=== ook_demod_flat ===
Figure 1. Placed standard cells (ook_demod_flat).
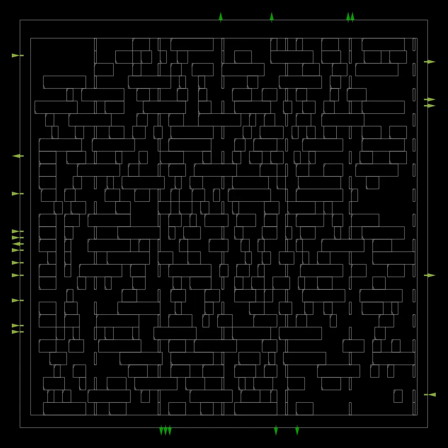

File: src/rtl/ook_pkg.sv
// Shared OOK definitions: FSM states, DAC/ADC midscale level and accumulator sizing.
package ook_pkg;

    typedef enum logic {
        HUNT  = 1'b0,
        TRACK = 1'b1
    } ook_state_e;

    // Idle level of the DDS OOK transmitter; offset-binary zero on the ADC side.
    localparam logic [7:0] OOK_MIDSCALE = 8'd128;

    function automatic int unsigned acc_width(input int unsigned bit_samples);
        return 8 + $clog2(bit_samples);
    endfunction

endpackage

File: src/rtl/ook_demod_if.sv
// ADC sample input and recovered-bit output bundle for ook_demod.
interface ook_demod_if
    import ook_pkg::*;
#(
    parameter int unsigned BIT_SAMPLES = 16
);
    localparam int unsigned W = acc_width(BIT_SAMPLES);

    logic         adc_valid;
    logic [7:0]   adc_data;
    logic         bit_out;
    logic         bit_valid;
    logic         carrier_det;
    logic [W-1:0] acc_dbg;

    modport master (
        output adc_valid, adc_data,
        input  bit_out, bit_valid, carrier_det, acc_dbg
    );

    modport slave (
        input  adc_valid, adc_data,
        output bit_out, bit_valid, carrier_det, acc_dbg
    );

endinterface

File: src/rtl/ook_integrator.sv
// Per-sample magnitude register plus bit-window accumulator, sample counter and window-done pulse.
module ook_integrator
    import ook_pkg::*;
#(
    parameter int unsigned BIT_SAMPLES = 16,
    localparam int unsigned W  = acc_width(BIT_SAMPLES),
    localparam int unsigned CW = $clog2(BIT_SAMPLES)
) (
    input  logic         clk,
    input  logic         rst,
    input  logic         adc_valid,
    input  logic [7:0]   adc_data,
    input  logic         accept,
    output logic [7:0]   mag,
    output logic         mag_valid,
    output logic [W-1:0] sum,
    output logic         done
);

    logic [7:0]    mag_d;
    logic [W-1:0]  acc;
    logic [CW-1:0] cnt;

    always_comb begin
        mag_d = '0;
        if (adc_data >= OOK_MIDSCALE) begin
            mag_d = adc_data - OOK_MIDSCALE;
        end else begin
            mag_d = OOK_MIDSCALE - adc_data;
        end
    end

    always_ff @(posedge clk or negedge rst) begin
        if (!rst) begin
            mag       <= '0;
            mag_valid <= 1'b0;
        end else begin
            mag_valid <= adc_valid;
            if (adc_valid) begin
                mag <= mag_d;
            end
        end
    end

    // sum already includes the sample being accepted, so it is the final total when done fires
    assign sum  = acc + W'(mag);
    assign done = accept && (cnt == CW'(BIT_SAMPLES - 1));

    always_ff @(posedge clk or negedge rst) begin
        if (!rst) begin
            acc <= '0;
            cnt <= '0;
        end else if (accept) begin
            if (done) begin
                acc <= '0;
                cnt <= '0;
            end else begin
                acc <= sum;
                cnt <= cnt + 1'b1;
            end
        end
    end

endmodule

File: src/rtl/ook_demod.sv
// OOK bit demodulator: integrate-and-dump over a bit period with HUNT/TRACK timing acquisition.
// Optional threshold hysteresis enabled by defining OOK_DEMOD_HYST_EN.
module ook_demod
    import ook_pkg::*;
#(
    parameter int unsigned BIT_SAMPLES = 16,
    parameter int unsigned THRESH      = 32,
    parameter int unsigned HYST        = 8,
    parameter int unsigned MAX_ZEROS   = 8
) (
    input logic        clk,
    input logic        rst,
    ook_demod_if.slave bus
);

    localparam int unsigned W = acc_width(BIT_SAMPLES);

    if ((BIT_SAMPLES & (BIT_SAMPLES - 1)) != 0 || BIT_SAMPLES < 4 || BIT_SAMPLES > 256
        || THRESH > 128 || HYST >= THRESH || MAX_ZEROS < 1 || MAX_ZEROS > 255) begin : g_bad_params
        $error("ook_demod: parameter out of range");
    end

`ifdef OOK_DEMOD_HYST_EN
    localparam logic [W-1:0] THR_RISE = W'((THRESH + HYST) * BIT_SAMPLES);
    localparam logic [W-1:0] THR_FALL = W'((THRESH - HYST) * BIT_SAMPLES);
    localparam logic [7:0]   HUNT_THR = 8'(THRESH + HYST);
    logic prev_bit;
`else
    localparam logic [W-1:0] THR      = W'(THRESH * BIT_SAMPLES);
    localparam logic [7:0]   HUNT_THR = 8'(THRESH);
`endif

    ook_state_e   state_q, state_d;
    logic [7:0]   zero_cnt;
    logic [7:0]   mag;
    logic         mag_valid;
    logic [W-1:0] sum;
    logic         done;
    logic         trigger;
    logic         accept;
    logic         decision;
    logic         drop;
    logic         bit_out_q;
    logic         bit_valid_q;
    logic [W-1:0] acc_dbg_q;

    ook_integrator #(
        .BIT_SAMPLES(BIT_SAMPLES)
    ) u_integrator (
        .clk       (clk),
        .rst       (rst),
        .adc_valid (bus.adc_valid),
        .adc_data  (bus.adc_data),
        .accept    (accept),
        .mag       (mag),
        .mag_valid (mag_valid),
        .sum       (sum),
        .done      (done)
    );

    // The triggering HUNT sample becomes sample 0 of the first window.
    always_comb begin
        trigger = mag_valid && (state_q == HUNT) && (mag >= HUNT_THR);
        accept  = mag_valid && ((state_q == TRACK) || trigger);
    end

    always_comb begin
        decision = 1'b0;
`ifdef OOK_DEMOD_HYST_EN
        decision = (sum >= (prev_bit ? THR_FALL : THR_RISE));
`else
        decision = (sum >= THR);
`endif
        drop    = done && !decision && (zero_cnt == 8'(MAX_ZEROS - 1));
        state_d = state_q;
        case (state_q)
            HUNT:    if (trigger) state_d = TRACK;
            TRACK:   if (drop)    state_d = HUNT;
            default: state_d = HUNT;
        endcase
    end

    always_ff @(posedge clk or negedge rst) begin
        if (!rst) begin
            state_q     <= HUNT;
            zero_cnt    <= '0;
            bit_out_q   <= 1'b0;
            bit_valid_q <= 1'b0;
            acc_dbg_q   <= '0;
        end else begin
            state_q     <= state_d;
            bit_valid_q <= done;
            if (done) begin
                bit_out_q <= decision;
                acc_dbg_q <= sum;
                if (decision || drop) begin
                    zero_cnt <= '0;
                end else begin
                    zero_cnt <= zero_cnt + 1'b1;
                end
            end
        end
    end

`ifdef OOK_DEMOD_HYST_EN
    // A drop is always a 0 decision, so HUNT entry leaves prev_bit cleared.
    always_ff @(posedge clk or negedge rst) begin
        if (!rst) begin
            prev_bit <= 1'b0;
        end else if (done) begin
            prev_bit <= decision;
        end
    end
`endif

    assign bus.bit_out     = bit_out_q;
    assign bus.bit_valid   = bit_valid_q;
    assign bus.acc_dbg     = acc_dbg_q;
    assign bus.carrier_det = (state_q == TRACK);

endmodule
File: src/flat_wrapper.sv
// flat-port wrapper written by rule: the top's interface ports become plain ports
module ook_demod_flat import ook_pkg::*;
#(
    parameter int unsigned BIT_SAMPLES = 16,
    parameter int unsigned THRESH      = 32,
    parameter int unsigned HYST        = 8,
    parameter int unsigned MAX_ZEROS   = 8
)
  (clk, rst, bus_adc_valid, bus_adc_data, bus_bit_out, bus_bit_valid, bus_carrier_det, bus_acc_dbg);
  ook_demod_if #(.BIT_SAMPLES(BIT_SAMPLES)) bus_i ();
  input logic clk;
  input logic rst;
  input wire logic [$bits(bus_i.adc_valid)-1:0] bus_adc_valid;
  input wire logic [$bits(bus_i.adc_data)-1:0] bus_adc_data;
  output wire logic [$bits(bus_i.bit_out)-1:0] bus_bit_out;
  output wire logic [$bits(bus_i.bit_valid)-1:0] bus_bit_valid;
  output wire logic [$bits(bus_i.carrier_det)-1:0] bus_carrier_det;
  output wire logic [$bits(bus_i.acc_dbg)-1:0] bus_acc_dbg;
  assign bus_i.adc_valid = bus_adc_valid;
  assign bus_i.adc_data = bus_adc_data;
  assign bus_bit_out = bus_i.bit_out;
  assign bus_bit_valid = bus_i.bit_valid;
  assign bus_carrier_det = bus_i.carrier_det;
  assign bus_acc_dbg = bus_i.acc_dbg;
  ook_demod #(.BIT_SAMPLES(BIT_SAMPLES), .THRESH(THRESH), .HYST(HYST), .MAX_ZEROS(MAX_ZEROS)) u_core (.clk(clk), .rst(rst), .bus(bus_i));
endmodule
File: config.mk
export PLATFORM = sky130hd
export DESIGN_NAME = ook_demod_flat
export DESIGN_NICKNAME = d
export VERILOG_FILES = /design/src/rtl/ook_pkg.sv /design/src/rtl/ook_demod_if.sv /design/src/rtl/ook_integrator.sv /design/src/rtl/ook_demod.sv /design/src/flat_wrapper.sv
export SDC_FILE = /design/constraint.sdc
export NUM_CORES = 1
export LEC_CHECK = 0
export CAP_MARGIN = 0
export CELL_PAD_IN_SITES_DETAIL_PLACEMENT = 2
export CELL_PAD_IN_SITES_GLOBAL_PLACEMENT = 2
export CORE_MARGIN = 2
export CORE_UTILIZATION = 37
export CTS_CLUSTER_DIAMETER = 50
export DETAILED_ROUTE_END_ITERATION = 8
export GPL_TIMING_DRIVEN = 1
export HOLD_SLACK_MARGIN = 0.1
export MAX_ROUTING_LAYER = met4
export PLACE_DENSITY_LB_ADDON = 0.1
export REMOVE_ABC_BUFFERS = 1
export SETUP_SLACK_MARGIN = 0.5
export SYNTH_ARGS = -nofsm -noshare
export SYNTH_HDL_FRONTEND = slang
export SYNTH_HIERARCHICAL = 1
export SYNTH_SLANG_ARGS = --single-unit
File: constraint.sdc
create_clock -name clk -period 3.15 [get_ports clk]
set_input_delay 0.63 -clock clk [delete_from_list [all_inputs] [get_ports clk]]
set_output_delay 0.63 -clock clk [all_outputs]
set_load 0.005 [all_outputs]
=== rlc_step_ctrl ===
$ cat config.mk
export PLATFORM = sky130hd
export DESIGN_NAME = rlc_step_ctrl
export DESIGN_NICKNAME = d
export VERILOG_FILES = /design/src/rtl/rlc_step_ctrl_pkg.sv /design/src/rtl/rlc_step_ctrl_settle_det.sv /design/src/rtl/rlc_step_ctrl.sv
export SDC_FILE = /design/constraint.sdc
export NUM_CORES = 1
export LEC_CHECK = 0
export CAP_MARGIN = 40
export CELL_PAD_IN_SITES_DETAIL_PLACEMENT = 2
export CELL_PAD_IN_SITES_GLOBAL_PLACEMENT = 2
export CORE_MARGIN = 4
export CORE_UTILIZATION = 35
export DETAILED_ROUTE_END_ITERATION = 10
export MAX_ROUTING_LAYER = met4
export PLACE_DENSITY_LB_ADDON = 0.1
export SETUP_SLACK_MARGIN = 0.4
export SLEW_MARGIN = 5
export SYNTH_ARGS = -nofsm -noshare
export SYNTH_HDL_FRONTEND = slang
export SYNTH_SLANG_ARGS = --single-unit
$ cat constraint.sdc
create_clock -name clk -period 21.7 [get_ports clk]
set_clock_uncertainty 0.05 [all_clocks]
set_input_delay 4.34 -clock clk [delete_from_list [all_inputs] [get_ports clk]]
set_output_delay 4.34 -clock clk [all_outputs]
set_load 0.005 [all_outputs]
$ cat src/rtl/rlc_step_ctrl_pkg.sv
// Shared definitions for the RLC step-response sequencer: state encoding,
// default model-reset length and the abs/saturate helpers.
package rlc_ctrl_pkg;

    localparam int RST_CYCLES_DEFAULT = 4;

    typedef logic [2:0] state_t;

    localparam state_t IDLE        = 3'd0;
    localparam state_t RESET_MODEL = 3'd1;
    localparam state_t PRE         = 3'd2;
    localparam state_t STEP        = 3'd3;
    localparam state_t DONE        = 3'd4;

    // Callers sign-extend narrower words into 64 bits, so one helper serves any WIDTH.
    function automatic logic [63:0] abs_s64(input logic signed [63:0] x);
        return (x < 0) ? 64'(-x) : 64'(x);
    endfunction

    function automatic logic [63:0] sat_u64(input logic [63:0] x, input int unsigned w);
        logic [63:0] lim;
        lim = (64'd1 << w) - 64'd1;
        return (x > lim) ? lim : x;
    endfunction

endpackage

$ cat src/rtl/rlc_step_ctrl_settle_det.sv
// Settle detector: tolerance-band comparator, consecutive in-band run counter
// and capture of the STEP index where the current run began.
module rlc_settle_det
    import rlc_ctrl_pkg::*;
#(
    parameter int WIDTH = 18,
    parameter int CNT_W = 16
) (
    input  logic                    clk,
    input  logic                    rst,
    input  logic                    clear,
    input  logic                    sample_en,
    input  logic signed [WIDTH-1:0] sample,
    input  logic [CNT_W-1:0]        k,
    input  logic signed [WIDTH-1:0] step_hi,
    input  logic [WIDTH-1:0]        tol,
    input  logic [CNT_W-1:0]        hold,
    output logic                    settled,
    output logic [CNT_W-1:0]        start_idx
);

    localparam int EW = WIDTH + 1;

    logic [CNT_W-1:0] run_cnt;
    logic [CNT_W-1:0] run_start;
    logic [CNT_W-1:0] run_next;
    logic [EW-1:0]    err;
    logic [EW-1:0]    err_mag;
    logic             in_band;

    // Error is formed one bit wider so full-range operands cannot overflow.
    always_comb begin
        err       = {sample[WIDTH-1], sample} - {step_hi[WIDTH-1], step_hi};
        err_mag   = EW'(abs_s64({{(64-EW){err[EW-1]}}, err}));
        in_band   = (err_mag <= {1'b0, tol});
        run_next  = '0;
        if (in_band)
            run_next = (run_cnt == '1) ? run_cnt : run_cnt + CNT_W'(1);
        settled   = sample_en && in_band && (run_next >= hold);
        start_idx = (run_cnt == '0) ? k : run_start;
    end

    always_ff @(posedge clk) begin
        if (rst || clear) begin
            run_cnt   <= '0;
            run_start <= '0;
        end else if (sample_en) begin
            run_cnt <= run_next;
            if (in_band && run_cnt == '0)
                run_start <= k;
        end
    end

endmodule

$ cat src/rtl/rlc_step_ctrl.sv
// Step-response sequencer for the fixed-point RLC model. Define
// RLC_STEP_CTRL_PEAK_EN to build the overshoot (peak excursion) tracker.
module rlc_step_ctrl
    import rlc_ctrl_pkg::*;
#(
    parameter int WIDTH      = 18,
    parameter int CNT_W      = 16,
    parameter int RST_CYCLES = RST_CYCLES_DEFAULT
) (
    input  logic                    clk,
    input  logic                    rst,
    input  logic                    start,
    input  logic signed [WIDTH-1:0] step_lo,
    input  logic signed [WIDTH-1:0] step_hi,
    input  logic [WIDTH-1:0]        tol,
    input  logic [CNT_W-1:0]        hold_cycles,
    input  logic [CNT_W-1:0]        max_cycles,
    input  logic signed [WIDTH-1:0] v_out_in,
    output logic signed [WIDTH-1:0] v_in_out,
    output logic                    model_rst,
    output logic                    busy,
    output logic                    done,
    output logic                    settled,
    output logic                    timeout,
    output logic [CNT_W-1:0]        settle_cycles,
    output logic [WIDTH-1:0]        overshoot
);

    localparam logic [CNT_W-1:0] RST_LAST = CNT_W'(RST_CYCLES - 1);

    state_t                  state;
    logic [CNT_W-1:0]        cnt;
    logic [CNT_W-1:0]        k;
    logic signed [WIDTH-1:0] lo_q;
    logic signed [WIDTH-1:0] hi_q;
    logic [WIDTH-1:0]        tol_q;
    logic [CNT_W-1:0]        hold_q;
    logic [CNT_W-1:0]        max_q;
    logic                    det_settled;
    logic [CNT_W-1:0]        det_start;

    rlc_settle_det #(
        .WIDTH(WIDTH),
        .CNT_W(CNT_W)
    ) u_det (
        .clk      (clk),
        .rst      (rst),
        .clear    (state != STEP),
        .sample_en(state == STEP),
        .sample   (v_out_in),
        .k        (k),
        .step_hi  (hi_q),
        .tol      (tol_q),
        .hold     (hold_q),
        .settled  (det_settled),
        .start_idx(det_start)
    );

    always_comb begin
        busy      = (state != IDLE);
        done      = (state == DONE);
        model_rst = (state == RESET_MODEL);
        case (state)
            RESET_MODEL, PRE: v_in_out = lo_q;
            STEP, DONE:       v_in_out = hi_q;
            default:          v_in_out = '0;
        endcase
    end

    // Zero hold/budget values are promoted to 1 at latch time so the FSM never sees them.
    always_ff @(posedge clk) begin
        if (rst) begin
            state         <= IDLE;
            cnt           <= '0;
            k             <= '0;
            lo_q          <= '0;
            hi_q          <= '0;
            tol_q         <= '0;
            hold_q        <= '0;
            max_q         <= '0;
            settled       <= 1'b0;
            timeout       <= 1'b0;
            settle_cycles <= '0;
        end else begin
            case (state)
                IDLE: begin
                    if (start) begin
                        lo_q          <= step_lo;
                        hi_q          <= step_hi;
                        tol_q         <= tol;
                        hold_q        <= (hold_cycles == '0) ? CNT_W'(1) : hold_cycles;
                        max_q         <= (max_cycles == '0) ? CNT_W'(1) : max_cycles;
                        settled       <= 1'b0;
                        timeout       <= 1'b0;
                        settle_cycles <= '0;
                        cnt           <= '0;
                        state         <= RESET_MODEL;
                    end
                end
                RESET_MODEL: begin
                    if (cnt == RST_LAST) begin
                        cnt   <= '0;
                        state <= PRE;
                    end else begin
                        cnt <= cnt + CNT_W'(1);
                    end
                end
                PRE: begin
                    if (cnt == hold_q - CNT_W'(1)) begin
                        cnt   <= '0;
                        k     <= '0;
                        state <= STEP;
                    end else begin
                        cnt <= cnt + CNT_W'(1);
                    end
                end
                STEP: begin
                    if (det_settled) begin
                        settled       <= 1'b1;
                        settle_cycles <= det_start;
                        state         <= DONE;
                    end else if (k == max_q - CNT_W'(1)) begin
                        timeout       <= 1'b1;
                        settle_cycles <= max_q;
                        state         <= DONE;
                    end else if (k != '1) begin
                        k <= k + CNT_W'(1);
                    end
                end
                DONE:    state <= IDLE;
                default: state <= IDLE;
            endcase
        end
    end

`ifdef RLC_STEP_CTRL_PEAK_EN
    logic              rising;
    logic [WIDTH:0]    exc;
    logic [WIDTH-1:0]  exc_sat;

    // Excursion is measured past step_hi in the direction of the step.
    always_comb begin
        rising  = (hi_q >= lo_q);
        exc     = rising ? ({v_out_in[WIDTH-1], v_out_in} - {hi_q[WIDTH-1], hi_q})
                         : ({hi_q[WIDTH-1], hi_q} - {v_out_in[WIDTH-1], v_out_in});
        exc_sat = WIDTH'(sat_u64({{(63-WIDTH){1'b0}}, exc}, WIDTH));
    end

    always_ff @(posedge clk) begin
        if (rst) begin
            overshoot <= '0;
        end else if (state == IDLE && start) begin
            overshoot <= '0;
        end else if (state == STEP && !exc[WIDTH] && exc != '0 && exc_sat > overshoot) begin
            overshoot <= exc_sat;
        end
    end
`else
    assign overshoot = '0;
`endif

endmodule

==> notes/layouts.md <==
Pictures saved along the way, in no particular order.

The metal 3 layer.
Plate I
The bar under the picture is 50 µm long.
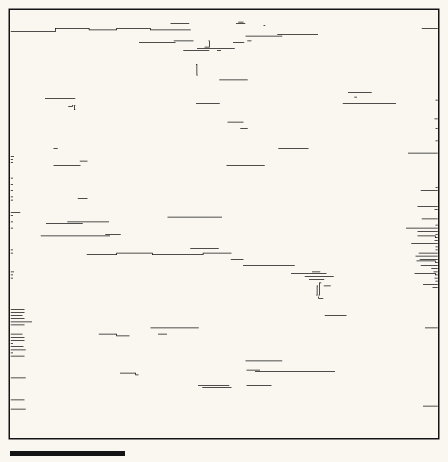
Plate II
The bar under the picture is 20 µm long.
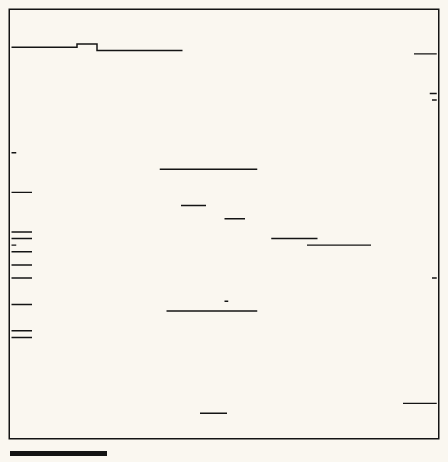
For rlc_step_ctrl, see Plate I.
For ook_demod_flat, see Plate II.
The one with the largest die is Plate I.

Figure 2. Sizing map (ook_demod_flat).
The bar under the picture is 20 µm long.
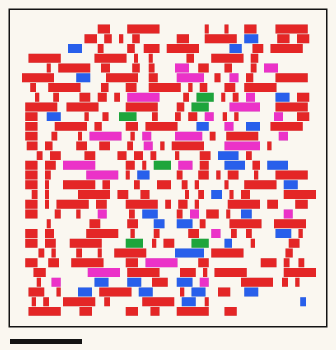
Key: magenta = _3 and _4 cells [cells 27, share 9.5%]; blue = _2 cells [cells 30, share 11%]; green = _6 and larger [cells 6, share 2.1%]; red = _0 and _1 cells [cells 220, share 78%]

## Picture notes: Figure 1
register share of the cell area: 36.8%
Tapcells: 96
Post-Route Utilization: 47.8%
Core ar.: 6830 µm²
number of standard cells in the layout, taps in and fillers out: 379

==> job_summary.md, ook_demod_flat <==
## Implementation flow summary

| Metric | Value |
|---|---|
| Status | `complete, no violations` |
| Post-synth area hogs | `dfrtp_1 46%, mux2_2 6.0%, ha_1 5.2%, xnor2_1 4.0%, a21oi_1 3.0%` |
| Commonest non-fill, non-tap cells in the layout | `48 x dfrtp_1, 24 x clkdlybuf4s50_1, 20 x nand2_1` |
| Cell Type Count | `52` |
| Overall power of the completed layout | `2.68 mW` |
| Top-level port count | `26` |
| Worst setup SP type | `flip-flop` |
| Most common cell in the netlist | `dfrtp_1` |
| Routed length per instance | `18.6 µm` |
| Met3 global-route usage | `3.45%` |
| Die span in y | `88.3 µm` |
| YS chip area | `2630 µm²` |
| # DRC | `0` |
| Clock root buffer master | `clkbuf_8` |
| Share of final-layout standard cells stronger than drive strength 1 | `22.3%` |
| Tightest hold margin | `0.499 ns` |
| Sequential cell area fraction in the yosys report | `45.7%` |
| Final non-filler cell area | `3270 µm²` |
| Vias post-DR | `2,074` |
| Pleak | `1.37 nW` |
| Worst R2R Setup Slack | `0.58 ns` |
| Type of the setup path with the least slack | `reg2reg` |
| Simple-gate area share of the yosys netlist | `13.0%` |
| Number of maximum-capacitance constraint violations | `0` |
-- ook_demod_flat: critical path, stage by stage, from the launching register on --
cell and delay (ns):
dfrtp_1 0.42, ha_4 0.31, o211ai_2 0.11, o41a_1 0.50, o22a_2 0.31, xnor2_4 0.18
or3_4 0.39, o21ai_1 0.15, a22o_1 0.15
-- ook_demod_flat: final cells by class --
| cell class | count | area, µm² | area share (%) |
|---|---|---|---|
| Multi-Input combinational cell | 179 | 1470 | 45.1 |
| Sequential cell | 48 | 1200 | 36.8 |
| Timing Repair Buffer | 39 | 350 | 10.7 |
| Tap cell | 96 | 120 | 3.68 |
| Clock buffer | 8 | 90.1 | 2.76 |
| Inverter | 9 | 33.8 | 1.03 |
-- ook_demod_flat: power groups by stage --
stage / Combinational, mW / Sequential [mW] / Clock, mW
2_1_floorplan: 0.737 / 0.926 / 0
3_3_place_gp: 1.11 / 0.943 / 0
3_5_place_dp: 1.14 / 0.956 / 0
4_1_cts: 1.23 / 0.957 / 0.400
5_1_grt: 1.47 / 0.998 / 0.423
6_report: 1.33 / 0.966 / 0.385
Figure 3. Wiring by layer (rlc_step_ctrl).
The bar under the picture is 50 µm long.
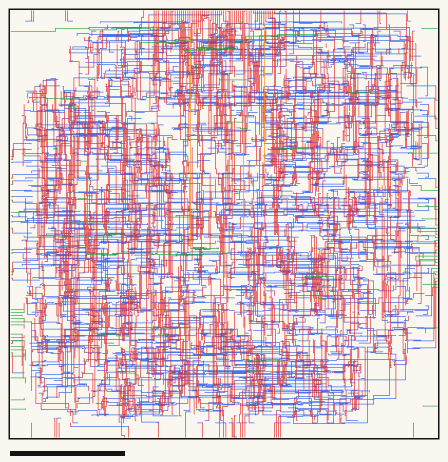
Key: green = metal 3 [wire length 1,010 µm]; orange = metal 4 [wire length 399 µm]; red = metal 2 [wire length 20.2 mm]; blue = metal 1 [wire length 19,800 µm]

==> job_summary.md, rlc_step_ctrl <==
## Implementation flow summary

| Metric | Value |
|---|---|
| Status | `complete, no violations` |
| Library cell with the largest summed area after synthesis | `dfxtp_1` |
| Adder-cell area share of the yosys netlist | `6.80%` |
| Final net count | `1,706` |
| Count of yosys warnings during synthesis | `0` |
| Crit. Startpoint | `v_out_in[0]` |
| Vias post-DR | `11,042` |
| Vias per Instance | `5.65` |
| Setup bufs post-CTS | `0` |
| Worst Path Arrival | `11.90 ns` |
| Sequential cell area fraction in the yosys report | `30.7%` |
| Peak clock frequency supported by timing | `0.0861 GHz` |
| Clock input transition at the sequential cells of the worst setup and hold paths | `0.07 ns` |
| Placed cell count | `1,921` |
| Largest net degree at the start of global routing | `74` |
| Chip Footprint | `34,800 µm²` |
| Critical path capture point | `k[13]` |
| Number of slew-limit violations in the final report | `0` |
| Pleak | `4.94 nW` |
| Category of cells accounting for the largest share of critical-path delay | `AND-OR/OR-AND gates` |
| Share of final-layout standard cells stronger than drive strength 1 | `5.28%` |
## rlc_step_ctrl: cells in the mapped netlist, drive strengths merged, types with 21 or more instances
cell,n
clkbuf,74
and3,32
nor2,96
nand4,23
a211oi,27
nand3,33
nand2,218
a21o,21
nor3,27
inv,75
ha,59
xnor2,48
dfxtp,171
a21oi,166
o21ai,34
xor2,26
nor4,25
mux2i,31
buf,35
## rlc_step_ctrl: per-layer routing
metal | part of all wire (%) | track usage (%) | vias up
met4 | 0.96 | 4.81 | 0
met5 | 0 | - | -
met1 | 48 | 31.9 | 5511
met3 | 2.4 | 2.58 | 20
li1 | - | - | 5329
met2 | 49 | 40.2 | 182
## rlc_step_ctrl: power by group
| group | internal, mW | switching [mW] | total (mW) |
|---|---|---|---|
| combinational | 0.197 | 0.281 | 0.478 |
| clock | 0.172 | 0.145 | 0.317 |
| sequential | 0.339 | 0.0362 | 0.375 |
| total | 0.708 | 0.463 | 1.17 |
## rlc_step_ctrl: final cells by class
class                           instances  area [µm²]
Clock inverter                         15         164
Tap cell                              402         503
Antenna cell                            2        5.00
Fill cell                            3600       18100
Inverter                               75         282
Sequential cell                       171        3420
Clock buffer                           17         425
Multi-Input combinational cell       1115        7020
Timing Repair Buffer                  159        1600

=== panic_hdr_fork ===
## src/rtl/panic_hdr_fork_pkg.sv

```systemverilog
// Shared constants and helpers for the RX header fork.
// The header span is shared with the downstream header parser.
package panic_hdr_fork_pkg;

    localparam int PANIC_HDR_BYTES = 38;
    localparam int POP_W = 64;

    function automatic logic [7:0] popcount(
        input logic [POP_W-1:0] v
    );
        logic [7:0] n;
        n = '0;
        for (int i = 0; i < POP_W; i++) begin
            n = n + 8'(v[i]);
        end
        return n;
    endfunction

endpackage

```

## src/rtl/panic_hdr_fork_ctrl.sv

```systemverilog
// Two-output stream fork with per-output sent flags.
// Output b is optional per beat (b_need); output a always takes the beat.
module axis_fork_ctrl (
    input  logic clk,
    input  logic rst,
    input  logic s_valid,
    output logic s_ready,
    output logic a_valid,
    input  logic a_ready,
    input  logic b_need,
    output logic b_valid,
    input  logic b_ready,
    output logic b_stall,
    output logic accept
);

    logic a_sent;
    logic b_sent;
    logic a_done;
    logic b_done;

    assign a_done  = a_sent | a_ready;
    assign b_done  = !b_need | b_sent | b_ready;
    assign a_valid = !rst & s_valid & !a_sent;
    assign b_valid = !rst & s_valid & b_need & !b_sent;
    assign s_ready = !rst & a_done & b_done;
    assign accept  = s_valid & s_ready;
    assign b_stall = b_valid & !b_ready & a_done;

    // A side that already took the beat must not see it again
    always_ff @(posedge clk) begin
        if (rst) begin
            a_sent <= 1'b0;
            b_sent <= 1'b0;
        end else if (accept) begin
            a_sent <= 1'b0;
            b_sent <= 1'b0;
        end else begin
            if (a_valid && a_ready) a_sent <= 1'b1;
            if (b_valid && b_ready) b_sent <= 1'b1;
        end
    end

endmodule

```

## src/rtl/panic_hdr_fork.sv

```systemverilog
// RX front end: forks ingress into a full packet stream and a
// header-only stream for the parser, with packet/runt statistics.
module panic_hdr_fork
    import panic_hdr_fork_pkg::*;
#(
    parameter int DATA_WIDTH = 256,
    parameter int KEEP_WIDTH = DATA_WIDTH / 8,
    parameter int HDR_BYTES  = PANIC_HDR_BYTES,
    parameter int HDR_BEATS  = (HDR_BYTES + KEEP_WIDTH - 1) / KEEP_WIDTH,
    parameter int CNT_WIDTH  = 32
) (
    input  logic                  clk,
    input  logic                  rst,
    input  logic [DATA_WIDTH-1:0] s_axis_tdata,
    input  logic [KEEP_WIDTH-1:0] s_axis_tkeep,
    input  logic                  s_axis_tvalid,
    input  logic                  s_axis_tlast,
    output logic                  s_axis_tready,
    output logic [DATA_WIDTH-1:0] m_pkt_axis_tdata,
    output logic [KEEP_WIDTH-1:0] m_pkt_axis_tkeep,
    output logic                  m_pkt_axis_tvalid,
    output logic                  m_pkt_axis_tlast,
    input  logic                  m_pkt_axis_tready,
    output logic [DATA_WIDTH-1:0] m_hdr_axis_tdata,
    output logic [KEEP_WIDTH-1:0] m_hdr_axis_tkeep,
    output logic                  m_hdr_axis_tvalid,
    output logic                  m_hdr_axis_tlast,
    input  logic                  m_hdr_axis_tready,
    output logic [CNT_WIDTH-1:0]  stat_pkt_count,
    output logic [CNT_WIDTH-1:0]  stat_runt_count,
    output logic                  stat_hdr_stall
);

    localparam int BW = $clog2(HDR_BEATS + 1);

    logic [BW-1:0] beat_idx;
    logic [15:0]   byte_acc;
    logic [15:0]   byte_sum;
    logic          hdr_need;
    logic          accept;

    assign hdr_need = int'(beat_idx) < HDR_BEATS;
    assign byte_sum = byte_acc
        + 16'(popcount(POP_W'(s_axis_tkeep)));

    assign m_pkt_axis_tdata = s_axis_tdata;
    assign m_pkt_axis_tkeep = s_axis_tkeep;
    assign m_pkt_axis_tlast = s_axis_tlast;
    assign m_hdr_axis_tdata = s_axis_tdata;
    assign m_hdr_axis_tkeep = s_axis_tkeep;
    assign m_hdr_axis_tlast = s_axis_tlast
        | (int'(beat_idx) == HDR_BEATS - 1);

    axis_fork_ctrl u_fork (
        .clk     (clk),
        .rst     (rst),
        .s_valid (s_axis_tvalid),
        .s_ready (s_axis_tready),
        .a_valid (m_pkt_axis_tvalid),
        .a_ready (m_pkt_axis_tready),
        .b_need  (hdr_need),
        .b_valid (m_hdr_axis_tvalid),
        .b_ready (m_hdr_axis_tready),
        .b_stall (stat_hdr_stall),
        .accept  (accept)
    );

    // byte_acc saturates at the header span; only "short or not" matters
    always_ff @(posedge clk) begin
        if (rst) begin
            beat_idx        <= '0;
            byte_acc        <= '0;
            stat_pkt_count  <= '0;
            stat_runt_count <= '0;
        end else if (accept) begin
            if (s_axis_tlast) begin
                beat_idx       <= '0;
                byte_acc       <= '0;
                stat_pkt_count <= stat_pkt_count + 1'b1;
                if (byte_sum < 16'(HDR_BYTES)) begin
                    stat_runt_count <= stat_runt_count + 1'b1;
                end
            end else begin
                if (hdr_need) beat_idx <= beat_idx + 1'b1;
                byte_acc <= (byte_sum >= 16'(HDR_BYTES))
                    ? 16'(HDR_BYTES) : byte_sum;
            end
        end
    end

endmodule

```

## config.mk

```make
export PLATFORM = sky130hd
export DESIGN_NAME = panic_hdr_fork
export DESIGN_NICKNAME = d
export VERILOG_FILES = /design/src/rtl/panic_hdr_fork_pkg.sv /design/src/rtl/panic_hdr_fork_ctrl.sv /design/src/rtl/panic_hdr_fork.sv
export SDC_FILE = /design/constraint.sdc
export NUM_CORES = 1
export LEC_CHECK = 0
export CAP_MARGIN = 40
export CORE_AREA = 2 2 368 370
export CTS_CLUSTER_SIZE = 28
export DETAILED_ROUTE_END_ITERATION = 8
export DIE_AREA = 0 0 370 372
export GPL_ROUTABILITY_DRIVEN = 0
export SLEW_MARGIN = 15
export SYNTH_ARGS = -nofsm -noshare
export SYNTH_HDL_FRONTEND = slang
export SYNTH_SLANG_ARGS = --single-unit
```

## constraint.sdc

```tcl
create_clock -name clk -period 13.56 [get_ports clk]
set_input_delay 2.712 -clock clk [delete_from_list [all_inputs] [get_ports clk]]
set_output_delay 2.712 -clock clk [all_outputs]
set_load 0.005 [all_outputs]
```

=== bitty_fetch ===
**src/rtl/bitty_fetch.sv**
```systemverilog
// bitty_fetch: instruction queue between a host writer and bitty_core.
// A circular buffer of DEPTH 16-bit words. The head word is presented
// combinationally on `instruction`; a core_done pulse retires it.
// Optional feature macro: BITTY_FETCH_RETIRE_CNT_EN adds an 8-bit
// wrapping retire counter output (retired_cnt).
module bitty_fetch #(
    parameter int          DEPTH      = 8,
    parameter logic [15:0] IDLE_INSTR = 16'h0000
) (
    input  logic        clk,
    input  logic        reset,
    input  logic        wr_valid,
    input  logic [15:0] wr_data,
    output logic        wr_ready,
    input  logic        flush,
    input  logic        core_done,
    output logic [15:0] instruction,
    output logic        instr_valid,
    output logic [4:0]  level
`ifdef BITTY_FETCH_RETIRE_CNT_EN
    ,
    output logic [7:0]  retired_cnt
`endif
);

    localparam int         PTR_W      = $clog2(DEPTH);
    localparam logic [4:0] FULL_LEVEL = 5'(DEPTH);

    // Storage is deliberately not reset; level gating keeps stale words hidden.
    logic [15:0]      mem [0:DEPTH-1];
    logic [PTR_W-1:0] wr_ptr_reg;
    logic [PTR_W-1:0] rd_ptr_reg;
    logic [4:0]       level_reg;

    logic not_empty;
    logic not_full;
    logic push;
    logic pop;

    assign not_empty = (level_reg != 5'd0);
    assign not_full  = (level_reg != FULL_LEVEL);

    // Flush blocks both sides so a concurrent write or retire is discarded.
    assign wr_ready = not_full && !flush;
    assign push     = wr_valid && wr_ready;
    // An empty queue cannot retire, so a word pushed into an empty queue
    // is only visible (and poppable) from the following cycle.
    assign pop      = core_done && not_empty && !flush;

    // Pointer and occupancy update; pointers wrap naturally at DEPTH (power of two).
    always_ff @(posedge clk or posedge reset) begin
        if (reset) begin
            wr_ptr_reg <= '0;
            rd_ptr_reg <= '0;
            level_reg  <= 5'd0;
        end else if (flush) begin
            wr_ptr_reg <= '0;
            rd_ptr_reg <= '0;
            level_reg  <= 5'd0;
        end else begin
            if (push) begin
                wr_ptr_reg <= wr_ptr_reg + PTR_W'(1);
            end
            if (pop) begin
                rd_ptr_reg <= rd_ptr_reg + PTR_W'(1);
            end
            level_reg <= level_reg + {4'd0, push} - {4'd0, pop};
        end
    end

    // Word storage write port.
    always_ff @(posedge clk) begin
        if (push) begin
            mem[wr_ptr_reg] <= wr_data;
        end
    end

    assign instruction = not_empty ? mem[rd_ptr_reg] : IDLE_INSTR;
    assign instr_valid = not_empty;
    assign level       = level_reg;

`ifdef BITTY_FETCH_RETIRE_CNT_EN
    logic [7:0] retired_cnt_reg;

    // Count real retirements only; ignored core_done pulses never reach pop.
    always_ff @(posedge clk or posedge reset) begin
        if (reset) begin
            retired_cnt_reg <= 8'd0;
        end else if (flush) begin
            retired_cnt_reg <= 8'd0;
        end else if (pop) begin
            retired_cnt_reg <= retired_cnt_reg + 8'd1;
        end
    end

    assign retired_cnt = retired_cnt_reg;
`endif

endmodule
```
**config.mk**
```make
export PLATFORM = sky130hd
export DESIGN_NAME = bitty_fetch
export DESIGN_NICKNAME = d
export VERILOG_FILES = /design/src/rtl/bitty_fetch.sv
export SDC_FILE = /design/constraint.sdc
export NUM_CORES = 1
export LEC_CHECK = 0
export ABC_AREA = 1
export ABC_CLOCK_PERIOD_IN_PS = 4400
export CELL_PAD_IN_SITES_DETAIL_PLACEMENT = 1
export CELL_PAD_IN_SITES_GLOBAL_PLACEMENT = 1
export CORE_MARGIN = 2
export CORE_UTILIZATION = 45
export CTS_BUF_LIST = sky130_fd_sc_hd__clkbuf_16
export CTS_CLUSTER_DIAMETER = 200
export DETAILED_ROUTE_END_ITERATION = 6
export PLACE_DENSITY = 0.84
export SLEW_MARGIN = 30
export SYNTH_ARGS = -nofsm -noshare
export SYNTH_HDL_FRONTEND = slang
export SYNTH_SLANG_ARGS = --single-unit
```
**constraint.sdc**
```tcl
create_clock -name clk -period 4.4 [get_ports clk]
set_clock_uncertainty 0.1 [all_clocks]
set_input_delay 1.32 -clock clk [delete_from_list [all_inputs] [get_ports clk]]
set_output_delay 1.32 -clock clk [all_outputs]
set_load 0.005 [all_outputs]
```
=== karatsuba_ctrl16 ===
$ cat src/rtl/karatsuba_ctrl16.sv
// karatsuba_ctrl16: sequential 16x16 unsigned multiplier built around one
// combinational 8x8 Karatsuba core. Three partial products (low, high, cross)
// are formed on consecutive cycles and recombined in a final cycle.

// KaratsubaCore8: combinational 8x8 unsigned multiply, itself split into
// 4-bit halves so the cross term needs only one extra narrow multiply.
module KaratsubaCore8 (
    input  logic [7:0]  X,
    input  logic [7:0]  Y,
    output logic [15:0] Z
);

    logic [3:0] x_hi;
    logic [3:0] x_lo;
    logic [3:0] y_hi;
    logic [3:0] y_lo;
    logic [7:0] prod_lo;
    logic [7:0] prod_hi;
    logic [4:0] sum_x;
    logic [4:0] sum_y;
    logic [9:0] prod_cross;
    logic [9:0] mid_term;

    // Karatsuba on nibbles: mid_term = xh*yl + xl*yh, at most 450, fits 10 bits
    always_comb begin
        x_hi       = X[7:4];
        x_lo       = X[3:0];
        y_hi       = Y[7:4];
        y_lo       = Y[3:0];
        prod_lo    = {4'b0, x_lo} * {4'b0, y_lo};
        prod_hi    = {4'b0, x_hi} * {4'b0, y_hi};
        sum_x      = {1'b0, x_hi} + {1'b0, x_lo};
        sum_y      = {1'b0, y_hi} + {1'b0, y_lo};
        prod_cross = {5'b0, sum_x} * {5'b0, sum_y};
        mid_term   = prod_cross - {2'b0, prod_hi} - {2'b0, prod_lo};
        Z          = {prod_hi, 8'b0} + {2'b0, mid_term, 4'b0} + {8'b0, prod_lo};
    end

endmodule

module karatsuba_ctrl16 (
    input  logic        clk,
    input  logic        rst_n,
    input  logic        in_valid,
    output logic        in_ready,
    input  logic [15:0] a,
    input  logic [15:0] b,
    output logic        out_valid,
    input  logic        out_ready,
    output logic [31:0] p,
    output logic        busy
);

    typedef enum logic [2:0] {
        IDLE,
        M0,
        M2,
        M1,
        COMB,
        DONE
    } state_t;

    state_t      state;
    logic [15:0] a_reg;
    logic [15:0] b_reg;
    logic [15:0] z0;
    logic [15:0] z2;
    logic [17:0] mid;

    logic [8:0]  sa;
    logic [8:0]  sb;
    logic [7:0]  core_x;
    logic [7:0]  core_y;
    logic [15:0] core_z;
    logic [17:0] mid_next;
    logic [17:0] z1;
    logic [31:0] p_next;

    // The single shared 8x8 multiplier; its operands are steered by state
    KaratsubaCore8 core (
        .X (core_x),
        .Y (core_y),
        .Z (core_z)
    );

    // Operand steering plus the 9-bit sum correction and final recombination
    always_comb begin
        sa = {1'b0, a_reg[15:8]} + {1'b0, a_reg[7:0]};
        sb = {1'b0, b_reg[15:8]} + {1'b0, b_reg[7:0]};
        case (state)
            M0: begin
                core_x = a_reg[7:0];
                core_y = b_reg[7:0];
            end
            M2: begin
                core_x = a_reg[15:8];
                core_y = b_reg[15:8];
            end
            default: begin
                core_x = sa[7:0];
                core_y = sb[7:0];
            end
        endcase
        mid_next = {2'b0, core_z}
                 + (sa[8] ? {2'b0, sb[7:0], 8'b0} : 18'd0)
                 + (sb[8] ? {2'b0, sa[7:0], 8'b0} : 18'd0)
                 + ((sa[8] & sb[8]) ? 18'h10000 : 18'd0);
        z1       = mid - {2'b0, z2} - {2'b0, z0};
        p_next   = {z2, 16'b0} + {6'b0, z1, 8'b0} + {16'b0, z0};
    end

    // Control FSM; handshake outputs are registered alongside the next state
    always_ff @(posedge clk or negedge rst_n) begin
        if (!rst_n) begin
            state     <= IDLE;
            in_ready  <= 1'b1;
            out_valid <= 1'b0;
            busy      <= 1'b0;
            p         <= 32'd0;
            a_reg     <= 16'd0;
            b_reg     <= 16'd0;
            z0        <= 16'd0;
            z2        <= 16'd0;
            mid       <= 18'd0;
        end else begin
            case (state)
                IDLE: begin
                    if (in_valid) begin
                        a_reg    <= a;
                        b_reg    <= b;
                        state    <= M0;
                        in_ready <= 1'b0;
                        busy     <= 1'b1;
                    end
                end
                M0: begin
                    z0    <= core_z;
                    state <= M2;
                end
                M2: begin
                    z2    <= core_z;
                    state <= M1;
                end
                M1: begin
                    mid   <= mid_next;
                    state <= COMB;
                end
                COMB: begin
                    p         <= p_next;
                    out_valid <= 1'b1;
                    state     <= DONE;
                end
                DONE: begin
                    if (out_ready) begin
                        out_valid <= 1'b0;
                        in_ready  <= 1'b1;
                        busy      <= 1'b0;
                        state     <= IDLE;
                    end
                end
                default: begin
                    state     <= IDLE;
                    in_ready  <= 1'b1;
                    out_valid <= 1'b0;
                    busy      <= 1'b0;
                end
            endcase
        end
    end

endmodule

$ cat config.mk
export PLATFORM = sky130hd
export DESIGN_NAME = karatsuba_ctrl16
export DESIGN_NICKNAME = d
export VERILOG_FILES = /design/src/rtl/karatsuba_ctrl16.sv
export SDC_FILE = /design/constraint.sdc
export NUM_CORES = 1
export LEC_CHECK = 0
export CAP_MARGIN = 20
export CORE_UTILIZATION = 40
export CTS_BUF_LIST = sky130_fd_sc_hd__clkbuf_8 sky130_fd_sc_hd__clkbuf_16
export DETAILED_ROUTE_END_ITERATION = 16
export GPL_ROUTABILITY_DRIVEN = 0
export GPL_TIMING_DRIVEN = 0
export HOLD_SLACK_MARGIN = 0.05
export SETUP_SLACK_MARGIN = 0.05
export SLEW_MARGIN = 15
export SYNTH_ARGS = -nofsm -noshare
export SYNTH_HDL_FRONTEND = slang
export SYNTH_SLANG_ARGS = --single-unit
$ cat constraint.sdc
create_clock -name clk -period 20.8 [get_ports clk]
set_clock_uncertainty 0.1 [all_clocks]
set_input_delay 5.2 -clock clk [delete_from_list [all_inputs] [get_ports clk]]
set_output_delay 5.2 -clock clk [all_outputs]
set_load 0.005 [all_outputs]
=== alsu_cmd_loader ===
## src/rtl/alsu_cmd_loader.sv

```systemverilog
// alsu_cmd_loader
// ---------------
// Upstream command loader for the ALSU. A serial command frame arrives on
// ss_n/mosi and is sampled on the system clock. Each frame is assembled into
// a 16-bit command word. The word is decoded onto the ALSU operand and
// control fields and held there until the next good frame. Frames that are
// short, long, or fail parity are discarded, and the last good command stays
// on the outputs.
//
// Handshake: this block has no backpressure. ss_n low frames a transfer.
// mosi is sampled MSB first on every rising clk edge while ss_n is low.
// cmd_valid is a one-cycle strobe, high in the cycle where the field
// outputs first show a new command. frame_err is a one-cycle strobe that
// marks a discarded frame. The two strobes are never high together.
//
// Parameters:
//   PARITY_EN  0: 16-bit frame. 1: 17-bit frame, i.e. 16 data bits
//              followed by a trailing even-parity bit.
//
// Ports:
//   clk, rst      system clock (rising edge); synchronous active-high reset
//   ss_n, mosi    frame select (active low) and serial data, MSB first
//   opcode..direction  decoded command fields, cmd[15:0]
//   cmd_valid     one-cycle pulse, new command applied
//   frame_err     one-cycle pulse, frame discarded
//   busy          high from the first captured bit until ss_n rises
//   fsm_state     current FSM state, for debug and checkers
module alsu_cmd_loader #(
    parameter int PARITY_EN = 0
) (
    input  logic       clk,
    input  logic       rst,
    input  logic       ss_n,
    input  logic       mosi,
    output logic [2:0] opcode,
    output logic [2:0] A,
    output logic [2:0] B,
    output logic       cin,
    output logic       serial_in,
    output logic       red_op_A,
    output logic       red_op_B,
    output logic       bypass_A,
    output logic       bypass_B,
    output logic       direction,
    output logic       cmd_valid,
    output logic       frame_err,
    output logic       busy,
    output logic [2:0] fsm_state
);

    localparam int N = 16 + PARITY_EN;

    typedef enum logic [2:0] {
        SYNC     = 3'd0,
        IDLE     = 3'd1,
        SHIFT    = 3'd2,
        APPLY    = 3'd3,
        WAIT_END = 3'd4
    } state_t;

    state_t      state;
    logic [15:0] shreg;
    logic [4:0]  cnt;
    logic [15:0] cmd;
    logic        extra_seen;

    // The frame as it will look once the bit on mosi is captured. At the
    // edge that captures bit N, this holds the whole frame, parity included.
    logic [16:0] frame_next;
    logic [15:0] word_next;
    logic        parity_ok;

    assign frame_next = {shreg, mosi};
    assign word_next  = (PARITY_EN != 0) ? frame_next[16:1] : frame_next[15:0];
    assign parity_ok  = (PARITY_EN == 0) || (^frame_next == 1'b0);

    assign opcode    = cmd[15:13];
    assign A         = cmd[12:10];
    assign B         = cmd[9:7];
    assign cin       = cmd[6];
    assign serial_in = cmd[5];
    assign red_op_A  = cmd[4];
    assign red_op_B  = cmd[3];
    assign bypass_A  = cmd[2];
    assign bypass_B  = cmd[1];
    assign direction = cmd[0];
    assign fsm_state = state;

    always_ff @(posedge clk) begin
        if (rst) begin
            state      <= SYNC;
            shreg      <= '0;
            cnt        <= '0;
            cmd        <= '0;
            cmd_valid  <= 1'b0;
            frame_err  <= 1'b0;
            busy       <= 1'b0;
            extra_seen <= 1'b0;
        end else begin
            cmd_valid <= 1'b0;
            frame_err <= 1'b0;
            case (state)
                // Require ss_n high first, so a frame cut by reset is never
                // picked up mid-stream.
                SYNC: begin
                    if (ss_n) state <= IDLE;
                end
                IDLE: begin
                    if (!ss_n) begin
                        shreg <= {15'b0, mosi};
                        cnt   <= 5'd1;
                        busy  <= 1'b1;
                        state <= SHIFT;
                    end
                end
                SHIFT: begin
                    if (!ss_n) begin
                        shreg <= frame_next[15:0];
                        cnt   <= cnt + 5'd1;
                        // Decide at the edge that captures bit N. The load
                        // and the strobe then become visible in the APPLY
                        // cycle, one cycle after that edge.
                        if (cnt == 5'(N - 1)) begin
                            state <= APPLY;
                            if (parity_ok) begin
                                cmd       <= word_next;
                                cmd_valid <= 1'b1;
                            end else begin
                                frame_err <= 1'b1;
                            end
                        end
                    end else begin
                        // Short frame: throw the partial word away.
                        shreg     <= '0;
                        cnt       <= '0;
                        frame_err <= 1'b1;
                        busy      <= 1'b0;
                        state     <= IDLE;
                    end
                end
                // One cycle that ignores ss_n. busy stays high through it so
                // that busy covers the whole frame without a gap.
                APPLY: begin
                    extra_seen <= 1'b0;
                    state      <= WAIT_END;
                end
                WAIT_END: begin
                    if (ss_n) begin
                        cnt   <= '0;
                        busy  <= 1'b0;
                        state <= IDLE;
                    end else if (!extra_seen) begin
                        // Long frame: flag it once. The command is already
                        // applied and stays applied.
                        frame_err  <= 1'b1;
                        extra_seen <= 1'b1;
                    end
                end
                default: begin
                    busy  <= 1'b0;
                    state <= SYNC;
                end
            endcase
        end
    end

endmodule

```

## config.mk

```make
export PLATFORM = sky130hd
export DESIGN_NAME = alsu_cmd_loader
export DESIGN_NICKNAME = d
export VERILOG_FILES = /design/src/rtl/alsu_cmd_loader.sv
export SDC_FILE = /design/constraint.sdc
export NUM_CORES = 1
export LEC_CHECK = 0
export ABC_CLOCK_PERIOD_IN_PS = 1900
export CORE_MARGIN = 3
export CORE_UTILIZATION = 47
export DETAILED_ROUTE_END_ITERATION = 6
export GPL_ROUTABILITY_DRIVEN = 0
export GPL_TIMING_DRIVEN = 0
export PLACE_DENSITY = 0.74
export SLEW_MARGIN = 20
export SYNTH_ARGS = -nofsm -noshare
export SYNTH_HDL_FRONTEND = slang
export SYNTH_SLANG_ARGS = --single-unit
```

## constraint.sdc

```tcl
create_clock -name clk -period 1.9 [get_ports clk]
set_input_delay 0.285 -clock clk [delete_from_list [all_inputs] [get_ports clk]]
set_output_delay 0.285 -clock clk [all_outputs]
set_load 0.005 [all_outputs]
```

=== serial_add_ctrl ===
### src/rtl/serial_add_ctrl.sv
// rtl/serial_add_ctrl.sv - bit-serial adder sequencer around one shared full_adder
// Operands are loaded on a start/ready handshake and added LSB first, one bit per clock.

module full_adder (
   input  logic x,
   input  logic y,
   input  logic carry_in,
   output logic s,
   output logic carry_out
);
   assign s         = x ^ y ^ carry_in;
   assign carry_out = (x & y) | (carry_in & (x ^ y));
endmodule

module serial_add_ctrl #(
   parameter int WIDTH = 8
) (
   input  logic             clk,
   input  logic             rst,
   input  logic             start,
   input  logic [WIDTH-1:0] a,
   input  logic [WIDTH-1:0] b,
   input  logic             cin,
   output logic             ready,
   output logic [WIDTH-1:0] sum,
   output logic             cout,
   output logic             done
);
   localparam int CW = $clog2(WIDTH) + 1;
   localparam logic [CW-1:0] LAST = CW'(WIDTH - 1);

   typedef enum logic [1:0] {IDLE, RUN, FIN} state_t;

   state_t           state;
   logic [WIDTH-1:0] a_sh;
   logic [WIDTH-1:0] b_sh;
   logic [WIDTH-1:0] sum_sh;
   logic [WIDTH-1:0] sum_next;
   logic [CW-1:0]    cnt;
   logic             carry_q;
   logic             fa_s;
   logic             fa_co;

   full_adder u_fa (
      .x         (a_sh[0]),
      .y         (b_sh[0]),
      .carry_in  (carry_q),
      .s         (fa_s),
      .carry_out (fa_co)
   );

   // Shift form keeps WIDTH=1 legal: the new bit lands in bit WIDTH-1.
   assign sum_next = (sum_sh >> 1) | (WIDTH'(fa_s) << (WIDTH - 1));

   always_ff @(posedge clk) begin
      if (rst) begin
         state   <= IDLE;
         ready   <= 1'b1;
         done    <= 1'b0;
         sum     <= '0;
         cout    <= 1'b0;
         cnt     <= '0;
         carry_q <= 1'b0;
         a_sh    <= '0;
         b_sh    <= '0;
         sum_sh  <= '0;
      end else begin
         case (state)
            IDLE: begin
               done <= 1'b0;
               if (start) begin
                  a_sh    <= a;
                  b_sh    <= b;
                  carry_q <= cin;
                  cnt     <= '0;
                  ready   <= 1'b0;
                  state   <= RUN;
               end
            end
            RUN: begin
               a_sh    <= a_sh >> 1;
               b_sh    <= b_sh >> 1;
               sum_sh  <= sum_next;
               carry_q <= fa_co;
               cnt     <= cnt + CW'(1);
               if (cnt == LAST) begin
                  sum   <= sum_next;
                  cout  <= fa_co;
                  done  <= 1'b1;
                  state <= FIN;
               end
            end
            FIN: begin
               done  <= 1'b0;
               ready <= 1'b1;
               state <= IDLE;
            end
            default: begin
               done  <= 1'b0;
               ready <= 1'b1;
               state <= IDLE;
            end
         endcase
      end
   end
endmodule

### config.mk
export PLATFORM = sky130hd
export DESIGN_NAME = serial_add_ctrl
export DESIGN_NICKNAME = d
export VERILOG_FILES = /design/src/rtl/serial_add_ctrl.sv
export SDC_FILE = /design/constraint.sdc
export NUM_CORES = 1
export LEC_CHECK = 0
export CORE_AREA = 2 2 54 76
export DETAILED_ROUTE_END_ITERATION = 7
export DIE_AREA = 0 0 56 78
export GPL_TIMING_DRIVEN = 0
export PLACE_DENSITY = 0.67
export SYNTH_ARGS = -nofsm -noshare
export SYNTH_HDL_FRONTEND = slang
export SYNTH_SLANG_ARGS = --single-unit
export TNS_END_PERCENT = 30
### constraint.sdc
create_clock -name clk -period 1.5 [get_ports clk]
set_clock_uncertainty 0.05 [all_clocks]
set_input_delay 0.3 -clock clk [delete_from_list [all_inputs] [get_ports clk]]
set_output_delay 0.3 -clock clk [all_outputs]
set_load 0.01 [all_outputs]
Figure 4. Metal 4 (bitty_fetch).
Supply wires on this layer in grey. Cells faint in the background.
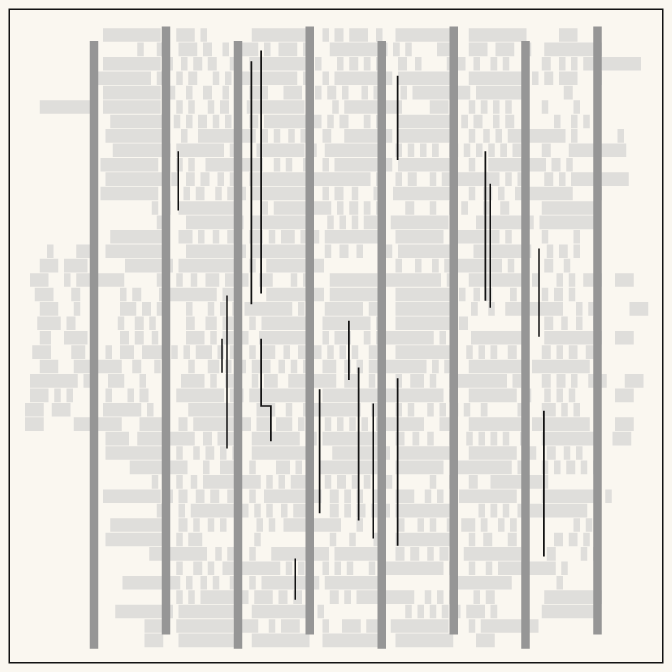
The layer holds 2.3% of the routed length. The layer carries 394 µm of wire. The wires run mostly vertical. The longest straight run is 45.6 µm.

==> job_summary.md, bitty_fetch <==
## Implementation flow summary

| Metric | Value |
|---|---|
| FFs & Latches | `139` |
| Placed cell areas | `7010 µm²` |
| Total nets after synthesis | `680` |
| Status | `complete, no violations` |
| OpenROAD warning count | `28` |
| Antenna-violating nets left | `0` |
| Clock root buffer master | `clkbuf_16` |
| Cell row count | `43` |
| Fill cell count | `1,538` |
| Tightest Pin Transition | `0.759 ns` |
| Commonest non-fill, non-tap cells in the layout | `178 x nand2_1, 140 x inv_1, 128 x edfxtp_1` |
| Core utilization at floorplan | `45.9%` |
| Fraction of synthesis flops using an asynchronous set or reset pin | `7.91%` |
| CTS tree | `yes` |
| Count of yosys warnings during synthesis | `0` |
| Peak clock frequency supported by timing | `0.252 GHz` |
| Most crowded layer after global routing | `met2` |
bitty_fetch: path summary, 6_finish.rpt:
| kind | slack, ns | depth (start not counted) | to | startpoint |
|---|---|---|---|---|
| max | 0.44 | 7 | instruction[15] | level[3] |
| min | 0.48 | 2 | wr_ptr_reg[0] | wr_ptr_reg[0] |
| max reg2reg | 1.13 | 14 | level[4] | level[3] |
| min reg2reg | 0.48 | 2 | wr_ptr_reg[0] | wr_ptr_reg[0] |
| max in group asynchronous | 2.70 | 2 | rd_ptr_reg[0] | reset |
| min in group asynchronous | 1.13 | 2 | level[3] | reset |
bitty_fetch: through the flow:
step / worst slack (ns) / instances
after global placement: 0.552 / 861
after CTS: 0.397 / 893
after global routing: 0.292 / 893
after detailed placement: 0.475 / 861
after floorplan: 1.15 / 649
final: 0.439 / 893
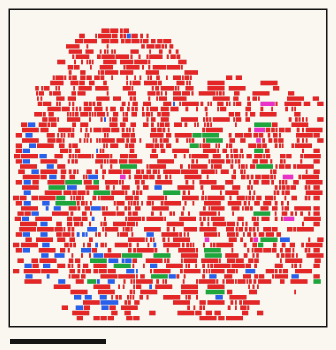
Figure 5: karatsuba_ctrl16, sizing map.
The bar under the picture is 50 µm long.
Key: blue = _2 cells [cells 68, share 5.5%]; red = _0 and _1 cells [cells 1,138, share 92%]; green = _6 and larger [cells 28, share 2.3%]; magenta = _3 and _4 cells [cells 8, share 0.64%]

==> job_summary.md, karatsuba_ctrl16 <==
## Implementation flow summary

| Metric | Value |
|---|---|
| IO Port Bufs | `70` |
| Clk ins delay skew pair | `0.42 ns` |
| Share of final-layout standard cells stronger than drive strength 1 | `8.37%` |
| Maximum count of clock buffers along a single path | `2` |
| Largest net degree at the start of global routing | `73` |
| Most common cell in the netlist | `inv_1` |
| Antenna-violating nets left | `0` |
| Total CTS buffers | `17` |
| MUX share of area | `4.16%` |
| Worst path depth | `41` |
| Core utilization at floorplan | `40.6%` |
| OpenROAD warning count | `27` |
| Post-synth area hogs | `dfrtp_1 28%, ha_1 15%, fa_1 12%, inv_1 4.7%, nand2_1 4.7%` |
| Sink Count | `120` |
| Status | `complete, no violations` |
karatsuba_ctrl16: worst reg2reg max path, delay by kind of cell (launching register included):
family          cells  cell delay, ns
compound gates     12            2.51
xor+xnor            4            1.39
fa+ha+maj          13            5.63
buf+inv             6            0.34
flops               1            0.42
simple gates        6            0.82
karatsuba_ctrl16: metrics by stage:
stage	instance area (µm²)	utilization (%)	hold WS, ns
4_1_cts	12300	47.4	0.377
5_1_grt	12300	47.4	0.390
3_5_place_dp	11700	45.0	0.365
6_report	12300	47.4	0.374
3_3_place_gp	11700	44.9	0.361
2_1_floorplan	10600	-	0.350
karatsuba_ctrl16: layout make-up:
class | instances | area, µm²
Fill cell | 2510 | 13700
Multi-Input combinational cell | 858 | 6930
Sequential cell | 120 | 3000
Timing Repair Buffer | 71 | 729
Inverter | 138 | 518
Clock buffer | 22 | 494
Tap cell | 335 | 419
Clock inverter | 9 | 114
Buffer | 24 | 101
karatsuba_ctrl16: routing by layer:
layer	part of all wire, %	global-route usage [%]
met5	0	0
met4	1.4	5.30
met3	3.1	3.09
met2	49	35.7
met1	46	25.7
Figure 6. Sizing map (alsu_cmd_loader).
The bar under the picture is 20 µm long.
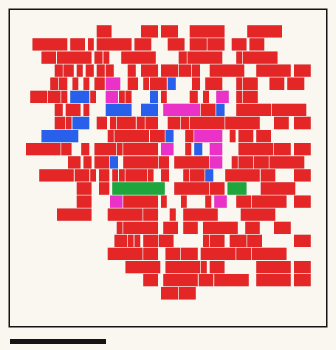
Key: red = _0 and _1 cells [cells 180, share 88%]; magenta = _3 and _4 cells [cells 10, share 4.9%]; green = _6 and larger [cells 2, share 0.98%]; blue = _2 cells [cells 12, share 5.9%]

==> job_summary.md, alsu_cmd_loader <==
## Implementation flow summary

| Metric | Value |
|---|---|
| Top-level port count | `26` |
| Number of endpoints with negative hold slack in the final report | `0` |
| Sequential cell area fraction in the yosys report | `51.5%` |
| Grt met2 use | `30.3%` |
| Hold Path Cell Cnt | `2` |
| Largest net degree at the start of global routing | `15` |
| Detailed placement HPWL | `2520 µm` |
| Post-synth area hogs | `dfxtp_1 51%, a22o_1 7.3%, a32oi_1 7.3%, nor2_1 4.5%, a21oi_1 3.0%` |
| Maximum count of clock buffers along a single path | `2` |
| CP Data Required Time | `2.20 ns` |
| Wire length of the first global-routing pass | `6200 µm` |
| Cell row count | `21` |
| Global route overflow | `0` |
| Flip-flop count of the largest register, all copies and words added | `16` |
| Total of cells resized after clock tree synthesis | `6` |
| XOR/XNOR Area Share | `0.524%` |
| Critical-path cell list | `ha_1 -> and3_1 -> ha_1 -> and3b_2 -> a21oi_4 -> buf_6 -> a22o_1` |
| # DRC | `0` |
| Max-Slew Margin vs Limit | `70.1%` |
| Setup violation total in the final timing report | `0` |
| Status | `complete, no violations` |
| Fraction of synthesis flops using an asynchronous set or reset pin | `0%` |
| Synthesized area divided by synthesized cell count | `9.83 µm²` |
| Routed length per instance | `15.1 µm` |
| Antenna diode instance count | `0` |
| Sink Count | `43` |
| Number of antenna violations at the first check in global routing | `0` |
alsu_cmd_loader: through the flow:
stage	hold WS, ns	worst slack, ns	util [%]	cell area [µm²]
6_report	0.484	0.0817	62.1	2110
5_1_grt	0.506	0.00539	62.1	2110
4_1_cts	0.483	0.0339	61.8	2090
3_5_place_dp	0.463	-0.248	58.4	1980
3_3_place_gp	0.460	-0.186	58.4	1980
2_1_floorplan	0.433	0.0906	-	1670
alsu_cmd_loader: layout make-up:
class / count / area [µm²] / area share [%]
buffer: 16 / 78.8 / 3.74
clock buffer: 5 / 37.5 / 1.78
clock inverter: 3 / 43.8 / 2.08
inverter: 3 / 11.3 / 0.535
multi-input combinational: 108 / 757 / 35.9
sequential: 43 / 862 / 40.9
tap: 46 / 57.6 / 2.73
timing repair buffer: 26 / 258 / 12.2
Figure 7. Wiring by layer (serial_add_ctrl).
The bar under the picture is 20 µm long.
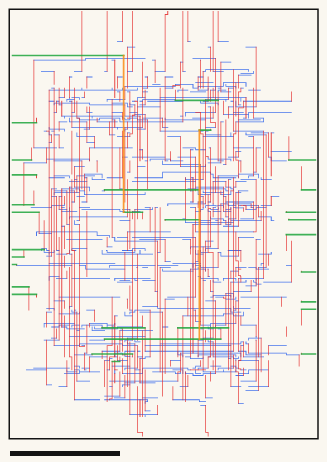
Key: green = metal 3 [wire length 174 µm]; red = metal 2 [wire length 1,970 µm]; orange = metal 4 [wire length 66.6 µm]; blue = metal 1 [wire length 1,530 µm]

==> job_summary.md, serial_add_ctrl <==
## Implementation flow summary

| Metric | Value |
|---|---|
| Status | `complete, no violations` |
| Leading registers by flop count | `a_sh: 8 flops, b_sh: 8 flops, sum: 8 flops` |
| Placed cell areas | `2040 µm²` |
| Grt met2 use | `34.2%` |
| Worst Path Arrival | `1.49 ns` |
| Count of buffering cells on the critical path with inverters included | `3` |
| Stage delay of the slowest cell on the critical path | `0.32 ns` |
| Tapcells | `42` |
| Final non-filler cell area | `2160 µm²` |
| Uppermost metal layer occupied by signal nets | `met4` |
| Total CTS buffers | `5` |
| Fill cell count | `355` |
| Ys flops | `41` |
| Number of violations reported at the end of detailed-routing iteration 0 | `22` |
| CP Data Required Time | `1.61 ns` |
| Number of hold buffers added after cts | `0` |
| Max-Slew Margin vs Limit | `63.8%` |
| Area growth, synth to finish | `27.7%` |
| Area used by sequential logic in the layout | `822 µm²` |
| Antenna diode instance count | `0` |
| Most crowded layer after global routing | `met2` |
| Count of clock buffers in the final design | `7` |
-- serial_add_ctrl: worst register-to-register path, stage by stage (launching register included) --
cell,delay [ns]
dfxtp_1,0.32
buf_4,0.16
and2b_1,0.16
buf_4,0.15
buf_6,0.14
a21oi_1,0.18
a211oi_2,0.09
-- serial_add_ctrl: final timing paths --
path	start	end	slack [ns]	depth (start not counted)
max	state[0]	b_sh[5]	0.12	6
min	start	state[0]	0.34	3
max reg2reg	state[0]	b_sh[5]	0.12	6
min reg2reg	sum_sh[1]	sum_sh[1]	0.41	2
-- serial_add_ctrl: kinds of logic (layout without fill, tap and decap cells) --
group           after synthesis  count (layout)  share of synthesized area [%]
buf+inv                      18              57                           6.58
flops                        41              41                           48.5
compound gates               66              66                           24.2
simple gates                 74              74                           18.8
fa+ha+maj                     2               2                           1.92
-- serial_add_ctrl: repair_timing --
| item | in CTS | in global routing |
|---|---|---|
| buffers inserted | 0 | 1 |
| endpoints found under the hold margin | 0 | 0 |
| setup endpoints to repair | 11 | 20 |
| gates resized | 11 | 7 |
Figure 8. Metal 4 (panic_hdr_fork).
Supply wires on this layer in grey. Cells faint in the background.
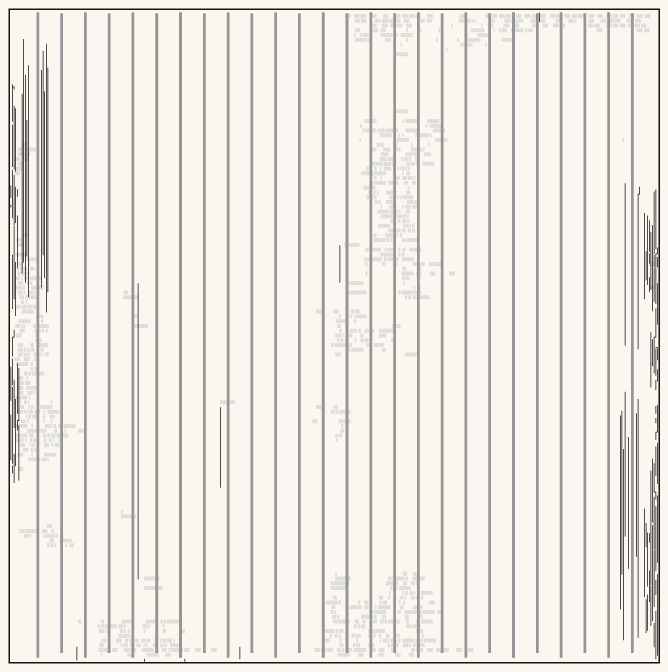
The layer holds 11% of the routed length. The layer carries 4,100 µm of wire. 82 nets have wire on it.

==> job_summary.md, panic_hdr_fork <==
## Implementation flow summary

| Metric | Value |
|---|---|
| Status | `complete, no violations` |
| Maximum count of clock buffers along a single path | `2` |
| Reg2reg start | `byte_acc[0]` |
| Number of antenna violations at the first check in global routing | `2` |
| Floorplan die width | `370 µm` |
| Largest net degree at the start of global routing | `69` |
| Start point of the worst min-delay path | `byte_acc[6]` |
| Post-layout period usage of the worst path | `68.4%` |
| Clock input transition at the sequential cells of the worst setup and hold paths | `0.07 ns` |
| Share of final-layout standard cells stronger than drive strength 1 | `5.10%` |
| Count of clock buffers in the final design | `10` |
| Count of yosys warnings during synthesis | `0` |
| Ys flops | `84` |
| Placed cell count | `2,528` |
| Top non-seq family | `buffers and inverters` |
| Dominant kind of cell by area | `multi-input combinational cells` |
| Shortest clock period the worst path allows after layout | `9.28 ns` |
| Simple-gate area share of the yosys netlist | `13.8%` |
| Clock root buffer master | `clkbuf_16` |
| CTS tree | `yes` |
| Post-Route Utilization | `6.97%` |
| Synth Flop Type | `dfxtp_1` |
| Register share of the cell area | `18.0%` |
| Cell Type Count | `54` |
panic_hdr_fork: per-layer routing:
| metal | global-route usage [%] | up-vias | wire, µm |
|---|---|---|---|
| li1 | - | 2432 | - |
| met1 | 5.13 | 2594 | 12800 |
| met2 | 6.98 | 466 | 15000 |
| met3 | 4.06 | 237 | 6110 |
| met4 | 5.35 | 6 | 4100 |
| met5 | 0.979 | - | 154 |
panic_hdr_fork: sequential cells by signal, indices dropped and copies added (netlist names):
register         cells
beat_idx             2
byte_acc            16
stat_pkt_count      32
stat_runt_count     32
u_fork.a_sent        1
u_fork.b_sent        1
panic_hdr_fork: stage by stage:
stage | hold slack, ns | setup slack, ns
3_5_place_dp | 0.456 | 3.80
2_1_floorplan | 0.425 | 5.08
4_1_cts | 0.473 | 4.25
3_3_place_gp | 0.444 | 3.94
5_1_grt | 0.488 | 3.93
6_report | 0.472 | 4.28
panic_hdr_fork: worst paths after layout:
path,end,slack [ns],cells after the start
worst max-delay path,stat_runt_count[9],4.28,18
worst min-delay path,byte_acc[6],0.47,1
worst max register to register,stat_runt_count[9],7.53,16
worst min register to register,byte_acc[6],0.47,1

==> screenshots <==
Placed standard cells.
shot_01.png
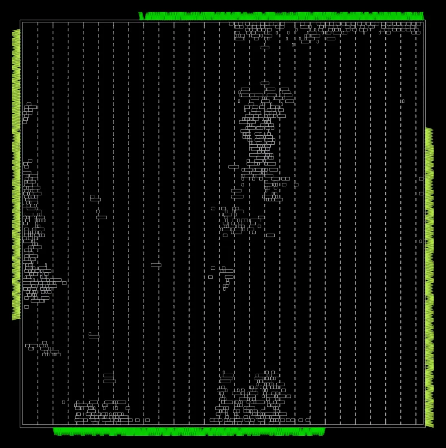
shot_02.png
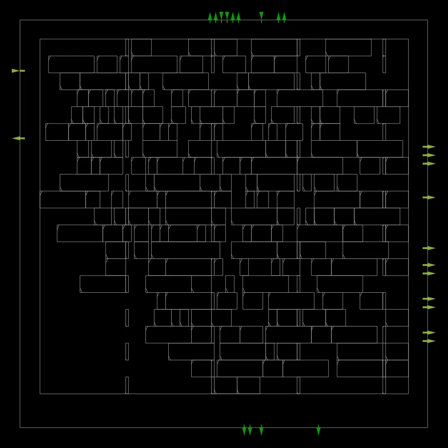
shot_03.png
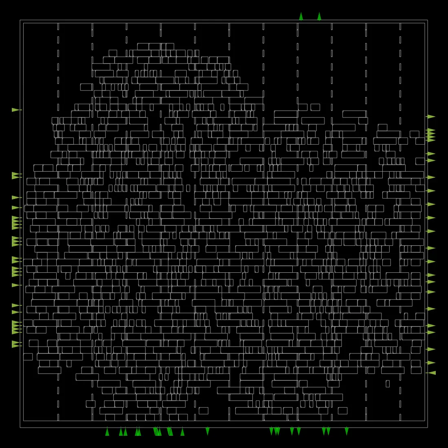
shot_04.png
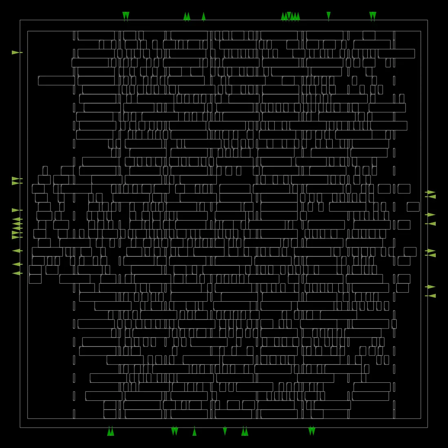
shot_05.png
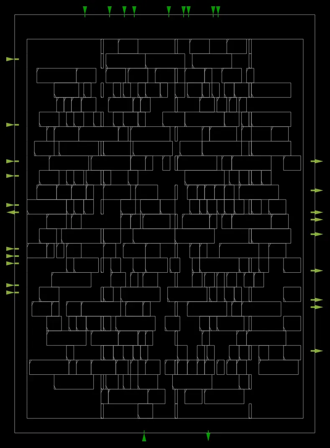
shot_02.png -> alsu_cmd_loader
shot_03.png -> karatsuba_ctrl16
shot_05.png -> serial_add_ctrl
shot_01.png -> panic_hdr_fork
shot_04.png -> bitty_fetch
- most cells: shot_01.png
- lowest utilization: shot_01.png


=== p1bs_lock_seq ===
**src/rtl/p1bs_seq_pkg.sv**
```systemverilog
// Shared state codes, widths and small helpers for the P1BS lock sequencer.
// The state encoding is also exported on the state port, so the codes are fixed.
package p1bs_seq_pkg;

    localparam int STATE_W = 3;
    localparam int GAIN_W  = 10;

    localparam logic [STATE_W-1:0] ST_IDLE   = 3'd0;
    localparam logic [STATE_W-1:0] ST_RAMP   = 3'd1;
    localparam logic [STATE_W-1:0] ST_LOCKED = 3'd2;
    localparam logic [STATE_W-1:0] ST_HOLD   = 3'd3;
    localparam logic [STATE_W-1:0] ST_CLEAR  = 3'd4;
    localparam logic [STATE_W-1:0] ST_FAULT  = 3'd5;

    typedef struct packed {
        logic on;
        logic hold;
        logic locked;
        logic fault;
    } ctrl_t;

    // Filter control pins implied by a given state.
    function automatic ctrl_t decode_ctrl(input logic [STATE_W-1:0] st);
        ctrl_t c;
        c = '{on: 1'b0, hold: 1'b0, locked: 1'b0, fault: 1'b0};
        case (st)
            ST_RAMP:   c.on = 1'b1;
            ST_LOCKED: begin
                c.on     = 1'b1;
                c.locked = 1'b1;
            end
            ST_HOLD:   begin
                c.on   = 1'b1;
                c.hold = 1'b1;
            end
            ST_FAULT:  c.fault = 1'b1;
            default:   c = '{on: 1'b0, hold: 1'b0, locked: 1'b0, fault: 1'b0};
        endcase
        return c;
    endfunction

    // Rail monitoring only runs while the filter is ramping or locked.
    function automatic logic is_rail_state(input logic [STATE_W-1:0] st);
        return (st == ST_RAMP) || (st == ST_LOCKED);
    endfunction

endpackage

```
**src/rtl/p1bs_gain_ramp.sv**
```systemverilog
// Rate divider plus one-LSB NP stepper; walks NP toward the live target without
// overshoot. The divider only advances while NP is away from the target.
module p1bs_gain_ramp
    import p1bs_seq_pkg::*;
#(
    parameter int DIV_W = 16
) (
    input  logic                     clk,
    input  logic                     rst_n,
    input  logic                     load,
    input  logic signed [GAIN_W-1:0] start,
    input  logic signed [GAIN_W-1:0] tgt,
    input  logic [DIV_W-1:0]         div,
    input  logic                     run,
    output logic signed [GAIN_W-1:0] NP,
    output logic                     at_tgt
);

    logic signed [GAIN_W-1:0] np_r;
    logic [DIV_W-1:0]         div_cnt_r;
    logic                     at_tgt_s;
    logic                     div_tc_s;

    assign at_tgt_s = (np_r == tgt);
    // div can be lowered live, so treat anything at or past it as terminal
    assign div_tc_s = (div_cnt_r >= div);
    assign at_tgt   = at_tgt_s;
    assign NP       = np_r;

    // Divider and gain register.
    always_ff @(posedge clk or negedge rst_n) begin
        if (!rst_n) begin
            np_r      <= 10'sd0;
            div_cnt_r <= '0;
        end else if (load) begin
            np_r      <= start;
            div_cnt_r <= '0;
        end else if (run && !at_tgt_s) begin
            if (div_tc_s) begin
                div_cnt_r <= '0;
                np_r      <= (np_r < tgt) ? (np_r + 10'sd1) : (np_r - 10'sd1);
            end else begin
                div_cnt_r <= div_cnt_r + DIV_W'(1);
            end
        end else begin
            np_r      <= np_r;
            div_cnt_r <= div_cnt_r;
        end
    end

endmodule

```
**src/rtl/p1bs_lock_seq.sv**
```systemverilog
// Lock sequencer for one P1BS channel: ramps NP to target, watches for rail
// saturation and runs bounded hold/clear/re-ramp recovery before faulting.
module p1bs_lock_seq
    import p1bs_seq_pkg::*;
#(
    parameter int SIGNAL_SIZE = 25,
    parameter int DIV_W       = 16,
    parameter int RAIL_CNT    = 1024,
    parameter int HOLD_CYC    = 4096,
    parameter int MAX_RETRY   = 3
) (
    input  logic                          clk,
    input  logic                          rst_n,
    input  logic                          en,
    input  logic signed [9:0]             NP_start,
    input  logic signed [9:0]             NP_tgt,
    input  logic signed [9:0]             NF_set,
    input  logic [DIV_W-1:0]              ramp_div,
    input  logic signed [SIGNAL_SIZE-1:0] s_out,
    input  logic signed [SIGNAL_SIZE-1:0] LL,
    input  logic signed [SIGNAL_SIZE-1:0] UL,
    output logic                          on,
    output logic                          hold,
    output logic signed [9:0]             NP,
    output logic signed [9:0]             NF,
    output logic [2:0]                    state,
    output logic                          locked,
    output logic                          fault,
    output logic [1:0]                    retry_cnt
);

    localparam int RAIL_W = $clog2(RAIL_CNT + 1);
    localparam int HOLD_W = $clog2(HOLD_CYC + 1);

    logic [STATE_W-1:0] state_r;
    logic [STATE_W-1:0] next_s;
    logic [RAIL_W-1:0]  rail_cnt_r;
    logic [HOLD_W-1:0]  hold_cnt_r;
    logic [1:0]         retry_r;
    logic signed [9:0]  nf_r;
    ctrl_t              ctrl_r;
    ctrl_t              ctrl_next_s;

    logic railed_s;
    logic rail_hit_s;
    logic hold_done_s;
    logic at_tgt_s;
    logic load_s;
    logic run_s;

    assign railed_s    = (s_out >= UL) || (s_out <= LL);
    assign rail_hit_s  = is_rail_state(state_r) && railed_s &&
                         (rail_cnt_r == RAIL_W'(RAIL_CNT - 1));
    assign hold_done_s = (hold_cnt_r == HOLD_W'(HOLD_CYC - 1));

    // Next-state selection; en low overrides everything.
    always_comb begin
        next_s = state_r;
        if (!en) begin
            next_s = ST_IDLE;
        end else begin
            case (state_r)
                ST_IDLE:   next_s = ST_RAMP;
                ST_RAMP: begin
                    if (rail_hit_s) begin
                        next_s = ST_HOLD;
                    end else if (at_tgt_s) begin
                        next_s = ST_LOCKED;
                    end else begin
                        next_s = ST_RAMP;
                    end
                end
                ST_LOCKED: begin
                    if (rail_hit_s) begin
                        next_s = ST_HOLD;
                    end else if (!at_tgt_s) begin
                        next_s = ST_RAMP;
                    end else begin
                        next_s = ST_LOCKED;
                    end
                end
                ST_HOLD: begin
                    if (hold_done_s) begin
                        next_s = ST_CLEAR;
                    end else begin
                        next_s = ST_HOLD;
                    end
                end
                ST_CLEAR: begin
                    if (retry_r == 2'(MAX_RETRY)) begin
                        next_s = ST_FAULT;
                    end else begin
                        next_s = ST_RAMP;
                    end
                end
                ST_FAULT:  next_s = ST_FAULT;
                default:   next_s = ST_IDLE;
            endcase
        end
    end

    // NP is reloaded while idle and on entry to CLEAR so CLEAR already shows NP_start.
    assign load_s      = (state_r == ST_IDLE) || (next_s == ST_IDLE) || (next_s == ST_CLEAR);
    assign run_s       = (state_r == ST_RAMP) && (next_s != ST_HOLD);
    assign ctrl_next_s = decode_ctrl(next_s);

    p1bs_gain_ramp #(
        .DIV_W (DIV_W)
    ) u_gain_ramp (
        .clk    (clk),
        .rst_n  (rst_n),
        .load   (load_s),
        .start  (NP_start),
        .tgt    (NP_tgt),
        .div    (ramp_div),
        .run    (run_s),
        .NP     (NP),
        .at_tgt (at_tgt_s)
    );

    // State register and registered control outputs.
    always_ff @(posedge clk or negedge rst_n) begin
        if (!rst_n) begin
            state_r <= ST_IDLE;
            ctrl_r  <= '{on: 1'b0, hold: 1'b0, locked: 1'b0, fault: 1'b0};
            nf_r    <= 10'sd0;
        end else begin
            state_r <= next_s;
            ctrl_r  <= ctrl_next_s;
            nf_r    <= NF_set;
        end
    end

    // Consecutive-rail counter; any clean sample or leaving RAMP/LOCKED restarts it.
    always_ff @(posedge clk or negedge rst_n) begin
        if (!rst_n) begin
            rail_cnt_r <= '0;
        end else if (!is_rail_state(state_r) || !railed_s || rail_hit_s) begin
            rail_cnt_r <= '0;
        end else begin
            rail_cnt_r <= rail_cnt_r + RAIL_W'(1);
        end
    end

    // HOLD dwell timer, zero on HOLD entry.
    always_ff @(posedge clk or negedge rst_n) begin
        if (!rst_n) begin
            hold_cnt_r <= '0;
        end else if ((state_r == ST_HOLD) && !hold_done_s) begin
            hold_cnt_r <= hold_cnt_r + HOLD_W'(1);
        end else begin
            hold_cnt_r <= '0;
        end
    end

    // Recovery counter, saturating; cleared whenever the sequencer lands in IDLE.
    always_ff @(posedge clk or negedge rst_n) begin
        if (!rst_n) begin
            retry_r <= 2'd0;
        end else if (next_s == ST_IDLE) begin
            retry_r <= 2'd0;
        end else if (rail_hit_s && (retry_r != 2'd3)) begin
            retry_r <= retry_r + 2'd1;
        end else begin
            retry_r <= retry_r;
        end
    end

    assign state     = state_r;
    assign on        = ctrl_r.on;
    assign hold      = ctrl_r.hold;
    assign locked    = ctrl_r.locked;
    assign fault     = ctrl_r.fault;
    assign retry_cnt = retry_r;
    assign NF        = nf_r;

endmodule

```
**config.mk**
```make
export PLATFORM = sky130hd
export DESIGN_NAME = p1bs_lock_seq
export DESIGN_NICKNAME = d
export VERILOG_FILES = /design/src/rtl/p1bs_seq_pkg.sv /design/src/rtl/p1bs_gain_ramp.sv /design/src/rtl/p1bs_lock_seq.sv
export SDC_FILE = /design/constraint.sdc
export NUM_CORES = 1
export LEC_CHECK = 0
export CORE_MARGIN = 1
export CORE_UTILIZATION = 45
export CTS_CLUSTER_DIAMETER = 120
export DETAILED_ROUTE_END_ITERATION = 8
export GPL_TIMING_DRIVEN = 0
export PLACE_DENSITY_LB_ADDON = 0.12
export SLEW_MARGIN = 20
export SYNTH_ARGS = -nofsm -noshare
export SYNTH_HDL_FRONTEND = slang
export SYNTH_SLANG_ARGS = --single-unit
```
**constraint.sdc**
```tcl
create_clock -name clk -period 3.5 [get_ports clk]
set_clock_uncertainty 0.1 [all_clocks]
set_input_delay 0.7 -clock clk [delete_from_list [all_inputs] [get_ports clk]]
set_output_delay 0.7 -clock clk [all_outputs]
set_load 0.02 [all_outputs]
```
=== codec_config_sequencer ===
<file path="src/rtl/codec_config_sequencer.sv">
// codec_config_sequencer: walks a codec register ROM, one I2C write per word.
// Optional autostart after reset when CODEC_CFG_AUTOSTART_EN is defined.
module codec_config_sequencer #(
   parameter logic [6:0] DEV_ADDR    = 7'h1A,
   parameter int         NUM_REGS    = 11,
   parameter int         MAX_RETRIES = 3,
   parameter int         INIT_DELAY  = 1000
) (
   input  logic       clock,
   input  logic       reset_n,
   input  logic       start,
   input  logic       i2c_ready,
   input  logic       i2c_error,
   output logic       i2c_start_transaction,
   output logic       i2c_start_write,
   output logic       i2c_end_transaction,
   output logic       i2c_start_read,
   output logic [7:0] i2c_data_out,
   output logic       busy,
   output logic       done,
   output logic       fail,
   output logic [3:0] reg_index
);
   localparam logic [2:0] S_IDLE  = 3'd0;
   localparam logic [2:0] S_WAIT  = 3'd1;
   localparam logic [2:0] S_ISSUE = 3'd2;
   localparam logic [2:0] S_GUARD = 3'd3;
   localparam logic [2:0] S_CHECK = 3'd4;
   localparam logic [2:0] S_NEXT  = 3'd5;

   localparam logic [2:0] P_START = 3'd0;
   localparam logic [2:0] P_ADDR  = 3'd1;
   localparam logic [2:0] P_HI    = 3'd2;
   localparam logic [2:0] P_LO    = 3'd3;
   localparam logic [2:0] P_STOP  = 3'd4;
   localparam logic [2:0] P_ABORT = 3'd5;

   localparam logic [3:0] LAST_IDX  = 4'(NUM_REGS - 1);
   localparam logic [7:0] RETRY_MAX = 8'(MAX_RETRIES);
   localparam logic [7:0] ADDR_BYTE = {DEV_ADDR, 1'b0};

   logic [2:0]  state;
   logic [2:0]  phase;
   logic        guard_cnt;
   logic        pending;
   logic        err_q;
   logic [7:0]  retry_cnt;
   logic [15:0] word;
   logic        go;
   logic        auto_go;

   function automatic logic [15:0] rom(input logic [3:0] idx);
      case (idx)
         4'd0:    rom = {7'h0F, 9'h000};
         4'd1:    rom = {7'h00, 9'h017};
         4'd2:    rom = {7'h01, 9'h017};
         4'd3:    rom = {7'h02, 9'h079};
         4'd4:    rom = {7'h03, 9'h079};
         4'd5:    rom = {7'h04, 9'h012};
         4'd6:    rom = {7'h05, 9'h000};
         4'd7:    rom = {7'h06, 9'h000};
         4'd8:    rom = {7'h07, 9'h042};
         4'd9:    rom = {7'h08, 9'h000};
         4'd10:   rom = {7'h09, 9'h001};
         default: rom = 16'h0000;
      endcase
   endfunction

   // current ROM word; HI byte is {reg, data[8]}, LO byte is data[7:0]
   always_comb begin
      word = rom(reg_index);
   end

`ifdef CODEC_CFG_AUTOSTART_EN
   localparam logic [15:0] DLY_LAST = 16'(INIT_DELAY - 1);

   logic [15:0] dly_cnt;
   logic        armed;

   // hold off the first run until the codec has settled after reset
   always_ff @(posedge clock or negedge reset_n) begin
      if (!reset_n) begin
         dly_cnt <= '0;
         armed   <= 1'b1;
      end else if (armed) begin
         if (dly_cnt == DLY_LAST || state != S_IDLE) begin
            armed <= 1'b0;
         end else begin
            dly_cnt <= dly_cnt + 16'd1;
         end
      end
   end

   assign auto_go = armed && (dly_cnt == DLY_LAST);
`else
   assign auto_go = 1'b0;
`endif

   assign go             = start | auto_go;
   assign i2c_start_read = 1'b0;

   // sequencer: one command per ISSUE, wait for the master, then decide
   always_ff @(posedge clock or negedge reset_n) begin
      if (!reset_n) begin
         state                 <= S_IDLE;
         phase                 <= P_START;
         guard_cnt             <= 1'b0;
         pending               <= 1'b0;
         err_q                 <= 1'b0;
         retry_cnt             <= '0;
         reg_index             <= '0;
         busy                  <= 1'b0;
         done                  <= 1'b0;
         fail                  <= 1'b0;
         i2c_start_transaction <= 1'b0;
         i2c_start_write       <= 1'b0;
         i2c_end_transaction   <= 1'b0;
         i2c_data_out          <= '0;
      end else begin
         i2c_start_transaction <= 1'b0;
         i2c_start_write       <= 1'b0;
         i2c_end_transaction   <= 1'b0;
         unique case (state)
            S_IDLE: begin
               if (go) begin
                  done      <= 1'b0;
                  fail      <= 1'b0;
                  reg_index <= '0;
                  retry_cnt <= '0;
                  busy      <= 1'b1;
                  phase     <= P_START;
                  pending   <= 1'b0;
                  state     <= S_WAIT;
               end
            end
            S_WAIT: begin
               if (i2c_ready) begin
                  err_q <= i2c_error;
                  state <= pending ? S_CHECK : S_ISSUE;
               end
            end
            S_ISSUE: begin
               if (i2c_ready) begin
                  case (phase)
                     P_START: i2c_start_transaction <= 1'b1;
                     P_ADDR: begin
                        i2c_start_write <= 1'b1;
                        i2c_data_out    <= ADDR_BYTE;
                     end
                     P_HI: begin
                        i2c_start_write <= 1'b1;
                        i2c_data_out    <= word[15:8];
                     end
                     P_LO: begin
                        i2c_start_write <= 1'b1;
                        i2c_data_out    <= word[7:0];
                     end
                     default: i2c_end_transaction <= 1'b1;
                  endcase
                  guard_cnt <= 1'b0;
                  pending   <= 1'b1;
                  state     <= S_GUARD;
               end
            end
            S_GUARD: begin
               guard_cnt <= 1'b1;
               if (guard_cnt) begin
                  state <= S_WAIT;
               end
            end
            S_CHECK: begin
               pending <= 1'b0;
               state   <= S_ISSUE;
               case (phase)
                  P_START: phase <= P_ADDR;
                  P_ADDR, P_HI, P_LO: begin
                     phase <= err_q ? P_ABORT : phase + 3'd1;
                  end
                  P_STOP: state <= S_NEXT;
                  default: begin
                     retry_cnt <= retry_cnt + 8'd1;
                     if (retry_cnt < RETRY_MAX) begin
                        phase <= P_START;
                     end else begin
                        fail  <= 1'b1;
                        busy  <= 1'b0;
                        state <= S_IDLE;
                     end
                  end
               endcase
            end
            S_NEXT: begin
               retry_cnt <= '0;
               if (reg_index == LAST_IDX) begin
                  done  <= 1'b1;
                  busy  <= 1'b0;
                  state <= S_IDLE;
               end else begin
                  reg_index <= reg_index + 4'd1;
                  phase     <= P_START;
                  state     <= S_ISSUE;
               end
            end
            default: state <= S_IDLE;
         endcase
      end
   end
endmodule
</file>
<file path="config.mk">
export PLATFORM = sky130hd
export DESIGN_NAME = codec_config_sequencer
export DESIGN_NICKNAME = d
export VERILOG_FILES = /design/src/rtl/codec_config_sequencer.sv
export SDC_FILE = /design/constraint.sdc
export NUM_CORES = 1
export LEC_CHECK = 0
export ABC_AREA = 1
export CAP_MARGIN = 20
export CORE_ASPECT_RATIO = 0.6
export CORE_UTILIZATION = 40
export CTS_BUF_LIST = sky130_fd_sc_hd__clkbuf_8
export CTS_CLUSTER_SIZE = 24
export DETAILED_ROUTE_END_ITERATION = 8
export GPL_ROUTABILITY_DRIVEN = 1
export GPL_TIMING_DRIVEN = 0
export HOLD_SLACK_MARGIN = 0.06
export PLACE_DENSITY_LB_ADDON = 0.3
export SYNTH_ARGS = -nofsm -noshare
export SYNTH_HDL_FRONTEND = slang
export SYNTH_SLANG_ARGS = --single-unit
</file>
<file path="constraint.sdc">
create_clock -name clock -period 2.5 [get_ports clock]
set_input_delay 0.75 -clock clock [delete_from_list [all_inputs] [get_ports clock]]
set_output_delay 0.75 -clock clock [all_outputs]
set_load 0.1 [all_outputs]
</file>
Figure 9. Wiring by layer (codec_config_sequencer).
The bar under the picture is 20 µm long.
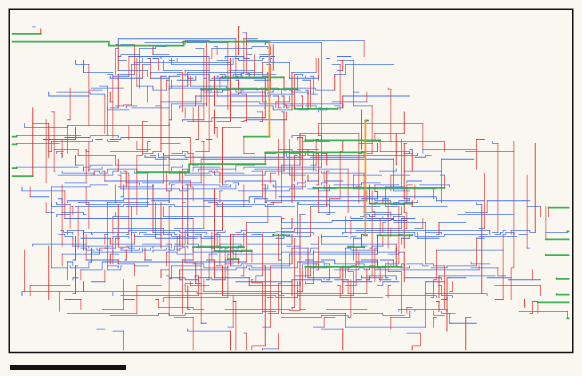
Key: green = metal 3 [wire length 245 µm]; blue = metal 1 [wire length 2,800 µm]; orange = metal 4 [wire length 36.0 µm]; red = metal 2 [wire length 1,800 µm]

==> job_summary.md, codec_config_sequencer <==
## Implementation flow summary

| Metric | Value |
|---|---|
| Overall power of the completed layout | `2.12 mW` |
| MUX share of area | `0%` |
| Clock root buffer master | `clkbuf_8` |
| Clock group share of total power | `19.3%` |
| Sequential cell area fraction in the yosys report | `39.5%` |
| Total Neg Setup Slack | `0 ns` |
| Register with the most flip-flops | `retry_cnt` |
| Worst Path Arrival | `1.65 ns` |
| Placed cell areas | `2440 µm²` |
| Final non-filler cell area | `2520 µm²` |
| Area growth, synth to finish | `16.9%` |
| Detailed placement HPWL | `3750 µm` |
| Worst VDD drop | `0.717 mV` |
| IO Port Bufs | `21` |
| YS chip area | `2150 µm²` |
| Status | `complete, no violations` |
| Tightest Pin Transition | `0.962 ns` |
| Start point of the worst min-delay path | `i2c_data_out[1]` |
| Leading registers by flop count | `retry_cnt: 8 flops, i2c_data_out: 7 flops, reg_index: 4 flops` |
| CP max-delay cell | `dlygate4sd2_1` |
| Worst setup SP type | `flip-flop` |
| XOR/XNOR Area Share | `1.63%` |
| Antenna diode instance count | `0` |
| Post-synth area hogs | `dfrtp_1 40%, nand2_1 14%, nor2_1 7.3%, ha_1 7.0%, inv_1 6.6%` |
| Synthesized area divided by synthesized cell count | `7.11 µm²` |
| Most instantiated logic cell after routing | `nand2_1` |
| Power in the clock group | `0.409 mW` |
-- codec_config_sequencer: cell families (layout without fill, tap and decap cells) --
family	after synthesis	after routing
flip-flops	34	34
other	1	2
adder cells (fa/ha/maj)	12	12
buffers and inverters	49	76
AND/OR/NAND/NOR	162	162
XOR/XNOR	4	4
AND-OR/OR-AND	41	41
-- codec_config_sequencer: path summary, 6_finish.rpt --
path	slack (ns)	cells after the start	to
max	0.1	1	reg_index[2]
min	0.48	2	i2c_data_out[1]
max reg2reg	0.67	9	retry_cnt[6]
min reg2reg	0.48	2	i2c_data_out[1]
max in group asynchronous	1.44	1	retry_cnt[3]
min in group asynchronous	0.53	1	i2c_start_write
-- codec_config_sequencer: per-layer routing --
layer / vias to the layer above / track usage, % / share of wire, %
li1: 1008 / - / -
met1: 892 / 29.3 / 57
met2: 48 / 26.2 / 37
met3: 5 / 3.92 / 5.0
met4: 0 / 5.12 / 0.74
met5: - / 0 / 0
-- codec_config_sequencer: area by class of cell --
type	instances	area (µm²)
clock buffers	6	82.6
repair buffers	21	195
fillers	521	2610
inverters	44	168
well taps	66	82.6
multi-input cells	221	1100
plain buffers	5	38.8
flip-flops and latches	34	851
Figure 10. Wiring by layer (p1bs_lock_seq).
The bar under the picture is 20 µm long.
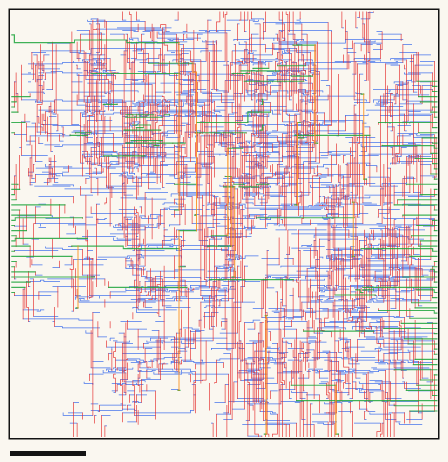
Key: red = metal 2 [wire length 8,110 µm]; orange = metal 4 [wire length 342 µm]; green = metal 3 [wire length 1,010 µm]; blue = metal 1 [wire length 6,740 µm]

Figure 11. Metal 4 (p1bs_lock_seq).
Supply wires on this layer in grey. Cells faint in the background.
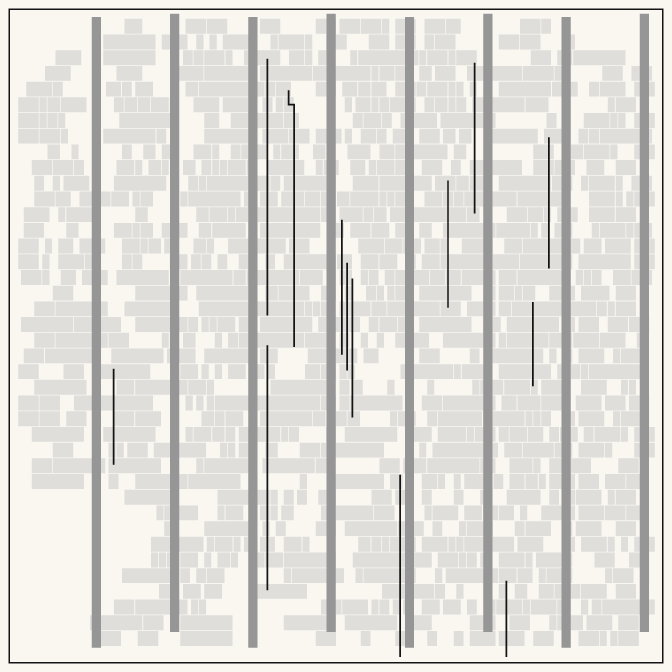
11 nets have wire on it. The layer holds 2.1% of the routed length. The longest straight run is 44.2 µm. The wires run mostly vertical. The layer carries 342 µm of wire.

==> job_summary.md, p1bs_lock_seq <==
## Implementation flow summary

| Metric | Value |
|---|---|
| Status | `complete, no violations` |
| Worst R2R Setup Slack | `0.14 ns` |
| Antenna diode instance count | `1` |
| Sink Count | `69` |
| Met1 Wirelength | `6740 µm` |
| Commonest non-fill, non-tap cells in the layout | `109 x clkdlybuf4s50_1, 67 x dfrtp_1, 66 x inv_1` |
| Power consumed by sequential cells | `0.850 mW` |
| Setup bufs post-CTS | `12` |
| RSZ-0062 raised after global routing | `yes` |
| Ys flops | `69` |
| Synth Flop Type | `dfrtp_1` |
| Overall power of the completed layout | `2.66 mW` |
| Top-level port count | `153` |
| Internal power of the cells | `1.87 mW` |
| Crit. Startpoint | `LL[5]` |
==> p1bs_lock_seq: critical path, cell delays in order <==
cell	delay, ns
clkdlybuf4s50_1	0.47
inv_1	0.05
ha_1	0.29
and4_1	0.21
a2111o_1	0.46
a211oi_2	0.28
nor4_4	0.11
buf_4	0.15
buf_4	0.12
or4b_4	0.53
nand3_2	0.10
a31oi_1	0.09
==> p1bs_lock_seq: synthesized netlist by cell type (all sizes together) (2+ instances only) <==
library cell / instances
a2111oi: 2
a211oi: 5
a21o: 11
a21oi: 31
a31oi: 14
a41oi: 2
and2: 3
and3: 17
and4: 3
buf: 7
clkbuf: 14
dfrtp: 69
ha: 88
inv: 89
mux2i: 2
nand2: 35
nand2b: 3
nand3: 21
nand4: 24
nand4b: 2
nor2: 58
nor2b: 5
nor3: 12
o211ai: 4
o21a: 4
o21ai: 41
o311ai: 14
o31ai: 5
or2: 2
or3: 3
or4: 5
or4b: 4
xnor2: 14
xor2: 12
==> p1bs_lock_seq: kinds of logic after synthesis <==
family,share of synthesized area (%)
AOI/OAI and AO/OA,16.9
xor gates and xnor gates,4.11
adders and majority gates,20.2
buffers and inverters,7.90
DFF,31.2
muxes,0.361
and+or+nand+nor,19.3

=== cpu_state_unit_flat ===
==> config.mk <==
export PLATFORM = sky130hd
export DESIGN_NAME = cpu_state_unit_flat
export DESIGN_NICKNAME = d
export VERILOG_FILES = /design/src/rtl/cpu_state_unit_if.sv /design/src/rtl/cpu_state_unit.sv /design/src/flat_wrapper.sv
export SDC_FILE = /design/constraint.sdc
export NUM_CORES = 1
export LEC_CHECK = 0
export CAP_MARGIN = 20
export CELL_PAD_IN_SITES_DETAIL_PLACEMENT = 1
export CELL_PAD_IN_SITES_GLOBAL_PLACEMENT = 1
export CORE_ASPECT_RATIO = 1.1
export CORE_MARGIN = 3
export CORE_UTILIZATION = 41
export CTS_CLUSTER_SIZE = 8
export DETAILED_ROUTE_END_ITERATION = 6
export PLACE_DENSITY_LB_ADDON = 0.1
export REMOVE_ABC_BUFFERS = 1
export SKIP_LAST_GASP = 1
export SLEW_MARGIN = 20
export SYNTH_ARGS = -nofsm -noshare
export SYNTH_HDL_FRONTEND = slang
export SYNTH_SLANG_ARGS = --single-unit
==> constraint.sdc <==
create_clock -name clk -period 6.6 [get_ports clk]
set_clock_uncertainty 0.1 [all_clocks]
set_input_delay 1.65 -clock clk [delete_from_list [all_inputs] [get_ports clk]]
set_output_delay 1.65 -clock clk [all_outputs]
set_load 0.02 [all_outputs]
==> src/rtl/cpu_state_unit_if.sv <==
// ============================================================================
// Module      : cpu_state_unit_if
// Description : Bus between make_next_reg (master) and cpu_state_unit (slave):
//               load port, next-state/write request and architectural state.
// Revision    : 1.0 - initial release
// ============================================================================
`default_nettype none

interface cpu_state_unit_if #(
    parameter int MEMSIZE = 64
) ();
    logic        load_valid;
    logic        load_ready;
    logic [7:0]  load_addr;
    logic [7:0]  load_data;
    logic        start;

    logic [7:0]  memory [0:MEMSIZE-1];
    logic [7:0]  a, b, c, d, sp, ip;
    logic        zf;

    logic [7:0]  next_a, next_b, next_c, next_d, next_sp, next_ip;
    logic        next_zf;
    logic        write_flag;
    logic [7:0]  write_addr;
    logic [7:0]  write_value;

    logic        running, halted, fault;
    logic [15:0] cycle_count;

    modport master (
        output load_valid, load_addr, load_data, start,
        output next_a, next_b, next_c, next_d, next_sp, next_ip, next_zf,
        output write_flag, write_addr, write_value,
        input  load_ready, memory, a, b, c, d, sp, ip, zf,
        input  running, halted, fault, cycle_count
    );

    modport slave (
        input  load_valid, load_addr, load_data, start,
        input  next_a, next_b, next_c, next_d, next_sp, next_ip, next_zf,
        input  write_flag, write_addr, write_value,
        output load_ready, memory, a, b, c, d, sp, ip, zf,
        output running, halted, fault, cycle_count
    );
endinterface

`default_nettype wire

==> src/rtl/cpu_state_unit.sv <==
// ============================================================================
// Module      : cpu_state_unit
// Description : Architectural state (memory, a/b/c/d/sp/ip/zf) with byte-load
//               port and IDLE/RUN/HALT/FAULT control. Optional single-step
//               input enabled by defining CPU_SINGLE_STEP_EN.
// Revision    : 1.0 - initial release
// ============================================================================
`default_nettype none

module cpu_state_unit #(
    parameter int         MEMSIZE = 64,
    parameter logic [7:0] SP_INIT = 8'd64
) (
    input  wire logic        clk,
    input  wire logic        rst,
`ifdef CPU_SINGLE_STEP_EN
    input  wire logic        step,
`endif
    cpu_state_unit_if.slave  bus
);
    localparam int         c_AW      = (MEMSIZE > 1) ? $clog2(MEMSIZE) : 1;
    localparam logic [8:0] c_MEMSIZE = 9'(MEMSIZE);

    typedef enum logic [1:0] {
        S_IDLE  = 2'd0,
        S_RUN   = 2'd1,
        S_HALT  = 2'd2,
        S_FAULT = 2'd3
    } state_t;

    state_t      r_state;
    logic [7:0]  r_mem [0:MEMSIZE-1];
    logic [7:0]  r_a, r_b, r_c, r_d, r_sp, r_ip;
    logic        r_zf;
    logic [15:0] r_cycle_count;
    logic        r_running, r_halted, r_fault, r_load_ready;

    logic w_step;
    logic w_ip_oob;
    logic w_wr_oob;
    logic w_halt;
    logic w_load_ok;

`ifdef CPU_SINGLE_STEP_EN
    assign w_step = step;
`else
    assign w_step = 1'b1;
`endif

    assign w_ip_oob  = ({1'b0, r_ip} >= c_MEMSIZE);
    assign w_wr_oob  = bus.write_flag && ({1'b0, bus.write_addr} >= c_MEMSIZE);
    assign w_halt    = (bus.next_ip == r_ip) && !bus.write_flag;
    assign w_load_ok = bus.load_valid && ({1'b0, bus.load_addr} < c_MEMSIZE);

    always_ff @(posedge clk) begin
        if (rst) begin
            r_state       <= S_IDLE;
            r_a           <= 8'h00;
            r_b           <= 8'h00;
            r_c           <= 8'h00;
            r_d           <= 8'h00;
            r_sp          <= SP_INIT;
            r_ip          <= 8'h00;
            r_zf          <= 1'b0;
            r_cycle_count <= 16'h0000;
            r_running     <= 1'b0;
            r_halted      <= 1'b0;
            r_fault       <= 1'b0;
            r_load_ready  <= 1'b1;
            for (int i = 0; i < MEMSIZE; i++) begin
                r_mem[i] <= 8'h00;
            end
        end else begin
            case (r_state)
                S_IDLE: begin
                    if (w_load_ok) begin
                        r_mem[bus.load_addr[c_AW-1:0]] <= bus.load_data;
                    end
                    if (bus.start) begin
                        r_state       <= S_RUN;
                        r_cycle_count <= 16'h0000;
                        r_running     <= 1'b1;
                        r_load_ready  <= 1'b0;
                    end
                end
                S_RUN: begin
                    if (w_step) begin
                        // Faults are checked before anything commits so the
                        // faulting cycle leaves registers and memory intact.
                        if (w_ip_oob || w_wr_oob) begin
                            r_state   <= S_FAULT;
                            r_running <= 1'b0;
                            r_fault   <= 1'b1;
                        end else begin
                            r_a  <= bus.next_a;
                            r_b  <= bus.next_b;
                            r_c  <= bus.next_c;
                            r_d  <= bus.next_d;
                            r_sp <= bus.next_sp;
                            r_ip <= bus.next_ip;
                            r_zf <= bus.next_zf;
                            if (r_cycle_count != 16'hFFFF) begin
                                r_cycle_count <= r_cycle_count + 16'd1;
                            end
                            if (w_halt) begin
                                r_state   <= S_HALT;
                                r_running <= 1'b0;
                                r_halted  <= 1'b1;
                            end else if (bus.write_flag) begin
                                r_mem[bus.write_addr[c_AW-1:0]] <= bus.write_value;
                            end
                        end
                    end
                end
                default: begin
                    // Restart keeps memory and cycle_count so a program reruns without reload.
                    if (bus.start) begin
                        r_state      <= S_IDLE;
                        r_a          <= 8'h00;
                        r_b          <= 8'h00;
                        r_c          <= 8'h00;
                        r_d          <= 8'h00;
                        r_sp         <= SP_INIT;
                        r_ip         <= 8'h00;
                        r_zf         <= 1'b0;
                        r_halted     <= 1'b0;
                        r_fault      <= 1'b0;
                        r_load_ready <= 1'b1;
                    end
                end
            endcase
        end
    end

    assign bus.memory      = r_mem;
    assign bus.a           = r_a;
    assign bus.b           = r_b;
    assign bus.c           = r_c;
    assign bus.d           = r_d;
    assign bus.sp          = r_sp;
    assign bus.ip          = r_ip;
    assign bus.zf          = r_zf;
    assign bus.cycle_count = r_cycle_count;
    assign bus.running     = r_running;
    assign bus.halted      = r_halted;
    assign bus.fault       = r_fault;
    assign bus.load_ready  = r_load_ready;

endmodule

`default_nettype wire

==> src/flat_wrapper.sv <==
// flat-port wrapper written by rule: the top's interface ports become plain ports
module cpu_state_unit_flat 
#(
    parameter int         MEMSIZE = 64,
    parameter logic [7:0] SP_INIT = 8'd64
)
  (clk, rst, bus_load_valid, bus_load_addr, bus_load_data, bus_start, bus_next_a, bus_next_b, bus_next_c, bus_next_d, bus_next_sp, bus_next_ip, bus_next_zf, bus_write_flag, bus_write_addr, bus_write_value, bus_load_ready, bus_memory, bus_a, bus_b, bus_c, bus_d, bus_sp, bus_ip, bus_zf, bus_running, bus_halted, bus_fault, bus_cycle_count);
  cpu_state_unit_if #(.MEMSIZE(MEMSIZE)) bus_i ();
  input  wire logic clk;
  input  wire logic rst;
  input wire logic [$bits(bus_i.load_valid)-1:0] bus_load_valid;
  input wire logic [$bits(bus_i.load_addr)-1:0] bus_load_addr;
  input wire logic [$bits(bus_i.load_data)-1:0] bus_load_data;
  input wire logic [$bits(bus_i.start)-1:0] bus_start;
  input wire logic [$bits(bus_i.next_a)-1:0] bus_next_a;
  input wire logic [$bits(bus_i.next_b)-1:0] bus_next_b;
  input wire logic [$bits(bus_i.next_c)-1:0] bus_next_c;
  input wire logic [$bits(bus_i.next_d)-1:0] bus_next_d;
  input wire logic [$bits(bus_i.next_sp)-1:0] bus_next_sp;
  input wire logic [$bits(bus_i.next_ip)-1:0] bus_next_ip;
  input wire logic [$bits(bus_i.next_zf)-1:0] bus_next_zf;
  input wire logic [$bits(bus_i.write_flag)-1:0] bus_write_flag;
  input wire logic [$bits(bus_i.write_addr)-1:0] bus_write_addr;
  input wire logic [$bits(bus_i.write_value)-1:0] bus_write_value;
  output wire logic [$bits(bus_i.load_ready)-1:0] bus_load_ready;
  output wire logic [$bits(bus_i.memory)-1:0] bus_memory;
  output wire logic [$bits(bus_i.a)-1:0] bus_a;
  output wire logic [$bits(bus_i.b)-1:0] bus_b;
  output wire logic [$bits(bus_i.c)-1:0] bus_c;
  output wire logic [$bits(bus_i.d)-1:0] bus_d;
  output wire logic [$bits(bus_i.sp)-1:0] bus_sp;
  output wire logic [$bits(bus_i.ip)-1:0] bus_ip;
  output wire logic [$bits(bus_i.zf)-1:0] bus_zf;
  output wire logic [$bits(bus_i.running)-1:0] bus_running;
  output wire logic [$bits(bus_i.halted)-1:0] bus_halted;
  output wire logic [$bits(bus_i.fault)-1:0] bus_fault;
  output wire logic [$bits(bus_i.cycle_count)-1:0] bus_cycle_count;
  assign bus_i.load_valid = bus_load_valid;
  assign bus_i.load_addr = bus_load_addr;
  assign bus_i.load_data = bus_load_data;
  assign bus_i.start = bus_start;
  assign bus_i.next_a = bus_next_a;
  assign bus_i.next_b = bus_next_b;
  assign bus_i.next_c = bus_next_c;
  assign bus_i.next_d = bus_next_d;
  assign bus_i.next_sp = bus_next_sp;
  assign bus_i.next_ip = bus_next_ip;
  assign bus_i.next_zf = bus_next_zf;
  assign bus_i.write_flag = bus_write_flag;
  assign bus_i.write_addr = bus_write_addr;
  assign bus_i.write_value = bus_write_value;
  assign bus_load_ready = bus_i.load_ready;
  assign bus_memory = {>>{bus_i.memory}};
  assign bus_a = bus_i.a;
  assign bus_b = bus_i.b;
  assign bus_c = bus_i.c;
  assign bus_d = bus_i.d;
  assign bus_sp = bus_i.sp;
  assign bus_ip = bus_i.ip;
  assign bus_zf = bus_i.zf;
  assign bus_running = bus_i.running;
  assign bus_halted = bus_i.halted;
  assign bus_fault = bus_i.fault;
  assign bus_cycle_count = bus_i.cycle_count;
  cpu_state_unit #(.MEMSIZE(MEMSIZE), .SP_INIT(SP_INIT)) u_core (.clk(clk), .rst(rst), .bus(bus_i));
endmodule
=== axi_id_remap ===
$ cat src/rtl/axi_id_remap.sv
// AXI ID remap: binds each in-flight wide ID to a narrow slot and restores the wide ID on responses.
// Zero latency on all paths; a request stalls (valid/ready both low) when its ID's slot is full or no slot is free.

module id_remap_table #(
  parameter int ID_W    = 5,
  parameter int SLOT_W  = 2,
  parameter int MAX_TXN = 8
) (
  input  logic              clk,
  input  logic              arst,
  input  logic              req_vld,
  input  logic [ID_W-1:0]   req_id,
  input  logic              req_rdy,
  output logic              req_ok,
  output logic [SLOT_W-1:0] req_slot,
  input  logic              rsp_fire,
  input  logic              rsp_last,
  input  logic [SLOT_W-1:0] rsp_slot,
  output logic [ID_W-1:0]   rsp_id,
  output logic              idle,
  output logic              err
);
  localparam int NSLOT = 2 ** SLOT_W;
  localparam int CNT_W = $clog2(MAX_TXN + 1);
  localparam logic [CNT_W-1:0] CNT_MAX = CNT_W'(MAX_TXN);

  logic [NSLOT-1:0] vld;
  logic [ID_W-1:0]  orig    [NSLOT];
  logic [CNT_W-1:0] cnt     [NSLOT];
  logic [CNT_W-1:0] cnt_nxt [NSLOT];
  logic [NSLOT-1:0] inc;
  logic [NSLOT-1:0] dec;

  logic              hit;
  logic              free;
  logic [SLOT_W-1:0] hit_slot;
  logic [SLOT_W-1:0] free_slot;
  logic              alloc;

  // Selection looks only at registered state, so a slot released this cycle
  // still reads as occupied and cannot be handed to a new ID until next cycle.
  always_comb begin
    hit       = 1'b0;
    free      = 1'b0;
    hit_slot  = '0;
    free_slot = '0;
    for (int i = 0; i < NSLOT; i++) begin
      if (!hit && vld[i] && orig[i] == req_id) begin
        hit      = 1'b1;
        hit_slot = SLOT_W'(i);
      end
      if (!free && !vld[i]) begin
        free      = 1'b1;
        free_slot = SLOT_W'(i);
      end
    end
  end

  assign req_slot = hit ? hit_slot : free_slot;
  assign req_ok   = !arst && (hit ? (cnt[hit_slot] != CNT_MAX) : free);
  assign alloc    = req_vld && req_rdy && req_ok;
  assign rsp_id   = orig[rsp_slot];
  assign idle     = ~|vld;

  // A response to an empty slot never decrements, so the counter cannot wrap.
  always_comb begin
    for (int i = 0; i < NSLOT; i++) begin
      inc[i]     = alloc && (req_slot == SLOT_W'(i));
      dec[i]     = rsp_fire && rsp_last && (rsp_slot == SLOT_W'(i)) && (cnt[i] != '0);
      cnt_nxt[i] = cnt[i] + CNT_W'(inc[i]) - CNT_W'(dec[i]);
    end
  end

  always_ff @(posedge clk or posedge arst) begin
    if (arst) begin
      vld <= '0;
      err <= 1'b0;
      for (int i = 0; i < NSLOT; i++) begin
        orig[i] <= '0;
        cnt[i]  <= '0;
      end
    end else begin
      if (rsp_fire && !vld[rsp_slot])
        err <= 1'b1;
      for (int i = 0; i < NSLOT; i++) begin
        cnt[i] <= cnt_nxt[i];
        vld[i] <= (cnt_nxt[i] != '0);
        if (inc[i])
          orig[i] <= req_id;
      end
    end
  end
endmodule

module axi_id_remap #(
  parameter int S_ID_W   = 5,
  parameter int M_ID_W   = 2,
  parameter int MAX_TXN  = 8,
  parameter int AR_PLD_W = 89,
  parameter int R_PLD_W  = 66
) (
  input  logic                clk,
  input  logic                arst,
  // read request
  input  logic                s_arvalid,
  output logic                s_arready,
  input  logic [S_ID_W-1:0]   s_arid,
  input  logic [AR_PLD_W-1:0] s_ar_pld,
  output logic                m_arvalid,
  input  logic                m_arready,
  output logic [M_ID_W-1:0]   m_arid,
  output logic [AR_PLD_W-1:0] m_ar_pld,
  // read response
  input  logic                m_rvalid,
  output logic                m_rready,
  input  logic [M_ID_W-1:0]   m_rid,
  input  logic                m_rlast,
  input  logic [R_PLD_W-1:0]  m_r_pld,
  output logic                s_rvalid,
  input  logic                s_rready,
  output logic [S_ID_W-1:0]   s_rid,
  output logic                s_rlast,
  output logic [R_PLD_W-1:0]  s_r_pld,
  // write request
  input  logic                s_awvalid,
  output logic                s_awready,
  input  logic [S_ID_W-1:0]   s_awid,
  input  logic [AR_PLD_W-1:0] s_aw_pld,
  output logic                m_awvalid,
  input  logic                m_awready,
  output logic [M_ID_W-1:0]   m_awid,
  output logic [AR_PLD_W-1:0] m_aw_pld,
  // write response
  input  logic                m_bvalid,
  output logic                m_bready,
  input  logic [M_ID_W-1:0]   m_bid,
  input  logic [1:0]          m_b_pld,
  output logic                s_bvalid,
  input  logic                s_bready,
  output logic [S_ID_W-1:0]   s_bid,
  output logic [1:0]          s_b_pld,
  // status
  output logic                rd_idle,
  output logic                wr_idle,
  output logic                id_err
);
  logic ar_ok;
  logic aw_ok;
  logic rd_err;
  logic wr_err;

  id_remap_table #(
    .ID_W    (S_ID_W),
    .SLOT_W  (M_ID_W),
    .MAX_TXN (MAX_TXN)
  ) u_rd_tbl (
    .clk      (clk),
    .arst     (arst),
    .req_vld  (s_arvalid),
    .req_id   (s_arid),
    .req_rdy  (m_arready),
    .req_ok   (ar_ok),
    .req_slot (m_arid),
    .rsp_fire (m_rvalid && s_rready),
    .rsp_last (m_rlast),
    .rsp_slot (m_rid),
    .rsp_id   (s_rid),
    .idle     (rd_idle),
    .err      (rd_err)
  );

  // B has no last beat: every handshake retires one write.
  id_remap_table #(
    .ID_W    (S_ID_W),
    .SLOT_W  (M_ID_W),
    .MAX_TXN (MAX_TXN)
  ) u_wr_tbl (
    .clk      (clk),
    .arst     (arst),
    .req_vld  (s_awvalid),
    .req_id   (s_awid),
    .req_rdy  (m_awready),
    .req_ok   (aw_ok),
    .req_slot (m_awid),
    .rsp_fire (m_bvalid && s_bready),
    .rsp_last (1'b1),
    .rsp_slot (m_bid),
    .rsp_id   (s_bid),
    .idle     (wr_idle),
    .err      (wr_err)
  );

  assign m_arvalid = s_arvalid && ar_ok;
  assign s_arready = m_arready && ar_ok;
  assign m_ar_pld  = s_ar_pld;

  assign s_rvalid  = m_rvalid;
  assign m_rready  = s_rready;
  assign s_rlast   = m_rlast;
  assign s_r_pld   = m_r_pld;

  assign m_awvalid = s_awvalid && aw_ok;
  assign s_awready = m_awready && aw_ok;
  assign m_aw_pld  = s_aw_pld;

  assign s_bvalid  = m_bvalid;
  assign m_bready  = s_bready;
  assign s_b_pld   = m_b_pld;

  assign id_err    = rd_err || wr_err;
endmodule

$ cat config.mk
export PLATFORM = sky130hd
export DESIGN_NAME = axi_id_remap
export DESIGN_NICKNAME = d
export VERILOG_FILES = /design/src/rtl/axi_id_remap.sv
export SDC_FILE = /design/constraint.sdc
export NUM_CORES = 1
export LEC_CHECK = 0
export CORE_AREA = 2 2 213 215
export DETAILED_ROUTE_END_ITERATION = 12
export DIE_AREA = 0 0 215 217
export DONT_BUFFER_PORTS = 1
export PLACE_DENSITY = 0.36
export SYNTH_ARGS = -nofsm -noshare
export SYNTH_HDL_FRONTEND = slang
export SYNTH_SLANG_ARGS = --single-unit
$ cat constraint.sdc
create_clock -name clk -period 3.7 [get_ports clk]
set_input_delay 0.555 -clock clk [delete_from_list [all_inputs] [get_ports clk]]
set_output_delay 0.555 -clock clk [all_outputs]
set_load 0.005 [all_outputs]
=== imem_arbiter ===
## config.mk

```make
export PLATFORM = sky130hd
export DESIGN_NAME = imem_arbiter
export DESIGN_NICKNAME = d
export VERILOG_FILES = /design/src/rtl/imem_arb_pkg.sv /design/src/rtl/imem_arb_pick.sv /design/src/rtl/imem_arbiter.sv
export SDC_FILE = /design/constraint.sdc
export NUM_CORES = 1
export LEC_CHECK = 0
export ABC_CLOCK_PERIOD_IN_PS = 2200
export CORE_MARGIN = 2
export CORE_UTILIZATION = 43
export DETAILED_ROUTE_END_ITERATION = 8
export GPL_TIMING_DRIVEN = 0
export PLACE_DENSITY = 0.91
export SLEW_MARGIN = 20
export SYNTH_ARGS = -nofsm -noshare
export SYNTH_HDL_FRONTEND = slang
export SYNTH_SLANG_ARGS = --single-unit
```

## constraint.sdc

```tcl
create_clock -name clk -period 2.2 [get_ports clk]
set_input_delay 0.44 -clock clk [delete_from_list [all_inputs] [get_ports clk]]
set_output_delay 0.44 -clock clk [all_outputs]
set_load 0.1 [all_outputs]
```

## src/rtl/imem_arb_pkg.sv

```systemverilog
// Shared types and constants for the instruction-memory arbiter.
// The FSM state enum, requester ids and counter widths.
package imem_arb_pkg;

   typedef enum logic [1:0] {
      StIdle,
      StIssue,
      StWait,
      StDone
   } arb_state_e;

   localparam logic REQ_FETCH = 1'b0;
   localparam logic REQ_LD    = 1'b1;

   localparam int unsigned LAT_CNT_W    = 2;
   localparam int unsigned STARVE_CNT_W = 4;

endpackage

```

## src/rtl/imem_arb_pick.sv

```systemverilog
// Combinational winner selection between fetch and loader.
// Fetch wins unless the loader has waited LOADER_MAX_WAIT fetch grants.
module imem_arb_pick
   import imem_arb_pkg::*;
#(
   parameter int unsigned LOADER_MAX_WAIT = 4
) (
   input  logic                    fetch_req,
   input  logic                    ld_req,
   input  logic [STARVE_CNT_W-1:0] starve_cnt,
   input  logic                    arb_en,
   output logic                    fetch_gnt,
   output logic                    ld_gnt,
   output logic                    win_id
);

   logic ld_due;

   always_comb begin
      ld_due    = (starve_cnt == STARVE_CNT_W'(LOADER_MAX_WAIT));
      ld_gnt    = arb_en & ld_req & (ld_due | ~fetch_req);
      fetch_gnt = arb_en & fetch_req & ~ld_gnt;
      win_id    = ld_gnt ? REQ_LD : REQ_FETCH;
   end

endmodule

```

## src/rtl/imem_arbiter.sv

```systemverilog
// Single-port instruction SRAM arbiter: fetch (read) and loader (read/write).
// One access in flight at a time; grants are possible in IDLE and DONE.
module imem_arbiter
   import imem_arb_pkg::*;
#(
   parameter int unsigned ADDR_WIDTH      = 20,
   parameter int unsigned DATA_WIDTH      = 32,
   parameter int unsigned MEM_LATENCY     = 1,
   parameter int unsigned LOADER_MAX_WAIT = 4
) (
   input  logic                  clk,
   input  logic                  rst_n,
   input  logic                  fetch_req_in,
   input  logic [ADDR_WIDTH-1:0] fetch_addr_in,
   output logic                  fetch_gnt_out,
   output logic [DATA_WIDTH-1:0] fetch_data_out,
   output logic                  fetch_valid_out,
   input  logic                  ld_req_in,
   input  logic                  ld_we_in,
   input  logic [ADDR_WIDTH-1:0] ld_addr_in,
   input  logic [DATA_WIDTH-1:0] ld_wdata_in,
   output logic                  ld_gnt_out,
   output logic [DATA_WIDTH-1:0] ld_rdata_out,
   output logic                  ld_valid_out,
   output logic                  mem_en_out,
   output logic                  mem_we_out,
   output logic [ADDR_WIDTH-1:0] mem_addr_out,
   output logic [DATA_WIDTH-1:0] mem_wdata_out,
   input  logic [DATA_WIDTH-1:0] mem_rdata_in
);

   arb_state_e              state_q, state_d;
   logic                    owner_q;
   logic                    we_q;
   logic [ADDR_WIDTH-1:0]   addr_q;
   logic [DATA_WIDTH-1:0]   wdata_q;
   logic [LAT_CNT_W-1:0]    lat_cnt_q, lat_cnt_d;
   logic [STARVE_CNT_W-1:0] starve_cnt_q, starve_cnt_d;
   logic [DATA_WIDTH-1:0]   fetch_data_q;
   logic [DATA_WIDTH-1:0]   ld_data_q;
   logic                    arb_en;
   logic                    win_id;
   logic                    any_gnt;
   logic                    capture;

   // Grants are suppressed while reset is held so every output reads 0.
   assign arb_en  = rst_n & ((state_q == StIdle) | (state_q == StDone));
   assign any_gnt = fetch_gnt_out | ld_gnt_out;

   imem_arb_pick #(
      .LOADER_MAX_WAIT(LOADER_MAX_WAIT)
   ) u_pick (
      .fetch_req (fetch_req_in),
      .ld_req    (ld_req_in),
      .starve_cnt(starve_cnt_q),
      .arb_en    (arb_en),
      .fetch_gnt (fetch_gnt_out),
      .ld_gnt    (ld_gnt_out),
      .win_id    (win_id)
   );

   always_ff @(posedge clk) begin
      if (!rst_n) begin
         state_q      <= StIdle;
         owner_q      <= REQ_FETCH;
         we_q         <= 1'b0;
         addr_q       <= '0;
         wdata_q      <= '0;
         lat_cnt_q    <= '0;
         starve_cnt_q <= '0;
         fetch_data_q <= '0;
         ld_data_q    <= '0;
      end else begin
         state_q      <= state_d;
         lat_cnt_q    <= lat_cnt_d;
         starve_cnt_q <= starve_cnt_d;
         if (any_gnt) begin
            owner_q <= win_id;
            we_q    <= (win_id == REQ_LD) & ld_we_in;
            addr_q  <= (win_id == REQ_LD) ? ld_addr_in : fetch_addr_in;
            wdata_q <= ld_wdata_in;
         end
         if (capture && owner_q == REQ_FETCH) fetch_data_q <= mem_rdata_in;
         if (capture && owner_q == REQ_LD && !we_q) ld_data_q <= mem_rdata_in;
      end
   end

   always_comb begin
      state_d   = state_q;
      lat_cnt_d = lat_cnt_q;
      capture   = 1'b0;
      unique case (state_q)
         StIdle: if (any_gnt) state_d = StIssue;
         StIssue: begin
            lat_cnt_d = LAT_CNT_W'(MEM_LATENCY - 1);
            state_d   = StWait;
         end
         StWait: begin
            if (lat_cnt_q == '0) begin
               capture = 1'b1;
               state_d = StDone;
            end else begin
               lat_cnt_d = lat_cnt_q - 1'b1;
            end
         end
         StDone: state_d = any_gnt ? StIssue : StIdle;
         default: state_d = StIdle;
      endcase
   end

   // Saturates at LOADER_MAX_WAIT; at that value the loader wins anyway.
   always_comb begin
      starve_cnt_d = starve_cnt_q;
      if (!ld_req_in || ld_gnt_out) begin
         starve_cnt_d = '0;
      end else if (fetch_gnt_out && starve_cnt_q != STARVE_CNT_W'(LOADER_MAX_WAIT)) begin
         starve_cnt_d = starve_cnt_q + 1'b1;
      end
   end

   always_comb begin
      mem_en_out      = (state_q == StIssue);
      mem_we_out      = mem_en_out & we_q;
      mem_addr_out    = mem_en_out ? addr_q : '0;
      mem_wdata_out   = mem_we_out ? wdata_q : '0;
      fetch_valid_out = (state_q == StDone) & (owner_q == REQ_FETCH);
      ld_valid_out    = (state_q == StDone) & (owner_q == REQ_LD);
      fetch_data_out  = fetch_data_q;
      ld_rdata_out    = ld_data_q;
   end

endmodule

```

Figure 12. The metal 3 layer (imem_arbiter).
The bar under the picture is 20 µm long.
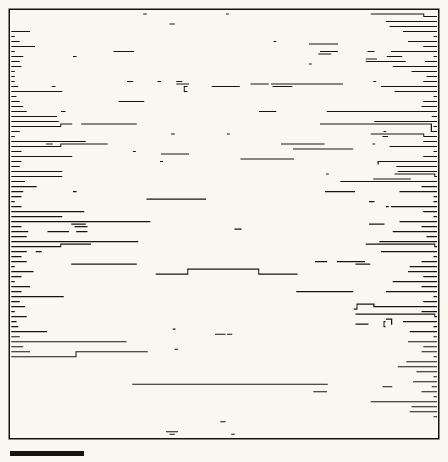
The layer holds 8.7% of the routed length. The layer carries 1,540 µm of wire.

Figure 13. Metal 4 (imem_arbiter).
Supply wires on this layer in grey. Cells faint in the background.
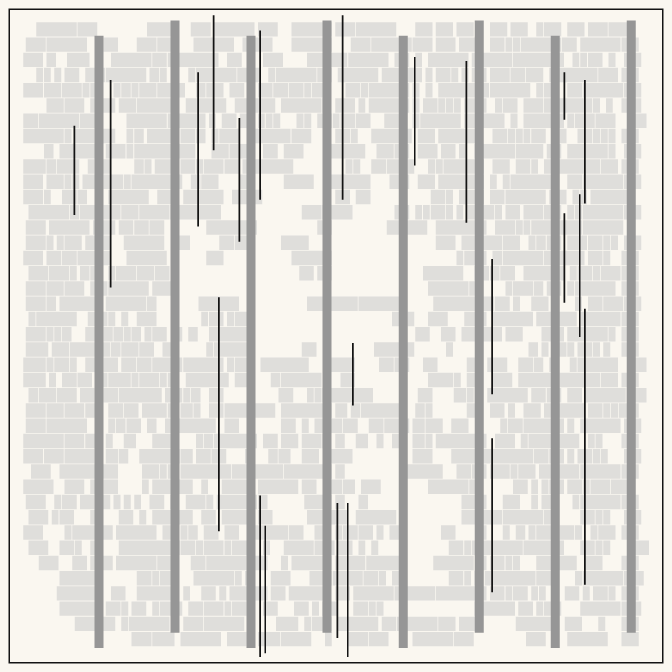
The layer holds 3.2% of the routed length. The longest straight run is 49.0 µm. The wires run mostly vertical.

==> job_summary.md, imem_arbiter <==
## Implementation flow summary

| Metric | Value |
|---|---|
| Largest net degree at the start of global routing | `17` |
| Area growth, synth to finish | `66.1%` |
| Core utilization at floorplan | `43.5%` |
| Synthesized area divided by synthesized cell count | `8.15 µm²` |
| Violated checks | `setup timing` |
| Worst clock skew on the final layout | `0.00496 ns` |
| R2R Path End | `wdata_q[10]` |
| Synth Flop Type | `dfxtp_1` |
| Final GP Congestion | `0.841` |
| YS chip area | `5430 µm²` |
| Tightest Pin Transition | `1.01 ns` |
| OpenROAD warning count | `33` |
| Final net count | `1,043` |
| Clock root buffer master | `clkbuf_16` |
| Total detailed-routing wirelength | `17,700 µm` |
| Post-Syn Area | `5430 µm²` |
| Mapped Cells | `666` |
| Most instantiated logic cell after routing | `nand2_1` |
| Setup violation total in the final timing report | `2` |
| Tightest hold margin | `0.454 ns` |
| Clk ins delay skew pair | `0.41 ns` |
| Crit path setup slack, layout | `-0.112 ns` |
| Number of optimization iterations in the first detailed-route pass | `5` |
| Worst R2R Setup Slack | `0.19 ns` |
| Vias post-DR | `5,698` |
| Worst-case reg-to-reg path depth | `10` |
| Status | `complete, but fails checks` |
| Global route overflow | `0` |
-- imem_arbiter: per-layer routing --
metal  GRT usage, %  wire length, µm
met1           28.6             6880
met2           45.3             8770
met3           9.08             1540
met4           10.8              560
met5              0                0
-- imem_arbiter: state kept, by name (all words and copies together) (netlist names), 2 cells and up --
register / count
ld_rdata_out: 32
fetch_data_out: 32
starve_cnt_q: 4
lat_cnt_q: 2
addr_q: 20
state_q: 2
wdata_q: 32
-- imem_arbiter: critical path, cell delays in order, from the launching register on --
cell	delay [ns]
dfxtp_4	0.37
inv_4	0.05
ha_4	0.25
nand3b_1	0.16
a21o_1	0.19
buf_6	0.14
and2_4	0.14
buf_12	0.16
-- imem_arbiter: logic make-up (layout without fill, tap and decap cells) --
family | after synthesis | count (layout) | share of synthesized area (%)
AOI/OAI and AO/OA | 131 | 131 | 18.5
xor gates and xnor gates | 1 | 1 | 0.161
adders and majority gates | 7 | 7 | 1.61
buffers and inverters | 59 | 333 | 5.14
DFF | 126 | 126 | 46.5
muxes | 2 | 2 | 0.369
and+or+nand+nor | 340 | 340 | 27.7
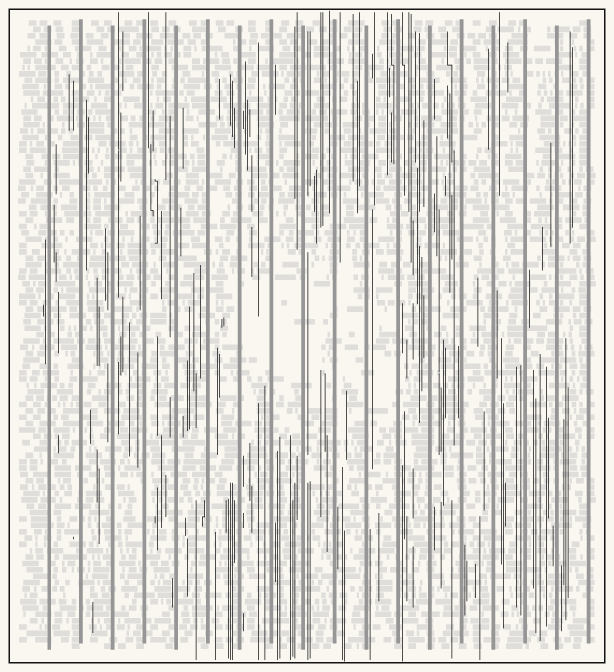
Figure 14: cpu_state_unit_flat, metal 4.
Supply wires on this layer in grey. Cells faint in the background.
The layer carries 8,870 µm of wire. The wires run mostly vertical. 121 nets have wire on it. The longest straight run is 126 µm.

==> job_summary.md, cpu_state_unit_flat <==
## Implementation flow summary

| Metric | Value |
|---|---|
| MUX share of area | `18.2%` |
| Top non-seq family | `AND-OR/OR-AND gates` |
| Hold path endpoint | `u_core.bus.sp[4]` |
| Part of the power in combinational logic | `9.4%` |
| Hold Path Cell Cnt | `2` |
| Overall power of the completed layout | `8.13 mW` |
| Final GP Congestion | `0.870` |
| Adder-cell area share of the yosys netlist | `0.0451%` |
| Final non-filler cell area | `37,000 µm²` |
| Fill cell count | `7,406` |
| Cell row count | `99` |
| Top power group | `the clock network` |
| Power in the clock group | `3.82 mW` |
| Global route overflow | `0` |
| Status | `complete, no violations` |
| Maximum count of clock buffers along a single path | `3` |
| Count of clock buffers in the final design | `84` |
| Switch share | `27.2%` |
| Number of violations reported at the end of detailed-routing iteration 0 | `2,310` |
| Post-Route Utilization | `55.6%` |
| Met3 WL post-DR | `13,500 µm` |
| Clk ins delay skew pair | `0.63 ns` |
| Final net count | `3,603` |
cpu_state_unit_flat: registers in the layout, indices dropped and copies added (netlist names):
register and flops:
u_core.bus.memory 512, u_core.bus.cycle_count 16, u_core.bus.a 8, u_core.bus.b 8, u_core.bus.c 8, u_core.bus.d 8, u_core.bus.ip 8, u_core.bus.sp 8
u_core.r_state 2, u_core.bus.fault 1, u_core.bus.halted 1, u_core.bus.load_ready 1, u_core.bus.running 1, u_core.bus.zf 1
cpu_state_unit_flat: cell usage after synthesis, drive strengths merged, types with 4 or more instances:
| cell | n |
|---|---|
| dfxtp | 583 |
| nor2 | 536 |
| mux2i | 505 |
| o22ai | 505 |
| clkbuf | 204 |
| nand2 | 198 |
| o21ai | 69 |
| o32ai | 63 |
| nand3 | 56 |
| a21oi | 54 |
| buf | 54 |
| xnor2 | 20 |
| nand4bb | 14 |
| and4bb | 11 |
| a211oi | 10 |
| a22oi | 9 |
| nand4b | 9 |
| nor4b | 9 |
| or4b | 9 |
| a2bb2oi | 8 |
| and4b | 8 |
| inv | 6 |
| nand4 | 6 |
| nor2b | 6 |
| nor4 | 6 |
| and2 | 5 |
| and4 | 4 |
Figure 15. Wiring by layer (axi_id_remap).
The bar under the picture is 50 µm long.
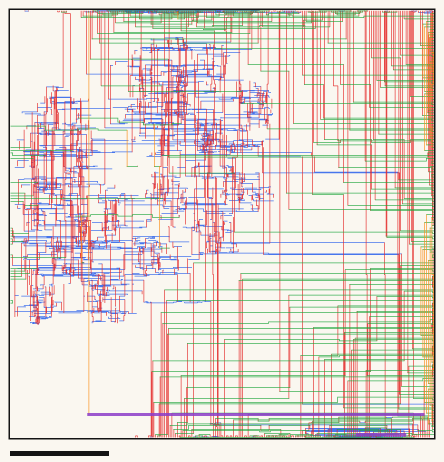
Key: orange = metal 4 [wire length 1,190 µm]; purple = metal 5 [wire length 193 µm]; red = metal 2 [wire length 15,100 µm]; blue = metal 1 [wire length 7,210 µm]; green = metal 3 [wire length 9,180 µm]

==> job_summary.md, axi_id_remap <==
## Implementation flow summary

| Metric | Value |
|---|---|
| Count of buffering cells on the critical path with inverters included | `3` |
| Setup violation total in the final timing report | `0` |
| Comb. pwr | `1.86 mW` |
| Synth Flop Type | `dfrtp_1` |
| Post-Syn Area | `6990 µm²` |
| Synth Area in Compound Gates | `4.57%` |
| Library cell with the largest summed area after synthesis | `dfrtp_1` |
| Met3 WL post-DR | `9180 µm` |
| Tightest hold margin | `0.0660 ns` |
| Total power density per cell area | `696 nW/µm²` |
| Number of optimization iterations in the first detailed-route pass | `4` |
| Synthesized area divided by synthesized cell count | `9.92 µm²` |
| Status | `complete, no violations` |
| OpenROAD warning count | `28` |
| Reported net switching power | `1.62 mW` |
| Max-Slew Margin vs Limit | `40.6%` |
| Type of the setup path with the least slack | `reg2reg` |
| Pre-CTS setup slack | `-0.0579 ns` |
| Tightest Pin Transition | `0.884 ns` |
| Cell Type Count | `51` |
| Clk ins delay skew pair | `0.35 ns` |
| Type of the worst min-delay path | `in2async` |
| Power in the clock group | `1.06 mW` |
| Count of clock buffers in the final design | `10` |
| Cell row count | `78` |
axi_id_remap: worst register-to-register path: stages, from the launching register on:
cell,delay [ns]
dfrtp_1,0.41
xor2_1,0.17
nor4_1,0.32
and3_1,0.33
nor2b_2,0.10
a31oi_4,0.18
o2111ai_4,0.14
or4_4,0.57
inv_2,0.08
ha_4,0.13
inv_2,0.03
fa_1,0.46
inv_1,0.04
or4_1,0.50
axi_id_remap: cells in the final DEF (no fill, tap or decap), drive strengths merged, types with 3 or more instances in the layout:
cell type | Yosys | routed
dfrtp | 82 | 82
clkbuf | 6 | 10
mux2 | 41 | 41
nor3 | 4 | 4
nand2 | 10 | 10
nand3 | 8 | 8
a311oi | 3 | 3
o21ai | 3 | 3
nor2 | 17 | 17
or4 | 9 | 9
nand4 | 7 | 7
xnor2 | 18 | 18
or2 | 3 | 3
nor4 | 8 | 8
a21o | 9 | 9
xor2 | 38 | 38
buf | 264 | 31
ha | 40 | 40
mux4 | 11 | 11
and3 | 10 | 10
a21oi | 10 | 10
inv | 68 | 67
bufinv | 0 | 3
a211oi | 5 | 5
fa | 8 | 8
axi_id_remap: timing repair:
action                     CTS  global route
resized                      0            12
buffers inserted             0             3
setup endpoints to repair    0             5

=== bcd_entry_loader ===
Figure 16. Sizing map (bcd_entry_loader).
The bar under the picture is 20 µm long.
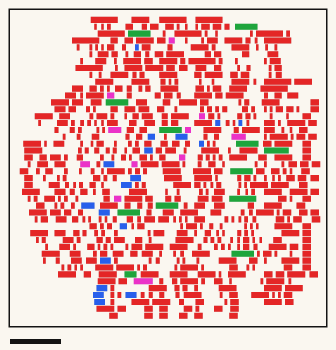

`src/rtl/bcd_entry_loader.sv`:
```
// Debounces enter/commit/cancel buttons, collects up to DIGITS BCD digits, converts
// them to binary by iterative x10 accumulate and issues a one-cycle load pulse.
module bcd_entry_loader #(
  parameter int DIGITS             = 6,
  parameter int DATA_OUT_SIZE      = 20,
  parameter int DEBOUNCE_THRESHOLD = 10
) (
  input  logic                     clk,
  input  logic                     rst_btn,
  input  logic [3:0]               digit_in,
  input  logic                     enter_btn,
  input  logic                     commit_btn,
  input  logic                     cancel_btn,
  output logic [DATA_OUT_SIZE-1:0] data_out,
  output logic                     load,
  output logic                     busy,
  output logic                     overflow,
  output logic                     digit_err,
  output logic [2:0]               digit_count,
  output logic [4*DIGITS-1:0]      bcd_buf
);

  localparam int BW = 4 * DIGITS;
  // Accumulator must hold 999999 even when data_out is narrow.
  localparam int AW = (DATA_OUT_SIZE + 4 > 20) ? DATA_OUT_SIZE + 4 : 20;
  localparam int IW = (DIGITS > 1) ? $clog2(DIGITS) : 1;
  localparam int CW = $clog2(DEBOUNCE_THRESHOLD + 1);

  typedef enum logic [1:0] {S_IDLE, S_CONVERT, S_DONE} state_t;

  // Button index: 0 = enter, 1 = commit, 2 = cancel.
  logic [2:0]    raw;
  logic [2:0]    sync1_q, sync2_q, stable_q, ev_q;
  logic [CW-1:0] cnt_q [3];

  assign raw = {cancel_btn, commit_btn, enter_btn};

  always_ff @(posedge clk) begin
    if (rst_btn) begin
      sync1_q  <= '0;
      sync2_q  <= '0;
      stable_q <= '0;
      ev_q     <= '0;
      for (int i = 0; i < 3; i++) cnt_q[i] <= '0;
    end else begin
      sync1_q <= raw;
      sync2_q <= sync1_q;
      for (int i = 0; i < 3; i++) begin
        ev_q[i] <= 1'b0;
        if (sync2_q[i] != stable_q[i]) begin
          if (cnt_q[i] == CW'(DEBOUNCE_THRESHOLD - 1)) begin
            stable_q[i] <= sync2_q[i];
            ev_q[i]     <= sync2_q[i];
            cnt_q[i]    <= '0;
          end else begin
            cnt_q[i] <= cnt_q[i] + CW'(1);
          end
        end else begin
          cnt_q[i] <= '0;
        end
      end
    end
  end

  state_t                   state_q;
  logic [AW-1:0]            acc_q, acc_d;
  logic [IW-1:0]            idx_q;
  logic [DATA_OUT_SIZE-1:0] data_q;
  logic                     load_q, busy_q, ovf_q, err_q;
  logic [2:0]               cnt_dig_q;
  logic [BW-1:0]            buf_q;
  logic [3:0]               cur_digit;
  logic                     sat;

  always_comb begin
    cur_digit = '0;
    for (int k = 0; k < DIGITS; k++) begin
      if (idx_q == IW'(k)) cur_digit = buf_q[4*k +: 4];
    end
  end

  assign acc_d = (acc_q << 3) + (acc_q << 1) + AW'(cur_digit);
  assign sat   = |acc_d[AW-1:DATA_OUT_SIZE];

  always_ff @(posedge clk) begin
    if (rst_btn) begin
      state_q   <= S_IDLE;
      acc_q     <= '0;
      idx_q     <= '0;
      data_q    <= '0;
      load_q    <= 1'b0;
      busy_q    <= 1'b0;
      ovf_q     <= 1'b0;
      err_q     <= 1'b0;
      cnt_dig_q <= '0;
      buf_q     <= '0;
    end else begin
      case (state_q)
        S_IDLE: begin
          if (ev_q[2]) begin
            buf_q     <= '0;
            cnt_dig_q <= '0;
            err_q     <= 1'b0;
          end else if (ev_q[1]) begin
            if (cnt_dig_q != 3'd0) begin
              acc_q   <= '0;
              idx_q   <= IW'(DIGITS - 1);
              ovf_q   <= 1'b0;
              err_q   <= 1'b0;
              busy_q  <= 1'b1;
              state_q <= S_CONVERT;
            end
          end else if (ev_q[0]) begin
            if (digit_in > 4'd9) begin
              err_q <= 1'b1;
            end else if (cnt_dig_q != 3'(DIGITS)) begin
              buf_q     <= BW'({buf_q, digit_in});
              cnt_dig_q <= cnt_dig_q + 3'd1;
            end
          end
        end
        S_CONVERT: begin
          acc_q <= acc_d;
          if (idx_q == '0) begin
            // Last digit folded in: publish the result so load and data coincide.
            data_q    <= sat ? '1 : acc_d[DATA_OUT_SIZE-1:0];
            ovf_q     <= sat;
            load_q    <= 1'b1;
            buf_q     <= '0;
            cnt_dig_q <= '0;
            state_q   <= S_DONE;
          end else begin
            idx_q <= idx_q - IW'(1);
          end
        end
        S_DONE: begin
          load_q  <= 1'b0;
          busy_q  <= 1'b0;
          state_q <= S_IDLE;
        end
        default: state_q <= S_IDLE;
      endcase
    end
  end

  assign data_out    = data_q;
  assign load        = load_q;
  assign busy        = busy_q;
  assign overflow    = ovf_q;
  assign digit_err   = err_q;
  assign digit_count = cnt_dig_q;
  assign bcd_buf     = buf_q;

endmodule

```
`config.mk`:
```
export PLATFORM = sky130hd
export DESIGN_NAME = bcd_entry_loader
export DESIGN_NICKNAME = d
export VERILOG_FILES = /design/src/rtl/bcd_entry_loader.sv
export SDC_FILE = /design/constraint.sdc
export NUM_CORES = 1
export LEC_CHECK = 0
export CELL_PAD_IN_SITES_DETAIL_PLACEMENT = 1
export CELL_PAD_IN_SITES_GLOBAL_PLACEMENT = 2
export CORE_MARGIN = 2
export CORE_UTILIZATION = 38
export DETAILED_ROUTE_END_ITERATION = 8
export PLACE_DENSITY = 0.89
export SLEW_MARGIN = 20
export SYNTH_ARGS = -nofsm -noshare
export SYNTH_HDL_FRONTEND = slang
export SYNTH_SLANG_ARGS = --single-unit
```
`constraint.sdc`:
```
create_clock -name clk -period 6.8 [get_ports clk]
set_input_delay 1.36 -clock clk [delete_from_list [all_inputs] [get_ports clk]]
set_output_delay 1.36 -clock clk [all_outputs]
set_load 0.02 [all_outputs]
```
=== dcache_dm ===
==> src/rtl/dcache_dm.sv <==
// Direct-mapped, write-through, no-write-allocate data cache with one 32-bit word per line.
// Load hits are answered combinationally; misses and stores run a req/ack transaction to RAM.
module dcache_dm #(
  parameter int ADDRESS_WIDTH = 12,
  parameter int DATA_WIDTH    = 32,
  parameter int SETS          = 8
) (
  input  logic                     clk,
  input  logic                     rst,
  input  logic                     cpu_req,
  input  logic                     WE,
  input  logic [1:0]               dataType,
  input  logic [ADDRESS_WIDTH-1:0] A,
  input  logic [DATA_WIDTH-1:0]    WD,
  output logic [DATA_WIDTH-1:0]    RD,
  output logic                     stall,
  output logic                     mem_req,
  output logic                     mem_we,
  output logic [ADDRESS_WIDTH-1:0] mem_addr,
  output logic [DATA_WIDTH-1:0]    mem_wdata,
  output logic [3:0]               mem_be,
  input  logic [DATA_WIDTH-1:0]    mem_rdata,
  input  logic                     mem_ack
);
  localparam int IDX = $clog2(SETS);
  localparam int TAG = ADDRESS_WIDTH - 2 - IDX;

  typedef enum logic [1:0] {IDLE, FILL, WRITE, DONE} state_t;

  state_t                     state_reg;
  logic [SETS-1:0]            valid_reg;
  logic [TAG-1:0]             tag_mem  [SETS];
  logic [DATA_WIDTH-1:0]      data_mem [SETS];
  logic [ADDRESS_WIDTH-1:0]   addr_reg;
  logic [DATA_WIDTH-1:0]      wdata_reg;
  logic [3:0]                 be_reg;

  logic [IDX-1:0]             index;
  logic [TAG-1:0]             tag;
  logic                       hit;
  logic                       xact;
  logic                       miss_or_store;
  logic [DATA_WIDTH-1:0]      line;
  logic [7:0]                 byte_sel;
  logic [15:0]                half_sel;
  logic [DATA_WIDTH-1:0]      load_data;
  logic [DATA_WIDTH-1:0]      lane_wdata;
  logic [3:0]                 lane_be;
  logic [DATA_WIDTH-1:0]      merged;

  assign index         = A[IDX+1:2];
  assign tag           = A[ADDRESS_WIDTH-1:IDX+2];
  assign line          = data_mem[index];
  assign hit           = cpu_req & valid_reg[index] & (tag_mem[index] == tag);
  assign xact          = (state_reg == FILL) || (state_reg == WRITE);
  assign miss_or_store = cpu_req & (WE | ~hit);
  assign byte_sel      = line[{A[1:0], 3'b000} +: 8];
  assign half_sel      = line[{A[1], 4'b0000} +: 16];

  // Lane extraction for loads and lane placement for stores share the same decode.
  always_comb begin
    load_data  = line;
    lane_wdata = WD;
    lane_be    = 4'b1111;
    case (dataType)
      2'b01: begin
        load_data  = {{24{byte_sel[7]}}, byte_sel};
        lane_wdata = {4{WD[7:0]}};
        lane_be    = 4'b0001 << A[1:0];
      end
      2'b10: begin
        load_data  = {{16{half_sel[15]}}, half_sel};
        lane_wdata = {2{WD[15:0]}};
        lane_be    = A[1] ? 4'b1100 : 4'b0011;
      end
      default: ;
    endcase
  end

  // Store-hit merge: only the enabled byte lanes of the line are replaced.
  generate
    for (genvar gi = 0; gi < 4; gi++) begin : g_merge
      assign merged[8*gi +: 8] = be_reg[gi] ? wdata_reg[8*gi +: 8] : line[8*gi +: 8];
    end
  endgenerate

  always_comb begin
    RD    = '0;
    stall = 1'b0;
    if (!rst) begin
      case (state_reg)
        IDLE: begin
          if (miss_or_store) stall = 1'b1;
          else if (cpu_req)  RD = load_data;
        end
        FILL, WRITE: stall = 1'b1;
        DONE: if (!WE) RD = load_data;
        default: ;
      endcase
    end
  end

  assign mem_req   = xact & ~rst;
  assign mem_we    = (state_reg == WRITE);
  assign mem_addr  = xact ? addr_reg : '0;
  assign mem_be    = xact ? be_reg : 4'b0000;
  assign mem_wdata = (state_reg == WRITE) ? wdata_reg : '0;

  always_ff @(posedge clk) begin
    if (rst) begin
      state_reg <= IDLE;
      valid_reg <= '0;
    end else begin
      case (state_reg)
        IDLE:  if (miss_or_store) state_reg <= WE ? WRITE : FILL;
        FILL: begin
          if (mem_ack) begin
            valid_reg[index] <= 1'b1;
            state_reg        <= DONE;
          end
        end
        WRITE: if (mem_ack) state_reg <= DONE;
        DONE:  state_reg <= IDLE;
        default: state_reg <= IDLE;
      endcase
    end
  end

  // Line storage and transaction registers need no reset; valid bits and state gate them.
  always_ff @(posedge clk) begin
    if (!rst) begin
      if (state_reg == IDLE && miss_or_store) begin
        addr_reg  <= {A[ADDRESS_WIDTH-1:2], 2'b00};
        wdata_reg <= lane_wdata;
        be_reg    <= WE ? lane_be : 4'b1111;
      end
      if (state_reg == FILL && mem_ack) begin
        data_mem[index] <= mem_rdata;
        tag_mem[index]  <= tag;
      end else if (state_reg == WRITE && mem_ack && hit) begin
        data_mem[index] <= merged;
      end
    end
  end
endmodule
==> config.mk <==
export PLATFORM = sky130hd
export DESIGN_NAME = dcache_dm
export DESIGN_NICKNAME = d
export VERILOG_FILES = /design/src/rtl/dcache_dm.sv
export SDC_FILE = /design/constraint.sdc
export NUM_CORES = 1
export LEC_CHECK = 0
export ABC_AREA = 1
export CORE_UTILIZATION = 52
export CTS_CLUSTER_DIAMETER = 80
export DETAILED_ROUTE_END_ITERATION = 10
export GPL_TIMING_DRIVEN = 0
export PLACE_DENSITY = 0.77
export SYNTH_ARGS = -nofsm -noshare
export SYNTH_HDL_FRONTEND = slang
export SYNTH_SLANG_ARGS = --single-unit
==> constraint.sdc <==
create_clock -name clk -period 5.1 [get_ports clk]
set_clock_uncertainty 0.15 [all_clocks]
set_input_delay 1.53 -clock clk [delete_from_list [all_inputs] [get_ports clk]]
set_output_delay 1.53 -clock clk [all_outputs]
set_load 0.02 [all_outputs]
=== dlfloat_stream_master ===
### config.mk
export PLATFORM = sky130hd
export DESIGN_NAME = dlfloat_stream_master
export DESIGN_NICKNAME = d
export VERILOG_FILES = /design/src/rtl/dlfloat_stream_master.sv
export SDC_FILE = /design/constraint.sdc
export NUM_CORES = 1
export LEC_CHECK = 0
export CORE_ASPECT_RATIO = 1.75
export CORE_UTILIZATION = 40
export CTS_CLUSTER_SIZE = 24
export DETAILED_ROUTE_END_ITERATION = 12
export GPL_TIMING_DRIVEN = 0
export MAX_ROUTING_LAYER = met4
export PLACE_DENSITY_LB_ADDON = 0.08
export SYNTH_ARGS = -nofsm -noshare
export SYNTH_HDL_FRONTEND = slang
export SYNTH_SLANG_ARGS = --single-unit
### constraint.sdc
create_clock -name clk -period 3.5 [get_ports clk]
set_input_delay 0.875 -clock clk [delete_from_list [all_inputs] [get_ports clk]]
set_output_delay 0.875 -clock clk [all_outputs]
set_load 0.01 [all_outputs]
### src/rtl/dlfloat_stream_master.sv
// dlfloat_stream_master: time-multiplexes DL-float operand pairs onto a MAC input bus and reassembles its byte-serial results.
//
// Optional feature: define DLMAC_RESULT_FIFO_EN to buffer results in a 4-entry FIFO.
//
// Parameters
//   RX_PHASE    value of ph at the edge that captures the result MSB byte
//   SKIP_WORDS  assembled words discarded after reset while the MAC pipeline fills
//
// Ports
//   clk, rst_n      clock (rising edge), asynchronous active-low reset
//   op_a, op_b      operand pair, accepted when op_valid & op_ready
//   op_valid        operand pair offered
//   op_ready        high on ph==0 cycles; the pair is taken on that edge
//   bus_data        registered operand word: A while ph==1, B while ph==0
//   res_byte        MAC result byte stream, MSB then LSB
//   res_data        reassembled result word
//   res_valid       res_data valid
//   res_ready       consumer accept (FIFO build only)
//   overflow        sticky result-drop flag (FIFO build only, else 0)
//   pair_count      operand pairs accepted, wraps mod 2^16
module dlfloat_stream_master #(
    parameter int RX_PHASE   = 0,
    parameter int SKIP_WORDS = 2
) (
    input  logic        clk,
    input  logic        rst_n,
    input  logic [15:0] op_a,
    input  logic [15:0] op_b,
    input  logic        op_valid,
    output logic        op_ready,
    output logic [15:0] bus_data,
    input  logic [7:0]  res_byte,
    output logic [15:0] res_data,
    output logic        res_valid,
    input  logic        res_ready,
    output logic        overflow,
    output logic [15:0] pair_count
);
    localparam int   SW  = (SKIP_WORDS < 1) ? 1 : $clog2(SKIP_WORDS + 1);
    localparam logic RXP = RX_PHASE[0];

    logic          ph;
    logic [15:0]   b_hold;
    logic [15:0]   pair_cnt;
    logic [7:0]    msb_hold;
    logic [SW-1:0] skip_cnt;
    logic          lsb_edge;
    logic          skip_done;
    logic          deliver;
    logic [15:0]   word;

    assign op_ready   = ~ph;
    assign pair_count = pair_cnt;
    assign lsb_edge   = ph != RXP;
    assign word       = {msb_hold, res_byte};
    assign skip_done  = skip_cnt == SW'(SKIP_WORDS);
    assign deliver    = lsb_edge & skip_done;

    // A bubble loads zero into both slots so the MAC sees a zero product.
    always_ff @(posedge clk or negedge rst_n) begin
        if (!rst_n) begin
            ph       <= 1'b0;
            bus_data <= '0;
            b_hold   <= '0;
            pair_cnt <= '0;
        end else begin
            ph <= ~ph;
            if (!ph) begin
                bus_data <= op_valid ? op_a : '0;
                b_hold   <= op_valid ? op_b : '0;
                if (op_valid)
                    pair_cnt <= pair_cnt + 16'd1;
            end else begin
                bus_data <= b_hold;
            end
        end
    end

    // Skip counter saturates at SKIP_WORDS, after which every assembled word is delivered.
    always_ff @(posedge clk or negedge rst_n) begin
        if (!rst_n) begin
            msb_hold <= '0;
            skip_cnt <= '0;
        end else if (!lsb_edge) begin
            msb_hold <= res_byte;
        end else if (!skip_done) begin
            skip_cnt <= skip_cnt + SW'(1);
        end
    end

`ifdef DLMAC_RESULT_FIFO_EN
    logic [15:0] mem [4];
    logic [1:0]  wr_ptr;
    logic [1:0]  rd_ptr;
    logic [2:0]  count;
    logic        full;
    logic        pop;
    logic        do_push;

    assign full      = count[2];
    assign res_valid = count != 3'd0;
    assign res_data  = res_valid ? mem[rd_ptr] : '0;
    assign pop       = res_valid & res_ready;
    // A pop in the same cycle frees the slot, so a push into a full FIFO still lands.
    assign do_push   = deliver & (~full | pop);

    always_ff @(posedge clk) begin
        if (do_push)
            mem[wr_ptr] <= word;
    end

    always_ff @(posedge clk or negedge rst_n) begin
        if (!rst_n) begin
            wr_ptr   <= '0;
            rd_ptr   <= '0;
            count    <= '0;
            overflow <= 1'b0;
        end else begin
            if (do_push)
                wr_ptr <= wr_ptr + 2'd1;
            if (pop)
                rd_ptr <= rd_ptr + 2'd1;
            count <= count + {2'b0, do_push} - {2'b0, pop};
            if (deliver & full & ~pop)
                overflow <= 1'b1;
        end
    end
`else
    logic unused_res_ready;

    assign unused_res_ready = res_ready;
    assign overflow         = 1'b0;

    always_ff @(posedge clk or negedge rst_n) begin
        if (!rst_n) begin
            res_data  <= '0;
            res_valid <= 1'b0;
        end else begin
            res_valid <= deliver;
            if (deliver)
                res_data <= word;
        end
    end
`endif

endmodule
=== cp0_unit_flat ===
[src/rtl/cp0_unit_if.sv]
// Pipeline <-> CP0 signal bundle for the M stage: exception info, interrupt lines,
// mtc0/mfc0/eret access and the flush request / eret return address.
interface cp0_if;
   logic [31:0] pc_M;
   logic [4:0]  exc_M;
   logic        bd_M;
   logic [5:0]  hwint;
   logic        we;
   logic [4:0]  addr;
   logic [31:0] wdata;
   logic        eret;
   logic [31:0] rdata;
   logic [31:0] epc_out;
   logic        req;

   modport master (
      output pc_M, exc_M, bd_M, hwint, we, addr, wdata, eret,
      input  rdata, epc_out, req
   );

   modport slave (
      input  pc_M, exc_M, bd_M, hwint, we, addr, wdata, eret,
      output rdata, epc_out, req
   );
endinterface

[src/rtl/cp0_unit.sv]
// Coprocessor 0 at the M stage: takes exceptions/interrupts, keeps SR/Cause/EPC,
// serves mfc0/mtc0/eret. req and rdata are combinational; state updates on the next edge.
module cp0_unit #(
   parameter logic [31:0] PRID = 32'h2020_1128
) (
   input  logic clk,
   input  logic reset,
   cp0_if.slave bus
);
   localparam logic [4:0] ADDR_SR    = 5'd12;
   localparam logic [4:0] ADDR_CAUSE = 5'd13;
   localparam logic [4:0] ADDR_EPC   = 5'd14;
   localparam logic [4:0] ADDR_PRID  = 5'd15;

   logic [5:0]  r_im;
   logic        r_exl;
   logic        r_ie;
   logic        r_bd;
   logic [5:0]  r_ip;
   logic [4:0]  r_exccode;
   logic [31:2] r_epc;

   logic        w_int_req;
   logic        w_exc_req;
   logic        w_req;
   logic        w_mtc0_sr;
   logic        w_mtc0_epc;
   logic [31:2] w_epc_exc;
   logic [31:0] w_rdata;
   logic [31:0] w_epc_out;

   // Nothing is taken while reset is held, even if stale state would allow it.
   assign w_int_req = (|(bus.hwint & r_im)) & r_ie & ~r_exl & ~reset;
   assign w_exc_req = (bus.exc_M != 5'd0) & ~r_exl & ~reset;
   assign w_req     = w_int_req | w_exc_req;

   assign w_mtc0_sr  = bus.we & ~w_req & (bus.addr == ADDR_SR);
   assign w_mtc0_epc = bus.we & ~w_req & (bus.addr == ADDR_EPC);

   // A delay-slot instruction restarts at its branch, one word earlier.
   assign w_epc_exc = bus.bd_M ? (bus.pc_M[31:2] - 30'd1) : bus.pc_M[31:2];

   always_ff @(posedge clk) begin
      if (reset) begin
         r_im      <= '0;
         r_exl     <= 1'b0;
         r_ie      <= 1'b0;
         r_bd      <= 1'b0;
         r_ip      <= '0;
         r_exccode <= '0;
         r_epc     <= '0;
      end else begin
         r_ip <= bus.hwint;
         if (w_req) begin
            r_exl     <= 1'b1;
            r_exccode <= w_int_req ? 5'd0 : bus.exc_M;
            r_bd      <= bus.bd_M;
            r_epc     <= w_epc_exc;
         end else begin
            if (w_mtc0_sr) begin
               r_im  <= bus.wdata[15:10];
               r_exl <= bus.wdata[1];
               r_ie  <= bus.wdata[0];
            end else if (bus.eret) begin
               r_exl <= 1'b0;
            end
            if (w_mtc0_epc) begin
               r_epc <= bus.wdata[31:2];
            end
         end
      end
   end

   always_comb begin
      w_rdata = 32'd0;
      case (bus.addr)
         ADDR_SR:    w_rdata = {16'd0, r_im, 8'd0, r_exl, r_ie};
         ADDR_CAUSE: w_rdata = {r_bd, 15'd0, r_ip, 3'd0, r_exccode, 2'b00};
         ADDR_EPC:   w_rdata = {r_epc, 2'b00};
         ADDR_PRID:  w_rdata = PRID;
         default:    w_rdata = 32'd0;
      endcase
   end

   // Forward a same-cycle mtc0 EPC write so an eret issued alongside it returns correctly.
   always_comb begin
      w_epc_out = {r_epc, 2'b00};
      if (bus.we && (bus.addr == ADDR_EPC)) begin
         w_epc_out = {bus.wdata[31:2], 2'b00};
      end
   end

   assign bus.rdata   = w_rdata;
   assign bus.epc_out = w_epc_out;
   assign bus.req     = w_req;
endmodule

[src/flat_wrapper.sv]
// flat-port wrapper written by rule: the top's interface ports become plain ports
module cp0_unit_flat 
#(
   parameter logic [31:0] PRID = 32'h2020_1128
)
  (clk, reset, bus_pc_M, bus_exc_M, bus_bd_M, bus_hwint, bus_we, bus_addr, bus_wdata, bus_eret, bus_rdata, bus_epc_out, bus_req);
  cp0_if bus_i ();
  input  logic clk;
  input  logic reset;
  input wire logic [$bits(bus_i.pc_M)-1:0] bus_pc_M;
  input wire logic [$bits(bus_i.exc_M)-1:0] bus_exc_M;
  input wire logic [$bits(bus_i.bd_M)-1:0] bus_bd_M;
  input wire logic [$bits(bus_i.hwint)-1:0] bus_hwint;
  input wire logic [$bits(bus_i.we)-1:0] bus_we;
  input wire logic [$bits(bus_i.addr)-1:0] bus_addr;
  input wire logic [$bits(bus_i.wdata)-1:0] bus_wdata;
  input wire logic [$bits(bus_i.eret)-1:0] bus_eret;
  output wire logic [$bits(bus_i.rdata)-1:0] bus_rdata;
  output wire logic [$bits(bus_i.epc_out)-1:0] bus_epc_out;
  output wire logic [$bits(bus_i.req)-1:0] bus_req;
  assign bus_i.pc_M = bus_pc_M;
  assign bus_i.exc_M = bus_exc_M;
  assign bus_i.bd_M = bus_bd_M;
  assign bus_i.hwint = bus_hwint;
  assign bus_i.we = bus_we;
  assign bus_i.addr = bus_addr;
  assign bus_i.wdata = bus_wdata;
  assign bus_i.eret = bus_eret;
  assign bus_rdata = bus_i.rdata;
  assign bus_epc_out = bus_i.epc_out;
  assign bus_req = bus_i.req;
  cp0_unit #(.PRID(PRID)) u_core (.clk(clk), .reset(reset), .bus(bus_i));
endmodule
[config.mk]
export PLATFORM = sky130hd
export DESIGN_NAME = cp0_unit_flat
export DESIGN_NICKNAME = d
export VERILOG_FILES = /design/src/rtl/cp0_unit_if.sv /design/src/rtl/cp0_unit.sv /design/src/flat_wrapper.sv
export SDC_FILE = /design/constraint.sdc
export NUM_CORES = 1
export LEC_CHECK = 0
export CORE_ASPECT_RATIO = 0.9
export CORE_MARGIN = 2
export CORE_UTILIZATION = 47
export CTS_CLUSTER_DIAMETER = 60
export DETAILED_ROUTE_END_ITERATION = 7
export PLACE_DENSITY = 0.91
export SLEW_MARGIN = 20
export SYNTH_ARGS = -nofsm -noshare
export SYNTH_HDL_FRONTEND = slang
export SYNTH_SLANG_ARGS = --single-unit
[constraint.sdc]
create_clock -name clk -period 3.6 [get_ports clk]
set_input_delay 0.54 -clock clk [delete_from_list [all_inputs] [get_ports clk]]
set_output_delay 0.54 -clock clk [all_outputs]
set_load 0.01 [all_outputs]
Figure 17. Wiring by layer (dcache_dm).
The bar under the picture is 50 µm long.
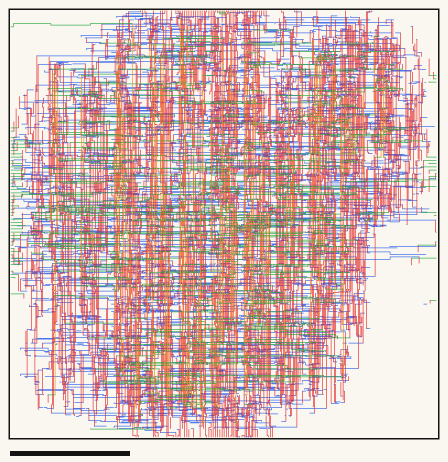
Key: orange = metal 4 [wire length 4,840 µm]; blue = metal 1 [wire length 19,400 µm]; green = metal 3 [wire length 7,490 µm]; red = metal 2 [wire length 27.2 mm]

==> job_summary.md, dcache_dm <==
## Implementation flow summary

| Metric | Value |
|---|---|
| Worst path depth | `38` |
| Post-Syn Area | `16,200 µm²` |
| Number of endpoints with negative hold slack in the final report | `0` |
| Post-synth area hogs | `edfxtp_1 66%, nand2_1 11%, inv_1 3.6%, nor2_1 2.9%, nand3_1 2.4%` |
| Comb/total area | `24.5%` |
| Maximum count of clock buffers along a single path | `3` |
| Number of violations reported at the end of detailed-routing iteration 0 | `2,073` |
| Total CTS buffers | `38` |
| Met1 Wirelength | `19,400 µm` |
| Synth Flop Type | `edfxtp_1` |
| Crit path setup slack, layout | `-0.600 ns` |
| Setup violation total in the final timing report | `35` |
| Pre-CTS setup slack | `-1.90 ns` |
| Violated checks | `setup timing` |
| Shortest clock period the worst path allows after layout | `5.70 ns` |
| Status | `complete, but fails checks` |
| Number of standard cells in the layout, taps in and fillers out | `2,244` |
| Pleak | `8.81 nW` |
| Tapcells | `396` |
| Total Neg Setup Slack | `-16.41 ns` |
| Vias in the first global route | `13,047` |
| Register share of the cell area | `49.6%` |
| CTS HTree Levels | `2` |
| CTS tree | `yes` |
| Flip-flop count of the largest register, all copies and words added | `256` |
==> dcache_dm: Yosys cell counts, types with 19 or more instances <==
cell type	instances
a21oi_1	22
a221oi_1	24
a22oi_1	22
buf_2	22
clkbuf_1	30
edfxtp_1	358
inv_1	157
nand2_1	474
nand3_1	77
nand4_1	19
nor2_1	124
o21ai_0	45
o21ai_1	35
==> dcache_dm: cells by family after synthesis <==
kind of cell	synth area share [%]
fa+ha+maj	0.539
flops	67.4
other cells	0.0231
mux	0.678
compound gates	7.43
simple gates	18.2
buf+inv	5.72
==> dcache_dm: report_power, final <==
group	leakage [nW]	total (mW)	internal [mW]	switching, mW
Combinational	4.81	1.95	0.725	1.22
Clock	0.686	3.11	1.91	1.20
Sequential	3.31	3.50	3.42	0.0755
Total	8.81	8.55	6.06	2.50
==> dcache_dm: tightest hold or removal path: stages (launching register included) <==
cell and delay [ns]:
dfxtp_1 0.30, inv_1 0.06, o22ai_1 0.08
==> dcache_dm: layer usage <==
metal,global-route usage (%),up-vias
met4,24.8,0
met1,44.5,6495
met3,7.59,295
li1,-,5808
met5,0,-
met2,55.5,1199
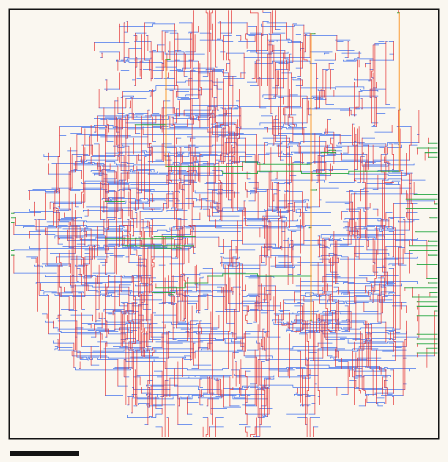
Figure 18: bcd_entry_loader, wiring by layer.
The bar under the picture is 20 µm long.
Key: orange = metal 4 [wire length 161 µm]; red = metal 2 [wire length 6,880 µm]; blue = metal 1 [wire length 6,670 µm]; green = metal 3 [wire length 385 µm]

About Figure 16:
Key: green = _6 and larger [cells 12, share 1.8%]; blue = _2 cells [cells 18, share 2.7%]; magenta = _3 and _4 cells [cells 11, share 1.6%]; red = _0 and _1 cells [cells 638, share 94%]

==> job_summary.md, bcd_entry_loader <==
## Implementation flow summary

| Metric | Value |
|---|---|
| Status | `complete, no violations` |
| MUX share of area | `5.04%` |
| Antenna-violating nets left | `0` |
| Top cells by instance count after synthesis | `109 x nor2_1, 91 x dfxtp_1, 56 x ha_1` |
| CTS HTree Levels | `3` |
| Number of slew-limit violations in the final report | `0` |
| Comb/total area | `48.5%` |
| Hold Path Cell Cnt | `1` |
| Area used by sequential logic in the layout | `2180 µm²` |
| Library cell with the largest summed area after synthesis | `dfxtp_1` |
| CTS tree | `yes` |
| Stage delay of the slowest cell on the critical path | `0.50 ns` |
| Critical path capture point | `data_out[15]` |
| Number of maximum-capacitance constraint violations | `0` |
| Fill cell count | `1,663` |
| RSZ-0062 raised after global routing | `no` |
| Die span in y | `125 µm` |
| OpenROAD warning count | `35` |
| Worst clock skew on the final layout | `0.00863 ns` |
| Antenna diode instance count | `0` |
| Sink Count | `103` |
| Clock root buffer master | `clkbuf_16` |
| Max-Slew Margin vs Limit | `35.2%` |
| Start point of the worst min-delay path | `sync1_q[0]` |
| Synth Area in Compound Gates | `18.2%` |
[bcd_entry_loader: layout by cell type (no fill, tap or decap), drive strengths merged, types with 2 or more instances in the layout]
cell           instances
nor2                 109
dfxtp                 91
clkdlybuf4s50         59
ha                    56
a21oi                 53
o21ai                 42
nand2                 33
mux2i                 28
a31oi                 22
inv                   18
xnor2                 17
xor2                  15
edfxtp                12
conb                  12
nor2b                 11
clkbuf                11
nand3                  9
nand2b                 7
a21o                   6
buf                    6
o211ai                 5
nand3b                 5
a2bb2oi                5
a22oi                  4
or3                    4
nor3                   4
clkinv                 4
a211oi                 3
nor4b                  3
a21boi                 2
a211o                  2
o21bai                 2
or2                    2
fa                     2
[bcd_entry_loader: sequential cells by signal, indices dropped and copies added (netlist names)]
name         cells
acc_q           23
overflow         1
bcd_buf         24
sync2_q          3
cnt_q           12
load             1
sync1_q          3
busy             1
stable_q         3
idx_q            3
data_out        20
ev_q             3
digit_count      3
digit_err        1
state_q          2
[bcd_entry_loader: power by group]
part           internal (mW)  switching [mW]
Combinational         0.0104          0.0162
Clock                  0.296           0.234
Sequential             0.619         0.00379
Total                  0.925           0.254
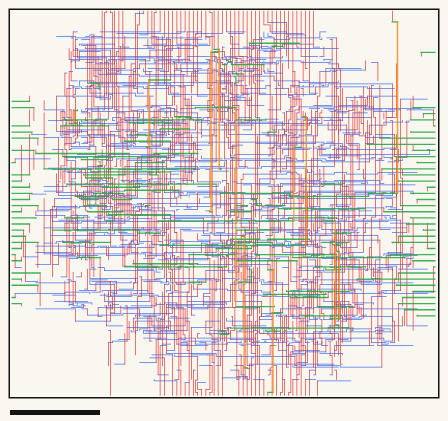
Figure 19: cp0_unit_flat, wiring by layer.
The bar under the picture is 20 µm long.
Key: blue = metal 1 [wire length 5,130 µm]; orange = metal 4 [wire length 301 µm]; red = metal 2 [wire length 5,880 µm]; green = metal 3 [wire length 1,180 µm]

==> job_summary.md, cp0_unit_flat <==
## Implementation flow summary

| Metric | Value |
|---|---|
| Status | `complete, no violations` |
| Clock distribution area overhead in the final layout | `1.83%` |
| Met1 Resource Use GR | `37.9%` |
| Top fanout value on the critical path | `39` |
| IO Port Bufs | `145` |
| Amount of wire on met2 after detailed routing | `5880 µm` |
| EDFF count, synth | `0` |
| Area growth, synth to finish | `46.0%` |
| Overall fraction of global-route tracks in use | `29.1%` |
| Comb/total area | `45.4%` |
| MI comb area | `2320 µm²` |
| Worst setup SP type | `input pin` |
| Clock root buffer master | `clkbuf_8` |
| Pleak | `2.08 nW` |
| Most crowded layer after global routing | `met2` |
| MUX share of area | `5.96%` |
| Routed length per instance | `19.2 µm` |
| Non-clock buffers, area share | `30.7%` |
| Switch share | `30.9%` |
| Commonest non-fill, non-tap cells in the layout | `145 x clkdlybuf4s50_1, 50 x dfxtp_1, 37 x and3_1` |
| Total Neg Setup Slack | `0 ns` |
| Hold Path Cell Cnt | `2` |
| Worst R2R Setup Slack | `1.51 ns` |
| Tightest hold margin | `0.479 ns` |
| Shortest clock period the worst path allows after layout | `3.22 ns` |
-- cp0_unit_flat: cell usage after synthesis, drive strengths merged (2+ instances only) --
cell type | n | share of area [%]
or4 | 17 | 3.9
clkbuf | 38 | 4.1
or3 | 11 | 2.1
inv | 4 | 0.43
o211a | 7 | 2.0
o21ai | 11 | 1.6
and3b | 3 | 0.75
a22o | 3 | 0.75
nor3b | 2 | 0.43
or4b | 4 | 1.2
a31oi | 2 | 0.36
xnor2 | 5 | 1.2
xor2 | 5 | 1.2
buf | 5 | 0.82
nand4 | 4 | 0.71
mux2i | 13 | 3.7
o211ai | 3 | 0.64
nor2b | 10 | 1.8
mux2 | 7 | 2.2
a211oi | 9 | 1.9
a22oi | 6 | 1.3
nand2 | 27 | 2.9
dfxtp | 50 | 29
nand3 | 3 | 0.43
o31ai | 14 | 3.0
and3 | 37 | 6.6
nor2 | 30 | 3.2
nor4 | 8 | 1.4
a2111oi | 22 | 5.5
a311oi | 14 | 3.5
o41ai | 3 | 0.75
nor3 | 7 | 1.1
a21oi | 10 | 1.4
a21o | 22 | 4.7
-- cp0_unit_flat: worst max-delay path, delay by kind of cell --
kind            cells  cell delay [ns]
compound gates      1             0.17
buf+inv             3             1.30
simple gates        2             0.65
Figure 20. I/O pins on the die edge (dlfloat_stream_master).
The bar under the picture is 20 µm long. Pins as bars across the die edge, other pins in grey.
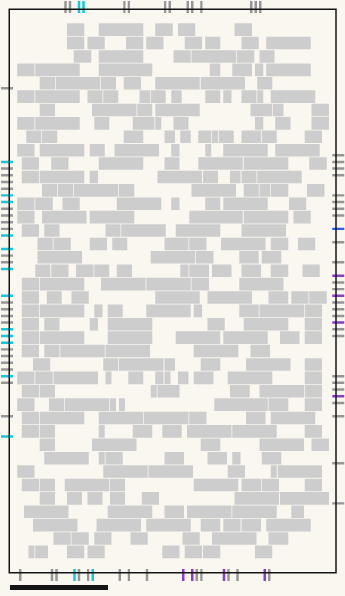
Key: blue = op_valid [pins 1, direction input, edge right]; purple = res_byte [pins 8, direction input, edge 4 bottom, 4 right]; cyan = op_a [pins 16, direction input, edge 12 left, 2 bottom, 2 top]
All pins by edge: 33 left, 29 right, 19 bottom, 14 top.

==> job_summary.md, dlfloat_stream_master <==
## Implementation flow summary

| Metric | Value |
|---|---|
| Commonest non-fill, non-tap cells in the layout | `91 x clkdlybuf4s50_1, 76 x dfrtp_1, 32 x a22o_1` |
| Register share of the cell area | `44.6%` |
| IO Port Bufs | `92` |
| Core utilization at floorplan | `41.6%` |
| Status | `complete, no violations` |
| Type of the worst min-delay path | `in2async` |
| Worst path depth | `4` |
| Signal buffers | `105` |
| Core ar. | `6910 µm²` |
| Number of slew-limit violations in the final report | `0` |
| Largest net degree at the start of global routing | `57` |
| Uppermost metal layer occupied by signal nets | `met4` |
| Non-clock inverters | `3` |
| Total CTS buffers | `9` |
| Detailed placement HPWL | `4120 µm` |
| Top fanout value on the critical path | `10` |
| Maximum count of clock buffers along a single path | `2` |
| Fill cell count | `557` |
| Worst VDD drop | `0.307 mV` |
| Clk ins delay skew pair | `0.32 ns` |
| Reported net switching power | `0.489 mW` |
| Cell Type Count | `24` |
| Crit. Startpoint | `lsb_edge` |
| Sink Count | `76` |
| Worst R2R Setup Slack | `1.89 ns` |
| Vias in the first global route | `2,033` |
| Comb. pwr | `0.277 mW` |
[dlfloat_stream_master: synth_stat cells, drive strengths merged]
cell	n	share of area [%]
xnor2	13	4.0
buf	9	2.0
conb	1	0.13
and2	2	0.44
and3	3	0.65
nand3	4	0.70
and4	3	1.1
a22o	32	9.7
mux2	25	9.8
nand4	4	1.1
dfrtp	76	66
ha	2	0.87
xor2	3	0.91
nor2b	1	0.48
o21ai	1	0.17
nand2b	1	0.22
clkbuf	3	0.39
nand2	6	0.87
inv	3	0.39
[dlfloat_stream_master: cell families after synthesis]
logic type | Yosys count | share of synthesized area, %
and+or+nand+nor | 24 | 5.53
muxes | 25 | 9.79
other | 1 | 0.130
AOI/OAI and AO/OA | 33 | 9.92
buffers and inverters | 15 | 2.74
xor gates and xnor gates | 16 | 4.87
adders and majority gates | 2 | 0.870
DFF | 76 | 66.1
[dlfloat_stream_master: sequential cells by signal (all words and copies together) (netlist names)]
register / flops
b_hold: 16
bus_data: 16
pair_count: 16
lsb_edge: 1
res_valid: 1
res_data: 16
msb_hold: 8
skip_cnt: 2

==> layout pictures side by side <==
The metal 3 layer.
(a)
The bar under the picture is 20 µm long.
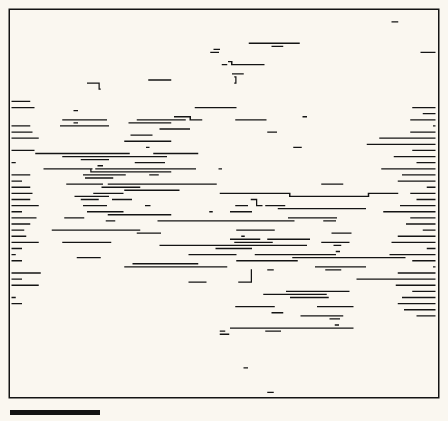
(b)
The bar under the picture is 50 µm long.
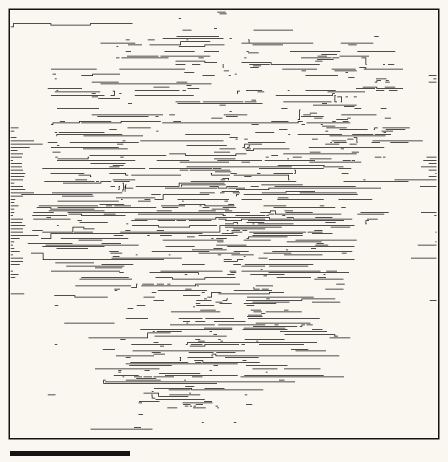
(c)
The bar under the picture is 20 µm long.
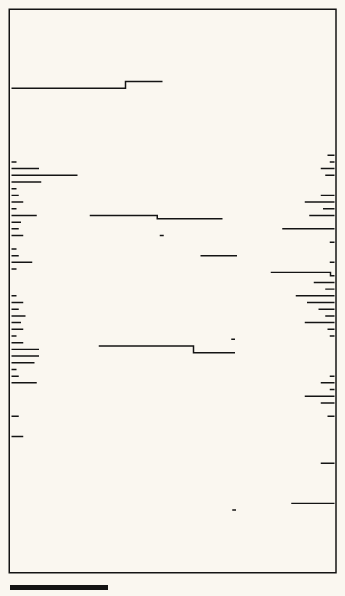
(d)
The bar under the picture is 20 µm long.
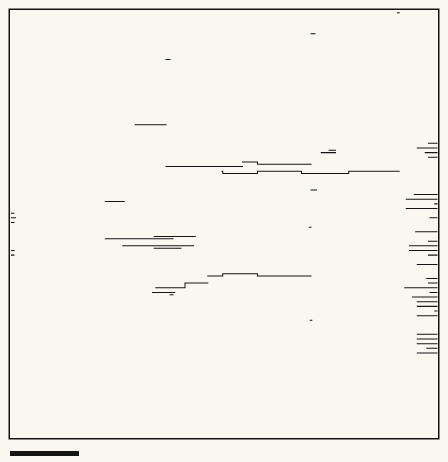
bcd_entry_loader is (d).
dcache_dm is (b).
dlfloat_stream_master is (c).
cp0_unit_flat is (a).


=== pipelined_prefix_subtractor_flat ===
Figure 21. I/O pins on the die edge (pipelined_prefix_subtractor_flat).
The bar under the picture is 10 µm long. Pins as bars across the die edge, other pins in grey.
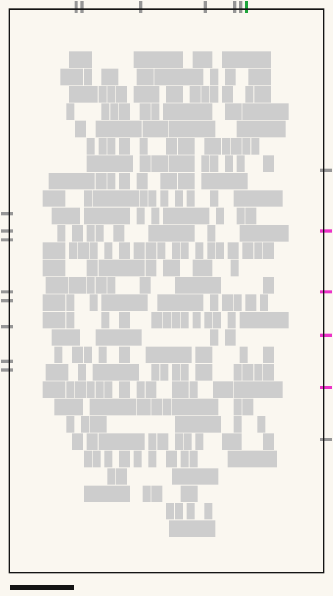

[src/rtl/pipelined_prefix_subtractor_if.sv]
// Operand and result handshake bundle for the pipelined prefix subtractor.
// The master side is the surrounding environment: it produces operands and
// consumes results. The slave side is the subtractor itself.
interface pipelined_prefix_subtractor_if #(
    parameter int WIDTH = 4
);
    logic             in_valid;
    logic             in_ready;
    logic [WIDTH-1:0] a;
    logic [WIDTH-1:0] b;
    logic             bin;
    logic             out_valid;
    logic             out_ready;
    logic [WIDTH-1:0] diff;
    logic             bout;
    logic             ovf;

    modport master (
        output in_valid, a, b, bin, out_ready,
        input  in_ready, out_valid, diff, bout, ovf
    );

    modport slave (
        input  in_valid, a, b, bin, out_ready,
        output in_ready, out_valid, diff, bout, ovf
    );
endinterface

[src/rtl/pipelined_prefix_subtractor.sv]
// Three-stage subtractor: diff = a - b - bin, computed as a + ~b + ~bin through
// a Sklansky parallel-prefix carry network. Stage 1 holds generate/propagate,
// stage 2 holds the prefix carries, stage 3 holds the result. Each stage has
// its own valid bit so bubbles collapse and either side may stall.
module pipelined_prefix_subtractor #(
    parameter int WIDTH = 4
) (
    input  logic                        clk,
    input  logic                        rst,
    pipelined_prefix_subtractor_if.slave bus
);
    localparam int LEVELS = $clog2(WIDTH);

    logic v1, v2, v3;
    logic rdy1, rdy2, rdy3;

    // Ready ripples backwards from the consumer; a stage can take a new beat
    // if it is empty or its current beat is moving on this cycle.
    assign rdy3        = !v3 || bus.out_ready;
    assign rdy2        = !v2 || rdy3;
    assign rdy1        = !v1 || rdy2;
    assign bus.in_ready = rdy1;

    // Subtraction as addition of the inverted subtrahend.
    logic [WIDTH-1:0] g0, p0;
    assign g0 = bus.a & ~bus.b;
    assign p0 = bus.a ^ ~bus.b;

    logic [WIDTH-1:0] g1, p1;
    logic             cin1, a_msb1, b_msb1;

    // Stage 1: capture per-bit generate/propagate and the carry-in (inverted borrow).
    always_ff @(posedge clk) begin
        if (rst) begin
            v1     <= 1'b0;
            g1     <= '0;
            p1     <= '0;
            cin1   <= 1'b0;
            a_msb1 <= 1'b0;
            b_msb1 <= 1'b0;
        end else if (rdy1) begin
            v1 <= bus.in_valid;
            if (bus.in_valid) begin
                g1     <= g0;
                p1     <= p0;
                cin1   <= ~bus.bin;
                a_msb1 <= bus.a[WIDTH-1];
                b_msb1 <= bus.b[WIDTH-1];
            end
        end
    end

    logic [WIDTH-1:0] gl [LEVELS+1];
    logic [WIDTH-1:0] pl [LEVELS+1];
    logic [WIDTH-1:0] gg;

    // Sklansky black-cell levels give group (G,P) over [i:0]; the final grey
    // cell folds in the carry-in pseudo-bit so gg[i] is the carry out of bit i.
    always_comb begin
        gl[0] = g1;
        pl[0] = p1;
        for (int l = 0; l < LEVELS; l++) begin
            gl[l+1] = gl[l];
            pl[l+1] = pl[l];
            for (int i = 0; i < WIDTH; i++) begin
                if (((i >> l) & 1) == 1) begin
                    int j;
                    j = ((i >> l) << l) - 1;
                    gl[l+1][i] = gl[l][i] | (pl[l][i] & gl[l][j]);
                    pl[l+1][i] = pl[l][i] & pl[l][j];
                end
            end
        end
        gg = gl[LEVELS] | (pl[LEVELS] & {WIDTH{cin1}});
    end

    logic [WIDTH-2:0] gg2;
    logic [WIDTH-1:0] p2;
    logic             cin2, cout2, a_msb2, b_msb2;

    // Stage 2: capture carries into bits 1..W-1, the carry-out and the propagate vector.
    always_ff @(posedge clk) begin
        if (rst) begin
            v2     <= 1'b0;
            gg2    <= '0;
            p2     <= '0;
            cin2   <= 1'b0;
            cout2  <= 1'b0;
            a_msb2 <= 1'b0;
            b_msb2 <= 1'b0;
        end else if (rdy2) begin
            v2 <= v1;
            if (v1) begin
                gg2    <= gg[WIDTH-2:0];
                p2     <= p1;
                cin2   <= cin1;
                cout2  <= gg[WIDTH-1];
                a_msb2 <= a_msb1;
                b_msb2 <= b_msb1;
            end
        end
    end

    logic [WIDTH-1:0] diff_c;
    logic             ovf_c;
    assign diff_c = p2 ^ {gg2, cin2};
    assign ovf_c  = (a_msb2 != b_msb2) && (diff_c[WIDTH-1] != a_msb2);

    logic [WIDTH-1:0] diff3;
    logic             bout3, ovf3;

    // Stage 3: result register; holds while the consumer stalls.
    always_ff @(posedge clk) begin
        if (rst) begin
            v3    <= 1'b0;
            diff3 <= '0;
            bout3 <= 1'b0;
            ovf3  <= 1'b0;
        end else if (rdy3) begin
            v3 <= v2;
            if (v2) begin
                diff3 <= diff_c;
                bout3 <= ~cout2;
                ovf3  <= ovf_c;
            end
        end
    end

    assign bus.out_valid = v3;
    assign bus.diff      = diff3;
    assign bus.bout      = bout3;
    assign bus.ovf       = ovf3;
endmodule
[src/flat_wrapper.sv]
// flat-port wrapper written by rule: the top's interface ports become plain ports
module pipelined_prefix_subtractor_flat 
#(
    parameter int WIDTH = 4
)
  (clk, rst, bus_in_valid, bus_a, bus_b, bus_bin, bus_out_ready, bus_in_ready, bus_out_valid, bus_diff, bus_bout, bus_ovf);
  pipelined_prefix_subtractor_if #(.WIDTH(WIDTH)) bus_i ();
  input  logic clk;
  input  logic rst;
  input wire logic [$bits(bus_i.in_valid)-1:0] bus_in_valid;
  input wire logic [$bits(bus_i.a)-1:0] bus_a;
  input wire logic [$bits(bus_i.b)-1:0] bus_b;
  input wire logic [$bits(bus_i.bin)-1:0] bus_bin;
  input wire logic [$bits(bus_i.out_ready)-1:0] bus_out_ready;
  output wire logic [$bits(bus_i.in_ready)-1:0] bus_in_ready;
  output wire logic [$bits(bus_i.out_valid)-1:0] bus_out_valid;
  output wire logic [$bits(bus_i.diff)-1:0] bus_diff;
  output wire logic [$bits(bus_i.bout)-1:0] bus_bout;
  output wire logic [$bits(bus_i.ovf)-1:0] bus_ovf;
  assign bus_i.in_valid = bus_in_valid;
  assign bus_i.a = bus_a;
  assign bus_i.b = bus_b;
  assign bus_i.bin = bus_bin;
  assign bus_i.out_ready = bus_out_ready;
  assign bus_in_ready = bus_i.in_ready;
  assign bus_out_valid = bus_i.out_valid;
  assign bus_diff = bus_i.diff;
  assign bus_bout = bus_i.bout;
  assign bus_ovf = bus_i.ovf;
  pipelined_prefix_subtractor #(.WIDTH(WIDTH)) u_core (.clk(clk), .rst(rst), .bus(bus_i));
endmodule
[config.mk]
export PLATFORM = sky130hd
export DESIGN_NAME = pipelined_prefix_subtractor_flat
export DESIGN_NICKNAME = d
export VERILOG_FILES = /design/src/rtl/pipelined_prefix_subtractor_if.sv /design/src/rtl/pipelined_prefix_subtractor.sv /design/src/flat_wrapper.sv
export SDC_FILE = /design/constraint.sdc
export NUM_CORES = 1
export LEC_CHECK = 0
export ABC_AREA = 1
export CORE_AREA = 5 5 44 83
export CTS_BUF_LIST = sky130_fd_sc_hd__clkbuf_4
export CTS_CLUSTER_SIZE = 28
export DETAILED_ROUTE_END_ITERATION = 7
export DIE_AREA = 0 0 49 88
export HOLD_SLACK_MARGIN = 0.08
export PLACE_DENSITY = 0.72
export SLEW_MARGIN = 25
export SYNTH_ARGS = -nofsm -noshare
export SYNTH_HDL_FRONTEND = slang
export SYNTH_SLANG_ARGS = --single-unit
[constraint.sdc]
create_clock -name clk -period 1.4 [get_ports clk]
set_clock_uncertainty 0.2 [all_clocks]
set_input_delay 0.28 -clock clk [delete_from_list [all_inputs] [get_ports clk]]
set_output_delay 0.28 -clock clk [all_outputs]
set_load 0.01 [all_outputs]
=== dec_hazard_scoreboard ===
$ cat config.mk
export PLATFORM = sky130hd
export DESIGN_NAME = dec_hazard_scoreboard
export DESIGN_NICKNAME = d
export VERILOG_FILES = /design/src/rtl/dec_hazard_scoreboard.sv
export SDC_FILE = /design/constraint.sdc
export NUM_CORES = 1
export LEC_CHECK = 0
export CAP_MARGIN = 20
export CORE_ASPECT_RATIO = 1.4
export CORE_UTILIZATION = 40
export CTS_CLUSTER_SIZE = 20
export DETAILED_ROUTE_END_ITERATION = 10
export PLACE_DENSITY = 0.65
export SLEW_MARGIN = 20
export SYNTH_ARGS = -nofsm -noshare
export SYNTH_HDL_FRONTEND = slang
export SYNTH_SLANG_ARGS = --single-unit
export TNS_END_PERCENT = 20
$ cat constraint.sdc
create_clock -name clk -period 9.2 [get_ports clk]
set_input_delay 1.38 -clock clk [delete_from_list [all_inputs] [get_ports clk]]
set_output_delay 1.38 -clock clk [all_outputs]
set_load 0.02 [all_outputs]
$ cat src/rtl/dec_hazard_scoreboard.sv
`default_nettype none
// ============================================================================
// Module   : dec_hazard_scoreboard
// Purpose  : Decode-stage register scoreboard. It counts in-flight writes per
//            register, stalls decode on RAW hazards or counter overflow, and
//            drives the enable and bubble controls of the DEC/EXE register.
// Options  : SCOREBOARD_WB_BYPASS_EN - source checks see same-cycle writeback
// Revision : 1.0 - initial release
// ============================================================================
module dec_hazard_scoreboard #(
  parameter int REG_INDEX_BIT_WIDTH = 4,
  parameter int NUM_REGS            = 16,
  parameter int CNT_WIDTH           = 2,
  parameter int STALL_CNT_WIDTH     = 32
) (
  input  logic                           clk,
  input  logic                           reset,
  input  logic                           dec_valid,
  input  logic [REG_INDEX_BIT_WIDTH-1:0] dec_src1,
  input  logic                           dec_src1_used,
  input  logic [REG_INDEX_BIT_WIDTH-1:0] dec_src2,
  input  logic                           dec_src2_used,
  input  logic [REG_INDEX_BIT_WIDTH-1:0] dec_dst,
  input  logic                           dec_wrt_en,
  input  logic                           wb_valid,
  input  logic [REG_INDEX_BIT_WIDTH-1:0] wb_dst,
  input  logic                           flush,
  input  logic [REG_INDEX_BIT_WIDTH-1:0] flush_dst,
  input  logic                           flush_wrt_en,
  output logic                           stall,
  output logic                           issue,
  output logic                           bubble,
  output logic [NUM_REGS-1:0]            busy_vec,
  output logic [STALL_CNT_WIDTH-1:0]     stall_count,
  output logic                           err
);

  localparam logic [CNT_WIDTH-1:0]       C_CNT_MAX   = {CNT_WIDTH{1'b1}};
  localparam logic [STALL_CNT_WIDTH-1:0] C_STALL_MAX = {STALL_CNT_WIDTH{1'b1}};

  logic [CNT_WIDTH-1:0]       r_pending [NUM_REGS];
  logic [CNT_WIDTH-1:0]       w_next    [NUM_REGS];
  logic [STALL_CNT_WIDTH-1:0] r_stall_count;
  logic                       r_err;

  logic [NUM_REGS-1:0] w_wb_hit;
  logic [NUM_REGS-1:0] w_flush_hit;
  logic [NUM_REGS-1:0] w_src_busy;
  logic [NUM_REGS-1:0] w_full;
  logic [NUM_REGS-1:0] w_underflow;
  logic                w_hazard;
  logic                w_issue;
  logic                w_stall;

  generate
    for (genvar r = 0; r < NUM_REGS; r++) begin : g_reg
      logic                 w_inc;
      logic [CNT_WIDTH:0]   w_sum;
      logic [CNT_WIDTH:0]   w_dec;

      assign w_wb_hit[r]    = wb_valid & (wb_dst == REG_INDEX_BIT_WIDTH'(r));
      assign w_flush_hit[r] = flush & flush_wrt_en & (flush_dst == REG_INDEX_BIT_WIDTH'(r));
      assign busy_vec[r]    = (r_pending[r] != '0);
      assign w_full[r]      = (r_pending[r] == C_CNT_MAX);

`ifdef SCOREBOARD_WB_BYPASS_EN
      // Write-through regfile: a last pending write retiring now is already visible.
      assign w_src_busy[r]  = busy_vec[r] & ~(w_wb_hit[r] & (r_pending[r] == CNT_WIDTH'(1)));
`else
      assign w_src_busy[r]  = busy_vec[r];
`endif

      // One extra bit so that pending + inc - dec can be tested for underflow.
      assign w_inc          = w_issue & dec_wrt_en & (dec_dst == REG_INDEX_BIT_WIDTH'(r));
      assign w_sum          = {1'b0, r_pending[r]} + (CNT_WIDTH+1)'(w_inc);
      assign w_dec          = (CNT_WIDTH+1)'(w_wb_hit[r]) + (CNT_WIDTH+1)'(w_flush_hit[r]);
      assign w_underflow[r] = (w_sum < w_dec);
      assign w_next[r]      = w_underflow[r] ? '0 : CNT_WIDTH'(w_sum - w_dec);
    end : g_reg
  endgenerate

  assign w_hazard = dec_valid & ((dec_src1_used & w_src_busy[dec_src1]) |
                                 (dec_src2_used & w_src_busy[dec_src2]) |
                                 (dec_wrt_en    & w_full[dec_dst]));

  // Flush overrides everything: the decode instruction is squashed, not held.
  assign w_stall = w_hazard & ~flush;
  assign w_issue = dec_valid & ~w_hazard & ~flush;

  always_ff @(posedge clk) begin
    if (reset) begin
      for (int i = 0; i < NUM_REGS; i++) r_pending[i] <= '0;
      r_stall_count <= '0;
      r_err         <= 1'b0;
    end else begin
      for (int i = 0; i < NUM_REGS; i++) r_pending[i] <= w_next[i];
      if (w_stall && (r_stall_count != C_STALL_MAX))
        r_stall_count <= r_stall_count + STALL_CNT_WIDTH'(1);
      if (|w_underflow)
        r_err <= 1'b1;
    end
  end

  assign stall       = w_stall;
  assign issue       = w_issue;
  assign bubble      = ~w_issue;
  assign stall_count = r_stall_count;
  assign err         = r_err;

endmodule
`default_nettype wire

==> layout pictures side by side <==
Wiring by layer.
image #1
The bar under the picture is 10 µm long.
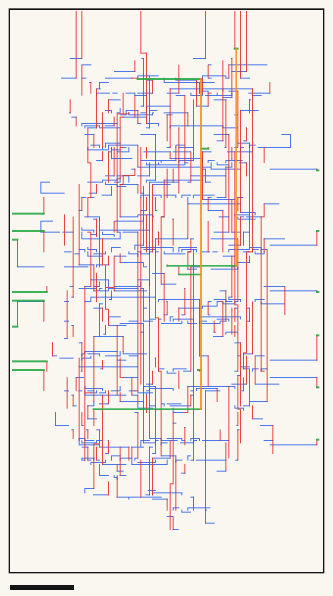
image #2
The bar under the picture is 20 µm long.
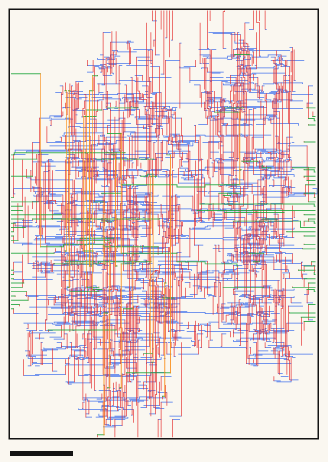
Image #1 comes from pipelined_prefix_subtractor_flat.
Image #2 comes from dec_hazard_scoreboard.
The one with the most wire is image #2.

Figure 22. The metal 3 layer (pipelined_prefix_subtractor_flat).
The bar under the picture is 10 µm long.
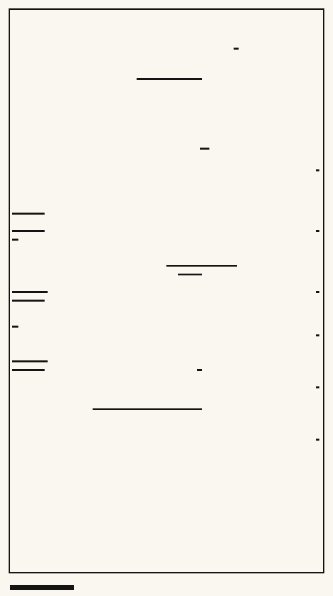
The longest straight run is 16.8 µm. The layer holds 3.0% of the routed length.

About Figure 21:
Key: green = bus_out_valid [pins 1, direction output, edge top]; magenta = bus_diff [pins 4, direction output, edge right]
All pins by edge: 8 left, 7 top, 6 right.

==> job_summary.md, pipelined_prefix_subtractor_flat <==
## Implementation flow summary

| Metric | Value |
|---|---|
| Status | `complete, but fails checks` |
| Violated checks | `setup timing` |
| Placed cell areas | `1700 µm²` |
| Synthesized area divided by synthesized cell count | `6.95 µm²` |
| Core ar. | `2940 µm²` |
| Worst Path Arrival | `0.94 ns` |
| Met3 WL post-DR | `75 µm` |
| Overall power of the completed layout | `1.72 mW` |
| Maximum count of clock buffers along a single path | `2` |
| Setup bufs post-CTS | `1` |
| Crit path setup slack, layout | `-0.0195 ns` |
| Post-Route Utilization | `59.7%` |
| MUX share of area | `0%` |
| Pleak | `0.884 nW` |
| Clock root buffer master | `clkbuf_4` |
| Worst R2R Setup Slack | `0.11 ns` |
| Peak clock frequency supported by timing | `0.704 GHz` |
| Post-synth area hogs | `dfxtp_1 45%, nor2_1 11%, nand2_1 9.7%, inv_1 7.8%, a21oi_1 7.6%` |
| Clock group share of total power | `28.5%` |
| Synth Area in Compound Gates | `10.8%` |
| Overall fraction of global-route tracks in use | `13.5%` |
| Cell Type Count | `17` |
| Worst-case reg-to-reg path depth | `5` |
| Global route overflow | `0` |
| Routed length per instance | `9.52 µm` |
| Setup violation total in the final timing report | `1` |
| Part of the power in combinational logic | `14.9%` |
-- pipelined_prefix_subtractor_flat: layout make-up --
cell class / instances / share of cell area, %
multi-input combinational: 132 / 36.1
sequential: 31 / 36.0
timing repair buffer: 33 / 16.6
inverter: 29 / 6.20
clock buffer: 6 / 2.56
tap: 30 / 2.14
clock inverter: 2 / 0.427
-- pipelined_prefix_subtractor_flat: state kept, by name, indices dropped and copies added, names as in the netlist --
signal / flops
u_core.bus.bout: 1
u_core.g1: 4
u_core.bus.ovf: 1
u_core.v2: 1
u_core.v1: 1
u_core.bus.diff: 4
u_core.p2: 4
u_core.cin2: 1
u_core.b_msb2: 1
u_core.bus.out_valid: 1
u_core.p1: 4
u_core.b_msb1: 1
u_core.cin1: 1
u_core.a_msb2: 1
u_core.gg2: 3
u_core.cout2: 1
u_core.a_msb1: 1
-- pipelined_prefix_subtractor_flat: power by group through the flow --
stage / Combinational (mW) / Sequential (mW) / Clock, mW
4_1_cts: 0.261 / 0.971 / 0.517
5_1_grt: 0.299 / 0.982 / 0.576
2_1_floorplan: 0.160 / 0.988 / 0
3_3_place_gp: 0.262 / 0.990 / 0
3_5_place_dp: 0.264 / 0.991 / 0
6_report: 0.257 / 0.973 / 0.489
Figure 23. The metal 3 layer (dec_hazard_scoreboard).
The bar under the picture is 20 µm long.
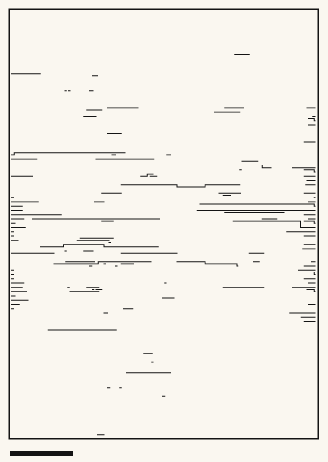
The longest straight run is 40.5 µm. The layer carries 795 µm of wire. 96 nets have wire on it. The wires run mostly horizontal. The layer holds 5.5% of the routed length.

==> job_summary.md, dec_hazard_scoreboard <==
## Implementation flow summary

| Metric | Value |
|---|---|
| Status | `complete, but fails checks` |
| Violated checks | `DRC` |
| Number of standard cells in the layout, taps in and fillers out | `830` |
| Vias in the first global route | `4,697` |
| Category of cells accounting for the largest share of critical-path delay | `buffers and inverters` |
| Die span in y | `136 µm` |
| # DRC | `12` |
| CTS HTree Levels | `3` |
| Amount of wire on met2 after detailed routing | `7150 µm` |
| Most crowded layer after global routing | `met2` |
| Shortest clock period the worst path allows after layout | `5.91 ns` |
| Number of maximum-capacitance constraint violations | `0` |
| Final GP Congestion | `0.985` |
| Most common cell in the netlist | `nor2_1` |
| Share of final-layout standard cells stronger than drive strength 1 | `7.94%` |
==> dec_hazard_scoreboard: cells by family (layout without fill, tap and decap cells) <==
kind of cell / Yosys count / count (layout) / share of synthesized area, %
DFF: 65 / 65 / 25.3
muxes: 12 / 12 / 3.94
adders and majority gates: 81 / 81 / 22.0
and+or+nand+nor: 283 / 283 / 30.6
buffers and inverters: 60 / 140 / 4.86
AOI/OAI and AO/OA: 83 / 83 / 10.5
xor gates and xnor gates: 16 / 16 / 2.72
==> dec_hazard_scoreboard: worst max-delay path by stage <==
| stage | slack [ns] | end |
|---|---|---|
| detailed placement | 3.31 | stall |
| finish | 3.29 | stall |
| global route | 3.06 | issue |
| floorplan | 4.30 | bubble |
| CTS | 3.31 | stall |
| global placement | 3.40 | issue |
==> dec_hazard_scoreboard: registers in the layout (all words and copies together) (netlist names) <==
name,flops
r_pending,32
stall_count,32
err,1
==> dec_hazard_scoreboard: stage by stage <==
step                cell area [µm²]  hold slack, ns
finish                         6400           0.494
global route                   6400           0.512
CTS                            6400           0.495
detailed placement             6070           0.489
global placement               6070           0.475
floorplan                      5150           0.559

=== mem_arbiter_flat ===
Figure 24. Placed standard cells (mem_arbiter_flat).
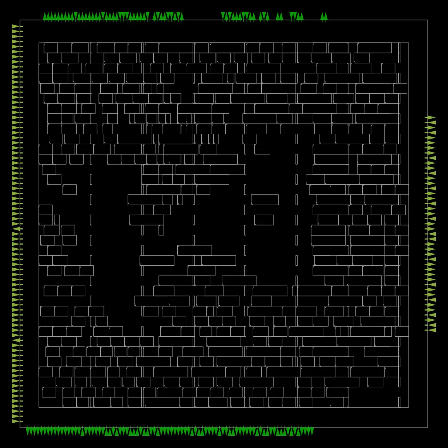

File: config.mk
export PLATFORM = sky130hd
export DESIGN_NAME = mem_arbiter_flat
export DESIGN_NICKNAME = d
export VERILOG_FILES = /design/src/rtl/mem_arb_pkg.sv /design/src/rtl/mem_arbiter_if.sv /design/src/rtl/mem_arbiter_prio.sv /design/src/rtl/mem_arbiter.sv /design/src/flat_wrapper.sv
export SDC_FILE = /design/constraint.sdc
export NUM_CORES = 1
export LEC_CHECK = 0
export CAP_MARGIN = 20
export CORE_MARGIN = 5
export CORE_UTILIZATION = 38
export DETAILED_ROUTE_END_ITERATION = 10
export PLACE_DENSITY = 0.94
export SYNTH_ARGS = -nofsm -noshare
export SYNTH_HDL_FRONTEND = slang
export SYNTH_HIERARCHICAL = 1
export SYNTH_SLANG_ARGS = --single-unit
File: constraint.sdc
create_clock -name clk -period 3.2 [get_ports clk]
set_input_delay 0.64 -clock clk [delete_from_list [all_inputs] [get_ports clk]]
set_output_delay 0.64 -clock clk [all_outputs]
set_load 0.01 [all_outputs]
File: src/rtl/mem_arb_pkg.sv
// Shared types and parameter defaults for the fetch/data memory arbiter.
package mem_arb_pkg;

   typedef enum logic {IDLE, WAIT} state_t;
   typedef enum logic {OWN_IF, OWN_D} own_t;

   localparam int ADDR_W_DEF     = 32;
   localparam int DATA_W_DEF     = 32;
   localparam int MEM_LAT_DEF    = 2;
   localparam int STARVE_MAX_DEF = 4;

endpackage

File: src/rtl/mem_arbiter_if.sv
// Requester and memory bus bundle for the arbiter.
interface mem_arbiter_if
   import mem_arb_pkg::*;
#(
   parameter int ADDR_W = ADDR_W_DEF,
   parameter int DATA_W = DATA_W_DEF
);

   logic              if_req;
   logic [ADDR_W-1:0] if_addr;
   logic              if_gnt;
   logic              if_rvalid;
   logic [DATA_W-1:0] if_rdata;

   logic              d_req;
   logic              d_we;
   logic [ADDR_W-1:0] d_addr;
   logic [DATA_W-1:0] d_wdata;
   logic              d_gnt;
   logic              d_rvalid;
   logic [DATA_W-1:0] d_rdata;

   logic              m_req;
   logic              m_we;
   logic [ADDR_W-1:0] m_addr;
   logic [DATA_W-1:0] m_wdata;
   logic [DATA_W-1:0] m_rdata;

   modport slave (
      input  if_req, if_addr,
      output if_gnt, if_rvalid, if_rdata,
      input  d_req, d_we, d_addr, d_wdata,
      output d_gnt, d_rvalid, d_rdata,
      output m_req, m_we, m_addr, m_wdata,
      input  m_rdata
   );

   modport master (
      output if_req, if_addr,
      input  if_gnt, if_rvalid, if_rdata,
      output d_req, d_we, d_addr, d_wdata,
      input  d_gnt, d_rvalid, d_rdata,
      input  m_req, m_we, m_addr, m_wdata,
      output m_rdata
   );

endinterface

File: src/rtl/mem_arbiter_prio.sv
// Data-over-fetch priority with a saturating starvation counter.
module arb_prio
   import mem_arb_pkg::*;
#(
   parameter int STARVE_MAX = STARVE_MAX_DEF
) (
   input  logic clk,
   input  logic reset,
   input  logic if_req,
   input  logic d_req,
   input  logic go,
   output own_t own
);

   localparam logic [3:0] SMAX = 4'(STARVE_MAX);

   logic [3:0] starve;

   assign own = (if_req && (!d_req || starve == SMAX))
              ? OWN_IF : OWN_D;

   always_ff @(posedge clk or negedge reset) begin
      if (!reset) begin
         starve <= '0;
      end else if (go) begin
         if (own == OWN_D && if_req) begin
            starve <= (starve == SMAX) ? starve : starve + 4'd1;
         end else begin
            starve <= '0;
         end
      end
   end

endmodule

File: src/rtl/mem_arbiter.sv
// Single-port memory arbiter for a fetch and a data requester.
// One transaction in flight; the grant is combinational in IDLE.
module mem_arbiter
   import mem_arb_pkg::*;
#(
   parameter int ADDR_W     = ADDR_W_DEF,
   parameter int DATA_W     = DATA_W_DEF,
   parameter int MEM_LAT    = MEM_LAT_DEF,
   parameter int STARVE_MAX = STARVE_MAX_DEF
) (
   input  logic          clk,
   input  logic          reset,
   mem_arbiter_if.slave  bus
);

   state_t            state;
   own_t              own;
   own_t              owner;
   logic              go;
   logic              if_g;
   logic              d_g;
   logic [2:0]        cnt;
   logic              if_rv_q;
   logic              d_rv_q;
   logic [DATA_W-1:0] if_rd_q;
   logic [DATA_W-1:0] d_rd_q;
   logic [ADDR_W-1:0] addr_sel;

   assign go = (state == IDLE) && (bus.if_req || bus.d_req);

   arb_prio #(
      .STARVE_MAX (STARVE_MAX)
   ) u_prio (
      .clk    (clk),
      .reset  (reset),
      .if_req (bus.if_req),
      .d_req  (bus.d_req),
      .go     (go),
      .own    (own)
   );

   assign if_g     = go && (own == OWN_IF);
   assign d_g      = go && (own == OWN_D);
   assign addr_sel = d_g ? bus.d_addr : bus.if_addr;

   assign bus.if_gnt    = if_g;
   assign bus.d_gnt     = d_g;
   assign bus.m_req     = go;
   assign bus.m_we      = d_g && bus.d_we;
   assign bus.m_addr    = addr_sel;
   assign bus.m_wdata   = bus.d_wdata;
   assign bus.if_rvalid = if_rv_q;
   assign bus.if_rdata  = if_rd_q;
   assign bus.d_rvalid  = d_rv_q;
   assign bus.d_rdata   = d_rd_q;

   // cnt reaches 1 in the cycle memory data is valid
   always_ff @(posedge clk or negedge reset) begin
      if (!reset) begin
         state   <= IDLE;
         owner   <= OWN_IF;
         cnt     <= '0;
         if_rv_q <= 1'b0;
         d_rv_q  <= 1'b0;
         if_rd_q <= '0;
         d_rd_q  <= '0;
      end else begin
         if_rv_q <= 1'b0;
         d_rv_q  <= 1'b0;
         unique case (state)
            IDLE: begin
               if (go) begin
                  state <= WAIT;
                  cnt   <= 3'(MEM_LAT);
                  owner <= own;
               end
            end
            WAIT: begin
               cnt <= cnt - 3'd1;
               if (cnt == 3'd1) begin
                  state <= IDLE;
                  if (owner == OWN_D) begin
                     d_rd_q <= bus.m_rdata;
                     d_rv_q <= 1'b1;
                  end else begin
                     if_rd_q <= bus.m_rdata;
                     if_rv_q <= 1'b1;
                  end
               end
            end
         endcase
      end
   end

endmodule

File: src/flat_wrapper.sv
// flat-port wrapper written by rule: the top's interface ports become plain ports
module mem_arbiter_flat import mem_arb_pkg::*;
#(
   parameter int ADDR_W     = ADDR_W_DEF,
   parameter int DATA_W     = DATA_W_DEF,
   parameter int MEM_LAT    = MEM_LAT_DEF,
   parameter int STARVE_MAX = STARVE_MAX_DEF
)
  (clk, reset, bus_if_req, bus_if_addr, bus_if_gnt, bus_if_rvalid, bus_if_rdata, bus_d_req, bus_d_we, bus_d_addr, bus_d_wdata, bus_d_gnt, bus_d_rvalid, bus_d_rdata, bus_m_req, bus_m_we, bus_m_addr, bus_m_wdata, bus_m_rdata);
  mem_arbiter_if #(.ADDR_W(ADDR_W), .DATA_W(DATA_W)) bus_i ();
  input  logic clk;
  input  logic reset;
  input wire logic [$bits(bus_i.if_req)-1:0] bus_if_req;
  input wire logic [$bits(bus_i.if_addr)-1:0] bus_if_addr;
  output wire logic [$bits(bus_i.if_gnt)-1:0] bus_if_gnt;
  output wire logic [$bits(bus_i.if_rvalid)-1:0] bus_if_rvalid;
  output wire logic [$bits(bus_i.if_rdata)-1:0] bus_if_rdata;
  input wire logic [$bits(bus_i.d_req)-1:0] bus_d_req;
  input wire logic [$bits(bus_i.d_we)-1:0] bus_d_we;
  input wire logic [$bits(bus_i.d_addr)-1:0] bus_d_addr;
  input wire logic [$bits(bus_i.d_wdata)-1:0] bus_d_wdata;
  output wire logic [$bits(bus_i.d_gnt)-1:0] bus_d_gnt;
  output wire logic [$bits(bus_i.d_rvalid)-1:0] bus_d_rvalid;
  output wire logic [$bits(bus_i.d_rdata)-1:0] bus_d_rdata;
  output wire logic [$bits(bus_i.m_req)-1:0] bus_m_req;
  output wire logic [$bits(bus_i.m_we)-1:0] bus_m_we;
  output wire logic [$bits(bus_i.m_addr)-1:0] bus_m_addr;
  output wire logic [$bits(bus_i.m_wdata)-1:0] bus_m_wdata;
  input wire logic [$bits(bus_i.m_rdata)-1:0] bus_m_rdata;
  assign bus_i.if_req = bus_if_req;
  assign bus_i.if_addr = bus_if_addr;
  assign bus_if_gnt = bus_i.if_gnt;
  assign bus_if_rvalid = bus_i.if_rvalid;
  assign bus_if_rdata = bus_i.if_rdata;
  assign bus_i.d_req = bus_d_req;
  assign bus_i.d_we = bus_d_we;
  assign bus_i.d_addr = bus_d_addr;
  assign bus_i.d_wdata = bus_d_wdata;
  assign bus_d_gnt = bus_i.d_gnt;
  assign bus_d_rvalid = bus_i.d_rvalid;
  assign bus_d_rdata = bus_i.d_rdata;
  assign bus_m_req = bus_i.m_req;
  assign bus_m_we = bus_i.m_we;
  assign bus_m_addr = bus_i.m_addr;
  assign bus_m_wdata = bus_i.m_wdata;
  assign bus_i.m_rdata = bus_m_rdata;
  mem_arbiter #(.ADDR_W(ADDR_W), .DATA_W(DATA_W), .MEM_LAT(MEM_LAT), .STARVE_MAX(STARVE_MAX)) u_core (.clk(clk), .reset(reset), .bus(bus_i));
endmodule
=== spike_decoder ===
## config.mk

```make
export PLATFORM = sky130hd
export DESIGN_NAME = spike_decoder
export DESIGN_NICKNAME = d
export VERILOG_FILES = /design/src/rtl/spike_decoder.sv
export SDC_FILE = /design/constraint.sdc
export NUM_CORES = 1
export LEC_CHECK = 0
export CORE_MARGIN = 4
export CORE_UTILIZATION = 55
export CTS_CLUSTER_DIAMETER = 80
export DETAILED_ROUTE_END_ITERATION = 8
export PLACE_DENSITY = 0.77
export SLEW_MARGIN = 20
export SYNTH_ARGS = -nofsm -noshare
export SYNTH_HDL_FRONTEND = slang
export SYNTH_SLANG_ARGS = --single-unit
```

## constraint.sdc

```tcl
create_clock -name clk -period 3.9 [get_ports clk]
set_clock_uncertainty 0.15 [all_clocks]
set_input_delay 0.585 -clock clk [delete_from_list [all_inputs] [get_ports clk]]
set_output_delay 0.585 -clock clk [all_outputs]
set_load 0.02 [all_outputs]
```

## src/rtl/spike_decoder.sv

```systemverilog
// Spike edge decoder: inter-spike interval (ISI) with ready/valid output, plus windowed spike rate.
// Define SPIKE_DEC_SYNC_EN to insert a two-flop synchronizer on spike_in ahead of edge detection.
module spike_decoder #(
  parameter logic [23:0] WINDOW = 24'd10_000_000,
  parameter int          ISI_W  = 16
) (
  input  logic             clk,
  input  logic             rst_n,
  input  logic             ena,
  input  logic             spike_in,
  output logic [ISI_W-1:0] isi_out,
  output logic             isi_valid,
  input  logic             isi_ready,
  output logic [7:0]       rate_out,
  output logic             rate_valid,
  output logic             overflow
);

  typedef enum logic {
    IDLE    = 1'b0,
    MEASURE = 1'b1
  } state_t;

  localparam logic [ISI_W-1:0] CNT_ONE = ISI_W'(1);
  localparam logic [ISI_W-1:0] CNT_MAX = '1;
  localparam logic [23:0]      WIN_LAST = WINDOW - 24'd1;

  state_t           state_q, state_d;
  logic             prev_q, prev_d;
  logic [ISI_W-1:0] cnt_q, cnt_d;
  logic [ISI_W-1:0] isi_q, isi_d;
  logic             valid_q, valid_d;
  logic             ovf_q, ovf_d;
  logic [23:0]      win_q, win_d;
  logic [7:0]       spk_q, spk_d;
  logic [7:0]       rate_q, rate_d;
  logic             rv_q, rv_d;

  logic             spike_s;
  logic             edge_det;
  logic             wrap;
  logic [7:0]       spk_inc;

`ifdef SPIKE_DEC_SYNC_EN
  logic sync1_q, sync2_q;

  always_ff @(posedge clk) begin
    if (!rst_n) begin
      sync1_q <= 1'b0;
      sync2_q <= 1'b0;
    end else if (ena) begin
      sync1_q <= spike_in;
      sync2_q <= sync1_q;
    end
  end

  assign spike_s = sync2_q;
`else
  assign spike_s = spike_in;
`endif

  assign edge_det = ena & spike_s & ~prev_q;
  assign wrap     = ena & (win_q == WIN_LAST);
  assign spk_inc  = (edge_det && (spk_q != 8'hFF)) ? spk_q + 8'd1 : spk_q;

  always_comb begin
    state_d = state_q;
    prev_d  = prev_q;
    cnt_d   = cnt_q;
    isi_d   = isi_q;
    valid_d = valid_q;
    ovf_d   = ovf_q;
    win_d   = win_q;
    spk_d   = spk_q;
    rate_d  = rate_q;
    rv_d    = 1'b0;

    // Consumer handshake completes independently of ena.
    if (valid_q && isi_ready) valid_d = 1'b0;

    if (ena) begin
      prev_d = spike_s;
      win_d  = wrap ? 24'd0 : win_q + 24'd1;
      if (wrap) begin
        rate_d = spk_inc;
        rv_d   = 1'b1;
        spk_d  = 8'd0;
      end else begin
        spk_d = spk_inc;
      end
    end

    case (state_q)
      IDLE: begin
        if (edge_det) begin
          state_d = MEASURE;
          cnt_d   = CNT_ONE;
        end
      end
      MEASURE: begin
        if (edge_det) begin
          cnt_d = CNT_ONE;
          // A result still waiting on the consumer wins; the new interval is dropped.
          if (valid_q && !isi_ready) begin
            ovf_d = 1'b1;
          end else begin
            isi_d   = cnt_q;
            valid_d = 1'b1;
          end
        end else if (ena && (cnt_q != CNT_MAX)) begin
          cnt_d = cnt_q + CNT_ONE;
        end
      end
      default: state_d = IDLE;
    endcase
  end

  always_ff @(posedge clk) begin
    if (!rst_n) begin
      state_q <= IDLE;
      prev_q  <= 1'b0;
      cnt_q   <= '0;
      isi_q   <= '0;
      valid_q <= 1'b0;
      ovf_q   <= 1'b0;
      win_q   <= 24'd0;
      spk_q   <= 8'd0;
      rate_q  <= 8'd0;
      rv_q    <= 1'b0;
    end else begin
      state_q <= state_d;
      prev_q  <= prev_d;
      cnt_q   <= cnt_d;
      isi_q   <= isi_d;
      valid_q <= valid_d;
      ovf_q   <= ovf_d;
      win_q   <= win_d;
      spk_q   <= spk_d;
      rate_q  <= rate_d;
      rv_q    <= rv_d;
    end
  end

  assign isi_out    = isi_q;
  assign isi_valid  = valid_q;
  assign rate_out   = rate_q;
  assign rate_valid = rv_q;
  assign overflow   = ovf_q;

endmodule

```

=== ins_cache_refill_ctrl ===
### src/rtl/icache_pkg.sv
// Shared definitions for the instruction-cache refill controller: default widths,
// FSM state codes and a saturating counter helper.
package icache_pkg;

    localparam int ISA_WIDTH_DEF      = 30;
    localparam int DDR_ADDR_WIDTH_DEF = 28;
    localparam int ADDR_WIDTH_MEM_DEF = 16;

    localparam int          STATE_W   = 3;
    localparam logic [2:0]  ST_IDLE   = 3'd0;
    localparam logic [2:0]  ST_LOOKUP = 3'd1;
    localparam logic [2:0]  ST_DRAIN  = 3'd2;
    localparam logic [2:0]  ST_REQ    = 3'd3;
    localparam logic [2:0]  ST_FILL   = 3'd4;
    localparam logic [2:0]  ST_DONE   = 3'd5;

    function automatic logic [15:0] sat_inc16(input logic [15:0] v);
        return (v == 16'hFFFF) ? v : v + 16'd1;
    endfunction

endpackage

### src/rtl/ins_cache_ram.sv
// Single cache block storage: one write port, one registered read port.
// The read register is reset so the instruction output starts at zero.
module ins_cache_ram #(
    parameter int WIDTH = 30,
    parameter int DEPTH = 72,
    parameter int AW    = $clog2(DEPTH)
) (
    input  logic             clk,
    input  logic             rst,
    input  logic             we,
    input  logic [AW-1:0]    waddr,
    input  logic [WIDTH-1:0] wdata,
    input  logic             re,
    input  logic [AW-1:0]    raddr,
    output logic [WIDTH-1:0] rdata
);

    logic [WIDTH-1:0] mem [0:DEPTH-1];

    always_ff @(posedge clk) begin
        if (we) begin
            mem[waddr] <= wdata;
        end
    end

    // Read data only updates on a hit so the last fetched word stays visible.
    always_ff @(posedge clk or posedge rst) begin
        if (rst) begin
            rdata <= '0;
        end else if (re) begin
            rdata <= mem[raddr];
        end
    end

endmodule

### src/rtl/ins_cache_refill_ctrl.sv
// Single-block instruction cache with DDR refill through a FWFT FIFO.
// Optional hit/miss performance counters are enabled with ICACHE_PERF_CNT_EN.
module ins_cache_refill_ctrl
    import icache_pkg::*;
#(
    parameter int ISA_WIDTH      = ISA_WIDTH_DEF,
    parameter int DDR_ADDR_WIDTH = DDR_ADDR_WIDTH_DEF,
    parameter int ADDR_WIDTH_MEM = ADDR_WIDTH_MEM_DEF,
    parameter int ISA_DEPTH      = 72
) (
    input  logic                      mem_clk,
    input  logic                      rst,
    input  logic                      ddr_init_input_finish,
    input  logic                      fetch_req,
    input  logic [ADDR_WIDTH_MEM-1:0] pc,
    output logic [ISA_WIDTH-1:0]      ins_out,
    output logic                      ins_valid,
    output logic                      ins_read_req,
    output logic [DDR_ADDR_WIDTH-1:0] ins_read_addr,
    output logic [7:0]                ins_read_len,
    input  logic                      ins_reading,
    input  logic                      ddr_to_ic_fifo_empty,
    input  logic [ISA_WIDTH-1:0]      ic_fifo_dout,
    output logic                      rd_en_ic_fifo
`ifdef ICACHE_PERF_CNT_EN
    ,
    output logic [15:0]               hit_cnt,
    output logic [15:0]               miss_cnt
`endif
);

    localparam int AW = $clog2(ISA_DEPTH);

    logic [STATE_W-1:0]        state;
    logic                      blk_valid;
    logic [ADDR_WIDTH_MEM-1:0] base;
    logic [ADDR_WIDTH_MEM-1:0] miss_pc;
    logic [AW-1:0]             wr_ptr;
    logic [ADDR_WIDTH_MEM-1:0] offset;
    logic                      hit;
    logic                      hit_acc;
    logic                      miss_det;
    logic                      ram_we;

    // pc below base wraps to a large unsigned offset and therefore misses.
    assign offset   = pc - base;
    assign hit      = blk_valid && (offset < ADDR_WIDTH_MEM'(ISA_DEPTH));
    assign hit_acc  = (state == ST_LOOKUP) && fetch_req && hit;
    assign miss_det = (state == ST_LOOKUP) && fetch_req && !hit;
    assign ram_we   = (state == ST_FILL) && rd_en_ic_fifo;

    always_comb begin
        rd_en_ic_fifo = 1'b0;
        if ((state == ST_DRAIN) || (state == ST_FILL)) begin
            rd_en_ic_fifo = !ddr_to_ic_fifo_empty;
        end else begin
            rd_en_ic_fifo = 1'b0;
        end
    end

    always_ff @(posedge mem_clk or posedge rst) begin
        if (rst) begin
            state         <= ST_IDLE;
            blk_valid     <= 1'b0;
            base          <= '0;
            miss_pc       <= '0;
            wr_ptr        <= '0;
            ins_valid     <= 1'b0;
            ins_read_req  <= 1'b0;
            ins_read_addr <= '0;
            ins_read_len  <= 8'd0;
        end else begin
            ins_valid <= hit_acc;
            case (state)
                ST_IDLE: begin
                    if (ddr_init_input_finish) begin
                        state <= ST_LOOKUP;
                    end
                end
                ST_LOOKUP: begin
                    if (miss_det) begin
                        miss_pc   <= pc;
                        blk_valid <= 1'b0;
                        if (ddr_to_ic_fifo_empty) begin
                            state         <= ST_REQ;
                            ins_read_req  <= 1'b1;
                            ins_read_addr <= DDR_ADDR_WIDTH'({pc, 3'b000});
                            ins_read_len  <= 8'(ISA_DEPTH);
                        end else begin
                            state <= ST_DRAIN;
                        end
                    end
                end
                ST_DRAIN: begin
                    if (ddr_to_ic_fifo_empty) begin
                        state         <= ST_REQ;
                        ins_read_req  <= 1'b1;
                        ins_read_addr <= DDR_ADDR_WIDTH'({miss_pc, 3'b000});
                        ins_read_len  <= 8'(ISA_DEPTH);
                    end
                end
                ST_REQ: begin
                    if (ins_reading) begin
                        ins_read_req <= 1'b0;
                        state        <= ST_FILL;
                    end
                end
                ST_FILL: begin
                    // Leaving on the last pop keeps the pop count at exactly one block.
                    if (rd_en_ic_fifo) begin
                        wr_ptr <= wr_ptr + AW'(1);
                        if (wr_ptr == AW'(ISA_DEPTH - 1)) begin
                            state <= ST_DONE;
                        end
                    end
                end
                ST_DONE: begin
                    base      <= miss_pc;
                    blk_valid <= 1'b1;
                    wr_ptr    <= '0;
                    state     <= ST_LOOKUP;
                end
                default: begin
                    state <= ST_IDLE;
                end
            endcase
        end
    end

`ifdef ICACHE_PERF_CNT_EN
    always_ff @(posedge mem_clk or posedge rst) begin
        if (rst) begin
            hit_cnt  <= 16'd0;
            miss_cnt <= 16'd0;
        end else begin
            if (hit_acc) begin
                hit_cnt <= sat_inc16(hit_cnt);
            end
            if (miss_det) begin
                miss_cnt <= sat_inc16(miss_cnt);
            end
        end
    end
`endif

    ins_cache_ram #(
        .WIDTH (ISA_WIDTH),
        .DEPTH (ISA_DEPTH),
        .AW    (AW)
    ) u_ram (
        .clk   (mem_clk),
        .rst   (rst),
        .we    (ram_we),
        .waddr (wr_ptr),
        .wdata (ic_fifo_dout),
        .re    (hit_acc),
        .raddr (offset[AW-1:0]),
        .rdata (ins_out)
    );

endmodule

### config.mk
export PLATFORM = sky130hd
export DESIGN_NAME = ins_cache_refill_ctrl
export DESIGN_NICKNAME = d
export VERILOG_FILES = /design/src/rtl/icache_pkg.sv /design/src/rtl/ins_cache_ram.sv /design/src/rtl/ins_cache_refill_ctrl.sv
export SDC_FILE = /design/constraint.sdc
export NUM_CORES = 2
export LEC_CHECK = 0
export CAP_MARGIN = 20
export CORE_UTILIZATION = 55
export DETAILED_ROUTE_END_ITERATION = 16
export GPL_TIMING_DRIVEN = 0
export PLACE_DENSITY = 0.75
export SKIP_CTS_REPAIR_TIMING = 1
export SLEW_MARGIN = 20
export SYNTH_ARGS = -nofsm -noshare
export SYNTH_HDL_FRONTEND = slang
export SYNTH_SLANG_ARGS = --single-unit
### constraint.sdc
create_clock -name mem_clk -period 6.1 [get_ports mem_clk]
set_input_delay 1.22 -clock mem_clk [delete_from_list [all_inputs] [get_ports mem_clk]]
set_output_delay 1.22 -clock mem_clk [all_outputs]
set_load 0.05 [all_outputs]
Figure 25. The metal 3 layer (mem_arbiter_flat).
The bar under the picture is 20 µm long.
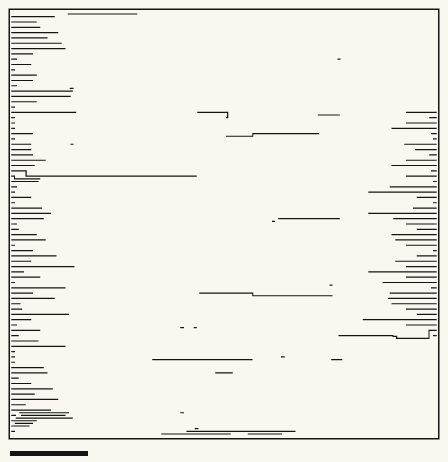
The longest straight run is 43.5 µm. The layer holds 9.4% of the routed length.

Notes on Figure 24 above:
register share of the cell area: 31.9%
FFs & Latches: 75

==> job_summary.md, mem_arbiter_flat <==
## Implementation flow summary

| Metric | Value |
|---|---|
| Placed cell count | `560` |
| Comb/total area | `25.2%` |
| Total nets after synthesis | `396` |
| Overall power of the completed layout | `4.99 mW` |
| Number of violations reported at the end of detailed-routing iteration 0 | `63` |
| Setup violation total in the final timing report | `0` |
| Number of standard cells in the layout, taps in and fillers out | `577` |
| Amount of wire on met2 after detailed routing | `6320 µm` |
| Met1 Resource Use GR | `19.8%` |
| Floorplan die width | `109 µm` |
| Final GP Congestion | `0.808` |
| Synthesized area divided by synthesized cell count | `14.5 µm²` |
| Wire length of the first global-routing pass | `17,000 µm` |
| Switch share | `31.1%` |
| Reg2reg start | `u_core/cnt[1]` |
| Grt met2 use | `34.7%` |
| Total Neg Setup Slack | `0 ns` |
| Number of endpoints with negative hold slack in the final report | `0` |
| Status | `complete, no violations` |
| Worst Path Arrival | `2.37 ns` |
| Reported net switching power | `1.56 mW` |
| CP Capture Type | `primary output` |
| YS chip area | `3760 µm²` |
| Part of the power in combinational logic | `52.8%` |
## mem_arbiter_flat: critical path: stages (launching register included)
cell	delay (ns)
dfrtp_1	0.40
inv_1	0.10
ha_1	0.15
nor2b_2	0.18
a21bo_2	0.15
nand2_1	0.09
nand2_4	0.10
buf_12	0.16
mux2_2	0.38
dlygate4sd2_1	0.30
## mem_arbiter_flat: cell usage in the layout, fill, tap and decap left out, drive strengths merged, types with 2 or more instances in the layout
cell and instances:
dlygate4sd2 18, clkinv 2, a21oi 2, o21ai 2, ha 4, nand2 7, dfrtp 75, nand3 2
nor2b 2, a22o 2, mux2 98, dlymetal6s2s 14, clkdlybuf4s50 169, buf 12, nor3 2, inv 7
nor2 3, clkbuf 13
## mem_arbiter_flat: logic make-up after synthesis
logic type | synth area share [%]
xor+xnor | 0.233
flops | 49.9
mux | 32.2
simple gates | 3.39
fa+ha+maj | 1.33
compound gates | 2.20
buf+inv | 10.7
## mem_arbiter_flat: power groups by stage
stage,Combinational [mW],Sequential [mW],Clock (mW)
5_1_grt,2.79,1.76,0.730
6_report,2.64,1.70,0.654
3_3_place_gp,2.61,1.68,0
4_1_cts,2.67,1.71,0.683
3_5_place_dp,2.69,1.72,0
2_1_floorplan,1.18,1.86,0
Figure 26. The metal 3 layer (ins_cache_refill_ctrl).
The bar under the picture is 100 µm long.
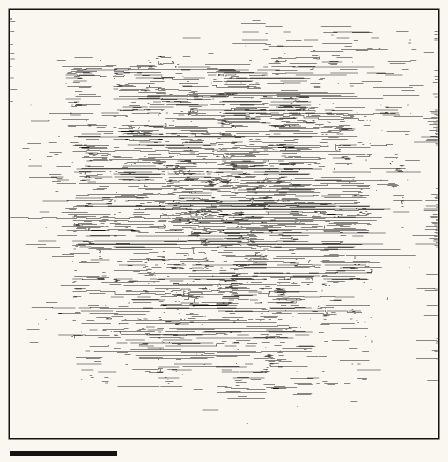
The layer holds 13% of the routed length. 1,046 nets have wire on it. The longest straight run is 198 µm.

==> job_summary.md, ins_cache_refill_ctrl <==
## Implementation flow summary

| Metric | Value |
|---|---|
| YS chip area | `87,000 µm²` |
| Vias post-DR | `44,026` |
| Clk ins delay skew pair | `0.86 ns` |
| Status | `complete, no violations` |
| Setup violation total in the final timing report | `0` |
| Global route overflow | `0` |
| Internal power of the cells | `31.5 mW` |
| Worst setup SP type | `input pin` |
| Post-layout period usage of the worst path | `99.1%` |
| Number of slew-limit violations in the final report | `0` |
| Peak clock frequency supported by timing | `0.165 GHz` |
| Pre-CTS setup slack | `-1.09 ns` |
| Sequential cell area fraction in the yosys report | `77.2%` |
| Routed length per instance | `38.3 µm` |
| Vias per Instance | `6.95` |
| MI comb area | `19,400 µm²` |
| Number of endpoints with negative hold slack in the final report | `0` |
==> ins_cache_refill_ctrl: logic make-up (layout without fill, tap and decap cells) <==
logic type | after synthesis | count (layout) | share of synthesized area, %
flops | 2252 | 2252 | 77.2
mux | 801 | 801 | 19.2
buf+inv | 236 | 843 | 1.26
simple gates | 219 | 219 | 1.14
compound gates | 110 | 110 | 0.761
fa+ha+maj | 17 | 17 | 0.253
xor+xnor | 15 | 15 | 0.151
other cells | 1 | 21 | 0.00431
==> ins_cache_refill_ctrl: cell usage after synthesis, types with 22 or more instances <==
cell,instances
o21ai_0,22
mux2_2,45
inv_1,24
mux2i_1,34
nor2_1,122
a21oi_1,48
buf_4,24
mux2_1,32
clkbuf_1,104
dfrtp_1,92
buf_2,60
mux4_2,690
edfxtp_1,2160
nand2_1,37
==> ins_cache_refill_ctrl: routing by layer <==
layer | routed length (µm) | GRT usage [%] | up-vias | part of all wire, %
met5 | 227 | 0.484 | - | 0.094
met4 | 16100 | 17.0 | 18 | 6.7
met3 | 30700 | 8.72 | 748 | 13
met2 | 115000 | 48.2 | 3753 | 47
met1 | 80400 | 39.3 | 23006 | 33
li1 | - | - | 16501 | -
Figure 27. The metal 3 layer (spike_decoder).
The bar under the picture is 20 µm long.
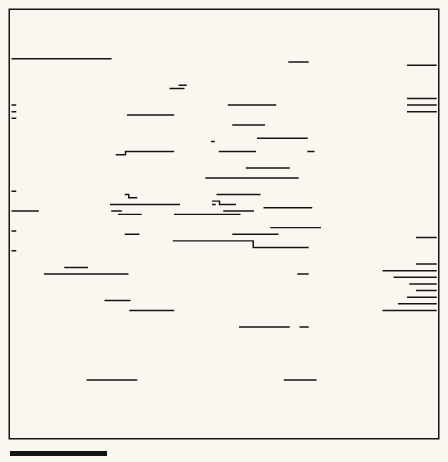
The longest straight run is 20.2 µm. 44 nets have wire on it.

==> job_summary.md, spike_decoder <==
## Implementation flow summary

| Metric | Value |
|---|---|
| Sequential power share | `52.9%` |
| Global route overflow | `0` |
| EDFF count, synth | `0` |
| Total nets after synthesis | `432` |
| Type of the setup path with the least slack | `in2reg` |
| Setup bufs post-CTS | `0` |
| Top non-seq family | `simple AND/OR/NAND/NOR gates` |
| Number of endpoints with negative hold slack in the final report | `0` |
| Synth Area in Compound Gates | `17.7%` |
| Internal power of the cells | `1.18 mW` |
| Core ar. | `6060 µm²` |
| IO Port Bufs | `31` |
| Maximum count of clock buffers along a single path | `2` |
| Reported net switching power | `0.331 mW` |
| Top-level port count | `32` |
| Final net count | `455` |
| Shortest clock period the worst path allows after layout | `2.70 ns` |
| Area fraction of the dominant cell type after synthesis | `44.0%` |
| Status | `complete, no violations` |
| XOR/XNOR Area Share | `2.75%` |
| Power consumed by sequential cells | `0.799 mW` |
| Mapped Cells | `424` |
| Number of maximum-capacitance constraint violations | `0` |
| Tightest Pin Transition | `0.621 ns` |
| Comb. pwr | `0.0543 mW` |
| Routed length per instance | `15.4 µm` |
| Die span in y | `87.9 µm` |
spike_decoder: final timing paths:
path              depth (start not counted)  slack, ns       start    endpoint
hold / removal                            2       0.31  isi_out[7]  isi_out[7]
hold reg to reg                           2       0.31  isi_out[7]  isi_out[7]
setup reg to reg                          6       1.34    win_q[0]   win_q[17]
setup / recovery                          6       1.20         ena   win_q[17]
spike_decoder: final cells by class:
class | instances | area [µm²]
fillers | 522 | 1990
multi-input cells | 316 | 1840
flip-flops and latches | 77 | 1540
repair buffers | 36 | 348
clock buffers | 10 | 138
well taps | 75 | 93.8
clock inverters | 5 | 75.1
inverters | 7 | 26.3
spike_decoder: stage by stage:
stage	hold slack (ns)	setup slack, ns	std cells	total power, mW
detailed placement	0.298	0.878	511	0.871
floorplan	0.297	1.81	424	0.852
CTS	0.308	1.22	526	1.52
global placement	0.292	0.819	511	0.870
global route	0.329	0.975	526	1.56
finish	0.306	1.20	526	1.51
spike_decoder: layer usage:
metal	track usage (%)	share of wire, %
met5	0	0
met4	9.90	1.7
met3	3.39	4.8
met2	34.0	45
met1	30.0	49

=== acq_sequencer ===
Figure 28. Placed standard cells (acq_sequencer).
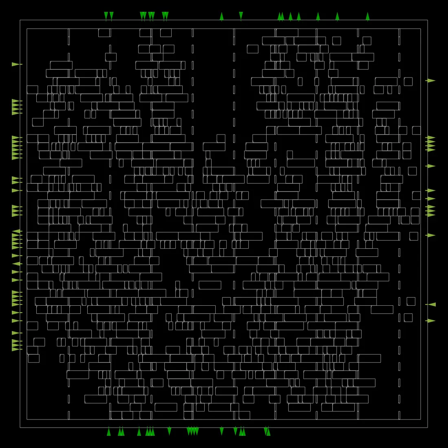

<file path="src/rtl/acq_pkg.sv">
// Shared types and constants for the acquisition sequencer and its SPI shift engine.
package acq_pkg;
    typedef enum logic [2:0] {
        S_IDLE, S_REG_WR, S_SETTLE, S_CONVERT, S_WAIT_BUSY, S_READ, S_EMIT
    } acq_state_t;

    typedef enum logic [2:0] {P_IDLE, P_SETUP, P_LOW, P_HIGH, P_HOLD} spi_ph_t;

    localparam int CNV_PULSE    = 2;
    localparam int BUSY_GUARD   = 2;  // adc_busy not trusted for the first cycles after cnv
    localparam int DEF_NUM_CH   = 6;
    localparam int DEF_CH_W     = 3;
    localparam int DEF_ADC_W    = 16;
    localparam int DEF_MODE_W   = 8;
    localparam int DEF_SCK_DIV  = 4;
    localparam int DEF_SETTLE   = 64;
    localparam int DEF_BUSY_TMO = 1024;

    function automatic int cnt_bits(input int a, input int b);
        return $clog2((a > b ? a : b) + 1);
    endfunction
endpackage

</file>
<file path="src/rtl/acq_spi_shift.sv">
// Mode-0 SPI shift engine (MSB first): cs setup, nbits clocks, cs hold, then a done pulse.
module acq_spi_shift
    import acq_pkg::*;
#(
    parameter int W       = 8,
    parameter int SCK_DIV = 4,
    localparam int NB_W   = $clog2(W + 1),
    localparam int DV_W   = $clog2(SCK_DIV) + 1
) (
    input  logic            clk,
    input  logic            rst,
    input  logic            start,
    input  logic [NB_W-1:0] nbits,
    input  logic [W-1:0]    tx_data,
    input  logic            miso,
    output logic            sck,
    output logic            mosi,
    output logic            cs_n,
    output logic            done,
    output logic [W-1:0]    rx_data
);
    spi_ph_t         ph;
    logic [DV_W-1:0] div_cnt;
    logic [NB_W-1:0] bit_cnt;
    logic [W-1:0]    sr;
    logic            half_end;

    assign half_end = (div_cnt == DV_W'(SCK_DIV - 1));

    always_ff @(posedge clk) begin
        if (rst) begin
            ph      <= P_IDLE;
            div_cnt <= '0;
            bit_cnt <= '0;
            sr      <= '0;
            rx_data <= '0;
            sck     <= 1'b0;
            mosi    <= 1'b0;
            cs_n    <= 1'b1;
            done    <= 1'b0;
        end else begin
            done    <= 1'b0;
            div_cnt <= half_end ? '0 : div_cnt + 1'b1;
            case (ph)
                P_IDLE: begin
                    div_cnt <= '0;
                    if (start) begin
                        ph      <= P_SETUP;
                        cs_n    <= 1'b0;
                        sr      <= tx_data;
                        bit_cnt <= '0;
                    end
                end
                P_SETUP: if (half_end) begin
                    ph   <= P_LOW;
                    mosi <= sr[W-1];
                end
                P_LOW: if (half_end) begin
                    ph      <= P_HIGH;
                    sck     <= 1'b1;
                    rx_data <= {rx_data[W-2:0], miso};
                end
                P_HIGH: if (half_end) begin
                    sck     <= 1'b0;
                    sr      <= {sr[W-2:0], 1'b0};
                    bit_cnt <= bit_cnt + 1'b1;
                    if (bit_cnt == nbits - 1'b1) begin
                        ph   <= P_HOLD;
                        mosi <= 1'b0;
                    end else begin
                        ph   <= P_LOW;
                        mosi <= sr[W-2];
                    end
                end
                P_HOLD: if (half_end) begin
                    ph   <= P_IDLE;
                    cs_n <= 1'b1;
                    done <= 1'b1;
                end
                default: ph <= P_IDLE;
            endcase
        end
    end
endmodule

</file>
<file path="src/rtl/acq_sequencer.sv">
// Multi-channel acquisition sequencer: per channel register write, settle, convert, ADC read, emit.
// Optional ACQ_OVERSAMPLE_EN averages 2**OVS_LOG2 conversions per channel.
module acq_sequencer
    import acq_pkg::*;
#(
    parameter int NUM_CH     = DEF_NUM_CH,
    parameter int CH_W       = DEF_CH_W,
    parameter int ADC_W      = DEF_ADC_W,
    parameter int MODE_W     = DEF_MODE_W,
    parameter int SCK_DIV    = DEF_SCK_DIV,
    parameter int SETTLE_CYC = DEF_SETTLE,
    parameter int BUSY_TMO   = DEF_BUSY_TMO
`ifdef ACQ_OVERSAMPLE_EN
    , parameter int OVS_LOG2 = 2
`endif
) (
    input  logic                     clk,
    input  logic                     rst,
    input  logic                     enable,
    input  logic                     start,
    input  logic [NUM_CH*MODE_W-1:0] mode_words,
    output logic                     reg_sck,
    output logic                     reg_mosi,
    output logic                     cs_reg,
    output logic                     adc_cnv,
    input  logic                     adc_busy,
    output logic                     adc_sck,
    input  logic                     adc_miso,
    output logic [CH_W-1:0]          mux_chn,
    output logic                     sample_vld,
    output logic [ADC_W-1:0]         sample_data,
    output logic [CH_W-1:0]          sample_chn,
    output logic                     sample_err,
    output logic                     frame_done,
    output logic                     busy_o
);
    localparam int CNT_W  = cnt_bits(SETTLE_CYC, BUSY_TMO);
    localparam int NB_REG = $clog2(MODE_W + 1);
    localparam int NB_ADC = $clog2(ADC_W + 1);

    acq_state_t                   state, state_n;
    logic [CH_W-1:0]              ch;
    logic [NUM_CH-1:0][MODE_W-1:0] modes_q;
    logic [CNT_W-1:0]             cnt;
    logic                         reg_go, reg_start, reg_done;
    logic                         adc_go, adc_start, adc_done;
    logic                         tmo, last_ch, ovs_more;
    logic [ADC_W-1:0]             adc_rx, result;
    logic [MODE_W-1:0]            reg_rx_unused;
    logic                         adc_mosi_unused, adc_cs_unused;

    assign last_ch = (ch == CH_W'(NUM_CH - 1));
    assign adc_cnv = (state == S_CONVERT);
    assign busy_o  = (state != S_IDLE);

`ifdef ACQ_OVERSAMPLE_EN
    logic [OVS_LOG2-1:0]       ovs_cnt;
    logic [ADC_W+OVS_LOG2-1:0] acc, acc_n;

    assign acc_n    = acc + (ADC_W + OVS_LOG2)'(adc_rx);
    assign ovs_more = (ovs_cnt != {OVS_LOG2{1'b1}});
    assign result   = acc_n[ADC_W+OVS_LOG2-1:OVS_LOG2];

    // Every channel passes through SETTLE once before its conversion loop.
    always_ff @(posedge clk) begin
        if (rst || state == S_SETTLE) begin
            ovs_cnt <= '0;
            acc     <= '0;
        end else if (state == S_READ && adc_done) begin
            ovs_cnt <= ovs_cnt + 1'b1;
            acc     <= acc_n;
        end
    end
`else
    assign ovs_more = 1'b0;
    assign result   = adc_rx;
`endif

    always_ff @(posedge clk) begin
        if (rst) state <= S_IDLE;
        else     state <= state_n;
    end

    always_comb begin
        state_n = state;
        reg_go  = 1'b0;
        adc_go  = 1'b0;
        tmo     = 1'b0;
        case (state)
            S_IDLE: if (start && enable) begin
                state_n = S_REG_WR;
                reg_go  = 1'b1;
            end
            S_REG_WR:  if (reg_done) state_n = S_SETTLE;
            S_SETTLE:  if (cnt == CNT_W'(SETTLE_CYC - 1)) state_n = S_CONVERT;
            S_CONVERT: if (cnt == CNT_W'(CNV_PULSE - 1)) state_n = S_WAIT_BUSY;
            S_WAIT_BUSY: begin
                if (cnt >= CNT_W'(BUSY_GUARD) && !adc_busy) begin
                    state_n = S_READ;
                    adc_go  = 1'b1;
                end else if (cnt == CNT_W'(BUSY_TMO - 1)) begin
                    state_n = S_EMIT;
                    tmo     = 1'b1;
                end
            end
            S_READ: if (adc_done) state_n = ovs_more ? S_CONVERT : S_EMIT;
            S_EMIT: begin
                if (!last_ch && enable) begin
                    state_n = S_REG_WR;
                    reg_go  = 1'b1;
                end else begin
                    state_n = S_IDLE;
                end
            end
            default: state_n = S_IDLE;
        endcase
    end

    always_ff @(posedge clk) begin
        if (rst) begin
            ch          <= '0;
            modes_q     <= '0;
            cnt         <= '0;
            reg_start   <= 1'b0;
            adc_start   <= 1'b0;
            mux_chn     <= '0;
            sample_vld  <= 1'b0;
            sample_data <= '0;
            sample_chn  <= '0;
            sample_err  <= 1'b0;
            frame_done  <= 1'b0;
        end else begin
            reg_start  <= reg_go;
            adc_start  <= adc_go;
            cnt        <= (state_n != state) ? '0 : cnt + 1'b1;
            sample_vld <= (state_n == S_EMIT);
            frame_done <= (state == S_EMIT) && last_ch;
            if (state == S_IDLE && reg_go) begin
                modes_q <= mode_words;
                ch      <= '0;
                mux_chn <= '0;
            end else if (reg_go) begin
                ch      <= ch + 1'b1;
                mux_chn <= ch + 1'b1;
            end
            if (tmo) begin
                sample_data <= '0;
                sample_err  <= 1'b1;
                sample_chn  <= ch;
            end else if (state == S_READ && adc_done && !ovs_more) begin
                sample_data <= result;
                sample_err  <= 1'b0;
                sample_chn  <= ch;
            end
        end
    end

    // Engines start one cycle after the state change so ch/modes_q are already updated.
    acq_spi_shift #(.W(MODE_W), .SCK_DIV(SCK_DIV)) u_reg_spi (
        .clk     (clk),
        .rst     (rst),
        .start   (reg_start),
        .nbits   (NB_REG'(MODE_W)),
        .tx_data (modes_q[ch]),
        .miso    (1'b0),
        .sck     (reg_sck),
        .mosi    (reg_mosi),
        .cs_n    (cs_reg),
        .done    (reg_done),
        .rx_data (reg_rx_unused)
    );

    acq_spi_shift #(.W(ADC_W), .SCK_DIV(SCK_DIV)) u_adc_spi (
        .clk     (clk),
        .rst     (rst),
        .start   (adc_start),
        .nbits   (NB_ADC'(ADC_W)),
        .tx_data ('0),
        .miso    (adc_miso),
        .sck     (adc_sck),
        .mosi    (adc_mosi_unused),
        .cs_n    (adc_cs_unused),
        .done    (adc_done),
        .rx_data (adc_rx)
    );
endmodule
</file>
<file path="config.mk">
export PLATFORM = sky130hd
export DESIGN_NAME = acq_sequencer
export DESIGN_NICKNAME = d
export VERILOG_FILES = /design/src/rtl/acq_pkg.sv /design/src/rtl/acq_spi_shift.sv /design/src/rtl/acq_sequencer.sv
export SDC_FILE = /design/constraint.sdc
export NUM_CORES = 1
export LEC_CHECK = 0
export CAP_MARGIN = 20
export CORE_MARGIN = 2
export CORE_UTILIZATION = 35
export DETAILED_ROUTE_END_ITERATION = 10
export PLACE_DENSITY_LB_ADDON = 0.15
export SLEW_MARGIN = 20
export SYNTH_ARGS = -nofsm -noshare
export SYNTH_HDL_FRONTEND = slang
export SYNTH_SLANG_ARGS = --single-unit
</file>
<file path="constraint.sdc">
create_clock -name clk -period 2.01 [get_ports clk]
set_input_delay 0.3015 -clock clk [delete_from_list [all_inputs] [get_ports clk]]
set_output_delay 0.3015 -clock clk [all_outputs]
set_load 0.1 [all_outputs]
</file>
=== mem_req_driver ===
`config.mk`:
```
export PLATFORM = sky130hd
export DESIGN_NAME = mem_req_driver
export DESIGN_NICKNAME = d
export VERILOG_FILES = /design/src/rtl/mem_req_driver.sv
export SDC_FILE = /design/constraint.sdc
export NUM_CORES = 1
export LEC_CHECK = 0
export CORE_ASPECT_RATIO = 1.1
export CORE_UTILIZATION = 57
export CTS_BUF_LIST = sky130_fd_sc_hd__clkbuf_8 sky130_fd_sc_hd__clkbuf_16
export DETAILED_ROUTE_END_ITERATION = 6
export HOLD_SLACK_MARGIN = 0.06
export PLACE_DENSITY_LB_ADDON = 0.08
export SLEW_MARGIN = 0
export SYNTH_ARGS = -nofsm -noshare
export SYNTH_HDL_FRONTEND = slang
export SYNTH_SLANG_ARGS = --single-unit
```
`constraint.sdc`:
```
create_clock -name clk -period 4.7 [get_ports clk]
set_input_delay 0.94 -clock clk [delete_from_list [all_inputs] [get_ports clk]]
set_output_delay 0.94 -clock clk [all_outputs]
set_load 0.1 [all_outputs]
```
`src/rtl/mem_req_driver.sv`:
```
`default_nettype none
// ==== mem_req_driver : 4-deep command FIFO feeding one outstanding mem_system request ====
// Rev 1.0 -- initial release
module mem_req_driver (
  input  logic        clk,
  input  logic        rst,
  input  logic        cmd_valid,
  output logic        cmd_ready,
  input  logic        cmd_wr,
  input  logic [15:0] cmd_addr,
  input  logic [15:0] cmd_data,
  output logic [15:0] Addr,
  output logic [15:0] DataIn,
  output logic        Rd,
  output logic        Wr,
  output logic        createdump,
  input  logic [15:0] DataOut,
  input  logic        Done,
  input  logic        Stall,
  input  logic        CacheHit,
  input  logic        mem_err,
  output logic        rsp_valid,
  output logic [15:0] rsp_data,
  output logic        rsp_hit,
  output logic        rsp_wr,
  output logic [15:0] req_cnt,
  output logic [15:0] hit_cnt,
  output logic        err
);

  localparam int       C_DEPTH     = 4;
  localparam logic [5:0] C_WAIT_LAST = 6'd62;

  typedef enum logic [1:0] {
    S_IDLE = 2'd0,
    S_REQ  = 2'd1,
    S_RESP = 2'd2,
    S_ERR  = 2'd3
  } state_t;

  state_t      r_state;
  state_t      w_next;

  logic        r_q_wr   [C_DEPTH];
  logic [15:0] r_q_addr [C_DEPTH];
  logic [15:0] r_q_data [C_DEPTH];
  logic [1:0]  r_wptr;
  logic [1:0]  r_rptr;
  logic [2:0]  r_count;

  logic        r_req_wr;
  logic [15:0] r_req_addr;
  logic [15:0] r_req_data;
  logic [5:0]  r_wait;
  logic [15:0] r_rsp_data;
  logic        r_rsp_hit;
  logic        r_rsp_wr;
  logic [15:0] r_req_cnt;
  logic [15:0] r_hit_cnt;

  logic        w_push;
  logic        w_pop;
  logic        w_load;
  logic        w_capture;
  logic        w_empty;
  logic        w_head_wr;
  logic [15:0] w_head_addr;
  logic [15:0] w_head_data;
  logic        w_unused_stall;

  // Stall only reports mem_system occupancy; the request is held until Done regardless.
  assign w_unused_stall = Stall;

  assign cmd_ready   = (r_count != 3'd4);
  assign w_empty     = (r_count == 3'd0);
  assign w_push      = cmd_valid & cmd_ready;
  assign w_head_wr   = r_q_wr[r_rptr];
  assign w_head_addr = r_q_addr[r_rptr];
  assign w_head_data = r_q_data[r_rptr];

  always_ff @(posedge clk) begin
    if (w_push) begin
      r_q_wr[r_wptr]   <= cmd_wr;
      r_q_addr[r_wptr] <= cmd_addr;
      r_q_data[r_wptr] <= cmd_data;
    end
  end

  always_ff @(posedge clk or posedge rst) begin
    if (rst) begin
      r_wptr  <= 2'd0;
      r_rptr  <= 2'd0;
      r_count <= 3'd0;
    end else begin
      if (w_push) r_wptr <= r_wptr + 2'd1;
      if (w_pop)  r_rptr <= r_rptr + 2'd1;
      case ({w_push, w_pop})
        2'b10:   r_count <= r_count + 3'd1;
        2'b01:   r_count <= r_count - 3'd1;
        default: r_count <= r_count;
      endcase
    end
  end

  always_comb begin
    w_next    = r_state;
    w_pop     = 1'b0;
    w_load    = 1'b0;
    w_capture = 1'b0;
    case (r_state)
      S_IDLE: begin
        if (!w_empty) begin
          w_pop = 1'b1;
          // Odd addresses are discarded without ever touching the memory port.
          if (w_head_addr[0]) begin
            w_next = S_ERR;
          end else begin
            w_load = 1'b1;
            w_next = S_REQ;
          end
        end
      end
      S_REQ: begin
        if (mem_err) begin
          w_next = S_ERR;
        end else if (Done) begin
          w_capture = 1'b1;
          w_next    = S_RESP;
        end else if (r_wait == C_WAIT_LAST) begin
          w_next = S_ERR;
        end
      end
      S_RESP:  w_next = S_IDLE;
      S_ERR:   w_next = S_ERR;
      default: w_next = S_IDLE;
    endcase
  end

  always_ff @(posedge clk or posedge rst) begin
    if (rst) begin
      r_state    <= S_IDLE;
      r_req_wr   <= 1'b0;
      r_req_addr <= 16'h0000;
      r_req_data <= 16'h0000;
      r_wait     <= 6'd0;
      r_rsp_data <= 16'h0000;
      r_rsp_hit  <= 1'b0;
      r_rsp_wr   <= 1'b0;
      r_req_cnt  <= 16'h0000;
      r_hit_cnt  <= 16'h0000;
    end else begin
      r_state <= w_next;
      if (w_load) begin
        r_req_wr   <= w_head_wr;
        r_req_addr <= w_head_addr;
        r_req_data <= w_head_data;
        r_wait     <= 6'd0;
      end else if (r_state == S_REQ && !Done && !mem_err) begin
        r_wait <= r_wait + 6'd1;
      end
      if (w_capture) begin
        r_rsp_data <= r_req_wr ? 16'h0000 : DataOut;
        r_rsp_hit  <= CacheHit;
        r_rsp_wr   <= r_req_wr;
      end
      if (r_state == S_RESP) begin
        r_req_cnt <= r_req_cnt + 16'd1;
        if (r_rsp_hit) r_hit_cnt <= r_hit_cnt + 16'd1;
      end
    end
  end

  // Port strobes decode straight from state so an async reset drops them at once.
  assign Rd         = (r_state == S_REQ) & ~r_req_wr;
  assign Wr         = (r_state == S_REQ) &  r_req_wr;
  assign Addr       = r_req_addr;
  assign DataIn     = r_req_data;
  assign createdump = 1'b0;
  assign rsp_valid  = (r_state == S_RESP);
  assign rsp_data   = r_rsp_data;
  assign rsp_hit    = r_rsp_hit;
  assign rsp_wr     = r_rsp_wr;
  assign req_cnt    = r_req_cnt;
  assign hit_cnt    = r_hit_cnt;
  assign err        = (r_state == S_ERR);

endmodule
`default_nettype wire

```
=== ps2_scan_decoder ===
==> src/rtl/ps2_pkg.sv <==
// Shared state encodings, Set-2 byte constants and the decoded key-event record
// for the PS/2 scan-code decoder.
package ps2_pkg;

    localparam int CODE_W = 8;

    typedef enum logic [2:0] {
        ST_IDLE    = 3'd0,
        ST_EXT     = 3'd1,
        ST_BRK     = 3'd2,
        ST_EXT_BRK = 3'd3,
        ST_SKIP    = 3'd4
    } state_t;

    localparam logic [CODE_W-1:0] PS2_EXT   = 8'hE0;
    localparam logic [CODE_W-1:0] PS2_BRK   = 8'hF0;
    localparam logic [CODE_W-1:0] PS2_PAUSE = 8'hE1;
    localparam logic [CODE_W-1:0] PS2_BAT   = 8'hAA;
    localparam logic [CODE_W-1:0] PS2_OVR0  = 8'h00;
    localparam logic [CODE_W-1:0] PS2_OVR1  = 8'hFF;

    typedef struct packed {
        logic [CODE_W-1:0] code;
        logic              ext;
        logic              rel;
    } key_evt_t;

    // Bytes that can never be part of a key sequence inside a prefix.
    function automatic logic is_bad_in_prefix(input logic [CODE_W-1:0] b);
        return (b == PS2_OVR0) || (b == PS2_OVR1) || (b == PS2_PAUSE) ||
               (b == PS2_EXT)  || (b == PS2_BRK);
    endfunction

endpackage

==> src/rtl/ps2_timeout.sv <==
// Stall watchdog: counts enabled cycles since the last clear and flags the
// cycle in which the count reaches TERMINAL-1.
module ps2_timeout #(
    parameter int TERMINAL = 2_500_000
) (
    input  logic clk,
    input  logic rst_n,
    input  logic clear,
    input  logic en,
    output logic expire
);

    localparam int W = (TERMINAL > 2) ? $clog2(TERMINAL) : 1;

    logic [W-1:0] cnt;

    always_ff @(posedge clk or negedge rst_n) begin
        if (!rst_n)
            cnt <= '0;
        else if (clear)
            cnt <= '0;
        else if (en && !expire)
            cnt <= cnt + 1'b1;
    end

    assign expire = en && (cnt == W'(TERMINAL - 1));

endmodule

==> src/rtl/ps2_scan_decoder.sv <==
// Set-2 scan-code decoder: folds E0/F0/E1 prefix sequences into key events,
// keeps the last two make codes, flags errors. Optional PS2_DEC_TYPEMATIC_FILTER_EN.
module ps2_scan_decoder
    import ps2_pkg::*;
#(
    parameter int TIMEOUT_CYCLES = 2_500_000,
    parameter int PAUSE_SKIP     = 7
) (
    input  logic              clk,
    input  logic              rst_n,
    input  logic [CODE_W-1:0] byte_in,
    input  logic              byte_valid,
    output logic              evt_valid,
    output logic [CODE_W-1:0] evt_code,
    output logic              evt_ext,
    output logic              evt_release,
    output logic [CODE_W-1:0] disp_last,
    output logic [CODE_W-1:0] disp_prev,
    output logic              err
);

    localparam int SKIP_W = $clog2(PAUSE_SKIP + 1);

    state_t            state, state_nxt;
    logic [SKIP_W-1:0] skip_cnt, skip_nxt;
    logic              tmo_expire;
    logic              dec_fire, dec_err, suppress, emit;
    key_evt_t          dec;
    logic              is_ovr;

    assign is_ovr = (byte_in == PS2_OVR0) || (byte_in == PS2_OVR1);

    ps2_timeout #(.TERMINAL(TIMEOUT_CYCLES)) u_timeout (
        .clk    (clk),
        .rst_n  (rst_n),
        .clear  (byte_valid || state == ST_IDLE),
        .en     (state != ST_IDLE),
        .expire (tmo_expire)
    );

    always_ff @(posedge clk or negedge rst_n) begin
        if (!rst_n) begin
            state    <= ST_IDLE;
            skip_cnt <= '0;
        end else begin
            state    <= state_nxt;
            skip_cnt <= skip_nxt;
        end
    end

    always_comb begin
        state_nxt = state;
        skip_nxt  = skip_cnt;
        if (byte_valid) begin
            case (state)
                ST_IDLE: begin
                    if (byte_in == PS2_EXT)
                        state_nxt = ST_EXT;
                    else if (byte_in == PS2_BRK)
                        state_nxt = ST_BRK;
                    else if (byte_in == PS2_PAUSE) begin
                        state_nxt = ST_SKIP;
                        skip_nxt  = SKIP_W'(PAUSE_SKIP);
                    end
                end
                ST_EXT: begin
                    if (byte_in == PS2_BRK)
                        state_nxt = ST_EXT_BRK;
                    else if (byte_in != PS2_EXT)
                        state_nxt = ST_IDLE;
                end
                ST_SKIP: begin
                    skip_nxt = skip_cnt - 1'b1;
                    if (skip_cnt == SKIP_W'(1))
                        state_nxt = ST_IDLE;
                end
                default: state_nxt = ST_IDLE;
            endcase
        end else if (tmo_expire) begin
            state_nxt = ST_IDLE;
        end
    end

    // A byte on the expiry cycle takes priority over the timeout.
    always_comb begin
        dec_fire = 1'b0;
        dec_err  = 1'b0;
        dec      = '{code: byte_in, ext: 1'b0, rel: 1'b0};
        if (byte_valid) begin
            case (state)
                ST_IDLE: begin
                    if (is_ovr)
                        dec_err = 1'b1;
                    else if (byte_in != PS2_EXT && byte_in != PS2_BRK &&
                             byte_in != PS2_PAUSE && byte_in != PS2_BAT)
                        dec_fire = 1'b1;
                end
                ST_EXT: begin
                    dec.ext = 1'b1;
                    if (is_ovr || byte_in == PS2_PAUSE)
                        dec_err = 1'b1;
                    else if (byte_in != PS2_BRK && byte_in != PS2_EXT)
                        dec_fire = 1'b1;
                end
                ST_BRK, ST_EXT_BRK: begin
                    dec.ext = (state == ST_EXT_BRK);
                    dec.rel = 1'b1;
                    if (is_bad_in_prefix(byte_in))
                        dec_err = 1'b1;
                    else
                        dec_fire = 1'b1;
                end
                ST_SKIP: begin
                    dec.code = PS2_PAUSE;
                    dec_fire = (skip_cnt == SKIP_W'(1));
                end
                default: ;
            endcase
        end else if (tmo_expire) begin
            dec_err = 1'b1;
        end
    end

`ifdef PS2_DEC_TYPEMATIC_FILTER_EN
    logic [CODE_W-1:0] held_code;
    logic              held_ext, held_vld, held_match;

    assign held_match = held_vld && (held_code == dec.code) && (held_ext == dec.ext);
    assign suppress   = !dec.rel && held_match;

    always_ff @(posedge clk or negedge rst_n) begin
        if (!rst_n) begin
            held_code <= '0;
            held_ext  <= 1'b0;
            held_vld  <= 1'b0;
        end else if (dec_fire) begin
            if (!dec.rel && !held_match) begin
                held_code <= dec.code;
                held_ext  <= dec.ext;
                held_vld  <= 1'b1;
            end else if (dec.rel && held_match) begin
                held_vld  <= 1'b0;
            end
        end
    end
`else
    assign suppress = 1'b0;
`endif

    assign emit = dec_fire && !suppress;

    always_ff @(posedge clk or negedge rst_n) begin
        if (!rst_n) begin
            evt_valid   <= 1'b0;
            evt_code    <= '0;
            evt_ext     <= 1'b0;
            evt_release <= 1'b0;
            disp_last   <= '0;
            disp_prev   <= '0;
            err         <= 1'b0;
        end else begin
            evt_valid <= emit;
            err       <= dec_err;
            if (emit) begin
                evt_code    <= dec.code;
                evt_ext     <= dec.ext;
                evt_release <= dec.rel;
                if (!dec.rel) begin
                    disp_prev <= disp_last;
                    disp_last <= dec.code;
                end
            end
        end
    end

endmodule

==> config.mk <==
export PLATFORM = sky130hd
export DESIGN_NAME = ps2_scan_decoder
export DESIGN_NICKNAME = d
export VERILOG_FILES = /design/src/rtl/ps2_pkg.sv /design/src/rtl/ps2_timeout.sv /design/src/rtl/ps2_scan_decoder.sv
export SDC_FILE = /design/constraint.sdc
export NUM_CORES = 1
export LEC_CHECK = 0
export CAP_MARGIN = 20
export CORE_MARGIN = 2
export CORE_UTILIZATION = 56
export DETAILED_ROUTE_END_ITERATION = 6
export PLACE_DENSITY = 0.79
export SYNTH_ARGS = -nofsm -noshare
export SYNTH_HDL_FRONTEND = slang
export SYNTH_SLANG_ARGS = --single-unit
==> constraint.sdc <==
create_clock -name clk -period 5.82 [get_ports clk]
set_input_delay 1.164 -clock clk [delete_from_list [all_inputs] [get_ports clk]]
set_output_delay 1.164 -clock clk [all_outputs]
set_load 0.02 [all_outputs]
Figure 29. The metal 3 layer (acq_sequencer).
The bar under the picture is 50 µm long.
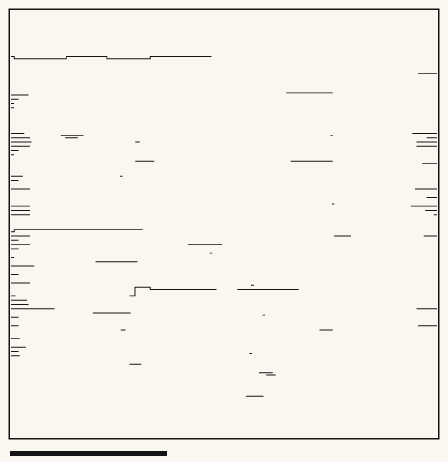
The longest straight run is 40.7 µm. The wires run mostly horizontal. 60 nets have wire on it.

Notes on Figure 28 above:
Core ar.: 17,200 µm²
Tapcells: 225
register share of the cell area: 36.0%
Post-Route Utilization: 45.5%
number of standard cells in the layout, taps in and fillers out: 1,018

==> job_summary.md, acq_sequencer <==
## Implementation flow summary

| Metric | Value |
|---|---|
| Status | `complete, no violations` |
| Top cells by instance count after synthesis | `191 x nand2_1, 140 x dfxtp_1, 91 x a21oi_1` |
| Total nets after synthesis | `768` |
| Pre-CTS setup slack | `0.143 ns` |
| Worst setup SP type | `flip-flop` |
| Hold Path Cell Cnt | `2` |
| Cell Type Count | `64` |
| Power consumed by sequential cells | `2.88 mW` |
| Category of cells accounting for the largest share of critical-path delay | `buffers and inverters` |
| Maximum count of clock buffers along a single path | `2` |
| Non-clock buffers, area share | `13.6%` |
| Clock root buffer master | `clkbuf_16` |
| Type of the setup path with the least slack | `reg2out` |
| Top power group | `the clock network` |
| OpenROAD warning count | `29` |
| Sequential cell area fraction in the yosys report | `45.8%` |
| Count of buffering cells on the critical path with inverters included | `3` |
| Total CTS buffers | `17` |
| Detailed placement HPWL | `9470 µm` |
| Routed length per instance | `13.1 µm` |
| Post-synth area hogs | `dfxtp_1 46%, nand2_1 12%, a21oi_1 7.4%, mux4_2 2.9%, ha_1 2.5%` |
| Synthesized area divided by synthesized cell count | `8.71 µm²` |
| Non-clock inverters | `22` |
| Floorplan die width | `136 µm` |
| Overall power of the completed layout | `6.52 mW` |
==> acq_sequencer: metal layers <==
metal  up-vias  GRT usage, %  share of wire [%]
met4         0          6.71                2.2
met3        19          3.73                3.5
li1       2535             -                  -
met1      2275          18.0                 46
met2        86          26.0                 48
met5         -             0                  0
==> acq_sequencer: sequential cells by signal, indices dropped and copies added, names as in the netlist, 3 cells and up <==
signal and flops:
ch 3, cnt 11, modes_q 48, sample_chn 3
sample_data 16, state 3, u_adc_spi.bit_cnt 5, u_adc_spi.div_cnt 3
u_adc_spi.ph 3, u_adc_spi.rx_data 16, u_reg_spi.bit_cnt 4, u_reg_spi.div_cnt 3
u_reg_spi.ph 3, u_reg_spi.sr 8
==> acq_sequencer: cell families (layout without fill, tap and decap cells) <==
| kind of cell | after synthesis | in the layout | share of synthesized area (%) |
|---|---|---|---|
| adders and majority gates | 12 | 12 | 2.45 |
| and+or+nand+nor | 300 | 300 | 23.7 |
| xor gates and xnor gates | 14 | 14 | 2.00 |
| muxes | 23 | 23 | 5.40 |
| buffers and inverters | 70 | 161 | 5.73 |
| AOI/OAI and AO/OA | 143 | 143 | 14.9 |
| DFF | 140 | 140 | 45.8 |
Figure 30. Sizing map (ps2_scan_decoder).
The bar under the picture is 20 µm long.
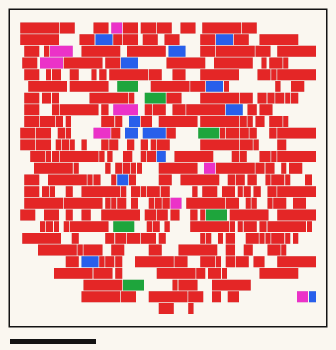
Key: magenta = _3 and _4 cells [cells 8, share 2.6%]; red = _0 and _1 cells [cells 282, share 91%]; green = _6 and larger [cells 6, share 1.9%]; blue = _2 cells [cells 13, share 4.2%]

==> job_summary.md, ps2_scan_decoder <==
## Implementation flow summary

| Metric | Value |
|---|---|
| CP Capture Type | `flip-flop` |
| Setup violation total in the final timing report | `0` |
| Hold path endpoint | `disp_prev[0]` |
| Final GP Congestion | `0.857` |
| Tightest Pin Transition | `1.24 ns` |
| YS chip area | `2710 µm²` |
| Worst-case reg-to-reg path depth | `5` |
| CTS HTree Levels | `2` |
| Top-level port count | `39` |
| Wire length of the first global-routing pass | `9670 µm` |
| Number of violations reported at the end of detailed-routing iteration 0 | `120` |
| Status | `complete, no violations` |
| Peak clock frequency supported by timing | `0.292 GHz` |
| Met3 global-route usage | `5.35%` |
| Shortest clock period the worst path allows after layout | `3.42 ns` |
| # DRC | `0` |
| Comb/total area | `38.5%` |
| Largest net degree at the start of global routing | `57` |
| Commonest non-fill, non-tap cells in the layout | `56 x dfrtp_1, 37 x clkdlybuf4s50_1, 34 x nor2_1` |
| Top cells by instance count after synthesis | `56 x dfrtp_1, 34 x nor2_1, 28 x nand2_1` |
| Non-clock buffers, area share | `12.1%` |
| FFs & Latches | `56` |
| Maximum count of clock buffers along a single path | `2` |
| Hold Path Cell Cnt | `1` |
| Most instantiated logic cell after routing | `dfrtp_1` |
| Sequential cell area fraction in the yosys report | `51.8%` |
| Crit. Startpoint | `byte_in[4]` |
[ps2_scan_decoder: metal layers]
metal / routed length (µm) / vias up
met1: 2600 / 1054
met4: 84 / 0
li1: - / 1044
met3: 186 / 10
met5: 0 / -
met2: 2840 / 39
[ps2_scan_decoder: kinds of logic (layout without fill, tap and decap cells)]
group | after synthesis | after routing | share of synthesized area [%]
flip-flops | 56 | 56 | 51.8
buffers and inverters | 17 | 54 | 2.68
XOR/XNOR | 16 | 16 | 5.18
AND/OR/NAND/NOR | 119 | 119 | 21.8
multiplexers | 10 | 10 | 4.39
adder cells (fa/ha/maj) | 3 | 3 | 1.39
AND-OR/OR-AND | 51 | 51 | 12.8
[ps2_scan_decoder: power by group through the flow]
stage	Combinational, mW	Clock [mW]	Sequential, mW
2_1_floorplan	0.0463	0	0.459
3_3_place_gp	0.138	0	0.435
3_5_place_dp	0.141	0	0.436
4_1_cts	0.142	0.231	0.428
5_1_grt	0.152	0.248	0.432
6_report	0.140	0.223	0.428
[ps2_scan_decoder: worst max-delay path: stages]
cell and delay [ns]:
clkdlybuf4s50_1 0.58, or2_2 0.37, o41ai_1 0.42, a22oi_1 0.23
a21oi_4 0.46, mux2_2 0.40
Figure 31. Wiring by layer (mem_req_driver).
The bar under the picture is 20 µm long.
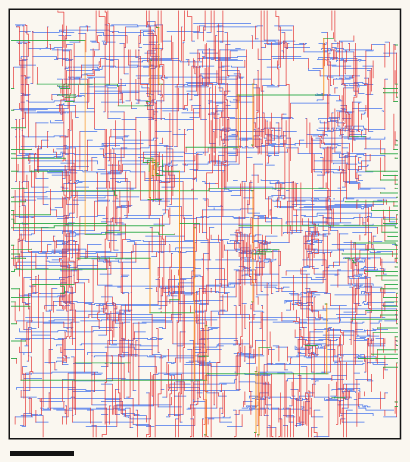
Key: orange = metal 4 [wire length 407 µm]; red = metal 2 [wire length 8,630 µm]; green = metal 3 [wire length 1,000 µm]; blue = metal 1 [wire length 6,720 µm]

Figure 32. Metal 4 (mem_req_driver).
Supply wires on this layer in grey. Cells faint in the background.
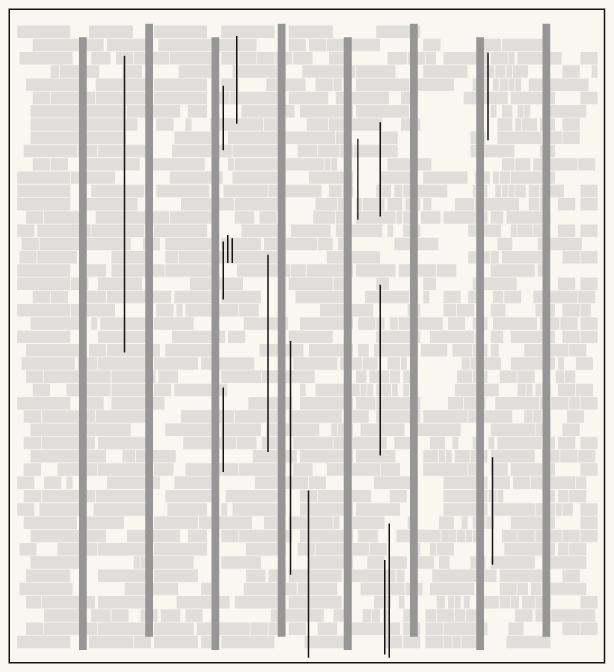
14 nets have wire on it. The layer carries 407 µm of wire. The wires run mostly vertical. The longest straight run is 60.5 µm.

==> job_summary.md, mem_req_driver <==
## Implementation flow summary

| Metric | Value |
|---|---|
| Status | `complete, no violations` |
| Clock input transition at the sequential cells of the worst setup and hold paths | `0.06 ns` |
| Antenna-violating nets left | `0` |
| IO Port Bufs | `141` |
| Met1 Wirelength | `6720 µm` |
| Global route overflow | `0` |
| Cell Type Count | `40` |
| Pre-CTS setup slack | `1.32 ns` |
| Die span in y | `134 µm` |
| Grt met2 use | `37.1%` |
| Number of endpoints with negative hold slack in the final report | `0` |
| Worst R2R Setup Slack | `1.95 ns` |
| Cell row count | `47` |
| Core utilization at floorplan | `59.0%` |
| Peak clock frequency supported by timing | `0.257 GHz` |
| Number of hold buffers added after cts | `0` |
| Post-Route Utilization | `73.7%` |
| Vias in the first global route | `5,262` |
| Wire length of the first global-routing pass | `26,600 µm` |
| Amount of wire on met2 after detailed routing | `8630 µm` |
| Total Neg Setup Slack | `0 ns` |
| Post-Syn Area | `8980 µm²` |
| Post-synth area hogs | `edfxtp_1 44%, dfrtp_1 27%, mux4_2 8.3%, mux2_2 4.3%, xnor2_1 2.3%` |
| Setup bufs post-CTS | `0` |
| Final GP Congestion | `0.744` |
| Number of optimization iterations in the first detailed-route pass | `4` |
| Crit. Startpoint | `r_state[1]` |
| Area growth, synth to finish | `25.0%` |
mem_req_driver: final cells by class:
cell class | count | area share (%)
Multi-Input combinational cell | 255 | 21.3
Tap cell | 196 | 2.18
Clock inverter | 17 | 0.702
Inverter | 13 | 0.457
Clock buffer | 24 | 5.25
Timing Repair Buffer | 146 | 12.9
Sequential cell | 230 | 57.2
mem_req_driver: cell families (layout without fill, tap and decap cells):
| group | Yosys count | count (layout) | share of synthesized area [%] |
|---|---|---|---|
| mux | 71 | 71 | 13.0 |
| simple gates | 112 | 112 | 6.91 |
| buf+inv | 36 | 200 | 1.92 |
| other cells | 1 | 1 | 0.0418 |
| compound gates | 20 | 20 | 1.17 |
| xor+xnor | 41 | 41 | 4.00 |
| fa+ha+maj | 10 | 10 | 1.48 |
| flops | 230 | 230 | 71.5 |
mem_req_driver: power breakdown:
group,switching [mW],internal [mW]
Combinational,2.51,1.04
Sequential,0.366,2.69
Clock,0.715,0.904
mem_req_driver: worst max-delay path, cell delays in order (launching register included):
cell,delay (ns)
dfrtp_1,0.57
nor2b_1,0.63
clkdlybuf4s50_1,1.26


==> notes/layouts.md <==
Pictures saved along the way, in no particular order.

Sizing map.
picture 1
The bar under the picture is 50 µm long.
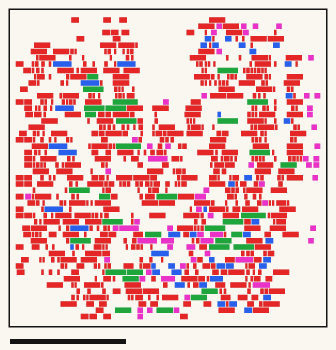
picture 2
The bar under the picture is 20 µm long.
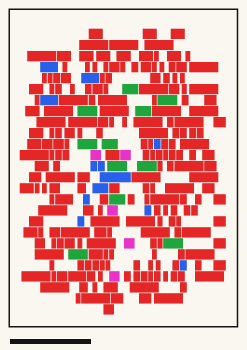
picture 3
The bar under the picture is 20 µm long.
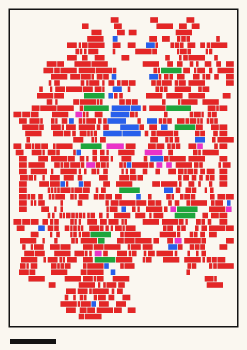
picture 4
The bar under the picture is 10 µm long.
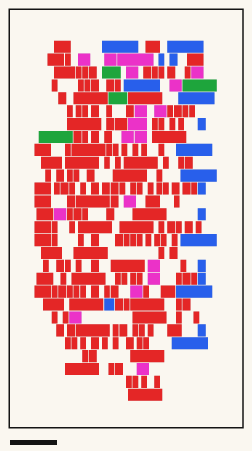
picture 5
The bar under the picture is 50 µm long.
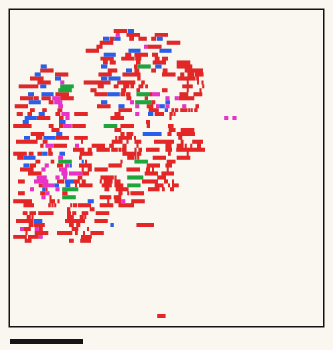
picture 6
The bar under the picture is 20 µm long.
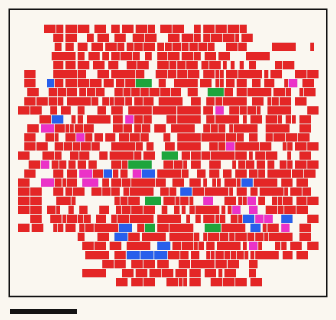
Picture 6 is cp0_unit_flat.
Picture 2 is serial_add_ctrl.
Picture 5 is axi_id_remap.
Picture 3 is dec_hazard_scoreboard.
Picture 4 is pipelined_prefix_subtractor_flat.
Picture 1 is acq_sequencer.
Of these, largest die: picture 5

Key to picture 4:
Key: green = _6 and larger [cells 4, share 1.7%]; blue = _2 cells [cells 18, share 7.7%]; red = _0 and _1 cells [cells 193, share 83%]; magenta = _3 and _4 cells [cells 18, share 7.7%]


==> screenshots <==
Wiring by layer.
panel A
The bar under the picture is 20 µm long.
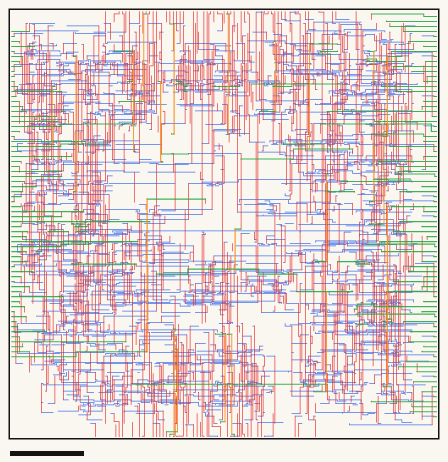
panel B
The bar under the picture is 20 µm long.
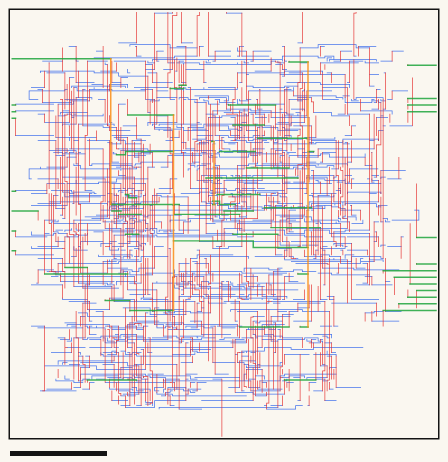
panel C
The bar under the picture is 20 µm long.
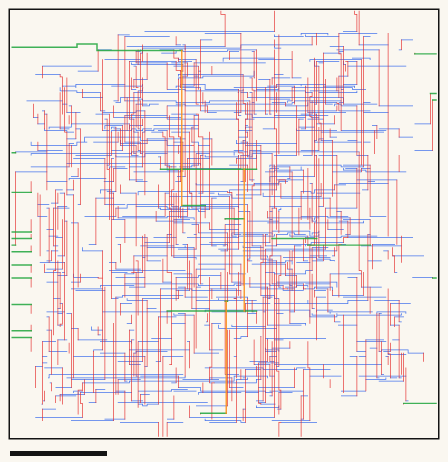
panel D
The bar under the picture is 20 µm long.
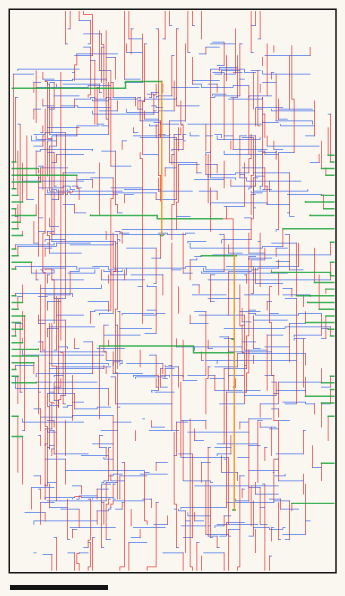
panel E
The bar under the picture is 50 µm long.
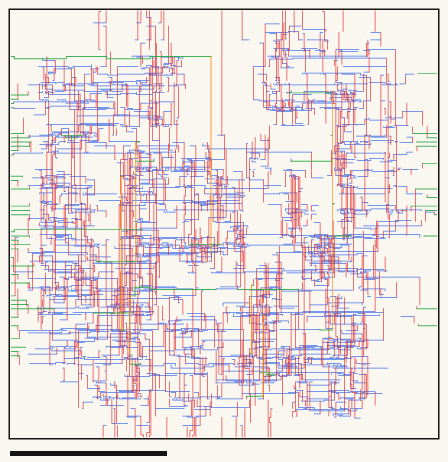
panel F
The bar under the picture is 20 µm long.
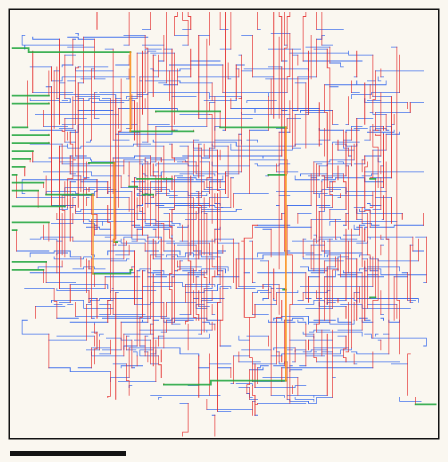
- panel F = ps2_scan_decoder
- panel B = spike_decoder
- panel D = dlfloat_stream_master
- panel E = acq_sequencer
- panel A = imem_arbiter
- panel C = ook_demod_flat
The one with the smallest die is panel F.

Key to panel C:
Key: blue = metal 1 [wire length 3,390 µm]; orange = metal 4 [wire length 84.3 µm]; red = metal 2 [wire length 3,400 µm]; green = metal 3 [wire length 162 µm]

Power figures rest on the tool's default switching activity, not on a simulated workload.
